=== block 1 ===
Figure 1. Zoomed window (block 1).
Scale bar: 20 um. Window x 0 to 50, y 0 to 50 um. Cells in grey, sequential cells in the stronger grey; small squares are vias.
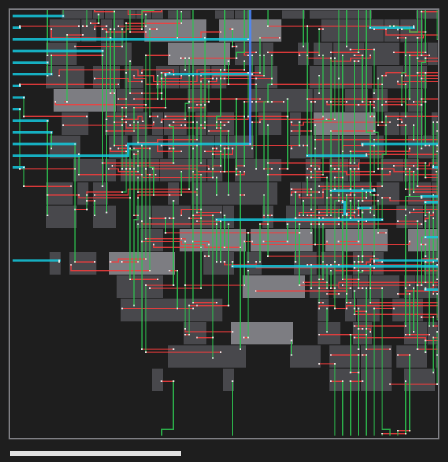

**src/rtl/texture_loader.sv**
```systemverilog
// texture_loader: AXI4-Lite write initiator that streams texels into texture_ram.
// One single-beat write per texel, one transaction outstanding at a time.
//
// state | meaning
// ------+-----------------------------------------------------------------
// IDLE  | waiting for start; count==0 jobs finish here with a done pulse
// FETCH | pix_ready high, waiting for the next texel
// XFER  | AW, W and B channels open; each handshake recorded independently
// RESP  | AW and W done, waiting for the write response
module texture_loader #(
    parameter int ADDR_WIDTH  = 22,
    parameter int DATA_WIDTH  = 32,   // must be >= COLOR_WIDTH
    parameter int COLOR_WIDTH = 12,
    parameter int COUNT_WIDTH = 13
) (
    input  logic                   clk,
    input  logic                   rst,
    input  logic                   start,
    input  logic [ADDR_WIDTH-1:0]  base_addr,
    input  logic [COUNT_WIDTH-1:0] count,
    output logic                   busy,
    output logic                   done,
    output logic                   error,
    input  logic [COLOR_WIDTH-1:0] pix_data,
    input  logic                   pix_valid,
    output logic                   pix_ready,
    output logic [ADDR_WIDTH-1:0]  awaddr,
    output logic [2:0]             awprot,
    output logic                   awvalid,
    input  logic                   awready,
    output logic [DATA_WIDTH-1:0]  wdata,
    output logic                   wvalid,
    input  logic                   wready,
    input  logic [1:0]             bresp,
    input  logic                   bvalid,
    output logic                   bready
);

    typedef enum logic [1:0] {IDLE, FETCH, XFER, RESP} state_t;

    state_t                   state_q;
    state_t                   state_d;
    logic [ADDR_WIDTH-1:0]    addr_reg;
    logic [COUNT_WIDTH-1:0]   remaining;
    logic [COLOR_WIDTH-1:0]   data_reg;
    logic                     aw_ok;
    logic                     w_ok;
    logic                     b_ok;
    logic                     b_err;
    logic                     error_q;
    logic                     done_q;

    logic                     start_ok;
    logic                     pix_hs;
    logic                     complete;
    logic                     in_xfer;
    logic                     aw_hs;
    logic                     w_hs;
    logic                     b_hs;
    logic                     aw_now;
    logic                     w_now;
    logic                     b_now;
    logic                     resp_err;

    // Handshakes are derived from state and flags so the same terms drive both
    // the outputs and the flag updates; a response may land before AW/W.
    assign in_xfer  = (state_q == XFER);
    assign aw_hs    = in_xfer && !aw_ok && awready;
    assign w_hs     = in_xfer && !w_ok && wready;
    assign b_hs     = ((in_xfer && !b_ok) || (state_q == RESP)) && bvalid;
    assign aw_now   = aw_ok || aw_hs;
    assign w_now    = w_ok || w_hs;
    assign b_now    = b_ok || b_hs;
    // An early response was captured into b_err; a response this cycle wins.
    assign resp_err = b_hs ? (bresp != 2'b00) : b_err;

    assign busy   = (state_q != IDLE);
    assign done   = done_q;
    assign error  = error_q;
    assign awaddr = addr_reg;
    assign awprot = 3'b000;
    assign wdata  = DATA_WIDTH'(data_reg);

    // State register.
    always_ff @(posedge clk) begin
        if (rst) begin
            state_q <= IDLE;
        end else begin
            state_q <= state_d;
        end
    end

    // Next-state decode and channel valid/ready outputs.
    always_comb begin
        state_d   = state_q;
        pix_ready = 1'b0;
        awvalid   = 1'b0;
        wvalid    = 1'b0;
        bready    = 1'b0;
        start_ok  = 1'b0;
        pix_hs    = 1'b0;
        complete  = 1'b0;
        case (state_q)
            IDLE: begin
                if (start) begin
                    start_ok = 1'b1;
                    if (count != '0) begin
                        state_d = FETCH;
                    end
                end
            end
            FETCH: begin
                pix_ready = 1'b1;
                if (pix_valid) begin
                    pix_hs  = 1'b1;
                    state_d = XFER;
                end
            end
            XFER: begin
                awvalid = !aw_ok;
                wvalid  = !w_ok;
                bready  = !b_ok;
                if (aw_now && w_now) begin
                    if (b_now) begin
                        complete = 1'b1;
                    end else begin
                        state_d = RESP;
                    end
                end
            end
            RESP: begin
                bready = 1'b1;
                if (bvalid) begin
                    complete = 1'b1;
                end
            end
            default: state_d = IDLE;
        endcase
        if (complete) begin
            state_d = (remaining == COUNT_WIDTH'(1)) ? IDLE : FETCH;
        end
    end

    // Job datapath: address/count, texel latch, channel flags, done and error.
    always_ff @(posedge clk) begin
        if (rst) begin
            addr_reg  <= '0;
            remaining <= '0;
            data_reg  <= '0;
            aw_ok     <= 1'b0;
            w_ok      <= 1'b0;
            b_ok      <= 1'b0;
            b_err     <= 1'b0;
            error_q   <= 1'b0;
            done_q    <= 1'b0;
        end else begin
            done_q <= 1'b0;
            if (start_ok) begin
                addr_reg  <= base_addr;
                remaining <= count;
                error_q   <= 1'b0;
                if (count == '0) begin
                    done_q <= 1'b1;
                end
            end
            if (pix_hs) begin
                data_reg <= pix_data;
                aw_ok    <= 1'b0;
                w_ok     <= 1'b0;
                b_ok     <= 1'b0;
                b_err    <= 1'b0;
            end
            if (aw_hs) begin
                aw_ok <= 1'b1;
            end
            if (w_hs) begin
                w_ok <= 1'b1;
            end
            if (b_hs) begin
                b_ok  <= 1'b1;
                b_err <= (bresp != 2'b00);
            end
            if (complete) begin
                if (resp_err) begin
                    error_q <= 1'b1;
                end
                addr_reg  <= addr_reg + ADDR_WIDTH'(1);
                remaining <= remaining - COUNT_WIDTH'(1);
                if (remaining == COUNT_WIDTH'(1)) begin
                    done_q <= 1'b1;
                end
            end
        end
    end

endmodule

```
**config.mk**
```make
export PLATFORM = sky130hd
export DESIGN_NAME = texture_loader
export DESIGN_NICKNAME = d
export VERILOG_FILES = /design/src/rtl/texture_loader.sv
export SDC_FILE = /design/constraint.sdc
export NUM_CORES = 1
export LEC_CHECK = 0
export CORE_MARGIN = 4
export CORE_UTILIZATION = 40
export DETAILED_ROUTE_END_ITERATION = 7
export HOLD_SLACK_MARGIN = 0.08
export PLACE_DENSITY_LB_ADDON = 0.25
export SLEW_MARGIN = 20
export SYNTH_ARGS = -nofsm -noshare
export SYNTH_HDL_FRONTEND = slang
export SYNTH_SLANG_ARGS = --single-unit
```
**constraint.sdc**
```tcl
create_clock -name clk -period 1.92 [get_ports clk]
set_input_delay 0.384 -clock clk [delete_from_list [all_inputs] [get_ports clk]]
set_output_delay 0.384 -clock clk [all_outputs]
set_load 0.01 [all_outputs]
```
=== block 2 ===
`src/rtl/ocdm_sched_pkg.sv`:
```
// ---------------------------------------------------------------------------
// ocdm_sched_pkg
// Shared definitions for the OCDM frame scheduler:
//   MODUL_WIDTH - width of the modulation code carried with each frame
//   state_t     - scheduler FSM states (IDLE: arbitrating, BUSY: frame open)
//   src_t       - index of an input source (0 or 1)
// ---------------------------------------------------------------------------
package ocdm_sched_pkg;

    localparam int MODUL_WIDTH = 3;

    typedef enum logic {
        ST_IDLE = 1'b0,
        ST_BUSY = 1'b1
    } state_t;

    typedef logic src_t;

endpackage

```
`src/rtl/ocdm_rr_arb2.sv`:
```
// ---------------------------------------------------------------------------
// ocdm_rr_arb2
// Two-way round-robin decision, purely combinational.
// Ports:
//   req0, req1 : in  - request from source 0 / source 1
//   last_gnt   : in  - source granted most recently
//   gnt_vld    : out - at least one request present
//   gnt        : out - chosen source index (meaningful when gnt_vld=1)
// ---------------------------------------------------------------------------
module ocdm_rr_arb2
    import ocdm_sched_pkg::*;
(
    input  logic req0,
    input  logic req1,
    input  logic last_gnt,
    output logic gnt_vld,
    output logic gnt
);

    src_t choice;

    always_comb begin
        choice = 1'b0;
        if (req0 && req1) begin
            // Contention: favour whoever did not get the previous frame.
            choice = ~last_gnt;
        end else if (req1) begin
            choice = 1'b1;
        end
    end

    assign gnt_vld = req0 | req1;
    assign gnt     = choice;

endmodule

```
`src/rtl/ocdm_frame_scheduler.sv`:
```
// ---------------------------------------------------------------------------
// ocdm_frame_scheduler
// Frame-level two-input scheduler. Whole frames (tfirst..tlast) from s0 or
// s1 are forwarded to the master port with zero latency; the source is
// chosen round-robin while idle and held until the frame's tlast transfer.
// A modulation code is latched per frame from a pending config register.
//
// Ports:
//   clk, reset              - clock, asynchronous active-high reset
//   cfg_tvalid/modulation   - config write into the pending register
//   s0_*, s1_*              - slave streams (tvalid/tfirst/tlast/bus, tready)
//   m_*                     - master stream (tvalid/tfirst/tlast/bus, tready)
//   m_modulation            - modulation active for the current frame
//   m_src                   - granted source index
//   err_orphan              - sticky: a beat arrived outside any frame
//   frame_cnt0/frame_cnt1   - completed-frame counters per source
//                             (only with OCDM_SCHED_FRAME_CNT_EN defined)
//
// Build option: `define OCDM_SCHED_FRAME_CNT_EN adds the frame counters.
// ---------------------------------------------------------------------------
module ocdm_frame_scheduler
    import ocdm_sched_pkg::*;
#(
    parameter int DATA_WIDTH = 16,
    parameter int LANE       = 2
) (
    input  logic                                clk,
    input  logic                                reset,
    input  logic                                cfg_tvalid,
    input  logic [MODUL_WIDTH-1:0]              cfg_modulation,
    input  logic                                s0_tvalid,
    input  logic                                s0_tfirst,
    input  logic                                s0_tlast,
    input  logic signed [LANE*DATA_WIDTH-1:0]   s0_bus,
    output logic                                s0_tready,
    input  logic                                s1_tvalid,
    input  logic                                s1_tfirst,
    input  logic                                s1_tlast,
    input  logic signed [LANE*DATA_WIDTH-1:0]   s1_bus,
    output logic                                s1_tready,
    output logic                                m_tvalid,
    output logic                                m_tfirst,
    output logic                                m_tlast,
    output logic signed [LANE*DATA_WIDTH-1:0]   m_bus,
    input  logic                                m_tready,
    output logic [MODUL_WIDTH-1:0]              m_modulation,
    output logic                                m_src,
`ifdef OCDM_SCHED_FRAME_CNT_EN
    output logic [15:0]                         frame_cnt0,
    output logic [15:0]                         frame_cnt1,
`endif
    output logic                                err_orphan
);

    state_t                 state_q, state_d;
    src_t                   src_q;
    src_t                   last_q;
    logic [MODUL_WIDTH-1:0] pend_q;
    logic [MODUL_WIDTH-1:0] act_q;
    logic                   orphan_q;

    logic req0, req1;
    logic gnt_vld;
    src_t gnt;
    logic grant_en;
    logic frame_done;
    logic orphan_hit;

    // Only a beat that opens a frame may request; anything else seen while
    // idle is an orphan and gets swallowed instead.
    assign req0 = s0_tvalid & s0_tfirst;
    assign req1 = s1_tvalid & s1_tfirst;

    ocdm_rr_arb2 u_arb (
        .req0     (req0),
        .req1     (req1),
        .last_gnt (last_q),
        .gnt_vld  (gnt_vld),
        .gnt      (gnt)
    );

    always_ff @(posedge clk or posedge reset) begin
        if (reset) begin
            state_q <= ST_IDLE;
        end else begin
            state_q <= state_d;
        end
    end

    always_comb begin
        state_d    = state_q;
        m_tvalid   = 1'b0;
        m_tfirst   = 1'b0;
        m_tlast    = 1'b0;
        m_bus      = '0;
        s0_tready  = 1'b0;
        s1_tready  = 1'b0;
        grant_en   = 1'b0;
        frame_done = 1'b0;
        orphan_hit = 1'b0;
        case (state_q)
            ST_IDLE: begin
                // Reset is level-sensitive here too so no tready leaks out
                // while the registers are held in reset.
                if (!reset) begin
                    s0_tready  = s0_tvalid & ~s0_tfirst;
                    s1_tready  = s1_tvalid & ~s1_tfirst;
                    orphan_hit = s0_tready | s1_tready;
                    if (gnt_vld) begin
                        grant_en = 1'b1;
                        state_d  = ST_BUSY;
                    end
                end
            end
            ST_BUSY: begin
                if (src_q == 1'b0) begin
                    m_tvalid  = s0_tvalid;
                    m_tfirst  = s0_tfirst;
                    m_tlast   = s0_tlast;
                    m_bus     = s0_bus;
                    s0_tready = m_tready;
                end else begin
                    m_tvalid  = s1_tvalid;
                    m_tfirst  = s1_tfirst;
                    m_tlast   = s1_tlast;
                    m_bus     = s1_bus;
                    s1_tready = m_tready;
                end
                // A mid-frame tfirst is just data; only tlast closes.
                if (m_tvalid && m_tready && m_tlast) begin
                    frame_done = 1'b1;
                    state_d    = ST_IDLE;
                end
            end
            default: state_d = ST_IDLE;
        endcase
    end

    always_ff @(posedge clk or posedge reset) begin
        if (reset) begin
            src_q    <= 1'b0;
            last_q   <= 1'b1;
            pend_q   <= '0;
            act_q    <= '0;
            orphan_q <= 1'b0;
        end else begin
            if (cfg_tvalid) begin
                pend_q <= cfg_modulation;
            end
            if (grant_en) begin
                src_q <= gnt;
                // A write landing on the grant cycle bypasses pending.
                act_q <= cfg_tvalid ? cfg_modulation : pend_q;
            end
            if (frame_done) begin
                last_q <= src_q;
            end
            if (orphan_hit) begin
                orphan_q <= 1'b1;
            end
        end
    end

`ifdef OCDM_SCHED_FRAME_CNT_EN
    logic [15:0] cnt0_q, cnt1_q;

    always_ff @(posedge clk or posedge reset) begin
        if (reset) begin
            cnt0_q <= '0;
            cnt1_q <= '0;
        end else if (frame_done) begin
            if (src_q == 1'b0) begin
                cnt0_q <= cnt0_q + 16'd1;
            end else begin
                cnt1_q <= cnt1_q + 16'd1;
            end
        end
    end

    assign frame_cnt0 = cnt0_q;
    assign frame_cnt1 = cnt1_q;
`endif

    assign m_modulation = act_q;
    assign m_src        = src_q;
    assign err_orphan   = orphan_q;

endmodule

```
`config.mk`:
```
export PLATFORM = sky130hd
export DESIGN_NAME = ocdm_frame_scheduler
export DESIGN_NICKNAME = d
export VERILOG_FILES = /design/src/rtl/ocdm_sched_pkg.sv /design/src/rtl/ocdm_rr_arb2.sv /design/src/rtl/ocdm_frame_scheduler.sv
export SDC_FILE = /design/constraint.sdc
export NUM_CORES = 1
export LEC_CHECK = 0
export CORE_AREA = 3 3 45 47
export DETAILED_ROUTE_END_ITERATION = 8
export DIE_AREA = 0 0 48 50
export DONT_BUFFER_PORTS = 1
export PLACE_DENSITY = 0.73
export SYNTH_ARGS = -nofsm -noshare
export SYNTH_HDL_FRONTEND = slang
export SYNTH_SLANG_ARGS = --single-unit
```
`constraint.sdc`:
```
create_clock -name clk -period 2.6 [get_ports clk]
set_input_delay 0.78 -clock clk [delete_from_list [all_inputs] [get_ports clk]]
set_output_delay 0.78 -clock clk [all_outputs]
set_load 0.01 [all_outputs]
```
=== block 3 ===
`src/rtl/uart_tx_arbiter.sv`:
```
// Round-robin arbiter sharing one UART tx core among NUM_REQ byte sources.
// Latency: gnt/tx_start one cycle after req; cmp one cycle after tx_done.
// Backpressure: req is ignored while a frame is in flight (busy); watchdog aborts on a missing tx_done.
module uart_tx_arbiter #(
  parameter  int NUM_REQ        = 4,
  parameter  int TIMEOUT_CYCLES = 12000,
  localparam int ID_W           = $clog2(NUM_REQ)
) (
  input  logic                 clock,
  input  logic                 rst,
  input  logic [NUM_REQ-1:0]   req,
  input  logic [NUM_REQ*8-1:0] req_data,
  output logic [NUM_REQ-1:0]   gnt,
  output logic [NUM_REQ-1:0]   cmp,
  output logic                 tx_start,
  output logic [7:0]           tx_data,
  input  logic                 tx_done,
  output logic                 busy,
  output logic [ID_W-1:0]      active_id,
  output logic                 timeout_err
);

  localparam int                WDT_W    = $clog2(TIMEOUT_CYCLES + 1);
  localparam logic [WDT_W-1:0]  WDT_LAST = WDT_W'(TIMEOUT_CYCLES - 1);
  localparam logic [WDT_W-1:0]  WDT_MAX  = {WDT_W{1'b1}};

  typedef enum logic {IDLE = 1'b0, WAIT = 1'b1} state_t;

  state_t             state, nxt_state;
  logic [ID_W-1:0]    ptr, nxt_ptr;
  logic [WDT_W-1:0]   wdt, nxt_wdt;
  logic [ID_W-1:0]    win;
  logic [ID_W:0]      scan_idx;
  logic [ID_W-1:0]    ptr_after;
  logic               wdt_last;
  logic [NUM_REQ-1:0] nxt_gnt, nxt_cmp;
  logic               nxt_tx_start, nxt_busy, nxt_timeout_err;
  logic [7:0]         nxt_tx_data;
  logic [ID_W-1:0]    nxt_active_id;

  // Winner: first set req bit scanning upward from ptr with wrap; the
  // downward loop leaves the lowest offset (closest to ptr) as the result.
  always_comb begin
    win      = '0;
    scan_idx = '0;
    for (int k = NUM_REQ - 1; k >= 0; k--) begin
      scan_idx = {1'b0, ptr} + (ID_W + 1)'(k);
      if (scan_idx >= (ID_W + 1)'(NUM_REQ))
        scan_idx = scan_idx - (ID_W + 1)'(NUM_REQ);
      if (req[scan_idx[ID_W-1:0]])
        win = scan_idx[ID_W-1:0];
    end
  end

  assign wdt_last  = (wdt == WDT_LAST);
  assign ptr_after = (active_id == ID_W'(NUM_REQ - 1)) ? '0 : active_id + 1'b1;

  // State register.
  always_ff @(posedge clock) begin
    if (rst) state <= IDLE;
    else     state <= nxt_state;
  end

  // Next-state: leave IDLE on any request, leave WAIT on done or watchdog expiry.
  always_comb begin
    nxt_state = state;
    case (state)
      IDLE:    if (|req) nxt_state = WAIT;
      WAIT:    if (tx_done || wdt_last) nxt_state = IDLE;
      default: nxt_state = IDLE;
    endcase
  end

  // Output/datapath next values; pulses default low, held values default to hold.
  always_comb begin
    nxt_gnt         = '0;
    nxt_cmp         = '0;
    nxt_tx_start    = 1'b0;
    nxt_timeout_err = 1'b0;
    nxt_tx_data     = tx_data;
    nxt_busy        = busy;
    nxt_active_id   = active_id;
    nxt_ptr         = ptr;
    nxt_wdt         = wdt;
    case (state)
      IDLE: begin
        if (|req) begin
          nxt_gnt       = NUM_REQ'(1) << win;
          nxt_tx_start  = 1'b1;
          nxt_tx_data   = req_data[8*win +: 8];
          nxt_active_id = win;
          nxt_busy      = 1'b1;
          nxt_wdt       = '0;
        end
      end
      WAIT: begin
        if (wdt != WDT_MAX) nxt_wdt = wdt + 1'b1;
        // done takes priority over a watchdog expiry in the same cycle
        if (tx_done) begin
          nxt_cmp  = NUM_REQ'(1) << active_id;
          nxt_busy = 1'b0;
          nxt_ptr  = ptr_after;
        end else if (wdt_last) begin
          nxt_timeout_err = 1'b1;
          nxt_busy        = 1'b0;
          nxt_ptr         = ptr_after;
        end
      end
      default: ;
    endcase
  end

  // Registered outputs, pointer and watchdog.
  always_ff @(posedge clock) begin
    if (rst) begin
      gnt         <= '0;
      cmp         <= '0;
      tx_start    <= 1'b0;
      tx_data     <= '0;
      busy        <= 1'b0;
      active_id   <= '0;
      timeout_err <= 1'b0;
      ptr         <= '0;
      wdt         <= '0;
    end else begin
      gnt         <= nxt_gnt;
      cmp         <= nxt_cmp;
      tx_start    <= nxt_tx_start;
      tx_data     <= nxt_tx_data;
      busy        <= nxt_busy;
      active_id   <= nxt_active_id;
      timeout_err <= nxt_timeout_err;
      ptr         <= nxt_ptr;
      wdt         <= nxt_wdt;
    end
  end

endmodule

```
`config.mk`:
```
export PLATFORM = sky130hd
export DESIGN_NAME = uart_tx_arbiter
export DESIGN_NICKNAME = d
export VERILOG_FILES = /design/src/rtl/uart_tx_arbiter.sv
export SDC_FILE = /design/constraint.sdc
export NUM_CORES = 1
export LEC_CHECK = 0
export CORE_MARGIN = 4
export CORE_UTILIZATION = 40
export DETAILED_ROUTE_END_ITERATION = 8
export PLACE_DENSITY = 0.71
export SYNTH_ARGS = -nofsm -noshare
export SYNTH_HDL_FRONTEND = slang
export SYNTH_SLANG_ARGS = --single-unit
```
`constraint.sdc`:
```
create_clock -name clock -period 2.7 [get_ports clock]
set_input_delay 0.405 -clock clock [delete_from_list [all_inputs] [get_ports clock]]
set_output_delay 0.405 -clock clock [all_outputs]
set_load 0.005 [all_outputs]
```
=== block 4 ===
[config.mk]
export PLATFORM = sky130hd
export DESIGN_NAME = fifo_rd_ptr_ctrl
export DESIGN_NICKNAME = d
export VERILOG_FILES = /design/src/rtl/fifo_rd_ptr_ctrl.sv
export SDC_FILE = /design/constraint.sdc
export NUM_CORES = 1
export LEC_CHECK = 0
export CORE_ASPECT_RATIO = 1.75
export CORE_MARGIN = 1.5
export CORE_UTILIZATION = 48
export CTS_CLUSTER_SIZE = 10
export DETAILED_ROUTE_END_ITERATION = 8
export GPL_TIMING_DRIVEN = 0
export HOLD_SLACK_MARGIN = 0.08
export PLACE_DENSITY = 0.76
export SLEW_MARGIN = 20
export SYNTH_ARGS = -nofsm -noshare
export SYNTH_HDL_FRONTEND = slang
export SYNTH_SLANG_ARGS = --single-unit
[constraint.sdc]
create_clock -name clk -period 3.2 [get_ports clk]
set_input_delay 0.64 -clock clk [delete_from_list [all_inputs] [get_ports clk]]
set_output_delay 0.64 -clock clk [all_outputs]
set_load 0.05 [all_outputs]
[src/rtl/fifo_rd_ptr_ctrl.sv]
// fifo_rd_ptr_ctrl: read-side pointer, level and flag controller for an async FIFO
module fifo_rd_ptr_ctrl #(
  parameter int ADDR_W      = 4,
  parameter int AE_THRESH   = 2,
  parameter int SYNC_STAGES = 2
) (
  input  logic              clk,
  input  logic              rst_n,
  input  logic [ADDR_W:0]   wr_ptr_gray_async,
  input  logic              rd_en,
  output logic [ADDR_W-1:0] rd_addr,
  output logic [ADDR_W:0]   rd_ptr_gray,
  output logic              empty,
  output logic              almost_empty,
  output logic [ADDR_W:0]   rd_level,
  output logic              underflow
);
  localparam logic [ADDR_W:0] AE = (ADDR_W+1)'(AE_THRESH);
  logic [ADDR_W:0] sync_q [SYNC_STAGES];
  logic [ADDR_W:0] rd_bin, rd_bin_nxt, wg_s, wb_s, lvl_nxt;
  logic            acc;
  assign wg_s    = sync_q[SYNC_STAGES-1];
  assign rd_addr = rd_bin[ADDR_W-1:0];
  // Gray->binary of the synchronized write pointer, next read pointer and next level
  always_comb begin
    for (int i = 0; i <= ADDR_W; i++) wb_s[i] = ^(wg_s >> i);
    acc        = rd_en & ~empty;
    rd_bin_nxt = acc ? rd_bin + 1'b1 : rd_bin;
    lvl_nxt    = wb_s - rd_bin_nxt;
  end
  // All read-domain state: synchronizer chain, pointers, level and flags
  always_ff @(posedge clk or negedge rst_n) begin
    if (!rst_n) begin
      for (int i = 0; i < SYNC_STAGES; i++) sync_q[i] <= '0;
      rd_bin       <= '0;
      rd_ptr_gray  <= '0;
      rd_level     <= '0;
      empty        <= 1'b1;
      almost_empty <= 1'b1;
      underflow    <= 1'b0;
    end else begin
      sync_q[0] <= wr_ptr_gray_async;
      for (int i = 1; i < SYNC_STAGES; i++) sync_q[i] <= sync_q[i-1];
      rd_bin       <= rd_bin_nxt;
      rd_ptr_gray  <= rd_bin_nxt ^ (rd_bin_nxt >> 1);
      rd_level     <= lvl_nxt;
      empty        <= (lvl_nxt == '0);
      almost_empty <= (lvl_nxt <= AE);
      underflow    <= rd_en & empty;
    end
  end
endmodule

Figure 2. Cell outlines without signal wires (block 3).
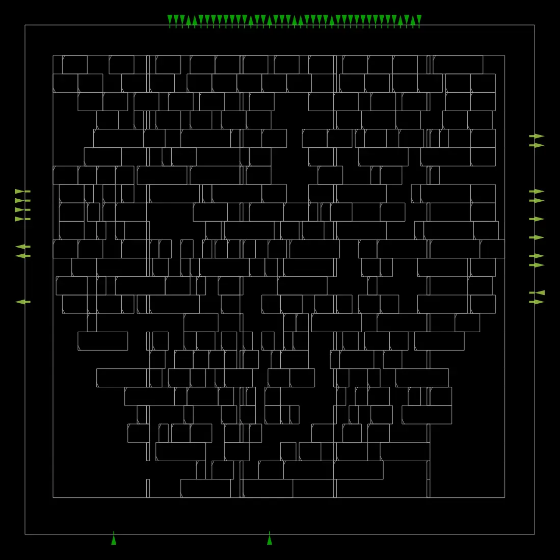
filler instances: 404
flop share of the area: 0.299

==> results_slide.txt, block 3 <==
Physical Implementation Snapshot

Run status
  – Outcome: complete, no violations

Timing
  – Fmax: just under 500 MHz
  – Clk_skew: about 0.0036 ns

Setup path
  – Max FO, Critical Path: 8
  – Reg2reg start: wdt[1]$_SDFFE_PP0P_
  – Crit path required time: slightly below 3 ns
  – Register-to-Register Path Depth: 6

Min path
  – Hold EP: tx_data[4]$_SDFFE_PP0P_
  – Min-Delay Path Class: flip-flop to flip-flop

Detailed routing
  – Iter 0 DRT Violations: 59
  – Top layer in use: met4
  – Routed wire per std cell: 14.3 um
  – Drc violations: 0

Layout
  – Inverters: 2
  – Storage element area: approximately 760 um2
  – Clock-cell share: 0.0310
  – Top Layout Cells: clkdlybuf4s50_1 (59), dfxtp_1 (38), mux2i_1 (20), nor2_1 (20), nand2_1 (19)
  – Non-clock buffers: just over 60
  – Nets: 298
  – Flop count: 38

GRT
  – GR Overflow Total: 0

Clock tree
  – Post-CTS sizing: 0
  – CTS tree: built

Yosys
  – Most frequent cells after synthesis: dfxtp_1 (38), mux2i_1 (20), nor2_1 (20)
  – FFs w/ async S/R, synth: 0

Floorplanning
  – Die height: about 75 um
==> block 3: state kept, by name (all words and copies together), names as in the netlist <==
signal,cells
wdt,14
tx_data,8
cmp,4
gnt,4
active_id,2
ptr,2
busy,1
state,1
timeout_err,1
tx_start,1
==> block 3: logic make-up (layout without fill, tap and decap cells) <==
logic type,count (synthesis),in the layout,share of synthesized area
flops,38,38,0.421
mux,20,20,0.111
compound gates,33,33,0.134
buf+inv,8,71,0.0194
simple gates,87,87,0.273
xor+xnor,6,6,0.0291
fa+ha+maj,2,2,0.0138
==> block 3: worst max-delay path by stage <==
stage	depth (start not counted)	start	end
CTS	7	req[2]	tx_data[2]$_SDFFE_PP0P_
global placement	7	req[2]	tx_data[3]$_SDFFE_PP0P_
detailed placement	7	req[2]	tx_data[2]$_SDFFE_PP0P_
finish	7	req[2]	tx_data[5]$_SDFFE_PP0P_
global route	7	req[2]	tx_data[2]$_SDFFE_PP0P_
floorplan	6	wdt[0]$_SDFFE_PP0P_	wdt[0]$_SDFFE_PP0P_
==> block 3: tightest hold or removal path: stages (launching register included) <==
cell      delay, ns
dfxtp_1        0.33
nand2_1        0.05
o221ai_1       0.06
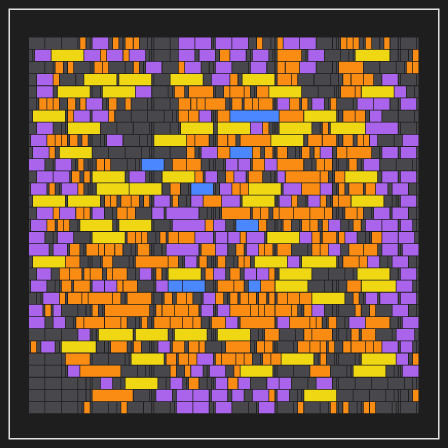
Figure 3: block 1, placed cells, one colour a class.
Fill, decap, tap and diode cells in grey.
yellow -> registers  # cells 55
orange -> remaining logic cells  # cells 314
blue -> clock drivers and dummy loads  # cells 8
purple -> remaining buffers and delay cells  # cells 170
fin area: 4920 um2
core area: 7370 um2
final core occ: 0.668
placement row count: 31

Figure 4. Cell outlines without signal wires (block 1).
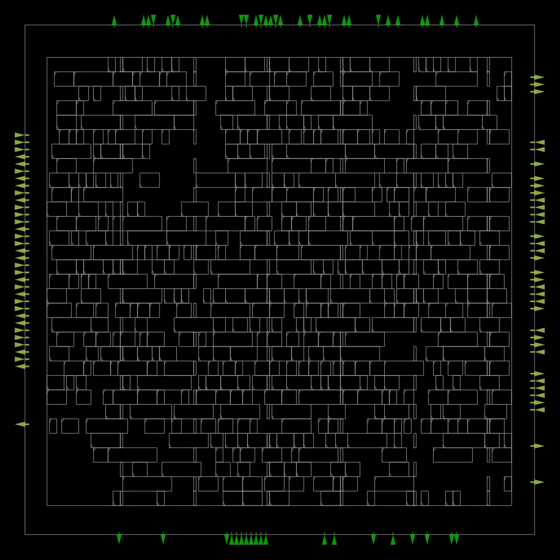
flop share of the area: 0.226
Layout Cells excl Fill: 646
Well Taps: 99
flop count: 55
filler instances: 638

Notes on Figure 1 above:
cyan -> M3
red -> M1
blue -> M4
green -> M2
netlist names of flops here include = remaining (4), state_q (2)
sequential cells in the window = 11
most frequent = buf_4 (21), clkdlybuf4s50_1 (15)
cells with their middle in the window = 141

==> results_slide.txt, block 1 <==
Physical Implementation Snapshot

Min path
  – Hold Path Cell Cnt: 2

Yosys
  – Most frequent cells after synthesis: dfxtp_1 (55), nand2_1 (50), a21oi_1 (39)
  – YS chip area: roughly 3100 um2
  – Count of library flops with an enable pin: 0
  – Post-synth top area share: 0.357

Setup path
  – Crit path required time: ~2.2 ns
  – Worst Setup Start Kind: flip-flop
  – R2r setup slk: around 0.06 ns
  – Reg2reg start: awaddr[0]$_SDFFE_PP0P_

Layout
  – Nets: just over 600

Clock tree
  – Hold_buf cts: 0

Detailed routing
  – Iter 0 DRT Violations: around 190
  – Top layer in use: met4
  – Drc violations: 0

GRT
  – Gr usage total: 0.210
  – Largest net degree at the start of global routing: just under 50

Run status
  – Outcome: complete, no violations
==> block 1: area by class of cell <==
| class | instances | area share |
|---|---|---|
| clock buffers | 5 | 0.0140 |
| clock inverters | 3 | 0.00941 |
| multi-input cells | 300 | 0.395 |
| inverters | 14 | 0.0107 |
| well taps | 99 | 0.0252 |
| flip-flops and latches | 55 | 0.226 |
| repair buffers | 170 | 0.321 |
==> block 1: layer usage <==
layer  vias up  GRT usage
li1       1702          -
met2       144      0.350
met1      1628      0.275
met3        13     0.0500
met4         0     0.0498
met5         -          0
==> block 1: cell usage in the layout (no fill, tap or decap), drive strengths merged, types with 14 or more instances in the layout <==
master,n
a21oi,40
buf,76
clkdlybuf4s50,89
conb,23
dfxtp,55
inv,15
nand2,52
nor2,28
nor3,14
o21ai,20
==> block 1: worst max-delay path, stage by stage (launching register included) <==
cell	delay [ns]
dfxtp_2	0.35
buf_6	0.11
nand4_1	0.21
or4_4	0.51
a21oi_4	0.26
a311oi_2	0.14
a211oi_2	0.21
Figure 5. Cell outlines without signal wires (block 2).
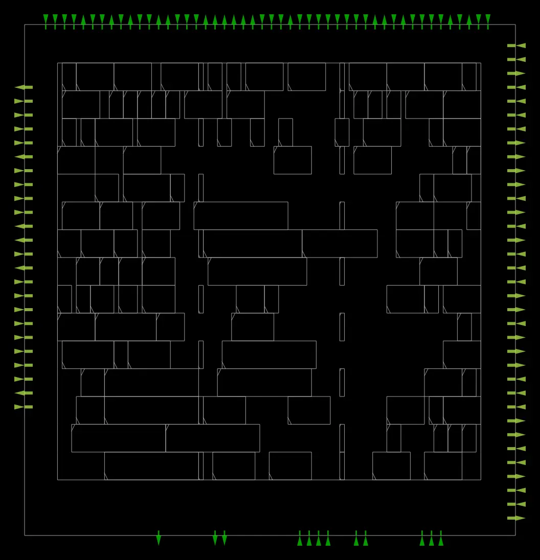
flop count: 10
flop share of the area: 0.246
final core occ: 0.607

Figure 6. Signal wires on met1 (block 2).
Scale bar: 10 um. Supply wires on this layer in grey.
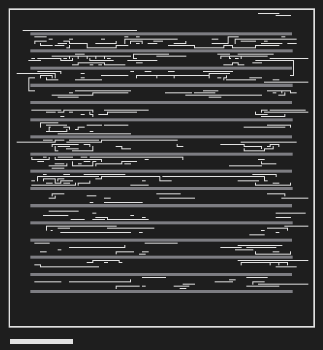
share of all routed wire = 35%
longest straight run = 17.9 um
main direction = horizontal
nets with wire on the layer = 141
vias: 816
final wirelength: 2.50 mm
GRT met1 Usage: 0.195

==> results_slide.txt, block 2 <==
Physical Implementation Snapshot

Run status
  – Outcome: complete, no violations

Layout
  – Clock-cell share: 0.0354
  – Filler instances: approximately 160
  – Layout Cells excl Fill: 128
  – Biggest Area Class: logic gates
  – Gate Area: between 600 and 700 um2
  – N_diodes: 0

Yosys
  – FFs w/ async S/R, synth: 1.00
  – Nets at Floorplan: roughly 190
  – Cell taking the most area after synthesis: mux2i_1
  – Post-synth top area share: 0.351

Clock tree
  – CTS H-Tree Depth: 1
  – Inserted Clock Buffers: 3

Setup path
  – Crit path cell chain: inv_2 -> nor2_1
  – Reg2reg start: state_q$_DFF_PP0_
  – Crit path required time: 1.82 ns
  – Crit. End Element: output port
  – Slowest Stage Delay on Critical Path: approximately 0.52 ns
  – Arrival time at the worst endpoint: approximately 1.4 ns

GRT
  – Largest net degree at the start of global routing: 37
  – Initial antenna violation count: 0
  – Gr usage total: 0.186
  – Global-route wire length before repair: 3.22 mm

Timing
  – RSZ-0062 raised after global routing: false

Detailed routing
  – Routed wl met2: approximately 1.2 mm

Min path
  – Min-Delay Path Class: input pin to async pin
-- block 2: state kept, by name, indices dropped and copies added, names as in the netlist --
| signal | flops |
|---|---|
| m_modulation | 3 |
| pend_q | 3 |
| err_orphan | 1 |
| last_q | 1 |
| m_src | 1 |
| state_q | 1 |
-- block 2: worst max path at each step --
stage,cells after the start,slack [ns],start,endpoint
3_5_place_dp,2,0.59,reset,s0_tready
4_1_cts,2,0.42,state_q$_DFF_PP0_,m_bus[5]
6_report,2,0.43,state_q$_DFF_PP0_,m_bus[5]
3_3_place_gp,2,0.60,reset,s0_tready
5_1_grt,2,0.30,state_q$_DFF_PP0_,m_bus[5]
2_1_floorplan,2,0.64,reset,s0_tready
-- block 2: metrics by stage --
step,cell area (um2),setup slack (ns),util
2_1_floorplan,997,0.639,-
3_3_place_gp,990,0.601,0.586
3_5_place_dp,990,0.587,0.586
4_1_cts,1030,0.418,0.607
5_1_grt,1030,0.298,0.607
6_report,1030,0.432,0.607
Figure 7. Signal wires by layer (block 4).
Scale bar: 10 um. Two of the layers only.
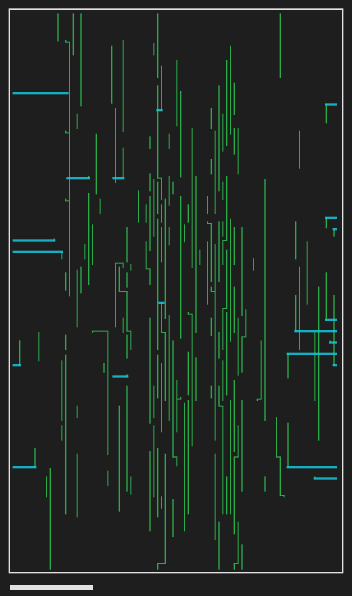
cyan -> M3  # wire length 49.5 um
green -> M2  # wire length 1,060 um
vias: 700
gr usage total: 0.168

==> results_slide.txt, block 4 <==
Physical Implementation Snapshot

Timing
  – Fin crit period: roughly 3 ns
  – Fmax: about 330 MHz
  – Clk_skew: 0.00121 ns

Setup path
  – Crit path cell chain: clkdlybuf4s50_1 -> nor2b_1 -> mux2i_1 -> fa_1 -> nand2_1 -> a2bb2oi_1 -> and4_1 -> or2_2
  – Reg2reg start: wg_s[4]$_DFF_PN0_
  – Slowest Stage Delay on Critical Path: 0.59 ns
  – Crit path capture: rd_level[4]$_DFF_PN0_

Run status
  – Outcome: complete, no violations

Yosys
  – Largest cells by area after synthesis: dfrtp_1 (55%), xnor2_1 (5.4%), xor2_1 (5.4%)

Floorplanning
  – FP Util: 0.501

Job
  – Max Cap Viol: 0
  – Tool warnings: 26

Clock tree
  – CTS H-Tree Depth: 1
  – Inserted Clock Buffers: 3
  – Post-CTS sizing: 0

Layout
  – Nets: 122
  – Filler instances: about 180
  – Share of layout cells above drive strength 1: 0.0833
  – Fin area: 1460 um2

Placement
  – Routability cong.: approximately 0.8
==> block 4: cells by family (layout without fill, tap and decap cells) <==
logic type                 Yosys count  count (layout)
muxes                                1               1
DFF                                 27              27
xor gates and xnor gates            18              18
buffers and inverters                5              33
adders and majority gates            5               5
and+or+nand+nor                     17              17
AOI/OAI and AO/OA                    7               7
==> block 4: area by class of cell <==
type                    count  share of cell area
flip-flops and latches     27               0.465
well taps                  25              0.0215
multi-input cells          48               0.308
inverters                   5              0.0129
clock buffers               4              0.0309
repair buffers             24               0.161
==> block 4: registers in the layout (all words and copies together), names as in the netlist <==
signal / flops
rd_bin: 5
rd_level: 5
sync_q: 5
wg_s: 5
rd_ptr_gray: 4
almost_empty: 1
empty: 1
underflow: 1
==> block 4: critical path, delay by kind of cell <==
family,cells,cell delay [ns]
buf+inv,1,0.51
compound gates,1,0.15
simple gates,4,0.92
mux,1,0.59
fa+ha+maj,1,0.36
==> block 4: metrics by stage <==
stage,util
floorplan,-
global placement,0.620
detailed placement,0.618
CTS,0.638
global route,0.641
finish,0.641

=== block 5 ===
Figure 8. Cell outlines without signal wires (block 5).
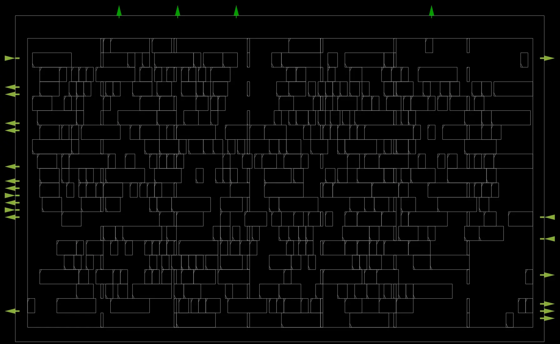

File: config.mk
export PLATFORM = sky130hd
export DESIGN_NAME = spike_rate_decoder
export DESIGN_NICKNAME = d
export VERILOG_FILES = /design/src/rtl/spike_dec_pkg.sv /design/src/rtl/spike_edge_det.sv /design/src/rtl/spike_rate_decoder.sv
export SDC_FILE = /design/constraint.sdc
export NUM_CORES = 1
export LEC_CHECK = 0
export ABC_AREA = 1
export ABC_CLOCK_PERIOD_IN_PS = 2500
export CAP_MARGIN = 20
export CELL_PAD_IN_SITES_DETAIL_PLACEMENT = 0
export CELL_PAD_IN_SITES_GLOBAL_PLACEMENT = 1
export CORE_ASPECT_RATIO = 0.6
export CORE_MARGIN = 2
export CORE_UTILIZATION = 43
export CTS_BUF_LIST = sky130_fd_sc_hd__clkbuf_2 sky130_fd_sc_hd__clkbuf_4 sky130_fd_sc_hd__clkbuf_8
export DETAILED_ROUTE_END_ITERATION = 10
export HOLD_SLACK_MARGIN = 0.1
export PLACE_DENSITY = 0.81
export SLEW_MARGIN = 10
export SYNTH_ARGS = -nofsm -noshare
export SYNTH_HDL_FRONTEND = slang
export SYNTH_SLANG_ARGS = --single-unit
export TNS_END_PERCENT = 5
File: constraint.sdc
create_clock -name clk -period 2.5 [get_ports clk]
set_input_delay 0.75 -clock clk [delete_from_list [all_inputs] [get_ports clk]]
set_output_delay 0.75 -clock clk [all_outputs]
set_load 0.005 [all_outputs]
File: src/rtl/spike_dec_pkg.sv
// spike_dec_pkg: shared types and constants for the spike rate decoder.
//   RATE_W    width of the reported rate value
//   SAT_MAX   saturated rate value
//   out_state_t  output holding FSM states
//   sat_inc8  saturating 8-bit increment (used by the optional ISI block)
package spike_dec_pkg;
  localparam int RATE_W = 8;
  localparam logic [RATE_W-1:0] SAT_MAX = 8'hFF;

  typedef enum logic {S_EMPTY, S_FULL} out_state_t;

  function automatic logic [7:0] sat_inc8(input logic [7:0] v);
    return (v == 8'hFF) ? v : v + 8'd1;
  endfunction
endpackage

File: src/rtl/spike_edge_det.sv
// spike_edge_det: rising-edge event detector for the incoming spike level.
//   i_clk, i_rst_n  clock, synchronous active-low reset
//   i_ena           enable; low holds the previous-level register
//   i_spike         spike level from the neuron
//   o_evt           one-cycle event on an enabled 0->1 transition
module spike_edge_det
  import spike_dec_pkg::*;
(
  input  logic i_clk,
  input  logic i_rst_n,
  input  logic i_ena,
  input  logic i_spike,
  output logic o_evt
);
  logic r_prev;
  // r_armed is clear until the first enabled cycle after reset has sampled
  // the line, so a spike level already high when reset lifts is not taken
  // as an edge.
  logic r_armed;

  always_ff @(posedge i_clk) begin
    if (!i_rst_n) begin
      r_prev  <= 1'b0;
      r_armed <= 1'b0;
    end else if (i_ena) begin
      r_prev  <= i_spike;
      r_armed <= 1'b1;
    end
  end

  assign o_evt = i_ena & r_armed & i_spike & ~r_prev;
endmodule

File: src/rtl/spike_rate_decoder.sv
// spike_rate_decoder: counts spike events over a window of WIN_LEN enabled
// cycles and presents each window's count on a valid/ready port.
//   clk, rst_n   clock, synchronous active-low reset
//   ena          enable; low freezes window and spike counting
//   spike_in     spike level, event = 0->1 transition
//   rate_out     count of last closed window, saturated at 8'hFF
//   rate_valid   rate_out holds an unconsumed result
//   rate_ready   consumer accept
//   sat          rate_out saturated, qualified by rate_valid
//   overrun      sticky: window closed while previous result unconsumed
//   isi_out      inter-spike interval in enabled cycles
// Optional feature macro: SPIKE_ISI_EN (inter-spike interval output).
module spike_rate_decoder
  import spike_dec_pkg::*;
#(
  parameter int unsigned WIN_LEN = 16'd255,
  parameter int unsigned WIN_W   = 16
) (
  input  logic              clk,
  input  logic              rst_n,
  input  logic              ena,
  input  logic              spike_in,
  output logic [RATE_W-1:0] rate_out,
  output logic              rate_valid,
  input  logic              rate_ready,
  output logic              sat,
  output logic              overrun,
  output logic [7:0]        isi_out
);
  localparam logic [WIN_W-1:0] LAST = WIN_W'(WIN_LEN - 1);

  logic             w_evt;
  logic             w_close;
  logic [9:0]       w_total;
  logic [WIN_W-1:0] r_win_cnt;
  logic [8:0]       r_spk_cnt;
  out_state_t       r_state;
  logic [RATE_W-1:0] r_rate;
  logic             r_valid;
  logic             r_sat;
  logic             r_overrun;

  spike_edge_det u_edge (
    .i_clk   (clk),
    .i_rst_n (rst_n),
    .i_ena   (ena),
    .i_spike (spike_in),
    .o_evt   (w_evt)
  );

  assign w_close = ena && (r_win_cnt == LAST);
  // An event on the close cycle belongs to the closing window.
  assign w_total = {1'b0, r_spk_cnt} + {9'd0, w_evt};

  always_ff @(posedge clk) begin
    if (!rst_n) begin
      r_win_cnt <= '0;
      r_spk_cnt <= '0;
    end else if (ena) begin
      if (w_close) begin
        r_win_cnt <= '0;
        r_spk_cnt <= '0;
      end else begin
        r_win_cnt <= r_win_cnt + 1'b1;
        // Saturate at 256; anything >= 255 reports as SAT_MAX anyway.
        if (w_evt && r_spk_cnt != 9'h100)
          r_spk_cnt <= r_spk_cnt + 9'd1;
      end
    end
  end

  // Output holding FSM; a close always loads the new window result.
  always_ff @(posedge clk) begin
    if (!rst_n) begin
      r_state   <= S_EMPTY;
      r_rate    <= '0;
      r_valid   <= 1'b0;
      r_sat     <= 1'b0;
      r_overrun <= 1'b0;
    end else begin
      if (w_close) begin
        r_rate  <= (w_total >= 10'd255) ? SAT_MAX : w_total[RATE_W-1:0];
        r_sat   <= (w_total >= 10'd255);
        r_state <= S_FULL;
        r_valid <= 1'b1;
        if (r_state == S_FULL && !rate_ready)
          r_overrun <= 1'b1;
      end else if (r_state == S_FULL && rate_ready) begin
        r_state <= S_EMPTY;
        r_valid <= 1'b0;
      end
    end
  end

  assign rate_out   = r_rate;
  assign rate_valid = r_valid;
  assign sat        = r_sat & r_valid;
  assign overrun    = r_overrun;

`ifdef SPIKE_ISI_EN
  logic [7:0] r_isi_cnt;
  logic [7:0] r_isi;

  // r_isi_cnt holds enabled cycles since the last event, so the interval
  // between two events is that count plus the event cycle itself.
  always_ff @(posedge clk) begin
    if (!rst_n) begin
      r_isi_cnt <= 8'd0;
      r_isi     <= 8'd0;
    end else if (ena) begin
      if (w_evt) begin
        r_isi     <= sat_inc8(r_isi_cnt);
        r_isi_cnt <= 8'd0;
      end else begin
        r_isi_cnt <= sat_inc8(r_isi_cnt);
      end
    end
  end

  assign isi_out = r_isi;
`else
  assign isi_out = 8'd0;
`endif
endmodule
=== block 6 ===
File: src/rtl/data_sync_tx.sv
// data_sync_tx: source-domain half of an enable-synchronized bus crossing.
// Holds a word on Async_bus, raises bus_EN, and completes a 4-phase
// handshake against the synchronized acknowledge from the destination.
module data_sync_tx #(
   parameter int unsigned NUM_Stages = 2,
   parameter int unsigned Width      = 8
) (
   input  logic             CLK,
   input  logic             Reset,
   input  logic [Width-1:0] in_data,
   input  logic             in_valid,
   output logic             in_ready,
   output logic [Width-1:0] Async_bus,
   output logic             bus_EN,
   input  logic             bus_ACK,
   output logic             busy,
   output logic             done_pulse
);

   typedef enum logic [1:0] {IDLE, LOAD, REQ, DROP} state_t;

   state_t                state;
   state_t                state_nxt;
   logic [NUM_Stages-1:0] ack_sync;
   logic                  ack_s;
   logic [Width-1:0]      pend_data;
   logic                  pend_full;
   logic                  accept;
   logic                  load;
   logic                  en_nxt;
   logic                  done_nxt;

   assign ack_s    = ack_sync[NUM_Stages-1];
   assign in_ready = ~pend_full | (state == IDLE);
   assign accept   = in_valid & in_ready;
   assign load     = (state == IDLE) & pend_full;
   assign busy     = (state != IDLE);

   // Bring the asynchronous acknowledge into the CLK domain
   always_ff @(posedge CLK or negedge Reset) begin
      if (!Reset)
         ack_sync <= '0;
      else
         ack_sync <= {ack_sync[NUM_Stages-2:0], bus_ACK};
   end

   // One-entry pending buffer; drain and refill may happen on the same edge
   always_ff @(posedge CLK or negedge Reset) begin
      if (!Reset) begin
         pend_data <= '0;
         pend_full <= 1'b0;
      end else begin
         if (accept)
            pend_data <= in_data;
         pend_full <= accept | (pend_full & ~load);
      end
   end

   // Handshake state register
   always_ff @(posedge CLK or negedge Reset) begin
      if (!Reset)
         state <= IDLE;
      else
         state <= state_nxt;
   end

   // Next-state and next registered outputs of the handshake
   always_comb begin
      state_nxt = state;
      en_nxt    = 1'b0;
      done_nxt  = 1'b0;
      case (state)
         IDLE: begin
            if (pend_full)
               state_nxt = LOAD;
         end
         LOAD: begin
            en_nxt    = 1'b1;
            state_nxt = REQ;
         end
         REQ: begin
            if (ack_s)
               state_nxt = DROP;
            else
               en_nxt = 1'b1;
         end
         DROP: begin
            if (!ack_s) begin
               state_nxt = IDLE;
               done_nxt  = 1'b1;
            end
         end
         default: state_nxt = IDLE;
      endcase
   end

   // Registered outputs toward the destination: bus_EN straight from a flop,
   // Async_bus only updated on the IDLE->LOAD edge
   always_ff @(posedge CLK or negedge Reset) begin
      if (!Reset) begin
         Async_bus  <= '0;
         bus_EN     <= 1'b0;
         done_pulse <= 1'b0;
      end else begin
         if (load)
            Async_bus <= pend_data;
         bus_EN     <= en_nxt;
         done_pulse <= done_nxt;
      end
   end

endmodule

File: config.mk
export PLATFORM = sky130hd
export DESIGN_NAME = data_sync_tx
export DESIGN_NICKNAME = d
export VERILOG_FILES = /design/src/rtl/data_sync_tx.sv
export SDC_FILE = /design/constraint.sdc
export NUM_CORES = 1
export LEC_CHECK = 0
export CORE_MARGIN = 4
export CORE_UTILIZATION = 41
export CTS_CLUSTER_DIAMETER = 80
export DETAILED_ROUTE_END_ITERATION = 6
export GPL_ROUTABILITY_DRIVEN = 0
export PLACE_DENSITY = 0.73
export SYNTH_ARGS = -nofsm -noshare
export SYNTH_HDL_FRONTEND = slang
export SYNTH_SLANG_ARGS = --single-unit
export TNS_END_PERCENT = 5
File: constraint.sdc
create_clock -name CLK -period 1.5 [get_ports CLK]
set_input_delay 0.3 -clock CLK [delete_from_list [all_inputs] [get_ports CLK]]
set_output_delay 0.3 -clock CLK [all_outputs]
set_load 0.01 [all_outputs]
Figure 9. Cell outlines without signal wires (block 6).
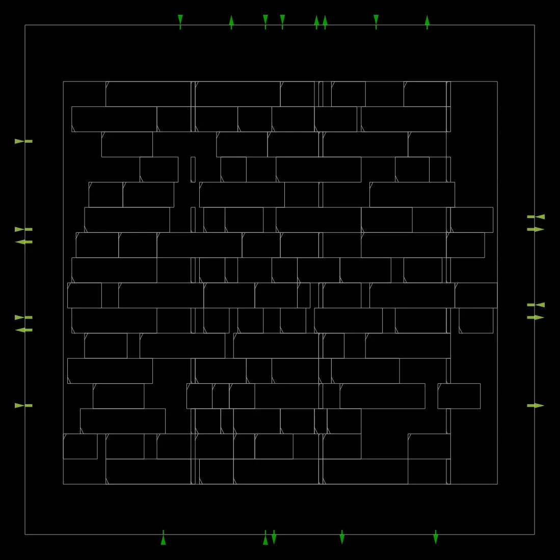
Layout Cells excl Fill: 123
core area: 2040 um2
flop share of the area: 0.405
filler instances: 147
Well Taps: 27

Figure 10. Signal wires by layer (block 6).
Scale bar: 20 um. Two of the layers only.
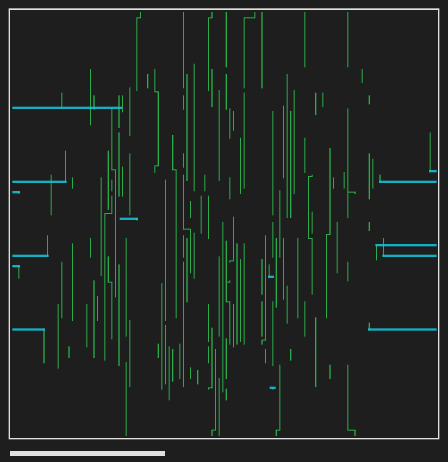
cyan -> M3  # wire length 63.2 um
green -> M2  # wire length 964 um
Routed wire per std cell: 14.9 um
gr usage total: 0.138

==> results_slide.txt, block 6 <==
Physical Implementation Snapshot

Setup path
  – Arrival time at the worst endpoint: between 1.5 and 2 ns
  – Register-to-Register Path Depth: 5
  – Crit. End Element: flip-flop
  – Reg2reg start: state[1]$_DFFE_PN0P_

Run status
  – Outcome: finished, violations left
  – Violated checks: negative setup slack

Clock tree
  – CTS tree: built
  – Post-CTS sizing: 20

Floorplanning
  – Placement row count: 16

GRT
  – Vias in the first global route: 634

Placement
  – Buffers on Ports: 23

Yosys
  – Most common cell in the netlist: dfrtp_1
  – Seq/Total Area, Yosys: 0.634
  – Ys cells: 59
  – Most frequent cells after synthesis: dfrtp_1 (23), mux2_2 (16), ha_1 (5)
  – Synth Warn #: 0

Layout
  – Non-clock buffers: 33
  – Nets: 114

Job
  – Max Cap Viol: 0

Power and ir drop
  – P_int: between 0.002 and 0.0025 W
  – Gate power share: 0.555

Timing
  – Final worst slack: -0.0491 ns
  – Final number of setup-violating endpoints: 3
  – Fin crit period: around 1.5 ns
-- block 6: per-stage QoR --
stage | TNS [ns] | power, W | instance area, um2 | hold WS, ns | std cells
after floorplan | 0 | 0.00170 | 911 | 0.00441 | 59
after global placement | -0.647 | 0.00235 | 1250 | 0.333 | 117
after detailed placement | -0.844 | 0.00240 | 1250 | 0.338 | 117
after CTS | -0.323 | 0.00282 | 1330 | 0.331 | 123
after global routing | -0.278 | 0.00322 | 1420 | 0.326 | 123
final | -0.0972 | 0.00300 | 1420 | 0.332 | 123
-- block 6: kinds of logic after synthesis --
kind of cell / count (synthesis) / synth area share
DFF: 23 / 0.634
adders and majority gates: 5 / 0.0689
AOI/OAI and AO/OA: 2 / 0.0193
muxes: 18 / 0.222
and+or+nand+nor: 7 / 0.0399
buffers and inverters: 4 / 0.0165
-- block 6: per-layer routing --
metal  GRT usage  up-vias
met3      0.0295        4
met2       0.240       13
met4      0.0810        0
met1       0.153      298
li1            -      276
met5           0        -
-- block 6: sequential cells by signal, indices dropped and copies added (netlist names) --
register and count:
pend_full 1, state 2, Async_bus 8, pend_data 8, done_pulse 1, ack_sync 2, bus_EN 1
Figure 11. Signal wires by layer (block 5).
Scale bar: 20 um. Two of the layers only.
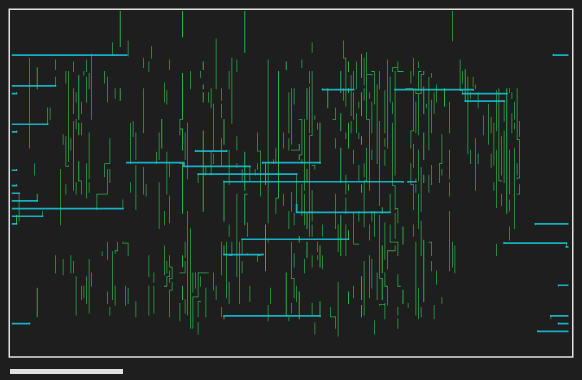
cyan -> M3  # wire length 285 um
green -> M2  # wire length 1,880 um
gr usage total: 0.187
final wirelength: 5.35 mm
Routed wire per std cell: 12.5 um

About Figure 8:
final core occ: 0.541
filler instances: 514
placement row count: 20
flop count: 38

==> results_slide.txt, block 5 <==
Physical Implementation Snapshot

Setup path
  – Worst Setup SP: ena
  – Slowest stage cell on the critical path: nor2_4
  – Crit path required time: approximately 2.7 ns
  – Delay-heaviest family, CP: simple AND/OR/NAND/NOR gates
  – Slowest Stage Delay on Critical Path: ~0.25 ns
  – Arrival time at the worst endpoint: 2.46 ns

Yosys
  – Mean post-synth cell area: between 7 and 8 um2
  – Mapped Area: about 2400 um2
  – Seq/Total Area, Yosys: 0.322
  – Synth Flop Type: dfxtp_1
  – Area fraction in mux cells: 0
  – Cell Type Count: 33

Power and ir drop
  – Seq group: 0.000617 W
  – Net Switching: 0.000274 W
  – Switch share: 0.239
  – Seq pwr share: 0.539

Timing
  – Final hold vios: 0
  – Clk_skew: 0.00742 ns

Run status
  – Outcome: complete, no violations

Clock tree
  – Clock transition at path regs: around 0.080 ns
  – CTS H-Tree Depth: 2
  – Hold_buf cts: 0
  – Post-CTS sizing: 7
  – Inserted Clock Buffers: 5
  – Bufs on Longest Clock Path: 2
  – Clk root buf: clkbuf_8

Layout
  – Nets: approximately 370
  – Top Layout Cells: nand2_1 (51), nor2_1 (50), inv_1 (38), dfxtp_1 (38), nand3_1 (35)

GRT
  – Most used routing layer: met1

Min path
  – Hold Path Cell Cnt: 2
  – Hold_sp: overrun$_SDFFE_PN0P_

Detailed routing
  – Antenna Nets Post-Route: 0
block 5: layout make-up:
type	count	area (um2)	share of cell area
multi-input combinational	238	1380	0.494
sequential	38	761	0.272
timing repair buffer	34	298	0.106
inverter	45	181	0.0648
clock buffer	7	90.1	0.0322
tap	66	82.6	0.0295
clock inverter	1	5.00	0.00179
block 5: sequential cells by signal (all words and copies together), names as in the netlist:
register and cells:
overrun 1, u_edge.r_prev 1, rate_out 8, r_spk_cnt 9, r_sat 1, rate_valid 1, u_edge.r_armed 1, r_win_cnt 16
block 5: stage by stage:
| stage | instance area [um2] | hold slack [ns] |
|---|---|---|
| 2_1_floorplan | 2390 | 0.447 |
| 3_5_place_dp | 2620 | 0.457 |
| 5_1_grt | 2800 | 0.494 |
| 3_3_place_gp | 2620 | 0.448 |
| 6_report | 2800 | 0.469 |
| 4_1_cts | 2740 | 0.473 |
block 5: synth_stat cells, types with 3 or more instances:
master	number
inv_2	3
nand2_1	52
nor2_4	6
nor2_1	52
nor3_1	4
nor2_2	6
xor2_1	12
nand2_2	7
a21oi_1	18
o21ai_2	4
nand3_1	42
ha_1	6
nand4_1	3
dfxtp_1	38
inv_1	38
nand2_4	3
nand3_2	4
buf_4	11

=== block 7 ===
Figure 12. Wiring heat map (block 7).
Scale bar: 20 um. The die is cut into 24 by 24 equal tiles; black is low, pale yellow is high, scaled to the fullest tile. Values are wire area over tile area, all layers added.
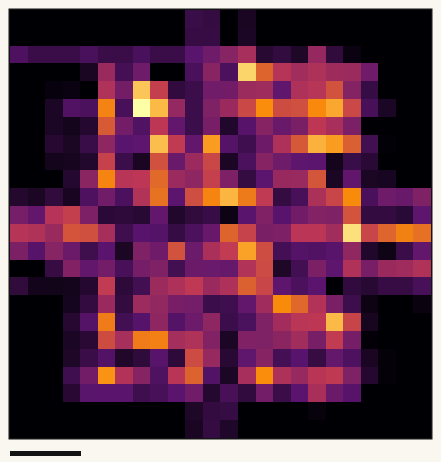

### config.mk
export PLATFORM = sky130hd
export DESIGN_NAME = request_collector
export DESIGN_NICKNAME = d
export VERILOG_FILES = /design/src/rtl/request_collector.sv
export SDC_FILE = /design/constraint.sdc
export NUM_CORES = 1
export LEC_CHECK = 0
export CAP_MARGIN = 10
export CELL_PAD_IN_SITES_DETAIL_PLACEMENT = 0
export CELL_PAD_IN_SITES_GLOBAL_PLACEMENT = 2
export CORE_AREA = 8 8 111 113
export DETAILED_ROUTE_END_ITERATION = 16
export DIE_AREA = 0 0 119 121
export HOLD_SLACK_MARGIN = 0.12
export MAX_ROUTING_LAYER = met4
export PLACE_DENSITY_LB_ADDON = 0.3
export SETUP_SLACK_MARGIN = 0.05
export SLEW_MARGIN = 15
export SYNTH_ARGS = -nofsm -noshare
export SYNTH_HDL_FRONTEND = slang
export SYNTH_SLANG_ARGS = --single-unit
### constraint.sdc
create_clock -name clk -period 5.3 [get_ports clk]
set_clock_uncertainty 0.2 [all_clocks]
set_input_delay 1.06 -clock clk [delete_from_list [all_inputs] [get_ports clk]]
set_output_delay 1.06 -clock clk [all_outputs]
set_load 0.1 [all_outputs]
### src/rtl/request_collector.sv
// Front end for the round-robin arbiter: synchronises and debounces push buttons,
// turns presses into sticky requests with a priority snapshot, and retires them on grant.
module request_collector #(
    parameter int N         = 4,
    parameter int LN        = $clog2(N),
    parameter int DB_CYCLES = 65535
) (
    input  logic              clk,
    input  logic              rst,
    input  logic [N-1:0]      btn,
    input  logic [N*LN-1:0]   prt_sw,
    input  logic [LN-1:0]     grant,
    input  logic              valid,
    input  logic              grant_stb,
    input  logic              ovr_clr,
    output logic [N-1:0]      req,
    output logic [LN-1:0]     prt [N-1:0],
    output logic [N-1:0]      overrun,
    output logic              bad_ack
);

    localparam int            CW     = (DB_CYCLES > 1) ? $clog2(DB_CYCLES) : 1;
    localparam logic [CW-1:0] CNT_TC = CW'(DB_CYCLES - 1);

    logic [N-1:0]  s1;
    logic [N-1:0]  s2;
    logic [N-1:0]  d;
    logic [N-1:0]  d_nxt;
    logic [CW-1:0] cnt     [N-1:0];
    logic [CW-1:0] cnt_nxt [N-1:0];

    logic          ack;
    logic [N-1:0]  press;
    logic [N-1:0]  grant_hit;
    logic [N-1:0]  req_nxt;
    logic [N-1:0]  snap;
    logic [N-1:0]  ovr_evt;
    logic          bad_evt;

    // Counter runs only while the synchronised input disagrees with the accepted level.
    always_comb begin
        for (int i = 0; i < N; i++) begin
            d_nxt[i]   = d[i];
            cnt_nxt[i] = '0;
            if (s2[i] != d[i]) begin
                if (cnt[i] == CNT_TC) begin
                    d_nxt[i] = s2[i];
                end else begin
                    cnt_nxt[i] = cnt[i] + 1'b1;
                end
            end
        end
    end

    assign press = d_nxt & ~d;
    assign ack   = grant_stb & valid;

    always_comb begin
        for (int i = 0; i < N; i++) begin
            grant_hit[i] = ack && (grant == LN'(i));
        end
    end

    // A press coinciding with the ack of the same requester re-arms it with a fresh snapshot.
    assign req_nxt = press | (req & ~grant_hit);
    assign snap    = press & (~req | grant_hit);
    assign ovr_evt = press & req & ~grant_hit;
    assign bad_evt = (|grant_hit) & ~(|(grant_hit & req));

    always_ff @(posedge clk) begin
        if (rst) begin
            s1      <= '0;
            s2      <= '0;
            d       <= '0;
            req     <= '0;
            overrun <= '0;
            bad_ack <= 1'b0;
            for (int i = 0; i < N; i++) begin
                cnt[i] <= '0;
                prt[i] <= '0;
            end
        end else begin
            s1      <= btn;
            s2      <= s1;
            d       <= d_nxt;
            req     <= req_nxt;
            overrun <= (ovr_clr ? '0 : overrun) | ovr_evt;
            bad_ack <= (bad_ack & ~ovr_clr) | bad_evt;
            for (int i = 0; i < N; i++) begin
                cnt[i] <= cnt_nxt[i];
                if (snap[i]) begin
                    prt[i] <= prt_sw[i*LN +: LN];
                end
            end
        end
    end

endmodule

=== block 8 ===
<file path="config.mk">
export PLATFORM = sky130hd
export DESIGN_NAME = mem_arbiter
export DESIGN_NICKNAME = d
export VERILOG_FILES = /design/src/rtl/mem_arbiter_pkg.sv /design/src/rtl/mem_arbiter.sv
export SDC_FILE = /design/constraint.sdc
export NUM_CORES = 1
export LEC_CHECK = 0
export CORE_MARGIN = 1
export CORE_UTILIZATION = 37
export CTS_CLUSTER_SIZE = 8
export DETAILED_ROUTE_END_ITERATION = 8
export GPL_ROUTABILITY_DRIVEN = 0
export PLACE_DENSITY = 0.82
export SETUP_SLACK_MARGIN = 0.1
export SYNTH_ARGS = -nofsm -noshare
export SYNTH_HDL_FRONTEND = slang
export SYNTH_SLANG_ARGS = --single-unit
</file>
<file path="constraint.sdc">
create_clock -name clk -period 1.94 [get_ports clk]
set_input_delay 0.388 -clock clk [delete_from_list [all_inputs] [get_ports clk]]
set_output_delay 0.388 -clock clk [all_outputs]
set_load 0.02 [all_outputs]
</file>
<file path="src/rtl/mem_arbiter_pkg.sv">
// mem_arbiter_pkg: FSM state and master id constants, response tag type and the
// round-robin grant helper shared by the arbiter.
package mem_arbiter_pkg;

    localparam logic ST_IDLE  = 1'b0;
    localparam logic ST_BURST = 1'b1;

    localparam logic MASTER0 = 1'b0;
    localparam logic MASTER1 = 1'b1;

    typedef struct packed {
        logic valid;
        logic id;
        logic last;
    } tag_t;

    // A lone requester always wins; on contention the priority holder wins.
    function automatic logic pick_master(input logic v0, input logic v1, input logic prio);
        return (v0 & v1) ? prio : (v1 ? MASTER1 : MASTER0);
    endfunction

endpackage

</file>
<file path="src/rtl/mem_arbiter.sv">
// mem_arbiter: round-robin sharing of one single-port synchronous memory between
// two masters, with incrementing read bursts and fixed 2-cycle response latency.
module mem_arbiter
    import mem_arbiter_pkg::*;
#(
    parameter int ADDR_WIDTH = 6,
    parameter int DATA_WIDTH = 16,
    parameter int LEN_WIDTH  = 3
) (
    input  logic                  clk,
    input  logic                  rst_n,
    input  logic                  m0_valid,
    output logic                  m0_ready,
    input  logic                  m0_we,
    input  logic [ADDR_WIDTH-1:0] m0_addr,
    input  logic [LEN_WIDTH-1:0]  m0_len,
    input  logic [DATA_WIDTH-1:0] m0_data,
    output logic                  m0_rvalid,
    output logic [DATA_WIDTH-1:0] m0_rdata,
    output logic                  m0_rlast,
    input  logic                  m1_valid,
    output logic                  m1_ready,
    input  logic                  m1_we,
    input  logic [ADDR_WIDTH-1:0] m1_addr,
    input  logic [LEN_WIDTH-1:0]  m1_len,
    input  logic [DATA_WIDTH-1:0] m1_data,
    output logic                  m1_rvalid,
    output logic [DATA_WIDTH-1:0] m1_rdata,
    output logic                  m1_rlast,
    output logic                  mem_we,
    output logic [ADDR_WIDTH-1:0] mem_addr,
    output logic [DATA_WIDTH-1:0] mem_data,
    input  logic [DATA_WIDTH-1:0] mem_out
);

    logic                  state;
    logic                  prio;
    logic [LEN_WIDTH-1:0]  remaining;
    tag_t                  s1;
    tag_t                  s2;

    logic                  idle;
    logic                  grant;
    logic                  handshake;
    logic                  sel_we;
    logic [ADDR_WIDTH-1:0] sel_addr;
    logic [DATA_WIDTH-1:0] sel_data;
    logic [LEN_WIDTH-1:0]  sel_len;
    logic                  last_beat;

    always_comb begin
        idle      = (state == ST_IDLE);
        grant     = pick_master(m0_valid, m1_valid, prio);
        handshake = idle & (m0_valid | m1_valid);
        m0_ready  = idle & m0_valid & (grant == MASTER0);
        m1_ready  = idle & m1_valid & (grant == MASTER1);
        sel_we    = (grant == MASTER1) ? m1_we   : m0_we;
        sel_addr  = (grant == MASTER1) ? m1_addr : m0_addr;
        sel_data  = (grant == MASTER1) ? m1_data : m0_data;
        sel_len   = (grant == MASTER1) ? m1_len  : m0_len;
        last_beat = (remaining == LEN_WIDTH'(1));
    end

    always_ff @(posedge clk or negedge rst_n) begin
        if (!rst_n) begin
            state     <= ST_IDLE;
            prio      <= MASTER0;
            remaining <= '0;
            mem_we    <= 1'b0;
            mem_addr  <= '0;
            mem_data  <= '0;
            s1        <= '0;
            s2        <= '0;
        end else begin
            s2 <= s1;
            if (state == ST_BURST) begin
                mem_we    <= 1'b0;
                mem_addr  <= mem_addr + ADDR_WIDTH'(1);
                remaining <= remaining - LEN_WIDTH'(1);
                s1.valid  <= 1'b1;
                s1.last   <= last_beat;
                if (last_beat)
                    state <= ST_IDLE;
            end else if (handshake) begin
                mem_we   <= sel_we;
                mem_addr <= sel_addr;
                mem_data <= sel_data;
                prio     <= ~grant;
                s1       <= '{valid: 1'b1, id: grant, last: sel_we | (sel_len == '0)};
                if (!sel_we && sel_len != '0) begin
                    remaining <= sel_len;
                    state     <= ST_BURST;
                end
            end else begin
                // Idle cycle: drop we so a write is never presented twice.
                mem_we   <= 1'b0;
                s1.valid <= 1'b0;
            end
        end
    end

    always_comb begin
        m0_rvalid = s2.valid & (s2.id == MASTER0);
        m1_rvalid = s2.valid & (s2.id == MASTER1);
        m0_rlast  = m0_rvalid & s2.last;
        m1_rlast  = m1_rvalid & s2.last;
        m0_rdata  = mem_out;
        m1_rdata  = mem_out;
    end

endmodule
</file>

==> gallery <==
Zoomed window.
Plate I
Scale bar: 20 um. Window x 0 to 50, y 0 to 50 um. Cells in grey, sequential cells in the stronger grey; small squares are vias.
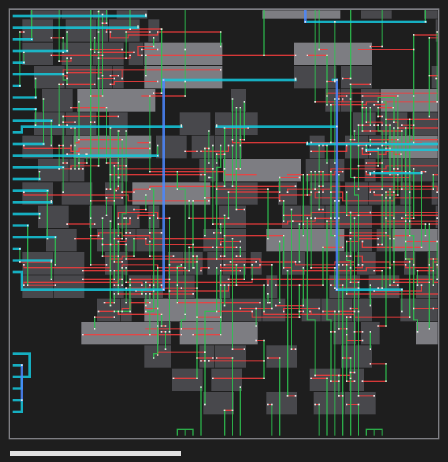
Plate II
Scale bar: 20 um. Window x 5 to 55, y 5 to 55 um. Cells in grey, sequential cells in the stronger grey; small squares are vias.
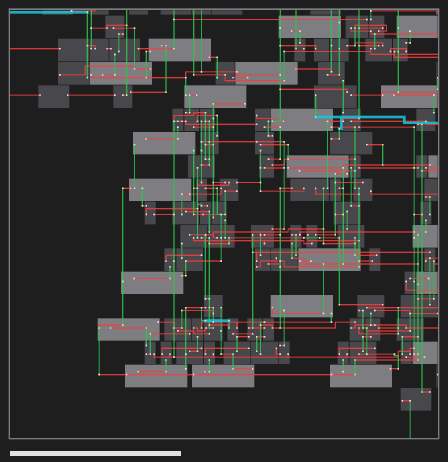
- largest die: Plate II
For block 8, see Plate I.
For block 7, see Plate II.

Figure 13. Placed cells, one colour a class (block 7).
Fill, decap, tap and diode cells in grey.
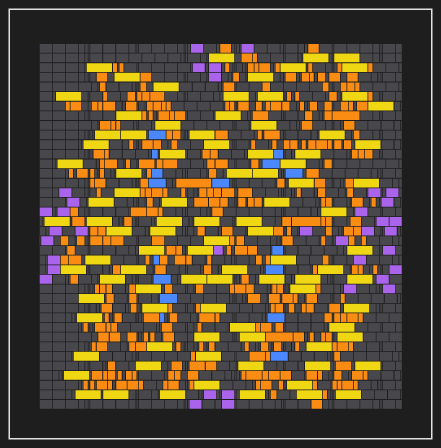
purple -> remaining buffers and delay cells  # cells 36
blue -> clock drivers and dummy loads  # cells 16
yellow -> registers  # cells 93
orange -> remaining logic cells  # cells 335
core area: 10,600 um2
final core occ: 0.443

About Figure 12:
fullest tile = 0.37
densest ninth of the die = centre
nearly empty tiles = 29%
mean over tiles = 0.084
tiles over half the peak = 13%
Routed wire per std cell: 12.5 um
final wirelength: 7.74 mm

==> results_slide.txt, block 7 <==
Physical Implementation Snapshot

Run status
  – Outcome: complete, no violations

Timing
  – Fmax: roughly 320 MHz
  – Final worst path period share: 0.590
  – Slew @ Worst Pin: approximately 1 ns
  – Fin. max-slew vios: 0

Yosys
  – YS chip area: 4060 um2
  – Cell taking the most area after synthesis: dfxtp_1
  – Synth Flop Type: dfxtp_1

Detailed routing
  – Top layer in use: met4
  – Vias: about 3,000
  – Drc violations: 0

Setup path
  – Crit path cell chain: clkdlybuf4s50_1
  – Delay-heaviest family, CP: buffers and inverters
  – Crit path required time: 4.04 ns
  – Reg2reg start: cnt[2][7]$_SDFF_PP0_
  – Crit. End Element: output port

Power and ir drop
  – Switch share: 0.229
  – Seq group: about 0.00071 W
  – Part of the power in the clock network: 0.367
  – Design Power: ~0.0012 W
  – Net Switching: approximately 0.00027 W

Layout
  – N_diodes: 0
  – Layout Cells excl Fill: a little over 600

Placement
  – Buffers on Ports: 35

Min path
  – Hold Path Cell Cnt: 1

Floorplanning
  – Placement row count: 38
  – Die height: between 100 and 150 um

GRT
  – Initial antenna violation count: 0

Job
  – Max Cap Viol: 0

Clock tree
  – Clock transition at path regs: ~0.080 ns
block 7: cell families after synthesis:
| logic type | share of synthesized area |
|---|---|
| buffers and inverters | 0.0318 |
| and+or+nand+nor | 0.291 |
| muxes | 0.0302 |
| xor gates and xnor gates | 0.119 |
| adders and majority gates | 0.0247 |
| AOI/OAI and AO/OA | 0.0450 |
| DFF | 0.459 |
block 7: worst max path at each step:
stage                          startpoint                    end  slack (ns)
detailed placement                    rst  cnt[3][13]$_SDFF_PP0_        1.92
finish                  req[0]$_SDFF_PP0_                 req[0]        2.17
global route                          rst  cnt[3][15]$_SDFF_PP0_        2.08
global placement                      rst  cnt[3][15]$_SDFF_PP0_        1.92
CTS                 overrun[0]$_SDFF_PP0_             overrun[0]        2.13
floorplan                       grant_stb    prt[4]$_SDFFE_PP0P_        3.06
block 7: stage by stage:
stage,hold slack [ns],setup WS (ns)
after global placement,0.218,1.92
final,0.243,2.17
after detailed placement,0.226,1.92
after floorplan,0.214,3.06
after global routing,0.270,2.08
after CTS,0.248,2.13
block 7: layer usage:
layer / global-route usage / vias up
met5: - / -
met4: 0.0451 / 0
met3: 0.0279 / 10
met2: 0.161 / 54
met1: 0.157 / 1368
li1: - / 1566
Figure 14. Placed cells, one colour a class (block 8).
Fill, decap, tap and diode cells in grey.
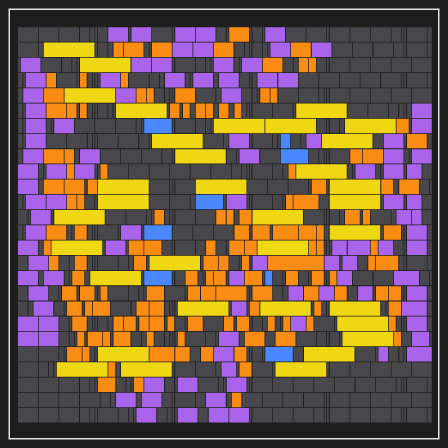
orange -> remaining logic cells  # cells 139
blue -> clock drivers and dummy loads  # cells 8
purple -> remaining buffers and delay cells  # cells 101
yellow -> registers  # cells 34
final core occ: 0.555
fin area: 2910 um2

Figure 15. Where the registers sit (block 8).
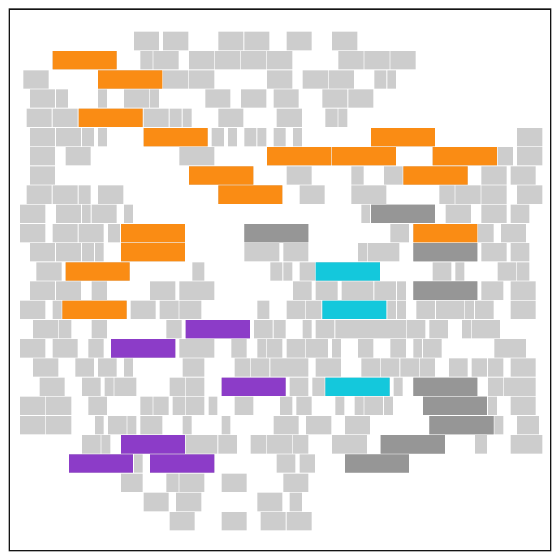
orange -> mem_data  # sequential cells 16
purple -> mem_addr  # sequential cells 6
cyan -> remaining  # sequential cells 3
not coloured = 9
storage element area: 851 um2
flop share of the area: 0.293
Seq group: 0.00126 W

==> results_slide.txt, block 8 <==
Physical Implementation Snapshot

Placement
  – Buffers on Ports: between 80 and 90
  – Detailed placement HPWL: about 3.7 mm

Detailed routing
  – Vias per inst: roughly 4.9
  – Drc violations: 0
  – Met3 wire len: 386 um
  – Routed wl met2: 2.34 mm
  – Wl on met1: between 2 and 2.5 mm

Power and ir drop
  – Clk pwr: approximately 0.00053 W
  – P_comb: about 0.0020 W
  – Part of the power in the clock network: 0.140
  – Seq pwr share: 0.334

Timing
  – Fmax: 564 MHz
  – Slew @ Worst Pin: roughly 0.77 ns
  – Setup TNS: 0 ns
  – Fin. max-slew vios: 0
  – Fin crit period: about 1.8 ns

Clock tree
  – CTS tree: built

Setup path
  – Arrival time at the worst endpoint: about 1.4 ns
  – Crit path required time: about 1.6 ns
  – Reg2reg start: prio$_DFFE_PN0P_
  – Max FO, Critical Path: 4
  – Crit path capture: m1_rvalid

Layout
  – Share of layout cells above drive strength 1: 0.117
  – N_diodes: 0

Min path
  – Min-Delay Path Class: input pin to async pin

Yosys
  – Yosys reg bits: 34
  – Seq/Total Area, Yosys: 0.415
  – Synth Flop Type: dfrtp_1
  – Area fraction in mux cells: 0.0683
  – Yosys xor share: 0.0213
  – Largest cells by area after synthesis: dfrtp_1 (41%), buf_4 (12%), mux2i_1 (6.8%)

Floorplanning
  – Die height: ~76 um
  – Core area: 5240 um2

GRT
  – Initial antenna violation count: 0
  – Largest net degree at the start of global routing: 35
  – GR Overflow Total: 0

Run status
  – Outcome: complete, no violations
==> block 8: flip-flops by register name, summed over array words and instances, names as in the netlist <==
name / flops
prio: 1
remaining: 3
mem_data: 16
s1: 3
s2: 3
state: 1
mem_addr: 6
mem_we: 1
==> block 8: worst max-delay path, cell delays in order, from the launching register on <==
cell             delay [ns]
dfrtp_1                0.38
and2_1                 0.13
clkdlybuf4s50_1        0.59
==> block 8: area by class of cell <==
type                       instances  area (um2)
clock buffer                       7        86.3
clock inverter                     1        5.00
fill                             483        2330
inverter                           3        11.3
multi-input combinational        136         900
sequential                        34         851
tap                               70        87.6
timing repair buffer             101         966
==> block 8: kinds of logic after synthesis <==
logic type | Yosys count
multiplexers | 14
adder cells (fa/ha/maj) | 3
AND/OR/NAND/NOR | 73
buffers and inverters | 47
AND-OR/OR-AND | 41
flip-flops | 34
XOR/XNOR | 5
==> block 8: timing repair <==
| action | CTS | global route |
|---|---|---|
| pin swaps | 0 | 2 |
| gates resized | 10 | 5 |
| endpoints found under the setup margin | 3 | 7 |
| buffers inserted | 0 | 0 |

=== block 9 ===
Figure 16. Placed cells, one colour a class (block 9).
Fill, decap, tap and diode cells in grey.
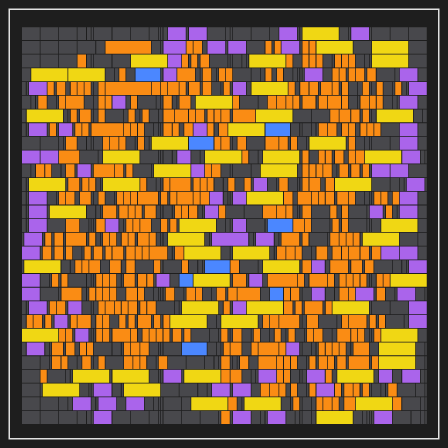

$ cat src/rtl/stream_pattern_source_if.sv
// stream_pattern_source_if: valid/ready/last/data stream bundle with master (source) and slave (sink) modports
interface stream_pattern_source_if #(parameter int DATA_WIDTH = 32);
  logic valid, ready, last;
  logic [DATA_WIDTH-1:0] data;
  modport master(output valid, data, last, input ready);
  modport slave(input valid, data, last, output ready);
endinterface

$ cat src/rtl/stream_pattern_source.sv
// stream_pattern_source: i_en-throttled packet pattern source (ports i_clk, i_s_rst_n, i_en, i_start, src master, o_busy, o_done, o_pkt_cnt); STREAM_PATTERN_SOURCE_LFSR_EN selects an LFSR pattern
module stream_pattern_source #(
  parameter int DATA_WIDTH = 32,
  parameter int PKT_LEN = 16,
  parameter int PKT_NUM = 4,
  parameter logic [63:0] START_VALUE = 64'd0
) (
  input logic i_clk,
  input logic i_s_rst_n,
  input logic i_en,
  input logic i_start,
  stream_pattern_source_if.master src,
  output logic o_busy,
  output logic o_done,
  output logic [15:0] o_pkt_cnt
);
  localparam int bw = PKT_LEN > 1 ? $clog2(PKT_LEN) : 1;
  localparam logic [DATA_WIDTH-1:0] start_raw = DATA_WIDTH'(START_VALUE);
  if (PKT_LEN < 1 || DATA_WIDTH < 8 || DATA_WIDTH > 64) begin : g_bad_params
    $error("stream_pattern_source: PKT_LEN must be >= 1 and DATA_WIDTH within 8..64");
  end
`ifdef STREAM_PATTERN_SOURCE_LFSR_EN
  function automatic logic [63:0] m(input int a, input int b, input int c, input int d);
    m = (64'd1 << (a - 1)) | (b > 0 ? 64'd1 << (b - 1) : 64'd0) |
        (c > 0 ? 64'd1 << (c - 1) : 64'd0) | (d > 0 ? 64'd1 << (d - 1) : 64'd0);
  endfunction
  function automatic logic [63:0] taps(input int w);
    case (w)
      8: taps = m(8, 6, 5, 4);       9: taps = m(9, 5, 0, 0);
      10: taps = m(10, 7, 0, 0);     11: taps = m(11, 9, 0, 0);
      12: taps = m(12, 6, 4, 1);     13: taps = m(13, 4, 3, 1);
      14: taps = m(14, 5, 3, 1);     15: taps = m(15, 14, 0, 0);
      16: taps = m(16, 15, 13, 4);   17: taps = m(17, 14, 0, 0);
      18: taps = m(18, 11, 0, 0);    19: taps = m(19, 6, 2, 1);
      20: taps = m(20, 17, 0, 0);    21: taps = m(21, 19, 0, 0);
      22: taps = m(22, 21, 0, 0);    23: taps = m(23, 18, 0, 0);
      24: taps = m(24, 23, 22, 17);  25: taps = m(25, 22, 0, 0);
      26: taps = m(26, 6, 2, 1);     27: taps = m(27, 5, 2, 1);
      28: taps = m(28, 25, 0, 0);    29: taps = m(29, 27, 0, 0);
      30: taps = m(30, 6, 4, 1);     31: taps = m(31, 28, 0, 0);
      32: taps = m(32, 22, 2, 1);    33: taps = m(33, 20, 0, 0);
      34: taps = m(34, 27, 2, 1);    35: taps = m(35, 33, 0, 0);
      36: taps = m(36, 25, 0, 0);    37: taps = m(37, 5, 4, 3) | m(2, 1, 0, 0);
      38: taps = m(38, 6, 5, 1);     39: taps = m(39, 35, 0, 0);
      40: taps = m(40, 38, 21, 19);  41: taps = m(41, 38, 0, 0);
      42: taps = m(42, 41, 20, 19);  43: taps = m(43, 42, 38, 37);
      44: taps = m(44, 43, 18, 17);  45: taps = m(45, 44, 42, 41);
      46: taps = m(46, 45, 26, 25);  47: taps = m(47, 42, 0, 0);
      48: taps = m(48, 47, 21, 20);  49: taps = m(49, 40, 0, 0);
      50: taps = m(50, 49, 24, 23);  51: taps = m(51, 50, 36, 35);
      52: taps = m(52, 49, 0, 0);    53: taps = m(53, 52, 38, 37);
      54: taps = m(54, 53, 18, 17);  55: taps = m(55, 31, 0, 0);
      56: taps = m(56, 55, 35, 34);  57: taps = m(57, 50, 0, 0);
      58: taps = m(58, 39, 0, 0);    59: taps = m(59, 58, 38, 37);
      60: taps = m(60, 59, 0, 0);    61: taps = m(61, 60, 46, 45);
      62: taps = m(62, 61, 6, 5);    63: taps = m(63, 62, 0, 0);
      64: taps = m(64, 63, 61, 60);
      default: taps = 64'd0;
    endcase
  endfunction
  localparam logic [DATA_WIDTH-1:0] taps_mask = DATA_WIDTH'(taps(DATA_WIDTH));
  localparam logic [DATA_WIDTH-1:0] start_word = start_raw == '0 ? DATA_WIDTH'(1) : start_raw;
  function automatic logic [DATA_WIDTH-1:0] step(input logic [DATA_WIDTH-1:0] w);
    step = (w >> 1) ^ (w[0] ? taps_mask : '0);
  endfunction
`else
  localparam logic [DATA_WIDTH-1:0] start_word = start_raw;
  function automatic logic [DATA_WIDTH-1:0] step(input logic [DATA_WIDTH-1:0] w);
    step = w + 1'b1;
  endfunction
`endif
  typedef enum logic [1:0] {IDLE, SEND, DONE} state_t;
  state_t state;
  logic [bw-1:0] idx, idx_n;
  logic [15:0] cnt_n;
  logic [DATA_WIDTH-1:0] word_n;
  logic xfer, fin;
  always_comb begin
    xfer = src.valid & src.ready;
    idx_n = xfer ? (src.last ? '0 : idx + 1'b1) : idx;
    cnt_n = o_pkt_cnt + 16'(xfer & src.last);
    word_n = xfer ? step(src.data) : src.data;
    fin = xfer & src.last & (PKT_NUM != 0) & (cnt_n == 16'(PKT_NUM));
  end
  always_ff @(posedge i_clk) begin
    if (!i_s_rst_n) begin
      state <= IDLE;
      idx <= '0;
      src.valid <= 1'b0;
      src.last <= 1'b0;
      src.data <= start_word;
      o_busy <= 1'b0;
      o_done <= 1'b0;
      o_pkt_cnt <= '0;
    end else if (state != SEND) begin
      src.valid <= 1'b0;
      if (i_start) begin
        state <= SEND;
        idx <= '0;
        src.last <= 1'b0;
        src.data <= start_word;
        o_busy <= 1'b1;
        o_done <= 1'b0;
        o_pkt_cnt <= '0;
      end
    end else begin
      idx <= idx_n;
      o_pkt_cnt <= cnt_n;
      if (fin) begin
        state <= DONE;
        src.valid <= 1'b0;
        src.last <= 1'b0;
        src.data <= word_n;
        o_busy <= 1'b0;
        o_done <= 1'b1;
      end else if (!src.valid || xfer) begin
        // offer register is free: take a new beat only when the throttle allows it
        src.valid <= i_en;
        src.data <= word_n;
        src.last <= idx_n == bw'(PKT_LEN - 1);
      end
    end
  end
endmodule

$ cat src/flat_wrapper.sv
// flat-port wrapper written by rule: the top's interface ports become plain ports
module stream_pattern_source_flat 
#(
  parameter int DATA_WIDTH = 32,
  parameter int PKT_LEN = 16,
  parameter int PKT_NUM = 4,
  parameter logic [63:0] START_VALUE = 64'd0
)
  (i_clk, i_s_rst_n, i_en, i_start, o_busy, o_done, o_pkt_cnt, src_valid, src_data, src_last, src_ready);
  stream_pattern_source_if #(.DATA_WIDTH(DATA_WIDTH)) src_i ();
  input logic i_clk;
  input logic i_s_rst_n;
  input logic i_en;
  input logic i_start;
  output logic o_busy;
  output logic o_done;
  output logic [15:0] o_pkt_cnt;
  output wire logic [$bits(src_i.valid)-1:0] src_valid;
  output wire logic [$bits(src_i.data)-1:0] src_data;
  output wire logic [$bits(src_i.last)-1:0] src_last;
  input wire logic [$bits(src_i.ready)-1:0] src_ready;
  assign src_valid = src_i.valid;
  assign src_data = src_i.data;
  assign src_last = src_i.last;
  assign src_i.ready = src_ready;
  stream_pattern_source #(.DATA_WIDTH(DATA_WIDTH), .PKT_LEN(PKT_LEN), .PKT_NUM(PKT_NUM), .START_VALUE(START_VALUE)) u_core (.i_clk(i_clk), .i_s_rst_n(i_s_rst_n), .i_en(i_en), .i_start(i_start), .src(src_i), .o_busy(o_busy), .o_done(o_done), .o_pkt_cnt(o_pkt_cnt));
endmodule
$ cat config.mk
export PLATFORM = sky130hd
export DESIGN_NAME = stream_pattern_source_flat
export DESIGN_NICKNAME = d
export VERILOG_FILES = /design/src/rtl/stream_pattern_source_if.sv /design/src/rtl/stream_pattern_source.sv /design/src/flat_wrapper.sv
export SDC_FILE = /design/constraint.sdc
export NUM_CORES = 1
export LEC_CHECK = 0
export ABC_AREA = 1
export CAP_MARGIN = 10
export CORE_MARGIN = 2
export CORE_UTILIZATION = 48
export CTS_BUF_LIST = sky130_fd_sc_hd__clkbuf_4 sky130_fd_sc_hd__clkbuf_8
export CTS_CLUSTER_SIZE = 8
export DETAILED_ROUTE_END_ITERATION = 16
export PLACE_DENSITY = 0.74
export SYNTH_ARGS = -nofsm -noshare
export SYNTH_HDL_FRONTEND = slang
export SYNTH_SLANG_ARGS = --single-unit
$ cat constraint.sdc
create_clock -name i_clk -period 2.1 [get_ports i_clk]
set_input_delay 0.315 -clock i_clk [delete_from_list [all_inputs] [get_ports i_clk]]
set_output_delay 0.315 -clock i_clk [all_outputs]
set_load 0.01 [all_outputs]
=== block 10 ===
[config.mk]
export PLATFORM = sky130hd
export DESIGN_NAME = fc_layer_ctrl_flat
export DESIGN_NICKNAME = d
export VERILOG_FILES = /design/src/rtl/fc_pkg.sv /design/src/rtl/fc_layer_ctrl_if.sv /design/src/rtl/fc_dly_line.sv /design/src/rtl/fc_layer_ctrl.sv /design/src/flat_wrapper.sv
export SDC_FILE = /design/constraint.sdc
export NUM_CORES = 1
export LEC_CHECK = 0
export CELL_PAD_IN_SITES_DETAIL_PLACEMENT = 0
export CELL_PAD_IN_SITES_GLOBAL_PLACEMENT = 1
export CORE_MARGIN = 1
export CORE_UTILIZATION = 45
export CTS_CLUSTER_DIAMETER = 60
export CTS_CLUSTER_SIZE = 8
export DETAILED_ROUTE_END_ITERATION = 12
export PLACE_DENSITY_LB_ADDON = 0.1
export SYNTH_ARGS = -nofsm -noshare
export SYNTH_HDL_FRONTEND = slang
export SYNTH_SLANG_ARGS = --single-unit
[constraint.sdc]
create_clock -name clk -period 2.11 [get_ports clk]
set_clock_uncertainty 0.2 [all_clocks]
set_input_delay 0.422 -clock clk [delete_from_list [all_inputs] [get_ports clk]]
set_output_delay 0.422 -clock clk [all_outputs]
set_load 0.005 [all_outputs]
[src/rtl/fc_pkg.sv]
// Shared definitions for the LeNet fully-connected layer controllers:
// one-hot FSM encoding and the default layer dimensions.
package fc_pkg;

  localparam int ST_W = 4;

  localparam logic [ST_W-1:0] ST_IDLE  = 4'b0001;
  localparam logic [ST_W-1:0] ST_RUN   = 4'b0010;
  localparam logic [ST_W-1:0] ST_DRAIN = 4'b0100;
  localparam logic [ST_W-1:0] ST_DONE  = 4'b1000;

  typedef struct packed {
    logic [15:0] in_len;
    logic [15:0] out_len;
  } fc_dims_t;

  localparam fc_dims_t FC1_DIMS = '{in_len: 16'd400, out_len: 16'd120};
  localparam fc_dims_t FC2_DIMS = '{in_len: 16'd120, out_len: 16'd84};
  localparam fc_dims_t FC3_DIMS = '{in_len: 16'd84,  out_len: 16'd10};

  // Odd parity over a state word; a corrupted one-hot code shows up as even.
  function automatic logic state_parity(input logic [ST_W-1:0] st);
    state_parity = ^st;
  endfunction

endpackage

[src/rtl/fc_layer_ctrl_if.sv]
// Handshake and address/strobe bundle between the FC sequencer (master)
// and the MAC datapath / buffers (slave).
interface fc_layer_ctrl_if #(
  parameter int IN_AW  = 7,
  parameter int W_AW   = 11,
  parameter int OUT_AW = 4
);
  logic              start;
  logic              busy;
  logic              done;
  logic [IN_AW-1:0]  in_raddr;
  logic [W_AW-1:0]   w_raddr;
  logic              acc_clr;
  logic              acc_en;
  logic              out_wr_en;
  logic [OUT_AW-1:0] out_waddr;

  modport master (
    input  start,
    output busy, done, in_raddr, w_raddr, acc_clr, acc_en, out_wr_en, out_waddr
  );

  modport slave (
    output start,
    input  busy, done, in_raddr, w_raddr, acc_clr, acc_en, out_wr_en, out_waddr
  );
endinterface

[src/rtl/fc_dly_line.sv]
// DEPTH-stage WIDTH-bit shift register with asynchronous clear; carries issue
// tags down to the point where the MAC pipeline consumes them.
module fc_dly_line #(
  parameter int DEPTH = 1,
  parameter int WIDTH = 1
) (
  input  logic             clk,
  input  logic             rst_n,
  input  logic [WIDTH-1:0] i_d,
  output logic [WIDTH-1:0] o_q
);

  logic [WIDTH-1:0] r_pipe [DEPTH];

  // Shift the tag one stage per clock; reset flushes every stage.
  always_ff @(posedge clk or negedge rst_n) begin
    if (!rst_n) begin
      for (int i = 0; i < DEPTH; i++) r_pipe[i] <= {WIDTH{1'b0}};
    end else begin
      r_pipe[0] <= i_d;
      for (int i = 1; i < DEPTH; i++) r_pipe[i] <= r_pipe[i-1];
    end
  end

  assign o_q = r_pipe[DEPTH-1];

endmodule

[src/rtl/fc_layer_ctrl.sv]
// Sequencer for one fully-connected layer: sweeps feature/weight addresses,
// aligns accumulator clear/enable to the MAC pipeline and writes each neuron.
module fc_layer_ctrl
  import fc_pkg::*;
#(
  parameter int IN_LEN  = 120,
  parameter int OUT_LEN = 10,
  parameter int IN_AW   = 7,
  parameter int OUT_AW  = 4,
  parameter int W_AW    = 11,
  parameter int CLR_DLY = 3,
  parameter int WR_DLY  = 7
) (
  input  logic             clk,
  input  logic             rst_n,
  fc_layer_ctrl_if.master  bus
);

  localparam int DR_W = $clog2(WR_DLY);

  logic [ST_W-1:0]   r_state;
  logic [ST_W-1:0]   w_state_nxt;
  logic              r_busy;
  logic              r_done;
  logic [IN_AW-1:0]  r_in_idx;
  logic [OUT_AW-1:0] r_out_idx;
  logic [W_AW-1:0]   r_w_cnt;
  logic [DR_W-1:0]   r_drain_cnt;
  logic              r_out_wr_en;
  logic [OUT_AW-1:0] r_out_waddr;

  logic              w_run;
  logic              w_in_last;
  logic              w_out_last;
  logic              w_issue_end;
  logic              w_drain_end;
  logic              w_first;
  logic              w_last;
  logic              w_acc_en;
  logic              w_acc_clr;
  logic              w_last_dly;
  logic [OUT_AW-1:0] w_idx_dly;

  assign w_run       = (r_state == ST_RUN);
  assign w_in_last   = (r_in_idx == IN_AW'(IN_LEN - 1));
  assign w_out_last  = (r_out_idx == OUT_AW'(OUT_LEN - 1));
  assign w_issue_end = w_run & w_in_last & w_out_last;
  assign w_drain_end = (r_state == ST_DRAIN) && (r_drain_cnt == DR_W'(WR_DLY - 1));
  assign w_first     = w_run & (r_in_idx == IN_AW'(0));
  assign w_last      = w_run & w_in_last;

  // Next-state logic; start is only looked at from IDLE.
  always_comb begin
    w_state_nxt = r_state;
    case (r_state)
      ST_IDLE:  if (bus.start)   w_state_nxt = ST_RUN;   else w_state_nxt = ST_IDLE;
      ST_RUN:   if (w_issue_end) w_state_nxt = ST_DRAIN; else w_state_nxt = ST_RUN;
      ST_DRAIN: if (w_drain_end) w_state_nxt = ST_DONE;  else w_state_nxt = ST_DRAIN;
      ST_DONE:  w_state_nxt = ST_IDLE;
      default:  w_state_nxt = ST_IDLE;
    endcase
  end

  // State register with busy/done precomputed from the next state.
  always_ff @(posedge clk or negedge rst_n) begin
    if (!rst_n) begin
      r_state <= ST_IDLE;
      r_busy  <= 1'b0;
      r_done  <= 1'b0;
    end else begin
      r_state <= w_state_nxt;
      r_busy  <= (w_state_nxt != ST_IDLE);
      r_done  <= (w_state_nxt == ST_DONE);
    end
  end

  // Address counters; w_cnt tracks out_idx*IN_LEN + in_idx without a multiplier.
  always_ff @(posedge clk or negedge rst_n) begin
    if (!rst_n) begin
      r_in_idx  <= IN_AW'(0);
      r_out_idx <= OUT_AW'(0);
      r_w_cnt   <= W_AW'(0);
    end else if (w_run) begin
      if (w_in_last) begin
        r_in_idx <= IN_AW'(0);
        if (w_out_last) begin
          r_out_idx <= OUT_AW'(0);
          r_w_cnt   <= W_AW'(0);
        end else begin
          r_out_idx <= r_out_idx + OUT_AW'(1);
          r_w_cnt   <= r_w_cnt + W_AW'(1);
        end
      end else begin
        r_in_idx <= r_in_idx + IN_AW'(1);
        r_w_cnt  <= r_w_cnt + W_AW'(1);
      end
    end else begin
      r_in_idx  <= IN_AW'(0);
      r_out_idx <= OUT_AW'(0);
      r_w_cnt   <= W_AW'(0);
    end
  end

  // Drain counter runs only while DRAIN waits for the last result.
  always_ff @(posedge clk or negedge rst_n) begin
    if (!rst_n)                    r_drain_cnt <= DR_W'(0);
    else if (r_state == ST_DRAIN)  r_drain_cnt <= r_drain_cnt + DR_W'(1);
    else                           r_drain_cnt <= DR_W'(0);
  end

  fc_dly_line #(.DEPTH(CLR_DLY), .WIDTH(1)) u_dly_valid (
    .clk(clk), .rst_n(rst_n), .i_d(w_run),   .o_q(w_acc_en)
  );

  fc_dly_line #(.DEPTH(CLR_DLY), .WIDTH(1)) u_dly_first (
    .clk(clk), .rst_n(rst_n), .i_d(w_first), .o_q(w_acc_clr)
  );

  // Write-side lines are one stage short; the output register supplies the last stage.
  fc_dly_line #(.DEPTH(WR_DLY - 1), .WIDTH(1)) u_dly_last (
    .clk(clk), .rst_n(rst_n), .i_d(w_last),  .o_q(w_last_dly)
  );

  fc_dly_line #(.DEPTH(WR_DLY - 1), .WIDTH(OUT_AW)) u_dly_oidx (
    .clk(clk), .rst_n(rst_n), .i_d(r_out_idx), .o_q(w_idx_dly)
  );

  // Write strobe and address; the address holds between writes.
  always_ff @(posedge clk or negedge rst_n) begin
    if (!rst_n) begin
      r_out_wr_en <= 1'b0;
      r_out_waddr <= OUT_AW'(0);
    end else begin
      r_out_wr_en <= w_last_dly;
      if (w_last_dly) r_out_waddr <= w_idx_dly;
      else            r_out_waddr <= r_out_waddr;
    end
  end

  assign bus.busy      = r_busy;
  assign bus.done      = r_done;
  assign bus.in_raddr  = r_in_idx;
  assign bus.w_raddr   = r_w_cnt;
  assign bus.acc_clr   = w_acc_clr;
  assign bus.acc_en    = w_acc_en;
  assign bus.out_wr_en = r_out_wr_en;
  assign bus.out_waddr = r_out_waddr;

endmodule
[src/flat_wrapper.sv]
// flat-port wrapper written by rule: the top's interface ports become plain ports
module fc_layer_ctrl_flat import fc_pkg::*;
#(
  parameter int IN_LEN  = 120,
  parameter int OUT_LEN = 10,
  parameter int IN_AW   = 7,
  parameter int OUT_AW  = 4,
  parameter int W_AW    = 11,
  parameter int CLR_DLY = 3,
  parameter int WR_DLY  = 7
)
  (clk, rst_n, bus_start, bus_busy, bus_done, bus_in_raddr, bus_w_raddr, bus_acc_clr, bus_acc_en, bus_out_wr_en, bus_out_waddr);
  fc_layer_ctrl_if #(.IN_AW(IN_AW), .W_AW(W_AW), .OUT_AW(OUT_AW)) bus_i ();
  input  logic clk;
  input  logic rst_n;
  input wire logic [$bits(bus_i.start)-1:0] bus_start;
  output wire logic [$bits(bus_i.busy)-1:0] bus_busy;
  output wire logic [$bits(bus_i.done)-1:0] bus_done;
  output wire logic [$bits(bus_i.in_raddr)-1:0] bus_in_raddr;
  output wire logic [$bits(bus_i.w_raddr)-1:0] bus_w_raddr;
  output wire logic [$bits(bus_i.acc_clr)-1:0] bus_acc_clr;
  output wire logic [$bits(bus_i.acc_en)-1:0] bus_acc_en;
  output wire logic [$bits(bus_i.out_wr_en)-1:0] bus_out_wr_en;
  output wire logic [$bits(bus_i.out_waddr)-1:0] bus_out_waddr;
  assign bus_i.start = bus_start;
  assign bus_busy = bus_i.busy;
  assign bus_done = bus_i.done;
  assign bus_in_raddr = bus_i.in_raddr;
  assign bus_w_raddr = bus_i.w_raddr;
  assign bus_acc_clr = bus_i.acc_clr;
  assign bus_acc_en = bus_i.acc_en;
  assign bus_out_wr_en = bus_i.out_wr_en;
  assign bus_out_waddr = bus_i.out_waddr;
  fc_layer_ctrl #(.IN_LEN(IN_LEN), .OUT_LEN(OUT_LEN), .IN_AW(IN_AW), .OUT_AW(OUT_AW), .W_AW(W_AW), .CLR_DLY(CLR_DLY), .WR_DLY(WR_DLY)) u_core (.clk(clk), .rst_n(rst_n), .bus(bus_i));
endmodule

==> layout pictures side by side <==
Where the registers sit.
panel A
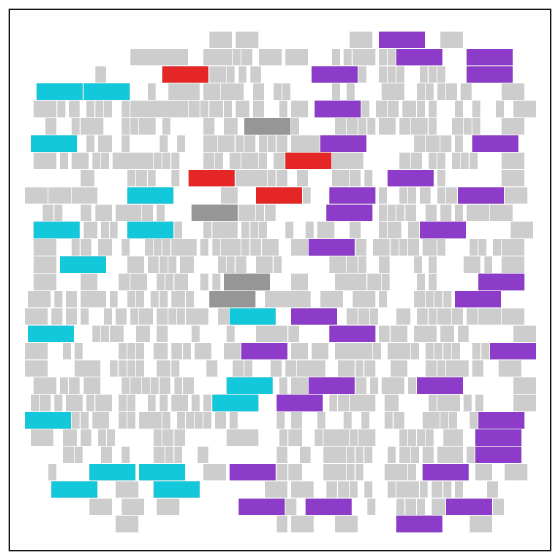
panel B
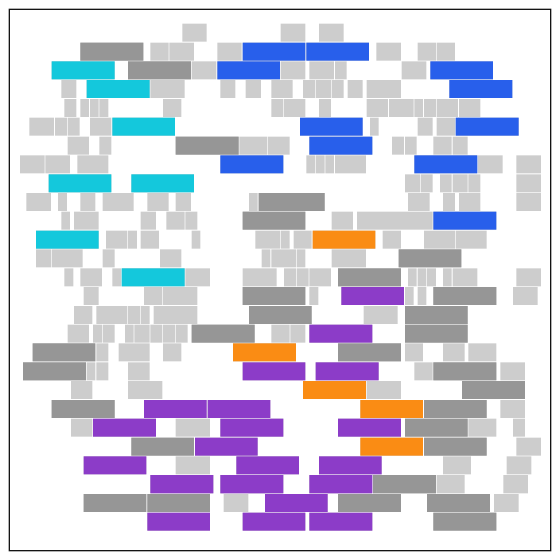
block 10: panel B
block 9: panel A

Figure 17. Wiring heat map (block 10).
Scale bar: 20 um. The die is cut into 16 by 16 equal tiles; black is low, pale yellow is high, scaled to the fullest tile. Values are wire area over tile area, all layers added.
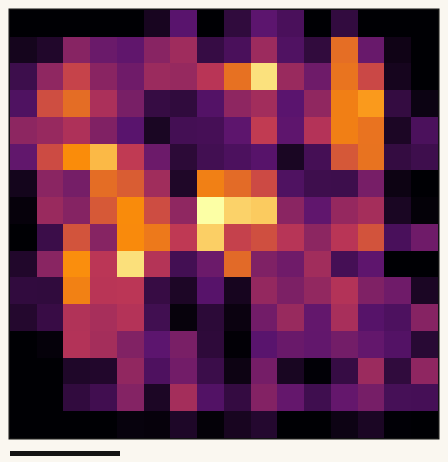
mean over tiles = 0.12
nearly empty tiles = 14%
tiles over half the peak = 16%
final wirelength: 4.49 mm
gr usage total: 0.173
vias: 1,580

==> results_slide.txt, block 10 <==
Physical Implementation Snapshot

Min path
  – Hold Path Cell Cnt: 0

Clock tree
  – Post-CTS sizing: 0
  – CTS tree: built

Run status
  – Outcome: complete, no violations

Yosys
  – Area fraction in mux cells: 0.0173
  – Largest cells by area after synthesis: dfrtp_1 (68%), ha_1 (3.4%), nor2_1 (1.9%)
  – Nets at Floorplan: approximately 200

Setup path
  – Max FO, Critical Path: 7
  – Arrival time at the worst endpoint: between 1 and 1.5 ns
  – Crit path capture: bus_in_raddr[2]
  – Delay-heaviest family, CP: buffers and inverters

Layout
  – Top Layout Cells: dfrtp_1 (71), clkdlybuf4s50_1 (28), nor2_1 (13)
  – Area delta synth->final: 23.5%

Power and ir drop
  – Max IR drop VDD: approximately 0.43 mV
  – Seq pwr share: 0.521
  – P_int: ~0.0022 W

Floorplanning
  – Die width: between 70 and 80 um

Timing
  – Fmax: ~500 MHz
==> block 10: logic make-up (layout without fill, tap and decap cells) <==
kind of cell / after synthesis / after routing
flops: 72 / 72
simple gates: 62 / 62
compound gates: 29 / 29
buf+inv: 11 / 59
fa+ha+maj: 7 / 7
xor+xnor: 7 / 7
mux: 4 / 4
==> block 10: power groups by stage <==
stage	logic (W)	clock network [W]	registers [W]
2_1_floorplan	0.000159	0	0.00154
6_report	0.000294	0.00111	0.00153
4_1_cts	0.000299	0.00116	0.00153
5_1_grt	0.000336	0.00121	0.00154
3_3_place_gp	0.000284	0	0.00155
3_5_place_dp	0.000295	0	0.00155
==> block 10: metal layers <==
| layer | global-route usage | share of wire |
|---|---|---|
| met5 | 0 | 0 |
| met2 | 0.276 | 0.49 |
| met3 | 0.0570 | 0.043 |
| met1 | 0.213 | 0.45 |
| met4 | 0.0815 | 0.019 |
==> block 10: repair_timing <==
item,CTS,global route
hold buffers,1,0
hold endpoints to repair,9,0
buffers inserted,0,0
==> block 10: area by class of cell <==
cell class	count	share of cell area
clock inverters	6	0.0226
clock buffers	10	0.0428
repair buffers	35	0.103
inverters	8	0.00933
flip-flops and latches	72	0.560
multi-input cells	109	0.234
well taps	72	0.0280
Figure 18. Cell outlines without signal wires (block 9).
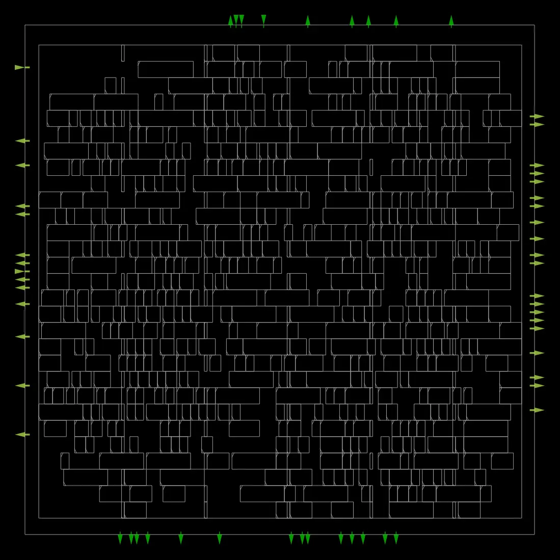
Well Taps: 77
flop share of the area: 0.272
flop count: 56

Figure 19. Wiring heat map (block 9).
Scale bar: 20 um. The die is cut into 17 by 17 equal tiles; black is low, pale yellow is high, scaled to the fullest tile. Values are wire area over tile area, all layers added.
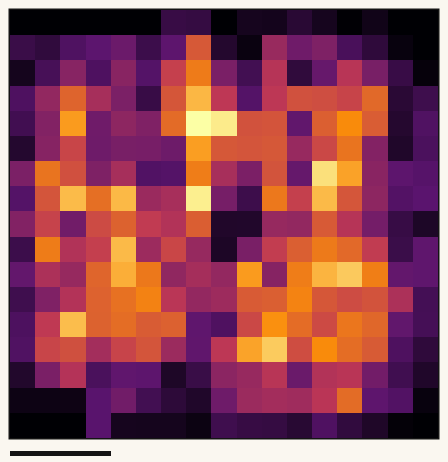
mean over tiles = 0.17
fullest tile = 0.45
densest ninth of the die = middle left
nearly empty tiles = 5.9%
tiles over half the peak = 33%
vias: 3,333
final wirelength: 7.86 mm
Routed wire per std cell: 12.3 um
gr usage total: 0.223

## Picture notes: Figure 16
orange -> remaining logic cells  # cells 413
blue -> clock drivers and dummy loads  # cells 8
purple -> remaining buffers and delay cells  # cells 83
yellow -> registers  # cells 56
core area: 6350 um2
final core occ: 0.648
placement row count: 29

==> results_slide.txt, block 9 <==
Physical Implementation Snapshot

Setup path
  – Slowest Stage Delay on Critical Path: 0.41 ns
  – Crit path cell chain: nand3_2 -> inv_2 -> ha_4 -> buf_4 -> inv_1 -> nor2_4 -> nand2_4 -> nor2_1 -> nand2_1 -> nand2_1 -> nand3_2 -> nor2_4 -> nand3_2 -> nand2_1 -> inv_1
  – Delay-heaviest family, CP: simple AND/OR/NAND/NOR gates
  – Kind of critical path: flip-flop to flip-flop
  – Worst Setup Start Kind: flip-flop

Job
  – Max Cap Viol: 0

Clock tree
  – CTS tree: built
  – Bufs on Longest Clock Path: 2
  – Inserted Clock Buffers: 5

Layout
  – Comb gates: around 350
  – NonClk Buf Share: 0.189
  – Top Layout Cells: nand2_1 (132), dfxtp_1 (56), inv_1 (55), clkdlybuf4s50_1 (55), nor2_1 (48)

Run status
  – Outcome: complete, no violations

Min path
  – Hold Path Cell Cnt: 1

Detailed routing
  – Top layer in use: met4
  – Drc violations: 0
[block 9: cells in the mapped netlist]
cell / count
a211oi_1: 1
a21o_1: 1
a21oi_1: 46
a21oi_2: 1
a31oi_1: 1
buf_2: 1
buf_6: 1
clkbuf_1: 7
clkinv_1: 2
dfxtp_1: 56
ha_1: 4
inv_1: 56
inv_2: 4
nand2_1: 132
nand2_2: 4
nand2_4: 1
nand3_1: 29
nand3_2: 6
nand3b_1: 1
nand4_1: 12
nor2_1: 48
nor2_2: 7
nor2_4: 6
nor3_1: 10
nor3_2: 4
nor3_4: 1
nor3b_1: 1
nor4_1: 4
o21a_1: 4
o21ai_0: 11
o21ai_1: 8
o21bai_1: 4
o221a_1: 1
o221ai_1: 1
or2_2: 1
or3_1: 1
[block 9: cells by family (layout without fill, tap and decap cells)]
logic type      Yosys count  after routing  synth area share
compound gates           79             79             0.138
fa+ha+maj                 4              4            0.0159
buf+inv                  71            153            0.0875
flops                    56             56             0.357
simple gates            268            268             0.402
[block 9: state kept, by name, indices dropped and copies added (netlist names)]
register          flops
u_core.src.valid      1
u_core.idx            4
u_core.src.last       1
u_core.src.data      32
u_core.o_pkt_cnt     16
u_core.o_done         1
u_core.state          1

=== block 11 ===
Figure 20. Cell outlines without signal wires (block 11).
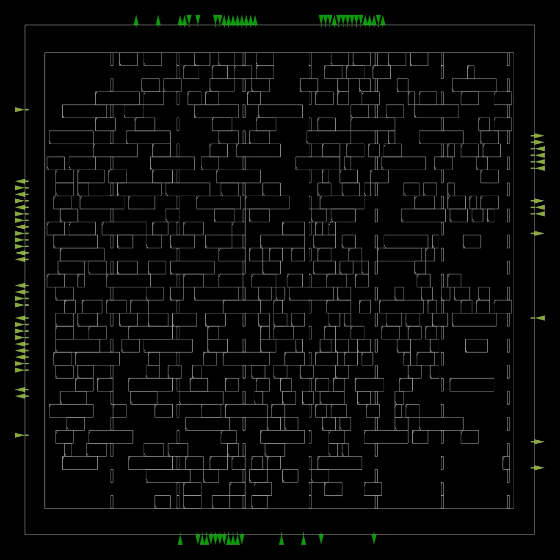

[config.mk]
export PLATFORM = sky130hd
export DESIGN_NAME = boot_rom_mapper_flat
export DESIGN_NICKNAME = d
export VERILOG_FILES = /design/src/rtl/boot_rom_mapper_if.sv /design/src/rtl/boot_rom_mapper.sv /design/src/flat_wrapper.sv
export SDC_FILE = /design/constraint.sdc
export NUM_CORES = 1
export LEC_CHECK = 0
export ABC_AREA = 0
export CELL_PAD_IN_SITES_DETAIL_PLACEMENT = 1
export CELL_PAD_IN_SITES_GLOBAL_PLACEMENT = 2
export CORE_MARGIN = 4
export CORE_UTILIZATION = 25
export DETAILED_ROUTE_END_ITERATION = 10
export HOLD_SLACK_MARGIN = 0.03
export MAX_ROUTING_LAYER = met4
export PLACE_DENSITY_LB_ADDON = 0.1
export SLEW_MARGIN = 20
export SYNTH_ARGS = -nofsm -noshare
export SYNTH_HDL_FRONTEND = slang
export SYNTH_SLANG_ARGS = --single-unit
[constraint.sdc]
create_clock -name clk -period 1.9 [get_ports clk]
set_input_delay 0.475 -clock clk [delete_from_list [all_inputs] [get_ports clk]]
set_output_delay 0.475 -clock clk [all_outputs]
set_load 0.005 [all_outputs]
[src/rtl/boot_rom_mapper_if.sv]
// Bus bundle between the CPU decoder, boot ROM, cartridge port and boot_rom_mapper.
// slave = the mapper itself, master = the surrounding system (CPU, ROM, cartridge).
interface boot_rom_mapper_if #(
  parameter int BOOT_AW = 8
);
  logic [15:0]        cpu_addr;
  logic               cpu_rd;
  logic               cpu_wr;
  logic [7:0]         cpu_wdata;
  logic [7:0]         cpu_rdata;
  logic               cpu_ready;
  logic               boot_en;
  logic [BOOT_AW-1:0] boot_addr;
  logic [7:0]         boot_data;
  logic               cart_req;
  logic               cart_we;
  logic [15:0]        cart_addr;
  logic [7:0]         cart_wdata;
  logic               cart_ack;
  logic [7:0]         cart_rdata;
  logic               boot_active;

  modport slave (
    input  cpu_addr, cpu_rd, cpu_wr, cpu_wdata, boot_data, cart_ack, cart_rdata,
    output cpu_rdata, cpu_ready, boot_en, boot_addr, cart_req, cart_we,
           cart_addr, cart_wdata, boot_active
  );

  modport master (
    output cpu_addr, cpu_rd, cpu_wr, cpu_wdata, boot_data, cart_ack, cart_rdata,
    input  cpu_rdata, cpu_ready, boot_en, boot_addr, cart_req, cart_we,
           cart_addr, cart_wdata, boot_active
  );
endinterface

[src/rtl/boot_rom_mapper.sv]
// Maps CPU reads of 0x0000-0x7FFF to the boot ROM overlay or the cartridge, and owns the 0xFF50 latch.
// Optional BOOT_ROM_LOCK_READBACK_EN: makes 0xFF50 readable as {7'h7F, ~boot_active}.
module boot_rom_mapper #(
  parameter int         CART_TIMEOUT = 16,
  parameter logic [7:0] TIMEOUT_DATA = 8'hFF,
  parameter int         BOOT_AW      = 8
) (
  input logic              clk,
  input logic              rst,
  boot_rom_mapper_if.slave bus
);

  localparam int            CW       = (CART_TIMEOUT > 1) ? $clog2(CART_TIMEOUT) : 1;
  localparam logic [CW-1:0] CNT_LAST = CW'(CART_TIMEOUT - 1);

  typedef enum logic [2:0] {
    IDLE,
    BOOT_RD,
    CART,
    LOCK,
    LOCK_RD
  } state_t;

  state_t             state_q, state_d;
  logic [7:0]         cpu_rdata_q, cpu_rdata_d;
  logic               cpu_ready_q, cpu_ready_d;
  logic               boot_en_q, boot_en_d;
  logic [BOOT_AW-1:0] boot_addr_q, boot_addr_d;
  logic               cart_req_q, cart_req_d;
  logic               cart_we_q, cart_we_d;
  logic [15:0]        cart_addr_q, cart_addr_d;
  logic [7:0]         cart_wdata_q, cart_wdata_d;
  logic               boot_active_q, boot_active_d;
  logic               lock_set_q, lock_set_d;
  logic [CW-1:0]      cnt_q, cnt_d;

  logic in_cart_space;
  logic in_boot_space;
  logic is_lock_addr;

  assign in_cart_space = ~bus.cpu_addr[15];
  assign in_boot_space = (bus.cpu_addr >> BOOT_AW) == 16'd0;
  assign is_lock_addr  = bus.cpu_addr == 16'hFF50;

  always_comb begin
    state_d       = state_q;
    cpu_rdata_d   = cpu_rdata_q;
    cpu_ready_d   = 1'b0;
    boot_en_d     = boot_en_q;
    boot_addr_d   = boot_addr_q;
    cart_req_d    = cart_req_q;
    cart_we_d     = cart_we_q;
    cart_addr_d   = cart_addr_q;
    cart_wdata_d  = cart_wdata_q;
    boot_active_d = boot_active_q;
    lock_set_d    = lock_set_q;
    cnt_d         = cnt_q;

    case (state_q)
      IDLE: begin
        // Writes take priority over a simultaneous read; unmapped addresses belong to other slaves.
        if (bus.cpu_wr) begin
          if (in_cart_space) begin
            state_d      = CART;
            cart_req_d   = 1'b1;
            cart_we_d    = 1'b1;
            cart_addr_d  = bus.cpu_addr;
            cart_wdata_d = bus.cpu_wdata;
            cnt_d        = '0;
          end else if (is_lock_addr) begin
            state_d    = LOCK;
            lock_set_d = |bus.cpu_wdata;
          end
        end else if (bus.cpu_rd) begin
          if (boot_active_q && in_boot_space) begin
            state_d     = BOOT_RD;
            boot_en_d   = 1'b1;
            boot_addr_d = bus.cpu_addr[BOOT_AW-1:0];
          end else if (in_cart_space) begin
            state_d      = CART;
            cart_req_d   = 1'b1;
            cart_we_d    = 1'b0;
            cart_addr_d  = bus.cpu_addr;
            cart_wdata_d = bus.cpu_wdata;
            cnt_d        = '0;
          end
`ifdef BOOT_ROM_LOCK_READBACK_EN
          else if (is_lock_addr) begin
            state_d = LOCK_RD;
          end
`endif
        end
      end

      BOOT_RD: begin
        cpu_rdata_d = bus.boot_data;
        cpu_ready_d = 1'b1;
        boot_en_d   = 1'b0;
        state_d     = IDLE;
      end

      CART: begin
        // An ack on the final counted cycle still completes normally.
        if (bus.cart_ack) begin
          cart_req_d  = 1'b0;
          cpu_ready_d = 1'b1;
          if (!cart_we_q) begin
            cpu_rdata_d = bus.cart_rdata;
          end
          state_d = IDLE;
        end else if (cnt_q == CNT_LAST) begin
          cart_req_d  = 1'b0;
          cpu_ready_d = 1'b1;
          cpu_rdata_d = TIMEOUT_DATA;
          state_d     = IDLE;
        end else begin
          cnt_d = cnt_q + CW'(1);
        end
      end

      LOCK: begin
        if (lock_set_q) begin
          boot_active_d = 1'b0;
        end
        cpu_ready_d = 1'b1;
        state_d     = IDLE;
      end

      LOCK_RD: begin
        cpu_rdata_d = {7'h7F, ~boot_active_q};
        cpu_ready_d = 1'b1;
        state_d     = IDLE;
      end

      default: begin
        state_d = IDLE;
      end
    endcase
  end

  always_ff @(posedge clk or posedge rst) begin
    if (rst) begin
      state_q       <= IDLE;
      cpu_rdata_q   <= '0;
      cpu_ready_q   <= 1'b0;
      boot_en_q     <= 1'b0;
      boot_addr_q   <= '0;
      cart_req_q    <= 1'b0;
      cart_we_q     <= 1'b0;
      cart_addr_q   <= '0;
      cart_wdata_q  <= '0;
      boot_active_q <= 1'b1;
      lock_set_q    <= 1'b0;
      cnt_q         <= '0;
    end else begin
      state_q       <= state_d;
      cpu_rdata_q   <= cpu_rdata_d;
      cpu_ready_q   <= cpu_ready_d;
      boot_en_q     <= boot_en_d;
      boot_addr_q   <= boot_addr_d;
      cart_req_q    <= cart_req_d;
      cart_we_q     <= cart_we_d;
      cart_addr_q   <= cart_addr_d;
      cart_wdata_q  <= cart_wdata_d;
      boot_active_q <= boot_active_d;
      lock_set_q    <= lock_set_d;
      cnt_q         <= cnt_d;
    end
  end

  assign bus.cpu_rdata   = cpu_rdata_q;
  assign bus.cpu_ready   = cpu_ready_q;
  assign bus.boot_en     = boot_en_q;
  assign bus.boot_addr   = boot_addr_q;
  assign bus.cart_req    = cart_req_q;
  assign bus.cart_we     = cart_we_q;
  assign bus.cart_addr   = cart_addr_q;
  assign bus.cart_wdata  = cart_wdata_q;
  assign bus.boot_active = boot_active_q;

endmodule
[src/flat_wrapper.sv]
// flat-port wrapper written by rule: the top's interface ports become plain ports
module boot_rom_mapper_flat 
#(
  parameter int         CART_TIMEOUT = 16,
  parameter logic [7:0] TIMEOUT_DATA = 8'hFF,
  parameter int         BOOT_AW      = 8
)
  (clk, rst, bus_cpu_addr, bus_cpu_rd, bus_cpu_wr, bus_cpu_wdata, bus_boot_data, bus_cart_ack, bus_cart_rdata, bus_cpu_rdata, bus_cpu_ready, bus_boot_en, bus_boot_addr, bus_cart_req, bus_cart_we, bus_cart_addr, bus_cart_wdata, bus_boot_active);
  boot_rom_mapper_if #(.BOOT_AW(BOOT_AW)) bus_i ();
  input logic clk;
  input logic rst;
  input wire logic [$bits(bus_i.cpu_addr)-1:0] bus_cpu_addr;
  input wire logic [$bits(bus_i.cpu_rd)-1:0] bus_cpu_rd;
  input wire logic [$bits(bus_i.cpu_wr)-1:0] bus_cpu_wr;
  input wire logic [$bits(bus_i.cpu_wdata)-1:0] bus_cpu_wdata;
  input wire logic [$bits(bus_i.boot_data)-1:0] bus_boot_data;
  input wire logic [$bits(bus_i.cart_ack)-1:0] bus_cart_ack;
  input wire logic [$bits(bus_i.cart_rdata)-1:0] bus_cart_rdata;
  output wire logic [$bits(bus_i.cpu_rdata)-1:0] bus_cpu_rdata;
  output wire logic [$bits(bus_i.cpu_ready)-1:0] bus_cpu_ready;
  output wire logic [$bits(bus_i.boot_en)-1:0] bus_boot_en;
  output wire logic [$bits(bus_i.boot_addr)-1:0] bus_boot_addr;
  output wire logic [$bits(bus_i.cart_req)-1:0] bus_cart_req;
  output wire logic [$bits(bus_i.cart_we)-1:0] bus_cart_we;
  output wire logic [$bits(bus_i.cart_addr)-1:0] bus_cart_addr;
  output wire logic [$bits(bus_i.cart_wdata)-1:0] bus_cart_wdata;
  output wire logic [$bits(bus_i.boot_active)-1:0] bus_boot_active;
  assign bus_i.cpu_addr = bus_cpu_addr;
  assign bus_i.cpu_rd = bus_cpu_rd;
  assign bus_i.cpu_wr = bus_cpu_wr;
  assign bus_i.cpu_wdata = bus_cpu_wdata;
  assign bus_i.boot_data = bus_boot_data;
  assign bus_i.cart_ack = bus_cart_ack;
  assign bus_i.cart_rdata = bus_cart_rdata;
  assign bus_cpu_rdata = bus_i.cpu_rdata;
  assign bus_cpu_ready = bus_i.cpu_ready;
  assign bus_boot_en = bus_i.boot_en;
  assign bus_boot_addr = bus_i.boot_addr;
  assign bus_cart_req = bus_i.cart_req;
  assign bus_cart_we = bus_i.cart_we;
  assign bus_cart_addr = bus_i.cart_addr;
  assign bus_cart_wdata = bus_i.cart_wdata;
  assign bus_boot_active = bus_i.boot_active;
  boot_rom_mapper #(.CART_TIMEOUT(CART_TIMEOUT), .TIMEOUT_DATA(TIMEOUT_DATA), .BOOT_AW(BOOT_AW)) u_core (.clk(clk), .rst(rst), .bus(bus_i));
endmodule
=== block 12 ===
`src/rtl/reg_file_dump.sv`:
```
// reg_file_dump
//
// Reads one register file port to dump a range of registers. A start pulse
// walks the addresses from start_addr to end_addr, both included. Each
// {address, data} pair goes out on a valid/ready stream. The dump is used for
// debug, trace capture and end-of-test signatures.
//
// Optional feature: define REG_DUMP_CSUM_EN to get a running XOR signature of
// every accepted word on csum. When the macro is undefined, csum is tied to 0
// and no XOR logic is built.
//
// Ports
//   clk         rising-edge clock
//   rst         synchronous active-high reset
//   start       one-cycle dump request, sampled only when idle
//   start_addr  first register to dump
//   end_addr    last register to dump (inclusive, may wrap below start_addr)
//   rf_addr     read address driven to the register file port
//   rf_data     combinational read data from the register file
//   dout_valid  stream word valid
//   dout_ready  sink accepts word
//   dout_addr   register index of the current word
//   dout_data   register contents of the current word
//   dout_last   current word is the final one of the range
//   busy        high while fetching or presenting words
//   done        one-cycle pulse after the final word is accepted
//   csum        XOR signature of accepted words (0 unless REG_DUMP_CSUM_EN)

module reg_file_dump #(
  parameter int unsigned ADDR_W = 5,
  parameter int unsigned DATA_W = 32
) (
  input  logic              clk,
  input  logic              rst,
  input  logic              start,
  input  logic [ADDR_W-1:0] start_addr,
  input  logic [ADDR_W-1:0] end_addr,
  output logic [ADDR_W-1:0] rf_addr,
  input  logic [DATA_W-1:0] rf_data,
  output logic              dout_valid,
  input  logic              dout_ready,
  output logic [ADDR_W-1:0] dout_addr,
  output logic [DATA_W-1:0] dout_data,
  output logic              dout_last,
  output logic              busy,
  output logic              done,
  output logic [DATA_W-1:0] csum
);

  typedef enum logic [1:0] {
    StIdle,
    StLoad,
    StSend,
    StDone
  } state_e;

  state_e            state_q, state_d;
  logic [ADDR_W-1:0] ptr_q, ptr_d;
  logic [ADDR_W-1:0] end_q, end_d;
  logic              valid_q, valid_d;
  logic [ADDR_W-1:0] addr_q, addr_d;
  logic [DATA_W-1:0] data_q, data_d;
  logic              last_q, last_d;

  logic start_accept;
  logic handshake;

  assign start_accept = (state_q == StIdle) && start;
  assign handshake    = (state_q == StSend) && valid_q && dout_ready;

  // Next-state and datapath updates.
  always_comb begin
    state_d = state_q;
    ptr_d   = ptr_q;
    end_d   = end_q;
    valid_d = valid_q;
    addr_d  = addr_q;
    data_d  = data_q;
    last_d  = last_q;

    case (state_q)
      StIdle: begin
        if (start) begin
          ptr_d   = start_addr;
          end_d   = end_addr;
          state_d = StLoad;
        end
      end

      StLoad: begin
        // Capture the register as it reads at this edge. Later writes do not
        // change a word that has already been captured.
        data_d  = rf_data;
        addr_d  = ptr_q;
        last_d  = (ptr_q == end_q);
        valid_d = 1'b1;
        state_d = StSend;
      end

      StSend: begin
        if (handshake) begin
          valid_d = 1'b0;
          if (last_q) begin
            state_d = StDone;
          end else begin
            // The address wraps modulo the register count, which lets
            // end_addr sit below start_addr.
            ptr_d   = ptr_q + ADDR_W'(1);
            state_d = StLoad;
          end
        end
      end

      StDone: begin
        state_d = StIdle;
      end

      default: begin
        state_d = StIdle;
      end
    endcase
  end

  always_ff @(posedge clk) begin
    if (rst) begin
      state_q <= StIdle;
      ptr_q   <= '0;
      end_q   <= '0;
      valid_q <= 1'b0;
      addr_q  <= '0;
      data_q  <= '0;
      last_q  <= 1'b0;
    end else begin
      state_q <= state_d;
      ptr_q   <= ptr_d;
      end_q   <= end_d;
      valid_q <= valid_d;
      addr_q  <= addr_d;
      data_q  <= data_d;
      last_q  <= last_d;
    end
  end

  // The pointer only changes on start or on a handshake. rf_addr therefore
  // holds the last address outside LOAD.
  assign rf_addr    = ptr_q;
  assign dout_valid = valid_q;
  assign dout_addr  = addr_q;
  assign dout_data  = data_q;
  assign dout_last  = last_q;
  assign busy       = (state_q == StLoad) || (state_q == StSend);
  assign done       = (state_q == StDone);

`ifdef REG_DUMP_CSUM_EN
  logic [DATA_W-1:0] csum_q, csum_d;

  // Clear on an accepted start and fold in each accepted word. The value is
  // held after the dump so it can be read until the next start.
  always_comb begin
    csum_d = csum_q;
    if (start_accept) begin
      csum_d = '0;
    end else if (handshake) begin
      csum_d = csum_q ^ data_q;
    end
  end

  always_ff @(posedge clk) begin
    if (rst) begin
      csum_q <= '0;
    end else begin
      csum_q <= csum_d;
    end
  end

  assign csum = csum_q;
`else
  logic unused_ctl;
  assign unused_ctl = start_accept ^ handshake;
  assign csum       = '0;
`endif

endmodule

```
`config.mk`:
```
export PLATFORM = sky130hd
export DESIGN_NAME = reg_file_dump
export DESIGN_NICKNAME = d
export VERILOG_FILES = /design/src/rtl/reg_file_dump.sv
export SDC_FILE = /design/constraint.sdc
export NUM_CORES = 1
export LEC_CHECK = 0
export CAP_MARGIN = 20
export CORE_MARGIN = 4
export CORE_UTILIZATION = 30
export DETAILED_ROUTE_END_ITERATION = 10
export MAX_ROUTING_LAYER = met4
export PLACE_DENSITY_LB_ADDON = 0.08
export SLEW_MARGIN = 20
export SYNTH_ARGS = -nofsm -noshare
export SYNTH_HDL_FRONTEND = slang
export SYNTH_SLANG_ARGS = --single-unit
```
`constraint.sdc`:
```
create_clock -name clk -period 1.6 [get_ports clk]
set_input_delay 0.4 -clock clk [delete_from_list [all_inputs] [get_ports clk]]
set_output_delay 0.4 -clock clk [all_outputs]
set_load 0.02 [all_outputs]
```
=== block 13 ===
### src/rtl/encoder_emulator.sv
// rtl/encoder_emulator.sv - synthetic quadrature/index/hall encoder source; optional ENCODER_EMU_FAULT_EN adds fault_in overrides
module encoder_emulator #(
    parameter int LINES      = 1200,
    parameter int POLE_PAIRS = 4,
    parameter int DIV_WIDTH  = 16
) (
    input  logic                           clk_in,
    input  logic                           rst_in,
    input  logic                           en_in,
    input  logic                           dir_in,
    input  logic [DIV_WIDTH-1:0]           period_in,
`ifdef ENCODER_EMU_FAULT_EN
    input  logic [1:0]                     fault_in,
`endif
    output logic                           enc_a,
    output logic                           enc_b,
    output logic                           enc_z,
    output logic                           enc_u,
    output logic                           enc_v,
    output logic                           enc_w,
    output logic [$clog2(4*LINES)-1:0]     pos_out,
    output logic                           step_out
);

    localparam int CNT        = 4 * LINES;
    localparam int POS_W      = $clog2(CNT);
    localparam int SECT_STEPS = CNT / (6 * POLE_PAIRS);
    localparam int HW         = (SECT_STEPS > 1) ? $clog2(SECT_STEPS) : 1;

    localparam logic [POS_W-1:0] POS_LAST  = POS_W'(CNT - 1);
    localparam logic [HW-1:0]    SECT_LAST = HW'(SECT_STEPS - 1);

    generate
        if (CNT % (6 * POLE_PAIRS) != 0) begin : g_bad_sect
            $error("encoder_emulator: 4*LINES must be a multiple of 6*POLE_PAIRS");
        end
    endgenerate

    function automatic logic [2:0] hall_code(input logic [2:0] s);
        case (s)
            3'd0:    hall_code = 3'b101;
            3'd1:    hall_code = 3'b100;
            3'd2:    hall_code = 3'b110;
            3'd3:    hall_code = 3'b010;
            3'd4:    hall_code = 3'b011;
            default: hall_code = 3'b001;
        endcase
    endfunction

    logic [DIV_WIDTH-1:0] div_cnt;
    logic [POS_W-1:0]     pos, pos_nxt;
    logic [HW-1:0]        hcnt, hcnt_nxt;
    logic [2:0]           sector, sector_nxt;
    logic                 running, step;
    logic                 a_nxt, b_nxt;
    logic [2:0]           uvw_nxt;

    assign running = en_in && (period_in != '0);
    // >= rather than == so a shrinking period never lets div_cnt overrun
    assign step    = running && (div_cnt >= period_in - DIV_WIDTH'(1));

    always_comb begin
        pos_nxt    = pos;
        hcnt_nxt   = hcnt;
        sector_nxt = sector;
        if (step) begin
            if (!dir_in) begin
                pos_nxt = (pos == POS_LAST) ? '0 : pos + POS_W'(1);
                if (hcnt == SECT_LAST) begin
                    hcnt_nxt   = '0;
                    sector_nxt = (sector == 3'd5) ? 3'd0 : sector + 3'd1;
                end else begin
                    hcnt_nxt = hcnt + HW'(1);
                end
            end else begin
                pos_nxt = (pos == '0) ? POS_LAST : pos - POS_W'(1);
                if (hcnt == '0) begin
                    hcnt_nxt   = SECT_LAST;
                    sector_nxt = (sector == 3'd0) ? 3'd5 : sector - 3'd1;
                end else begin
                    hcnt_nxt = hcnt - HW'(1);
                end
            end
        end
    end

    // Outputs are registered from next-state so every output moves on the step edge
    always_comb begin
        a_nxt   = pos_nxt[1] ^ pos_nxt[0];
        b_nxt   = pos_nxt[1];
        uvw_nxt = hall_code(sector_nxt);
`ifdef ENCODER_EMU_FAULT_EN
        case (fault_in)
            2'b01:   uvw_nxt = 3'b000;
            2'b10:   uvw_nxt = 3'b111;
            2'b11: begin
                a_nxt = enc_a;
                b_nxt = enc_b;
            end
            default: ;
        endcase
`endif
    end

    always_ff @(posedge clk_in) begin
        if (rst_in) begin
            div_cnt  <= '0;
            pos      <= '0;
            hcnt     <= '0;
            sector   <= 3'd0;
            enc_a    <= 1'b0;
            enc_b    <= 1'b0;
            enc_z    <= 1'b0;
            enc_u    <= 1'b1;
            enc_v    <= 1'b0;
            enc_w    <= 1'b1;
            step_out <= 1'b0;
        end else begin
            div_cnt  <= (!running || step) ? '0 : div_cnt + DIV_WIDTH'(1);
            pos      <= pos_nxt;
            hcnt     <= hcnt_nxt;
            sector   <= sector_nxt;
            enc_a    <= a_nxt;
            enc_b    <= b_nxt;
            enc_z    <= en_in && (pos_nxt == '0);
            {enc_u, enc_v, enc_w} <= uvw_nxt;
            step_out <= step;
        end
    end

    assign pos_out = pos;

endmodule

### config.mk
export PLATFORM = sky130hd
export DESIGN_NAME = encoder_emulator
export DESIGN_NICKNAME = d
export VERILOG_FILES = /design/src/rtl/encoder_emulator.sv
export SDC_FILE = /design/constraint.sdc
export NUM_CORES = 1
export LEC_CHECK = 0
export CAP_MARGIN = 15
export CORE_AREA = 3 3 98 100
export CTS_CLUSTER_SIZE = 16
export DETAILED_ROUTE_END_ITERATION = 10
export DIE_AREA = 0 0 101 103
export SYNTH_ARGS = -nofsm -noshare
export SYNTH_HDL_FRONTEND = slang
export SYNTH_SLANG_ARGS = --single-unit
### constraint.sdc
create_clock -name clk_in -period 10.25 [get_ports clk_in]
set_clock_uncertainty 0.2 [all_clocks]
set_input_delay 1.025 -clock clk_in [delete_from_list [all_inputs] [get_ports clk_in]]
set_output_delay 1.025 -clock clk_in [all_outputs]
set_load 0.05 [all_outputs]
Figure 21. Wiring heat map (block 11).
Scale bar: 20 um. The die is cut into 21 by 21 equal tiles; black is low, pale yellow is high, scaled to the fullest tile. Values are wire area over tile area, all layers added.
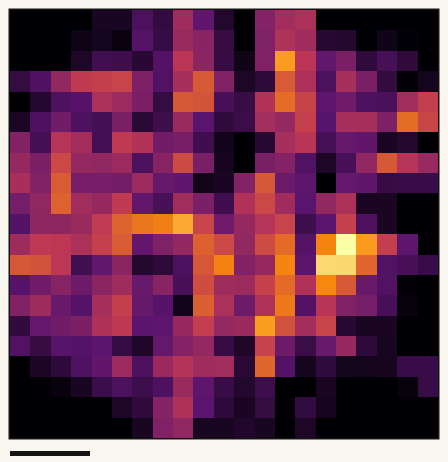
mean over tiles = 0.10
emptiest ninth of the die = lower right
nearly empty tiles = 16%
fullest tile = 0.38
final wirelength: 7.49 mm
vias: 2,103
Routed wire per std cell: 16.1 um
gr usage total: 0.138

## Picture notes: Figure 20
flop share of the area: 0.318
placement row count: 35
core area: 9330 um2
final core occ: 0.431
filler instances: 1,044

==> results_slide.txt, block 11 <==
Physical Implementation Snapshot

Yosys
  – Synth Flop Type: dfrtp_1
  – Ys cells: 198
  – Mean post-synth cell area: 12.2 um2
  – Count of library flops with an enable pin: 0
  – Mapped Area: roughly 2400 um2
  – Cell count after synthesis: just under 200

Floorplanning
  – FP Util: 0.260

Placement
  – Dpl cell area: 3770 um2

Setup path
  – Reg2reg start: u_core.state_q[0]$_DFFE_PP0P_
  – Worst Setup SP: bus_cpu_addr[15]
  – Crit path capture: u_core.lock_set_q$_DFFE_PP0P_
  – R2r setup slk: about 0.060 ns
  – Slowest stage cell on the critical path: or4b_4
  – Register-to-Register Path Depth: 9
  – Slowest Stage Delay on Critical Path: 0.51 ns
  – Crit path cell chain: dlygate4sd2_1 -> or4b_4 -> nor4_4 -> nand4_1 -> mux2_4
  – R2r endpoint: u_core.bus.cart_wdata[5]$_DFFE_PP0P_

Clock tree
  – CTS tree: built
  – CTS H-Tree Depth: 2
  – CTS sink count: about 51
  – Clk root buf: clkbuf_8
  – Clock transition at path regs: about 0.1 ns

Power and ir drop
  – Pleak: between 1.5 and 2 nW
  – Pwr dens: between 1000 and 1500 nW/um2

Layout
  – Largest register FFs: 15
  – Fin area: 4020 um2
  – Storage element area: about 1300 um2
  – Area delta synth->final: 65.9%
  – Comb gates: ~130
  – Nets: 386

Min path
  – Hold_sp: u_core.lock_set_q$_DFFE_PP0P_
  – Hold Path Cell Cnt: 1

Run status
  – Outcome: complete, no violations

Timing
  – Fin. max-slew vios: 0
  – WHS: between 0.4 and 0.5 ns
  – Fin crit period: roughly 1.9 ns
  – Final worst path period share: 0.985
  – Final number of setup-violating endpoints: 0
  – Final hold vios: 0

Detailed routing
  – Vias per inst: ~4.5
==> block 11: synthesized netlist by cell type, types with 2 or more instances <==
master,count
nand2b_1,4
nor2b_1,3
o21ai_0,5
buf_6,3
mux2i_1,9
nand2_1,6
o31ai_1,3
o22ai_1,7
dfrtp_1,50
nand4_1,6
or4b_1,2
inv_1,14
nor3_1,3
mux2_2,31
nand3b_1,2
nand3_1,6
ha_1,5
nor4_1,3
nor2_1,5
a31oi_1,3
==> block 11: cells by family (layout without fill, tap and decap cells) <==
kind of cell / after synthesis / count (layout) / share of synthesized area
DFF: 51 / 51 / 0.527
and+or+nand+nor: 48 / 48 / 0.126
muxes: 41 / 41 / 0.186
AOI/OAI and AO/OA: 31 / 31 / 0.0894
buffers and inverters: 21 / 160 / 0.0439
adders and majority gates: 5 / 5 / 0.0258
other: 1 / 1 / 0.00155
==> block 11: layout by cell type, fill, tap and decap left out, types with 6 or more instances in the layout <==
master and count:
dfrtp_1 50, nand3_1 6, mux2_4 8, mux2i_1 9
dlygate4sd2_1 15, o22ai_1 7, nand4_1 6, buf_4 43
clkdlybuf4s50_1 73, mux2_2 24, inv_1 12
Figure 22. Where the registers sit (block 13).
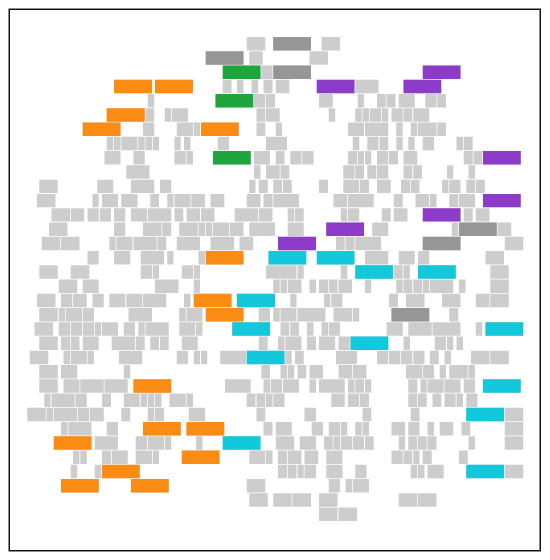
cyan -> pos_out  # sequential cells 13
orange -> div_cnt  # sequential cells 16
green -> sector  # sequential cells 3
purple -> hcnt  # sequential cells 8
not coloured = 6
final core occ: 0.463
storage element area: 921 um2

==> results_slide.txt, block 13 <==
Physical Implementation Snapshot

Clock tree
  – CTS H-Tree Depth: 2

Placement
  – Detailed placement HPWL: between 6 and 7 mm
  – Routability cong.: around 0.87

GRT
  – Most used routing layer: met2
  – Initial antenna violation count: 0

Layout
  – Fin area: just over 4000 um2
  – NonClk Buf Share: 0.105
  – Clock-cell share: 0.0259

Detailed routing
  – Top layer in use: met4
  – Vias per inst: between 5 and 6
  – Antenna Nets Post-Route: 0

Run status
  – Outcome: complete, no violations

Timing
  – RSZ-0062 raised after global routing: false

Yosys
  – Dominant combinational family: simple AND/OR/NAND/NOR gates
  – Post-synth top area share: 0.262
  – Most common cell in the netlist: nor2_1
  – Yosys reg bits: between 40 and 50
  – Synth Warn #: 0

Floorplanning
  – Placement row count: 34

Power and ir drop
  – Pleak: roughly 1.5 nW
[block 13: cell usage in the layout, fill, tap and decap left out, drive strengths merged, types with 3 or more instances in the layout]
cell type and n:
a211oi 4, a21o 3, a21oi 32, a221oi 3
a22oi 3, and2 10, and3 7, and4 4
buf 5, clkbuf 7, clkdlybuf4s50 39, dfxtp 46
ha 24, inv 17, mux2i 4, nand2 43
nand2b 7, nand3 16, nand4 9, nor2 59
nor2b 4, nor3 13, nor4 10, o211ai 3
o21a 3, o21ai 31, o31ai 4, or2 5
or3 11, or4 5, xnor2 19, xor2 13
[block 13: worst max-delay path by stage]
stage                      start               end  slack, ns  depth (start not counted)
floorplan           period_in[3]  enc_z$_SDFF_PP0_       4.66                         22
global placement    period_in[3]  enc_z$_SDFF_PP0_       4.37                         22
detailed placement  period_in[3]  enc_z$_SDFF_PP0_       4.14                         22
CTS                 period_in[2]  enc_z$_SDFF_PP0_       4.44                         22
global route        period_in[3]  enc_z$_SDFF_PP0_       3.99                         22
finish              period_in[2]  enc_z$_SDFF_PP0_       4.45                         22
Figure 23. Placed cells, one colour a class (block 12).
Fill, decap, tap and diode cells in grey.
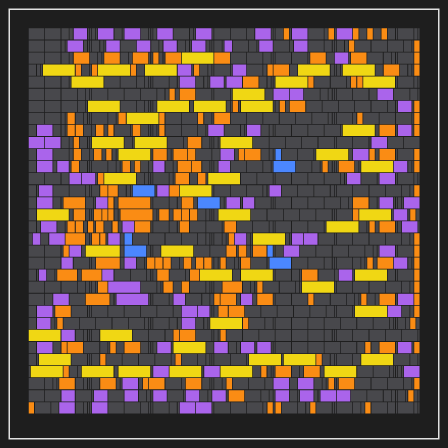
orange -> remaining logic cells  # cells 185
purple -> remaining buffers and delay cells  # cells 112
yellow -> registers  # cells 51
blue -> clock drivers and dummy loads  # cells 8
flop share of the area: 0.300
final core occ: 0.443
core area: 7690 um2
fin area: 3400 um2

==> results_slide.txt, block 12 <==
Physical Implementation Snapshot

Power and ir drop
  – Pleak: 1.60 nW
  – Design Power: approximately 0.0042 W

Yosys
  – Count of library flops with an enable pin: 0
  – Synth Flop Type: dfxtp_1
  – Largest cells by area after synthesis: dfxtp_1 (43%), mux2i_1 (16%), buf_4 (11%)
  – Mean post-synth cell area: about 9.4 um2
  – Cell Type Count: 31
  – Seq/Total Area, Yosys: 0.434

Detailed routing
  – Top layer in use: met4
  – Vias per inst: approximately 4.2
  – Routed wl met2: 2.59 mm
  – Final wirelength: roughly 5.6 mm
  – Routed wire per std cell: between 10 and 15 um

GRT
  – Gr usage total: 0.123
  – GR Overflow Total: 0
  – Largest net degree at the start of global routing: 25
  – Initial antenna violation count: 0

Clock tree
  – Clock transition at path regs: 0.09 ns
  – Clk root buf: clkbuf_8
  – CTS tree: built

Job
  – Tool warnings: 31

Layout
  – Clock-cell share: 0.0239
  – Layout Cells excl Fill: between 400 and 500
  – N_diodes: 0

Placement
  – Buffers on Ports: roughly 91

Timing
  – WHS: ~0.48 ns
  – Clk_skew: 0.00445 ns
  – Fin crit period: around 1.5 ns
  – Final worst slack: approximately 0.057 ns
  – Final worst path period share: 0.965

Setup path
  – Reg2reg start: state_q[0]$_SDFFE_PP0P_
  – Register-to-Register Path Depth: 8
  – Crit path required time: approximately 1.8 ns
  – Kind of critical path: flip-flop to flip-flop
  – Crit. End Element: flip-flop

Run status
  – Outcome: complete, no violations

Floorplanning
  – Die area: between 9000 and 10,000 um2
  – Die height: 96.5 um
-- block 12: critical path, cell delays in order, from the launching register on --
cell and delay (ns):
dfxtp_2 0.33, inv_1 0.05, buf_4 0.13, ha_2 0.18, buf_4 0.15, a211oi_4 0.29
buf_4 0.18, nand2_1 0.05, a21oi_1 0.11
-- block 12: worst max-delay path by stage --
stage                                        from                       to  slack [ns]  cells past startpoint
after floorplan           state_q[0]$_SDFFE_PP0P_  rf_addr[0]$_SDFFE_PP0P_        0.04                      7
after global placement                 dout_ready  rf_addr[4]$_SDFFE_PP0P_       -0.20                      5
after detailed placement               dout_ready  rf_addr[0]$_SDFFE_PP0P_       -0.22                      5
after CTS                 state_q[0]$_SDFFE_PP0P_  rf_addr[2]$_SDFFE_PP0P_        0.03                      8
after global routing      state_q[0]$_SDFFE_PP0P_  rf_addr[0]$_SDFFE_PP0P_       -0.05                      7
final                     state_q[0]$_SDFFE_PP0P_  rf_addr[2]$_SDFFE_PP0P_        0.06                      8
-- block 12: power by group --
part / switching [W] / total (W) / internal (W) / leakage [nW]
combinational: 0.00102 / 0.00190 / 0.000877 / 1.14
clock: 0.000413 / 0.000722 / 0.000308 / 0.0422
sequential: 0.000105 / 0.00159 / 0.00149 / 0.418

==> layout pictures side by side <==
Zoomed window.
image #1
Scale bar: 20 um. Window x 0 to 50, y 0 to 50 um. Cells in grey, sequential cells in the stronger grey; small squares are vias.
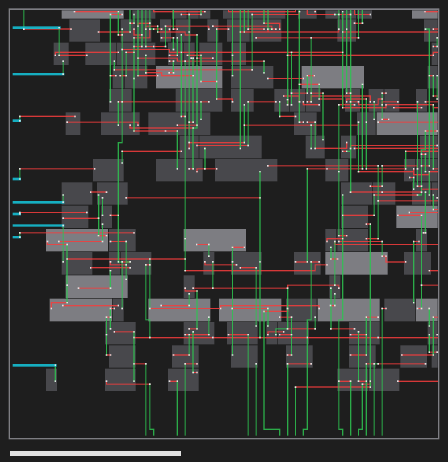
image #2
Scale bar: 20 um. Window x 2 to 52, y 2 to 52 um. Cells in grey, sequential cells in the stronger grey; small squares are vias.
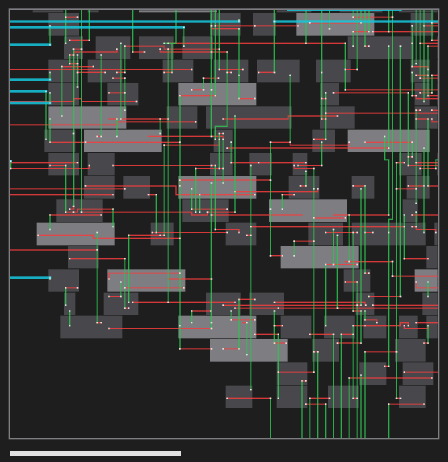
image #3
Scale bar: 20 um. Window x 0 to 50, y 1 to 51 um. Cells in grey, sequential cells in the stronger grey; small squares are vias.
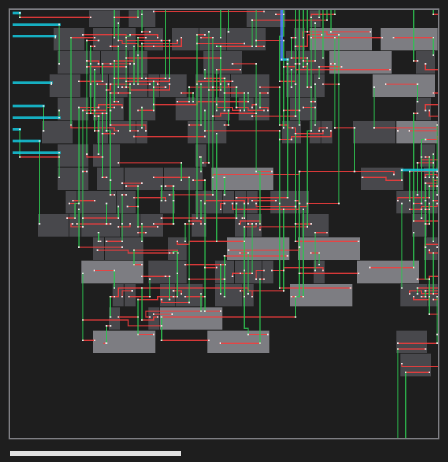
block 12 -> image #1
block 11 -> image #2
block 13 -> image #3

Key to image #3:
red -> M1
cyan -> M3
blue -> M4
green -> M2
netlist names of flops here include = div_cnt (10), pos_out (4)
most frequent = nor2_1 (18), dfxtp_1 (14)
cells with their middle in the window = 118
sequential cells in the window = 14


=== block 14 ===
### src/rtl/sony_block_sync_encoder.sv
// Sony block camera embedded-sync transmitter.
// Turns an upstream 16-bit pixel-pair source into a framed word stream:
// FS header, per-line LS header + pixels + horizontal filler, FE header,
// vertical filler. Pixel bytes are clamped so they can never look like a
// header preamble to the receiver.
module sony_block_sync_encoder #(
    parameter int LINE_WORDS   = 1920,
    parameter int ACTIVE_LINES = 1080,
    parameter int HBLANK_WORDS = 280,
    parameter int VBLANK_WORDS = 2000
) (
    input  logic        clock_in,
    input  logic        reset_n,
    input  logic        enable,
    input  logic [15:0] pix_data,
    input  logic        pix_valid,
    output logic        pix_ready,
    output logic [15:0] data_out,
    output logic        frame_active,
    output logic        line_active,
    output logic        underrun,
    output logic [15:0] frame_count
);

    typedef enum logic [2:0] {
        IDLE,
        FS_HDR,
        LS_HDR,
        ACTIVE,
        HBLANK,
        FE_HDR,
        VBLANK
    } state_t;

    localparam logic [15:0] BLANK_WORD    = 16'h1080;
    localparam logic [7:0]  CODE_FS       = 8'h9D;
    localparam logic [7:0]  CODE_LS       = 8'h80;
    localparam logic [7:0]  CODE_FE       = 8'hAB;
    localparam logic [12:0] HDR_LAST      = 13'd3;
    localparam logic [12:0] LINE_LAST     = 13'(LINE_WORDS - 1);
    localparam logic [12:0] HBLANK_LAST   = 13'(HBLANK_WORDS - 1);
    localparam logic [12:0] VBLANK_LAST   = 13'(VBLANK_WORDS - 1);
    localparam logic [10:0] LINE_CNT_LAST = 11'(ACTIVE_LINES - 1);

    state_t      state;
    state_t      state_next;
    logic [12:0] wcnt;
    logic [10:0] lcnt;
    logic        last_word;
    logic        enable_q;

    logic [15:0] data_d;
    logic        frame_active_d;
    logic        line_active_d;
    logic        underrun_d;
    logic [15:0] frame_count_d;

    // Keep pixel bytes out of the reserved 00/FF codes used by headers.
    function automatic logic [7:0] clamp_byte(input logic [7:0] b);
        logic [7:0] r;
        r = b;
        if (b == 8'hFF) r = 8'hFE;
        if (b == 8'h00) r = 8'h01;
        return r;
    endfunction

    // Four-word header: preamble FFFF 0000 0000 followed by the code word.
    function automatic logic [15:0] hdr_word(input logic [7:0] code, input logic [1:0] idx);
        logic [15:0] w;
        case (idx)
            2'd0:    w = 16'hFFFF;
            2'd3:    w = {8'h00, code};
            default: w = 16'h0000;
        endcase
        return w;
    endfunction

    // Flags the final word of the current state's fixed-length run.
    always_comb begin
        last_word = 1'b0;
        case (state)
            FS_HDR, LS_HDR, FE_HDR: last_word = (wcnt == HDR_LAST);
            ACTIVE:                 last_word = (wcnt == LINE_LAST);
            HBLANK:                 last_word = (wcnt == HBLANK_LAST);
            VBLANK:                 last_word = (wcnt == VBLANK_LAST);
            default:                last_word = 1'b0;
        endcase
    end

    // Registered enable gives the two-edge start latency and a clean sample point.
    always_ff @(posedge clock_in or negedge reset_n) begin
        if (!reset_n) enable_q <= 1'b0;
        else          enable_q <= enable;
    end

    // State register.
    always_ff @(posedge clock_in or negedge reset_n) begin
        if (!reset_n) state <= IDLE;
        else          state <= state_next;
    end

    // Next-state logic; enable only matters in IDLE and at the end of VBLANK.
    always_comb begin
        state_next = state;
        case (state)
            IDLE:    if (enable_q) state_next = FS_HDR;
            FS_HDR:  if (last_word) state_next = LS_HDR;
            LS_HDR:  if (last_word) state_next = ACTIVE;
            ACTIVE:  if (last_word) state_next = HBLANK;
            HBLANK:  if (last_word) state_next = (lcnt == LINE_CNT_LAST) ? FE_HDR : LS_HDR;
            FE_HDR:  if (last_word) state_next = VBLANK;
            VBLANK:  if (last_word) state_next = enable_q ? FS_HDR : IDLE;
            default: state_next = IDLE;
        endcase
    end

    // Word counter restarts per state run; line counter restarts each frame.
    always_ff @(posedge clock_in or negedge reset_n) begin
        if (!reset_n) begin
            wcnt <= '0;
            lcnt <= '0;
        end else begin
            if (last_word || state == IDLE) wcnt <= '0;
            else                            wcnt <= wcnt + 13'd1;
            if (state == FS_HDR)                    lcnt <= '0;
            else if (state == HBLANK && last_word)  lcnt <= lcnt + 11'd1;
        end
    end

    // Next output word and qualifiers derived from the current state.
    always_comb begin
        data_d         = BLANK_WORD;
        frame_active_d = 1'b0;
        line_active_d  = 1'b0;
        underrun_d     = 1'b0;
        frame_count_d  = frame_count;
        case (state)
            FS_HDR: begin
                data_d         = hdr_word(CODE_FS, wcnt[1:0]);
                frame_active_d = 1'b1;
            end
            LS_HDR: begin
                data_d         = hdr_word(CODE_LS, wcnt[1:0]);
                frame_active_d = 1'b1;
            end
            ACTIVE: begin
                frame_active_d = 1'b1;
                line_active_d  = 1'b1;
                if (pix_valid) data_d = {clamp_byte(pix_data[15:8]), clamp_byte(pix_data[7:0])};
                else           underrun_d = 1'b1;
            end
            HBLANK: frame_active_d = 1'b1;
            FE_HDR: begin
                data_d         = hdr_word(CODE_FE, wcnt[1:0]);
                frame_active_d = 1'b1;
                if (last_word) frame_count_d = frame_count + 16'd1;
            end
            default: data_d = BLANK_WORD;
        endcase
    end

    // Output register stage.
    always_ff @(posedge clock_in or negedge reset_n) begin
        if (!reset_n) begin
            data_out     <= BLANK_WORD;
            frame_active <= 1'b0;
            line_active  <= 1'b0;
            underrun     <= 1'b0;
            frame_count  <= '0;
        end else begin
            data_out     <= data_d;
            frame_active <= frame_active_d;
            line_active  <= line_active_d;
            underrun     <= underrun_d;
            frame_count  <= frame_count_d;
        end
    end

    assign pix_ready = (state == ACTIVE);

endmodule

### config.mk
export PLATFORM = sky130hd
export DESIGN_NAME = sony_block_sync_encoder
export DESIGN_NICKNAME = d
export VERILOG_FILES = /design/src/rtl/sony_block_sync_encoder.sv
export SDC_FILE = /design/constraint.sdc
export NUM_CORES = 1
export LEC_CHECK = 0
export ABC_AREA = 1
export CAP_MARGIN = 0
export CORE_UTILIZATION = 52
export DETAILED_ROUTE_END_ITERATION = 8
export GPL_TIMING_DRIVEN = 0
export PLACE_DENSITY = 0.85
export SYNTH_ARGS = -nofsm -noshare
export SYNTH_HDL_FRONTEND = slang
export SYNTH_SLANG_ARGS = --single-unit
### constraint.sdc
create_clock -name clock_in -period 3.6 [get_ports clock_in]
set_clock_uncertainty 0.1 [all_clocks]
set_input_delay 0.54 -clock clock_in [delete_from_list [all_inputs] [get_ports clock_in]]
set_output_delay 0.54 -clock clock_in [all_outputs]
set_load 0.005 [all_outputs]
=== block 15 ===
`src/rtl/continuous_monitoring_system_pkg.sv`:
```
// Shared constants for the continuous monitoring system: RISC-V encodings
// used by the trace monitors and the trace class indices.
package continuous_monitoring_system_pkg;

  localparam int RISC_V_INSTRUCTION_WIDTH = 32;

  localparam logic [6:0]  BRANCH_OPCODE   = 7'b1100011;
  localparam logic [6:0]  JAL_OPCODE      = 7'b1101111;
  localparam logic [6:0]  JALR_OPCODE     = 7'b1100111;
  localparam logic [31:0] WFI_INSTRUCTION = 32'h10500073;

  localparam logic [31:0] RET_INSTRUCTION   = 32'h00008067;
  localparam logic [15:0] C_RET_INSTRUCTION = 16'h8082;

  // Compressed quadrants and funct fields for control-flow instructions
  localparam logic [1:0] C_QUADRANT_1   = 2'b01;
  localparam logic [1:0] C_QUADRANT_2   = 2'b10;
  localparam logic [2:0] C_J_FUNCT3     = 3'b101;
  localparam logic [2:0] C_JAL_FUNCT3   = 3'b001;
  localparam logic [2:0] C_BEQZ_FUNCT3  = 3'b110;
  localparam logic [2:0] C_BNEZ_FUNCT3  = 3'b111;
  localparam logic [3:0] C_JR_FUNCT4    = 4'b1000;
  localparam logic [3:0] C_JALR_FUNCT4  = 4'b1001;

  localparam int TRACE_CLASS_BRANCH = 0;
  localparam int TRACE_CLASS_JUMP   = 1;
  localparam int TRACE_CLASS_RETURN = 2;
  localparam int TRACE_CLASS_WFI    = 3;
  localparam int TRACE_NUM_CLASSES  = 4;

  typedef logic [TRACE_NUM_CLASSES-1:0] trace_class_t;

endpackage

```
`src/rtl/trace_instr_classifier.sv`:
```
// Combinational instruction classifier: maps an instruction word to a
// one-hot trace class (branch, jump, return, wfi).
module trace_instr_classifier
  import continuous_monitoring_system_pkg::*;
#(
  parameter int INSTR_WIDTH = RISC_V_INSTRUCTION_WIDTH
) (
  input  logic [INSTR_WIDTH-1:0]       instr,
  output logic [TRACE_NUM_CLASSES-1:0] instr_class
);

  logic [31:0] word;
  logic        is_compressed;
  logic        is_q1;
  logic        is_q2;
  logic        is_ret;
  logic        is_jump;
  logic        is_branch;
  logic        is_wfi;
  logic        is_c_jr_form;

  assign word          = instr[31:0];
  assign is_compressed = (word[1:0] != 2'b11);
  assign is_q1         = (word[1:0] == C_QUADRANT_1);
  assign is_q2         = (word[1:0] == C_QUADRANT_2);

  // C.JR / C.JALR need rs1 != 0 and rs2 == 0; otherwise the encoding is C.MV/C.ADD/C.EBREAK
  assign is_c_jr_form = is_q2
                      && ((word[15:12] == C_JR_FUNCT4) || (word[15:12] == C_JALR_FUNCT4))
                      && (word[11:7] != 5'd0) && (word[6:2] == 5'd0);

  assign is_ret = (word == RET_INSTRUCTION) || (word[15:0] == C_RET_INSTRUCTION);

  assign is_jump = (!is_compressed && ((word[6:0] == JAL_OPCODE) || (word[6:0] == JALR_OPCODE)))
                || (is_q1 && ((word[15:13] == C_J_FUNCT3) || (word[15:13] == C_JAL_FUNCT3)))
                || is_c_jr_form;

  assign is_branch = (!is_compressed && (word[6:0] == BRANCH_OPCODE))
                  || (is_q1 && ((word[15:13] == C_BEQZ_FUNCT3) || (word[15:13] == C_BNEZ_FUNCT3)));

  assign is_wfi = (word == WFI_INSTRUCTION);

  always_comb begin
    instr_class                     = '0;
    instr_class[TRACE_CLASS_BRANCH] = is_branch;
    instr_class[TRACE_CLASS_JUMP]   = is_jump && !is_ret;
    instr_class[TRACE_CLASS_RETURN] = is_ret;
    instr_class[TRACE_CLASS_WFI]    = is_wfi;
  end

endmodule

```
`src/rtl/trace_event_filter.sv`:
```
// Trace event filter: stages each valid instruction, keeps it on an enabled
// class hit or inside the trailing window, and counts kept/dropped decisions.
module trace_event_filter
  import continuous_monitoring_system_pkg::*;
#(
  parameter int INSTR_WIDTH = RISC_V_INSTRUCTION_WIDTH,
  parameter int ADDR_WIDTH  = 64,
  parameter int TRAIL_WIDTH = 4,
  parameter int STAT_WIDTH  = 32
) (
  input  logic                   clk,
  input  logic                   rst_n,
  input  logic                   pc_valid,
  input  logic [ADDR_WIDTH-1:0]  pc,
  input  logic [INSTR_WIDTH-1:0] next_instr,
  input  logic [3:0]             cfg_class_en,
  input  logic [TRAIL_WIDTH-1:0] cfg_trail_len,
  input  logic                   cfg_range_en,
  input  logic [ADDR_WIDTH-1:0]  cfg_range_lo,
  input  logic [ADDR_WIDTH-1:0]  cfg_range_hi,
  input  logic                   stat_clear,
  output logic                   drop_instr,
  output logic [4:0]             keep_reason,
  output logic [STAT_WIDTH-1:0]  kept_count,
  output logic [STAT_WIDTH-1:0]  dropped_count
);

  localparam logic [TRAIL_WIDTH-1:0] TRAIL_ONE = 1;
  localparam logic [STAT_WIDTH-1:0]  STAT_ONE  = 1;

  logic [TRACE_NUM_CLASSES-1:0] instr_class;
  logic [TRACE_NUM_CLASSES-1:0] class_q;
  logic                         in_range;
  logic                         in_range_q;
  logic                         stage_valid_q;
  logic [TRAIL_WIDTH-1:0]       trail_cnt_q;
  logic [STAT_WIDTH-1:0]        kept_q;
  logic [STAT_WIDTH-1:0]        dropped_q;
  logic                         hit;
  logic                         trail;
  logic                         keep;

  trace_instr_classifier #(
    .INSTR_WIDTH (INSTR_WIDTH)
  ) u_classifier (
    .instr       (next_instr),
    .instr_class (instr_class)
  );

  // An inverted range (lo > hi) naturally matches nothing
  assign in_range = !cfg_range_en || ((pc >= cfg_range_lo) && (pc <= cfg_range_hi));

  assign hit   = (class_q != '0) && in_range_q;
  assign trail = (trail_cnt_q != '0) && in_range_q;
  assign keep  = stage_valid_q && (hit || trail);

  assign drop_instr    = !keep;
  assign keep_reason   = {trail && !hit, hit ? class_q : 4'b0};
  assign kept_count    = kept_q;
  assign dropped_count = dropped_q;

  always_ff @(posedge clk or negedge rst_n) begin
    if (!rst_n) begin
      stage_valid_q <= 1'b0;
      class_q       <= '0;
      in_range_q    <= 1'b0;
      trail_cnt_q   <= '0;
    end else if (pc_valid) begin
      stage_valid_q <= 1'b1;
      class_q       <= instr_class & cfg_class_en;
      in_range_q    <= in_range;
      // The window opens after the event itself, so reload from the outgoing stage
      if (hit) begin
        trail_cnt_q <= cfg_trail_len;
      end else if (trail_cnt_q != '0) begin
        trail_cnt_q <= trail_cnt_q - TRAIL_ONE;
      end
    end
  end

  always_ff @(posedge clk or negedge rst_n) begin
    if (!rst_n) begin
      kept_q    <= '0;
      dropped_q <= '0;
    end else if (stat_clear) begin
      kept_q    <= '0;
      dropped_q <= '0;
    end else if (pc_valid && stage_valid_q) begin
      if (keep) begin
        if (kept_q != '1) kept_q <= kept_q + STAT_ONE;
      end else begin
        if (dropped_q != '1) dropped_q <= dropped_q + STAT_ONE;
      end
    end
  end

endmodule

```
`config.mk`:
```
export PLATFORM = sky130hd
export DESIGN_NAME = trace_event_filter
export DESIGN_NICKNAME = d
export VERILOG_FILES = /design/src/rtl/continuous_monitoring_system_pkg.sv /design/src/rtl/trace_instr_classifier.sv /design/src/rtl/trace_event_filter.sv
export SDC_FILE = /design/constraint.sdc
export NUM_CORES = 1
export LEC_CHECK = 0
export CORE_ASPECT_RATIO = 0.6
export CORE_MARGIN = 8
export CORE_UTILIZATION = 48
export DETAILED_ROUTE_END_ITERATION = 10
export PLACE_DENSITY = 0.88
export SLEW_MARGIN = 15
export SYNTH_ARGS = -nofsm -noshare
export SYNTH_HDL_FRONTEND = slang
export SYNTH_HIERARCHICAL = 1
export SYNTH_SLANG_ARGS = --single-unit
```
`constraint.sdc`:
```
create_clock -name clk -period 3.79 [get_ports clk]
set_input_delay 0.758 -clock clk [delete_from_list [all_inputs] [get_ports clk]]
set_output_delay 0.758 -clock clk [all_outputs]
set_load 0.02 [all_outputs]
```
=== block 16 ===
--- src/rtl/alu_pkg.sv ---
// Shared types and constants for the round-robin ALU arbiter.
// States follow the issue/wait/respond handshake with one shared ALU.
package alu_pkg;

    typedef enum logic [1:0] {
        IDLE  = 2'd0,
        ISSUE = 2'd1,
        WAIT  = 2'd2,
        RESP  = 2'd3
    } state_t;

    localparam int NUM_REQ   = 4;
    localparam int DEF_WIDTH = 8;
    localparam int DEF_OPW   = 2;

endpackage

--- src/rtl/decoder_2_4.sv ---
// 2-to-4 one-hot decoder, MSB-first: sel 0 -> 4'b1000, sel 3 -> 4'b0001.
// Purely combinational; output is all-zero while disabled.
module decoder_2_4 (
    input  logic       i_en,
    input  logic [1:0] i_sel,
    output logic [3:0] o_y
);

    always_comb begin
        o_y = 4'b0000;
        if (i_en) begin
            o_y = 4'b1000 >> i_sel;
        end
    end

endmodule

--- src/rtl/alu_rr_arbiter.sv ---
// Round-robin arbiter sharing one multi-cycle ALU among four requesters.
// Latency: grant+start 1 cycle after req, ack 1 cycle after done; requesters hold req until ack.
module alu_rr_arbiter
    import alu_pkg::*;
#(
    parameter int WIDTH = DEF_WIDTH,
    parameter int OPW   = DEF_OPW
) (
    input  logic                       clk,
    input  logic                       rst,
    input  logic [NUM_REQ-1:0]         req,
    input  logic [NUM_REQ*OPW-1:0]     op_in,
    input  logic [NUM_REQ*WIDTH-1:0]   a_in,
    input  logic [NUM_REQ*WIDTH-1:0]   b_in,
    output logic                       alu_start,
    output logic [OPW-1:0]             alu_op,
    output logic [WIDTH-1:0]           alu_a,
    output logic [WIDTH-1:0]           alu_b,
    input  logic                       alu_done,
    input  logic [WIDTH-1:0]           alu_result,
    output logic [NUM_REQ-1:0]         gnt,
    output logic [NUM_REQ-1:0]         ack,
    output logic [WIDTH-1:0]           result,
    output logic                       busy
);

    state_t           r_state;
    state_t           w_next;
    logic [1:0]       r_ptr;
    logic [1:0]       r_idx;
    logic [1:0]       w_pick;
    logic [1:0]       w_cand;
    logic             w_found;
    logic             w_any;
    logic             w_active;
    logic             w_resp;
    logic [OPW-1:0]   r_op;
    logic [WIDTH-1:0] r_a;
    logic [WIDTH-1:0] r_b;
    logic [WIDTH-1:0] r_result;

    // Requester n owns req bit 3-n, which for a 2-bit index is simply ~n.
    always_comb begin
        w_any   = |req;
        w_pick  = r_ptr;
        w_cand  = r_ptr;
        w_found = 1'b0;
        for (int k = 0; k < NUM_REQ; k++) begin
            w_cand = r_ptr + 2'(k);
            if (!w_found && req[~w_cand]) begin
                w_pick  = w_cand;
                w_found = 1'b1;
            end
        end
    end

    always_comb begin
        w_next = r_state;
        case (r_state)
            IDLE:    if (w_any) w_next = ISSUE;
            ISSUE:   w_next = WAIT;
            WAIT:    if (alu_done) w_next = RESP;
            RESP:    w_next = IDLE;
            default: w_next = IDLE;
        endcase
    end

    always_ff @(posedge clk or posedge rst) begin
        if (rst) begin
            r_state  <= IDLE;
            r_ptr    <= 2'd0;
            r_idx    <= 2'd0;
            r_op     <= '0;
            r_a      <= '0;
            r_b      <= '0;
            r_result <= '0;
        end else begin
            r_state <= w_next;
            if (r_state == IDLE && w_any) begin
                r_idx <= w_pick;
                r_op  <= op_in[w_pick*OPW +: OPW];
                r_a   <= a_in[w_pick*WIDTH +: WIDTH];
                r_b   <= b_in[w_pick*WIDTH +: WIDTH];
            end
            if (r_state == WAIT && alu_done) begin
                r_result <= alu_result;
            end
            if (r_state == RESP) begin
                r_ptr <= r_idx + 2'd1;
            end
        end
    end

    assign w_active  = (r_state != IDLE);
    assign w_resp    = (r_state == RESP);
    assign alu_start = (r_state == ISSUE);
    assign busy      = w_active;
    assign alu_op    = r_op;
    assign alu_a     = r_a;
    assign alu_b     = r_b;
    assign result    = r_result;

    decoder_2_4 u_gnt_dec (
        .i_en  (w_active),
        .i_sel (r_idx),
        .o_y   (gnt)
    );

    decoder_2_4 u_ack_dec (
        .i_en  (w_resp),
        .i_sel (r_idx),
        .o_y   (ack)
    );

endmodule

--- config.mk ---
export PLATFORM = sky130hd
export DESIGN_NAME = alu_rr_arbiter
export DESIGN_NICKNAME = d
export VERILOG_FILES = /design/src/rtl/alu_pkg.sv /design/src/rtl/decoder_2_4.sv /design/src/rtl/alu_rr_arbiter.sv
export SDC_FILE = /design/constraint.sdc
export NUM_CORES = 1
export LEC_CHECK = 0
export CORE_MARGIN = 5
export CORE_UTILIZATION = 39
export CTS_CLUSTER_SIZE = 40
export DETAILED_ROUTE_END_ITERATION = 10
export GPL_TIMING_DRIVEN = 0
export HOLD_SLACK_MARGIN = 0.15
export PLACE_DENSITY = 0.81
export REMOVE_ABC_BUFFERS = 1
export SYNTH_ARGS = -nofsm -noshare
export SYNTH_HDL_FRONTEND = slang
export SYNTH_SLANG_ARGS = --single-unit
--- constraint.sdc ---
create_clock -name clk -period 2.33 [get_ports clk]
set_input_delay 0.699 -clock clk [delete_from_list [all_inputs] [get_ports clk]]
set_output_delay 0.699 -clock clk [all_outputs]
set_load 0.01 [all_outputs]
=== block 17 ===
**src/rtl/fifo_arb_pkg.sv**
```systemverilog
// Shared types and sizing for the FIFO write-side arbiter.
// The FIFO is a 32-slot ring that keeps one slot empty, so 31 entries are usable.
package fifo_arb_pkg;

  typedef enum logic {IDLE, BURST} arb_state_t;

  localparam int FIFO_DEPTH = 32;
  localparam int CAPACITY   = FIFO_DEPTH - 1;
  localparam int CNT_W      = $clog2(FIFO_DEPTH);

endpackage

```
**src/rtl/fifo_wr_arbiter_rr_pick.sv**
```systemverilog
// Combinational round-robin picker.
// Finds the first active request strictly after last_winner, wrapping around.
module rr_pick #(
  parameter int NREQ = 4,
  parameter int OW   = $clog2(NREQ)
) (
  input  logic [NREQ-1:0] req,
  input  logic [OW-1:0]   last_winner,
  output logic [NREQ-1:0] win,
  output logic            any
);

  logic [OW-1:0] idx;

  always_comb begin
    win = '0;
    any = 1'b0;
    idx = '0;
    // Offset NREQ comes back to last_winner itself, so it has the lowest priority.
    for (int k = 1; k <= NREQ; k++) begin
      idx = OW'((int'(last_winner) + k) % NREQ);
      if (!any && req[idx]) begin
        win[idx] = 1'b1;
        any      = 1'b1;
      end
    end
  end

endmodule

```
**src/rtl/fifo_wr_arbiter.sv**
```systemverilog
// Round-robin write-side controller for the shared 32-entry FIFO.
// Grants bursts of up to MAX_BURST beats, gates reads and tracks occupancy.
module fifo_wr_arbiter #(
  parameter int NREQ      = 4,
  parameter int DW        = 8,
  parameter int CAPACITY  = fifo_arb_pkg::CAPACITY,
  parameter int MAX_BURST = 4
) (
  input  logic                           clk,
  input  logic                           rst,
  input  logic [NREQ-1:0]                req,
  input  logic [NREQ*DW-1:0]             wdata,
  output logic [NREQ-1:0]                gnt,
  output logic                           ack,
  input  logic                           rd_req,
  output logic                           rd_ack,
  output logic                           fifo_w,
  output logic [DW-1:0]                  fifo_din,
  output logic                           fifo_r,
  output logic [fifo_arb_pkg::CNT_W-1:0] count,
  output logic                           full,
  output logic                           empty
);

  import fifo_arb_pkg::*;

  localparam int OW = $clog2(NREQ);
  localparam int BW = (MAX_BURST > 1) ? $clog2(MAX_BURST) : 1;
  localparam int CW = CNT_W;

  arb_state_t      state_reg, state_next;
  logic [NREQ-1:0] gnt_reg, gnt_next;
  logic [OW-1:0]   owner_reg, owner_next;
  logic [OW-1:0]   last_winner_reg, last_winner_next;
  logic [BW-1:0]   beat_cnt_reg, beat_cnt_next;
  logic [CW-1:0]   count_reg, count_next;

  logic [NREQ-1:0] win;
  logic            any;
  logic [OW-1:0]   win_idx;
  logic            wr_en;
  logic            rd_en;
  logic            burst_end;
  logic [DW-1:0]   wdata_arr [NREQ];

  generate
    for (genvar gi = 0; gi < NREQ; gi++) begin : g_slice
      assign wdata_arr[gi] = wdata[gi*DW +: DW];
    end
  endgenerate

  rr_pick #(
    .NREQ (NREQ),
    .OW   (OW)
  ) u_rr_pick (
    .req         (req),
    .last_winner (last_winner_reg),
    .win         (win),
    .any         (any)
  );

  always_comb begin
    win_idx = '0;
    for (int i = 0; i < NREQ; i++) begin
      if (win[i]) win_idx = OW'(i);
    end
  end

  assign full  = (count_reg == CW'(CAPACITY));
  assign empty = (count_reg == '0);

  // A write while full stays blocked even if a read frees a slot this cycle.
  assign wr_en     = (state_reg == BURST) && req[owner_reg] && !full;
  assign rd_en     = rd_req && !empty;
  assign burst_end = (state_reg == BURST) &&
                     ((wr_en && (beat_cnt_reg == BW'(MAX_BURST - 1))) || !req[owner_reg]);

  assign count_next = count_reg + CW'(wr_en) - CW'(rd_en);

  always_comb begin
    state_next       = state_reg;
    gnt_next         = gnt_reg;
    owner_next       = owner_reg;
    beat_cnt_next    = beat_cnt_reg;
    last_winner_next = last_winner_reg;
    case (state_reg)
      IDLE: begin
        if (any) begin
          state_next    = BURST;
          gnt_next      = win;
          owner_next    = win_idx;
          beat_cnt_next = '0;
        end
      end
      BURST: begin
        if (wr_en) beat_cnt_next = beat_cnt_reg + 1'b1;
        if (burst_end) begin
          state_next       = IDLE;
          gnt_next         = '0;
          last_winner_next = owner_reg;
        end
      end
      default: state_next = IDLE;
    endcase
  end

  always_ff @(posedge clk or negedge rst) begin
    if (!rst) begin
      state_reg       <= IDLE;
      gnt_reg         <= '0;
      owner_reg       <= '0;
      beat_cnt_reg    <= '0;
      count_reg       <= '0;
      last_winner_reg <= OW'(NREQ - 1);
    end else begin
      state_reg       <= state_next;
      gnt_reg         <= gnt_next;
      owner_reg       <= owner_next;
      beat_cnt_reg    <= beat_cnt_next;
      count_reg       <= count_next;
      last_winner_reg <= last_winner_next;
    end
  end

  assign gnt      = gnt_reg;
  assign ack      = wr_en;
  assign fifo_w   = wr_en;
  assign fifo_r   = rd_en;
  assign rd_ack   = rd_en;
  assign count    = count_reg;
  assign fifo_din = (|gnt_reg) ? wdata_arr[owner_reg] : '0;

  a_count_bound: assert property (@(posedge clk) disable iff (!rst) count_reg <= CW'(CAPACITY));

endmodule

```
**config.mk**
```make
export PLATFORM = sky130hd
export DESIGN_NAME = fifo_wr_arbiter
export DESIGN_NICKNAME = d
export VERILOG_FILES = /design/src/rtl/fifo_arb_pkg.sv /design/src/rtl/fifo_wr_arbiter_rr_pick.sv /design/src/rtl/fifo_wr_arbiter.sv
export SDC_FILE = /design/constraint.sdc
export NUM_CORES = 1
export LEC_CHECK = 0
export ABC_CLOCK_PERIOD_IN_PS = 6700
export CAP_MARGIN = 20
export CELL_PAD_IN_SITES_DETAIL_PLACEMENT = 0
export CELL_PAD_IN_SITES_GLOBAL_PLACEMENT = 1
export CORE_MARGIN = 2
export CORE_UTILIZATION = 36
export CTS_BUF_LIST = sky130_fd_sc_hd__clkbuf_8
export CTS_CLUSTER_SIZE = 8
export DETAILED_ROUTE_END_ITERATION = 12
export GPL_TIMING_DRIVEN = 1
export PLACE_DENSITY_LB_ADDON = 0.05
export SLEW_MARGIN = 20
export SYNTH_ARGS = -nofsm -noshare
export SYNTH_HDL_FRONTEND = slang
export SYNTH_HIERARCHICAL = 1
export SYNTH_SLANG_ARGS = --single-unit
```
**constraint.sdc**
```tcl
create_clock -name clk -period 6.7 [get_ports clk]
set_input_delay 1.34 -clock clk [delete_from_list [all_inputs] [get_ports clk]]
set_output_delay 1.34 -clock clk [all_outputs]
set_load 0.02 [all_outputs]
```

==> gallery <==
Cell outlines without signal wires.
shot_01.png
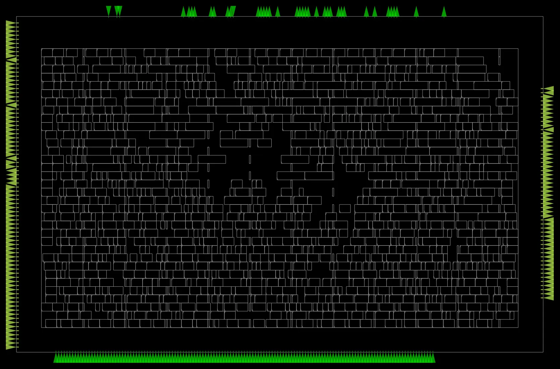
shot_02.png
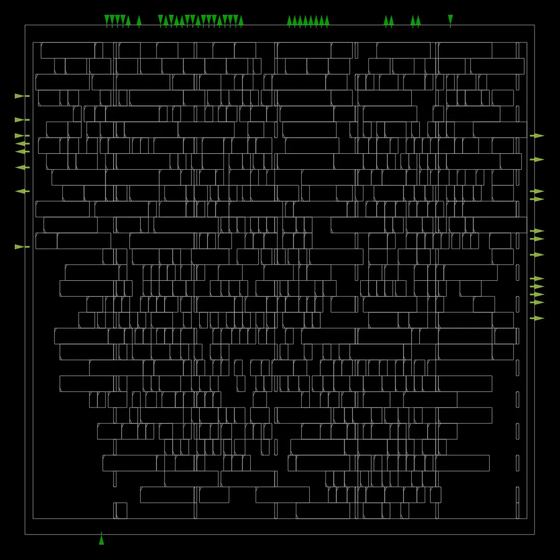
shot_03.png
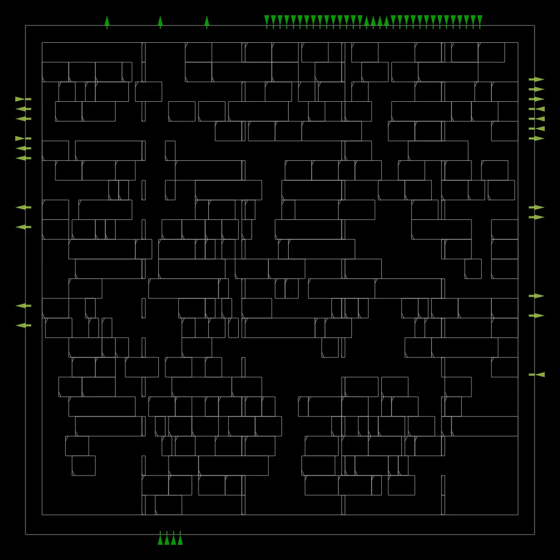
shot_04.png
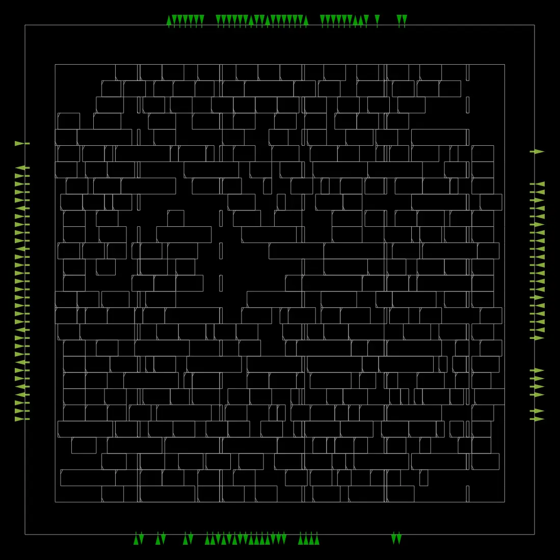
For block 17, see shot_03.png.
For block 15, see shot_01.png.
For block 16, see shot_04.png.
For block 14, see shot_02.png.
The one with the fewest sequential cells is shot_03.png.
The one with the lowest utilization is shot_03.png.

Figure 24. Zoomed window (block 14).
Scale bar: 20 um. Window x 0 to 50, y 0 to 50 um. Cells in grey, sequential cells in the stronger grey; small squares are vias.
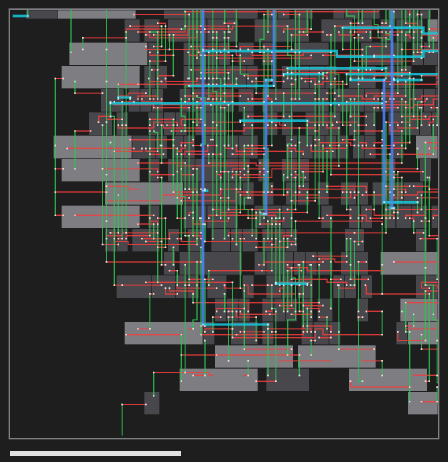
red -> M1
cyan -> M3
blue -> M4
green -> M2
netlist names of flops here include = wcnt (11), lcnt (1)
sequential cells in the window = 12
most frequent = nand2_1 (48), nor2_1 (33), inv_1 (26)
cells with their middle in the window = 183

Figure 25. Where the registers sit (block 14).
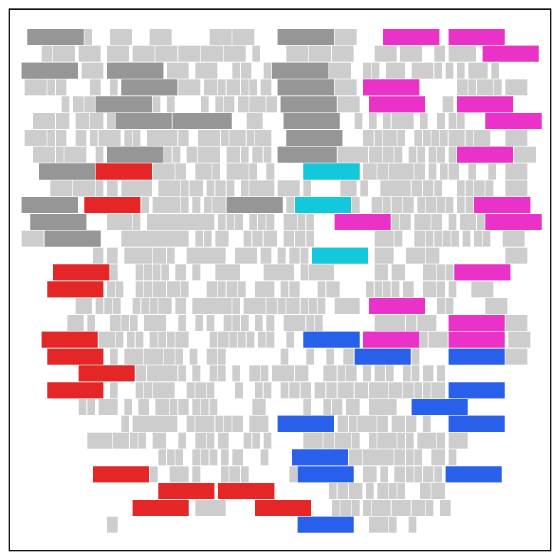
cyan -> state  # sequential cells 3
red -> wcnt  # sequential cells 13
blue -> lcnt  # sequential cells 11
magenta -> frame_count  # sequential cells 16
final core occ: 0.679
Seq group: 0.000894 W
storage element area: 1580 um2
flop share of the area: 0.337

==> results_slide.txt, block 14 <==
Physical Implementation Snapshot

Power and ir drop
  – Seq pwr share: 0.322
  – P_int: roughly 0.0017 W

Detailed routing
  – Iter 0 DRT Violations: 229
  – Wl on met1: between 3 and 4 mm

Run status
  – Outcome: complete, no violations

Floorplanning
  – Well Taps: 96
  – Die height: 87.3 um
  – Placement row count: 30

Setup path
  – Reg2reg start: state[1]$_DFFE_PN0P_
  – R2r endpoint: frame_count[6]$_DFFE_PN0P_
  – Arrival time at the worst endpoint: roughly 1.9 ns

Clock tree
  – Bufs on Longest Clock Path: 2
  – CTS H-Tree Depth: 3
  – Inserted Clock Buffers: 9

Layout
  – Nets: around 600

Yosys
  – Most frequent cells after synthesis: nand2_1 (134), inv_1 (71), dfrtp_1 (61)
  – Synth Warn #: 0

Timing
  – Final worst path period share: 0.692

Job
  – Tool warnings: 27

Placement
  – Buffers on Ports: 55
[block 14: per-layer routing]
metal	up-vias	track usage
met4	0	0.119
met5	-	0
li1	1784	-
met1	1681	0.325
met3	18	0.0398
met2	110	0.416
[block 14: cells by family (layout without fill, tap and decap cells)]
group           count (synthesis)  count (layout)  share of synthesized area
compound gates                 29              29                     0.0440
xor+xnor                       18              18                     0.0417
fa+ha+maj                       4               4                     0.0132
buf+inv                        87             159                      0.101
flops                          63              63                      0.417
simple gates                  309             309                      0.382
[block 14: registers in the layout, indices dropped and copies added, names as in the netlist]
signal        flops
underrun          1
lcnt             11
data_out         16
line_active       1
state             3
enable_q          1
wcnt             13
frame_count      16
frame_active      1
[block 14: stage by stage]
step	instance area, um2	hold WS [ns]	cells	utilization	setup TNS [ns]
after global placement	4460	0.376	661	0.645	-6.60
after floorplan	3780	0.144	510	-	0
after global routing	4690	0.175	678	0.679	0
after CTS	4690	0.140	678	0.679	0
final	4690	0.117	678	0.679	0
after detailed placement	4470	0.385	662	0.647	0
Figure 26. Wiring heat map (block 16).
Scale bar: 20 um. The die is cut into 17 by 17 equal tiles; black is low, pale yellow is high, scaled to the fullest tile. Values are wire area over tile area, all layers added.
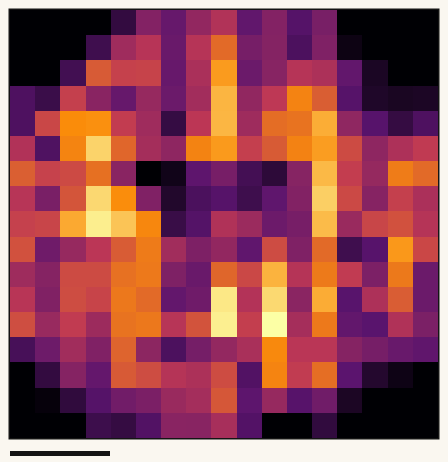
fullest tile = 0.39
mean over tiles = 0.15
densest ninth of the die = middle left
tiles over half the peak = 33%
nearly empty tiles = 12%
Routed wire per std cell: 17.5 um
gr usage total: 0.188

==> results_slide.txt, block 16 <==
Physical Implementation Snapshot

Power and ir drop
  – Pwr dens: ~1100 nW/um2
  – Net Switching: 0.00163 W
  – Gate power share: 0.641
  – Pleak: about 1.6 nW

GRT
  – Vias in the first global route: ~2,200
  – Global-route wire length before repair: between 10 and 15 mm

Placement
  – Placed cells: around 380
  – Detailed placement HPWL: 5.11 mm
  – Routability cong.: a little over 0.7

Layout
  – Layout Cells excl Fill: 397
  – Clock buf count: 6
  – Storage element area: ~800 um2
  – Share of layout cells above drive strength 1: 0.255
  – Top Layout Cells: clkdlybuf4s50_1 (111), a211oi_2 (36), dfrtp_1 (32)
  – Commonest Layout Cell: clkdlybuf4s50_1
  – Filler instances: between 400 and 500

Run status
  – Outcome: complete, no violations

Floorplanning
  – Die height: 85.5 um
  – I/O pin count: approximately 120
  – Die width: between 80 and 90 um
  – Die area: 7310 um2

Yosys
  – Mean post-synth cell area: 11.3 um2
  – Cell taking the most area after synthesis: dfrtp_1
  – Cell Type Count: 30
  – Most common cell in the netlist: a211oi_2
  – Seq/Total Area, Yosys: 0.360

Setup path
  – Register-to-Register Path Depth: 9
  – R2r setup slk: 0.32 ns
  – R2r endpoint: alu_b[6]$_DFFE_PP0P_

Clock tree
  – Bufs on Longest Clock Path: 2
  – Clk root buf: clkbuf_8
  – CTS tree: built
  – Setup repair bufs after CTS: 7

Timing
  – Final worst slack: approximately 0.054 ns
  – Slew @ Worst Pin: about 0.70 ns
  – Setup TNS: 0 ns

Min path
  – Hold EP: result[2]$_DFFE_PP0P_
  – Hold_sp: result[2]$_DFFE_PP0P_
  – Hold Path Cell Cnt: 1

Detailed routing
  – Final wirelength: just under 7 mm
  – Drc violations: 0
==> block 16: logic make-up after synthesis <==
kind of cell,synth area share
compound gates,0.316
mux,0.127
fa+ha+maj,0.0450
simple gates,0.0889
buf+inv,0.0636
flops,0.360
==> block 16: per-layer routing <==
| metal | GRT usage | up-vias | wire length, um |
|---|---|---|---|
| li1 | - | 989 | - |
| met1 | 0.216 | 996 | 2790 |
| met2 | 0.340 | 77 | 3580 |
| met3 | 0.0557 | 11 | 498 |
| met4 | 0.0460 | 0 | 93 |
| met5 | 0 | - | 0 |
==> block 16: power by group through the flow <==
stage / Sequential, W / Combinational (W) / Clock (W)
floorplan: 0.00111 / 0.00124 / 0
global placement: 0.00101 / 0.00233 / 0
detailed placement: 0.00102 / 0.00249 / 0
CTS: 0.00102 / 0.00262 / 0.000470
global route: 0.00107 / 0.00288 / 0.000483
finish: 0.00103 / 0.00267 / 0.000461
==> block 16: sequential cells by signal (all words and copies together) (netlist names) <==
name and cells:
r_state 2, alu_b 8, r_idx 2, alu_op 2
r_ptr 2, result 8, alu_a 8
==> block 16: critical path: stages (launching register included) <==
cell             delay (ns)
dfrtp_1                0.44
inv_1                  0.15
ha_1                   0.18
clkdlybuf4s50_1        0.54
Figure 27. Where the registers sit (block 17).
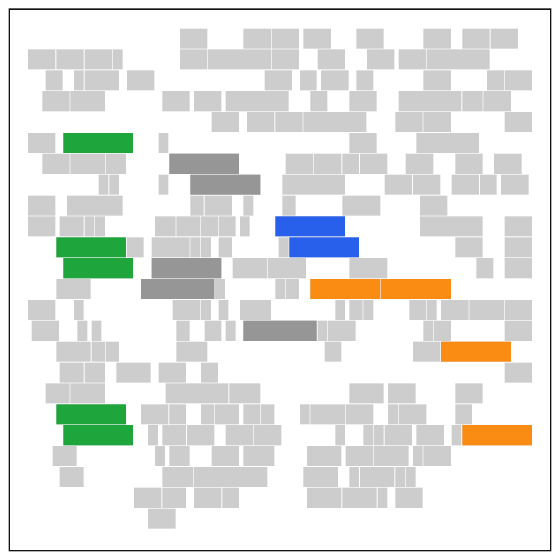
orange -> gnt  # sequential cells 4, where middle right
green -> count  # sequential cells 5
blue -> owner_reg  # sequential cells 2
not coloured = 5
Seq group: 0.000243 W
final core occ: 0.531
storage element area: 403 um2
flop share of the area: 0.177

==> results_slide.txt, block 17 <==
Physical Implementation Snapshot

Run status
  – Outcome: complete, no violations

Layout
  – N_diodes: 0

Yosys
  – Largest cells by area after synthesis: dfrtp_1 (22%), mux4_2 (13%), ha_1 (13%)
  – FFs w/ async S/R, synth: 1.00
  – Most frequent cells after synthesis: inv_1 (18), nand2_1 (17), ha_1 (16)

Timing
  – Final number of setup-violating endpoints: 0
  – WHS: around 0.54 ns
  – Clk_skew: between 0.003 and 0.004 ns
  – Setup TNS: 0 ns
  – RSZ-0062 raised after global routing: false

Detailed routing
  – Final wirelength: about 4.0 mm

Min path
  – Hold Path Cell Cnt: 2

GRT
  – Met3 Use GR: 0.0390

Clock tree
  – Bufs on Longest Clock Path: 2

Power and ir drop
  – Design Power: ~0.0010 W

Floorplanning
  – FP Util: 0.369
==> block 17: worst reg2reg max path, stage by stage (launching register included) <==
cell,delay [ns]
dfstp_2,0.64
inv_1,0.19
ha_1,0.44
mux2i_1,0.26
o2111ai_1,0.14
o21ai_0,0.42
a221o_1,0.29
inv_1,0.05
a21oi_1,0.12
o21ai_0,0.09
==> block 17: per-stage QoR <==
step | setup slack [ns] | utilization
CTS | 2.07 | 0.531
floorplan | 3.12 | -
global route | 1.95 | 0.531
detailed placement | 2.09 | 0.518
global placement | 2.14 | 0.517
finish | 2.08 | 0.531
==> block 17: worst max-delay path by stage <==
stage and end:
2_1_floorplan fifo_w, 3_3_place_gp ack, 3_5_place_dp fifo_w, 4_1_cts fifo_w
5_1_grt fifo_w, 6_report fifo_w
==> block 17: final cells by class <==
type | instances | area share
Multi-Input combinational cell | 117 | 0.473
Timing Repair Buffer | 61 | 0.268
Sequential cell | 16 | 0.177
Inverter | 18 | 0.0296
Tap cell | 52 | 0.0285
Clock buffer | 4 | 0.0241
==> block 17: where the power goes <==
group | switching, W | internal, W
Combinational | 0.000324 | 0.000357
Sequential | 0.0000941 | 0.000149
Clock | 0.0000343 | 0.0000521
Total | 0.000452 | 0.000558
Figure 28. Zoomed window (block 15).
Scale bar: 20 um. Window x 19 to 69, y 3 to 53 um. Cells in grey, sequential cells in the stronger grey; small squares are vias.
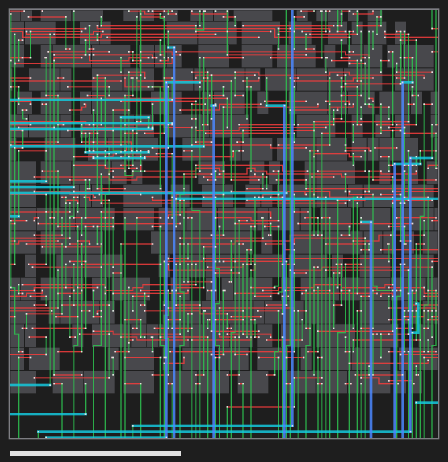
red -> M1
cyan -> M3
green -> M2
blue -> M4
sequential cells in the window = 0
most frequent = clkdlybuf4s50_1 (59), ha_1 (44), inv_1 (37)
cells with their middle in the window = 209

==> results_slide.txt, block 15 <==
Physical Implementation Snapshot

Clock tree
  – CTS H-Tree Depth: 3
  – Clk root buf: clkbuf_16
  – Worst-Skew Late Latency: 0.34 ns

Run status
  – Outcome: complete, no violations

Min path
  – Hold_sp: trail_cnt_q[1]$_DFFE_PN0P_

Setup path
  – Crit path required time: 3.03 ns
  – R2r endpoint: kept_count[23]$_DFFE_PN0P_
  – Register-to-Register Path Depth: 9
  – Max FO, Critical Path: 4
  – Crit path capture: drop_instr

Floorplanning
  – Die height: about 110 um
  – Die width: around 170 um
  – Core area: about 15,000 um2

Yosys
  – Yosys xor share: 0.0627
  – Adder share: 0.226
  – Dominant combinational family: adder cells
  – Nets at Floorplan: ~1,300
  – Ys cells: between 800 and 900

Detailed routing
  – Final wirelength: ~25 mm
  – Vias per inst: around 5.4
  – TritonRoute pass-1 iters: 5

Timing
  – WHS: 0.561 ns
  – Final worst slack: approximately 0.73 ns
  – Setup TNS: 0 ns
  – Fmax: approximately 330 MHz

Power and ir drop
  – Pwr dens: roughly 240 nW/um2

Job
  – Max Cap Viol: 0
## block 15: worst max-delay path, cell delays in order (launching register included)
cell,delay [ns]
dfrtp_1,0.41
inv_1,0.08
ha_1,0.18
or3b_4,0.42
o211ai_1,0.21
clkdlybuf4s50_1,0.66
## block 15: registers in the layout, indices dropped and copies added, names as in the netlist
signal / count
trail_cnt_q: 4
dropped_count: 32
in_range_q: 1
stage_valid_q: 1
kept_count: 32
class_q: 4
## block 15: cell type report
cell class | count | area (um2)
Multi-Input combinational cell | 655 | 4780
Fill cell | 1120 | 3840
Timing Repair Buffer | 309 | 3080
Sequential cell | 74 | 1850
Inverter | 140 | 526
Tap cell | 198 | 248
Clock buffer | 9 | 225
Clock inverter | 7 | 77.6
Antenna cell | 1 | 2.50
## block 15: stage by stage
stage,instance area [um2],util
3_5_place_dp,10500,0.716
6_report,10800,0.737
5_1_grt,10800,0.737
2_1_floorplan,7260,-
3_3_place_gp,10500,0.716
4_1_cts,10800,0.737
## block 15: power by group
part           total (W)  switching (W)  internal [W]
Clock           0.000864       0.000348      0.000516
Combinational   0.000832       0.000375      0.000457
Sequential      0.000859      0.0000376      0.000821


==> gallery <==
Cell outlines without signal wires.
picture 1
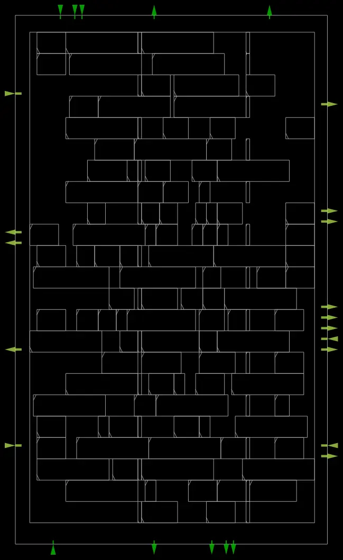
picture 2
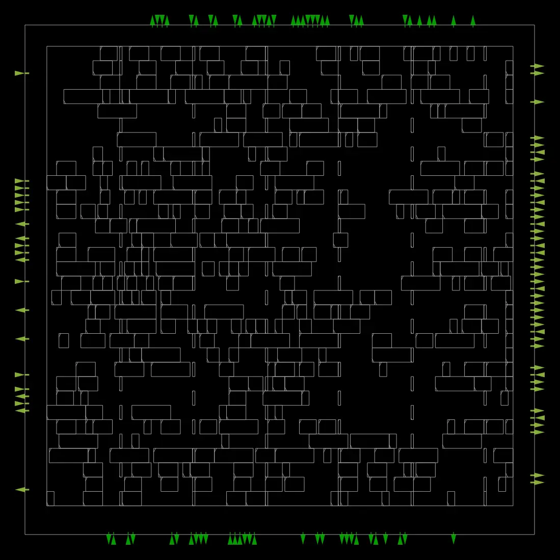
picture 3
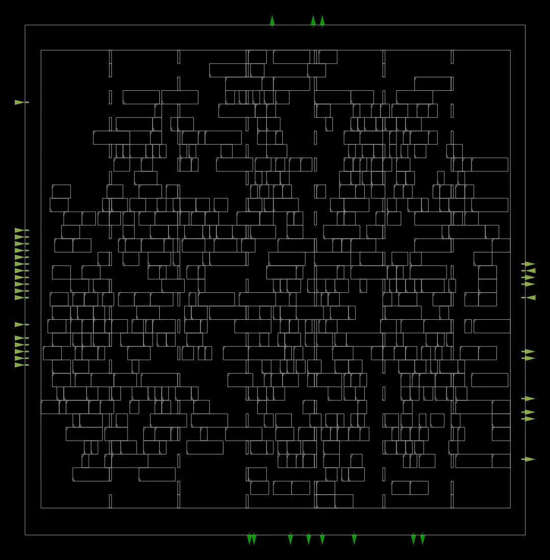
picture 4
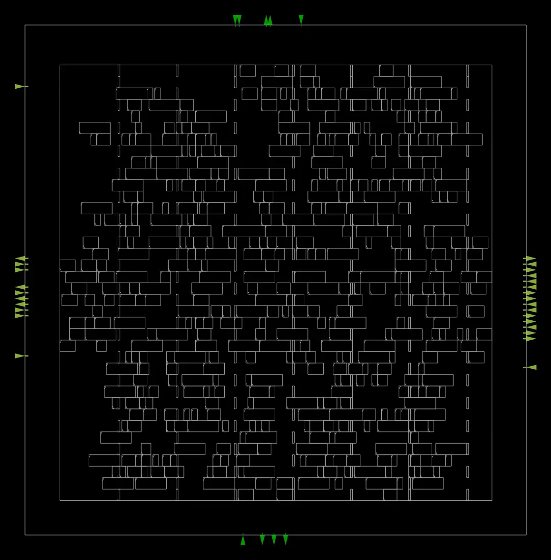
picture 5
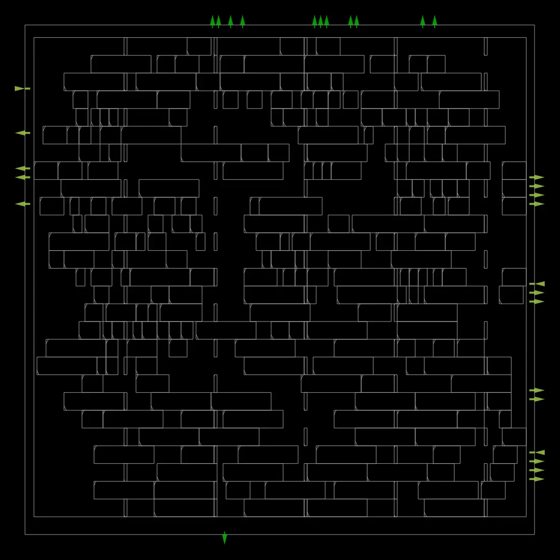
picture 6
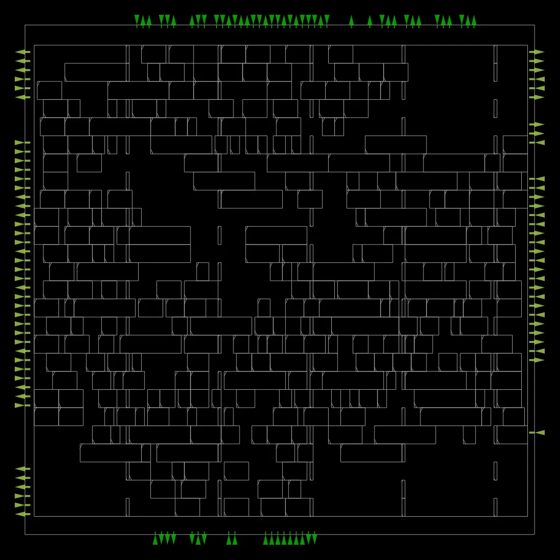
picture 2 -> block 12
picture 6 -> block 8
picture 5 -> block 10
picture 1 -> block 4
picture 3 -> block 13
picture 4 -> block 7


## Gallery

Where the registers sit.
(a)
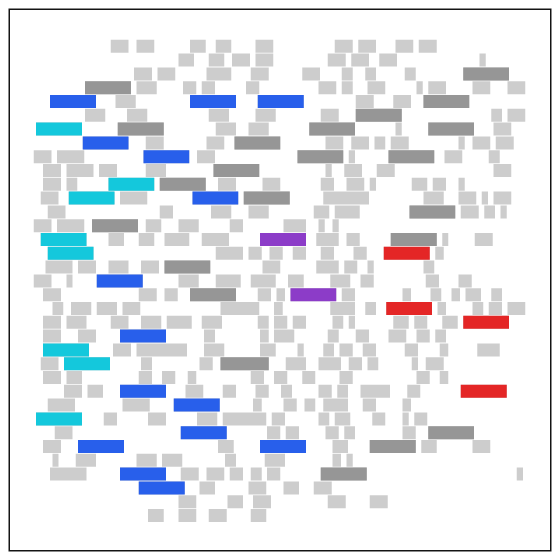
(b)
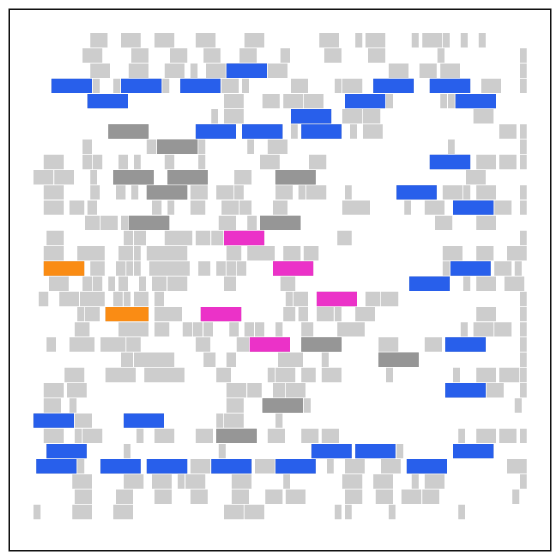
(c)
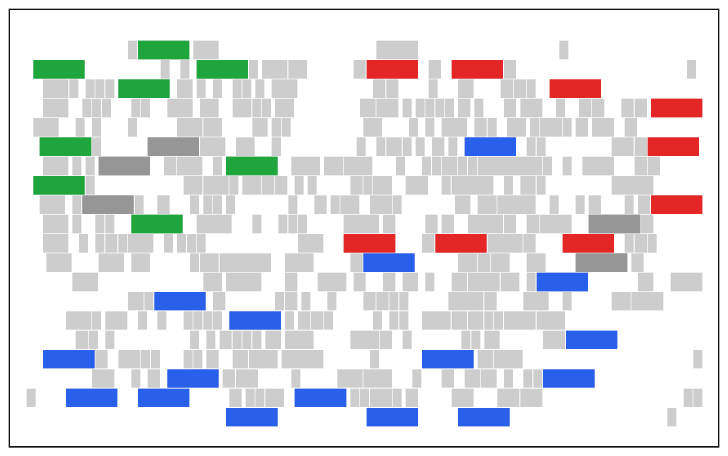
(d)
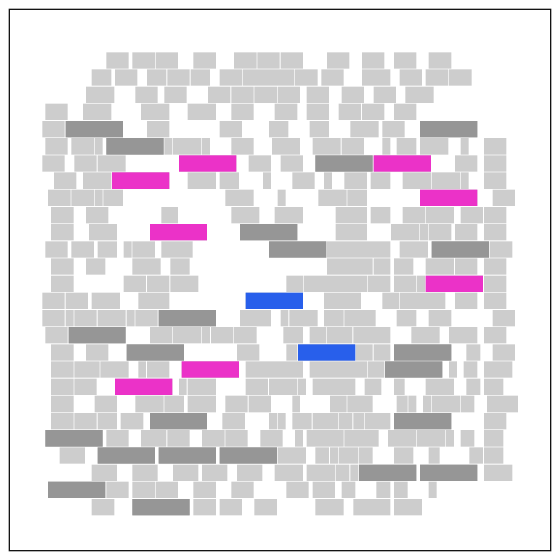
(e)
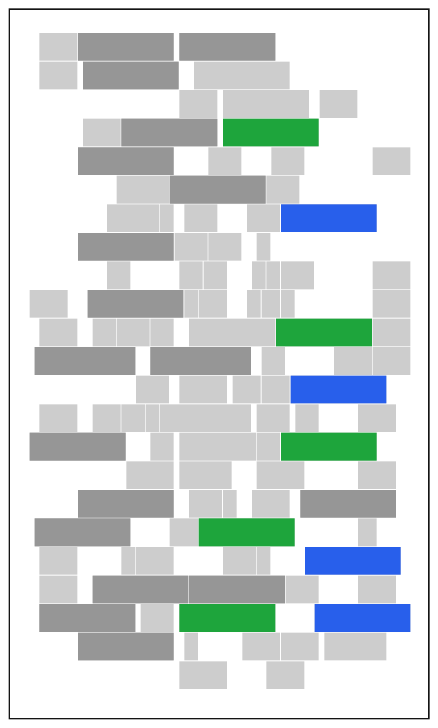
(f)
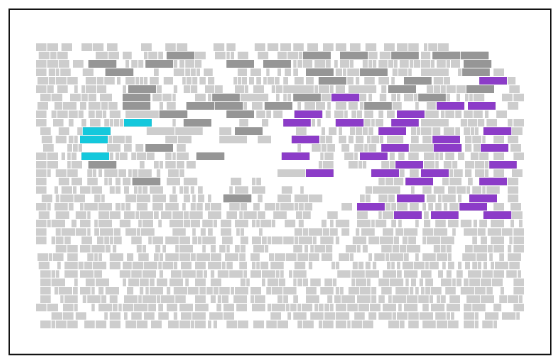
(f) is block 15.
(e) is block 4.
(a) is block 11.
(c) is block 5.
(b) is block 12.
(d) is block 16.
- most sequential cells: (f)
- fewest cells: (e)

Key to (b):
blue -> dout_data  # sequential cells 32, where spread over the die
orange -> state_q  # sequential cells 2
magenta -> rf_addr  # sequential cells 5, where centre

Power figures rest on the tool's default switching activity, not on a simulated workload.
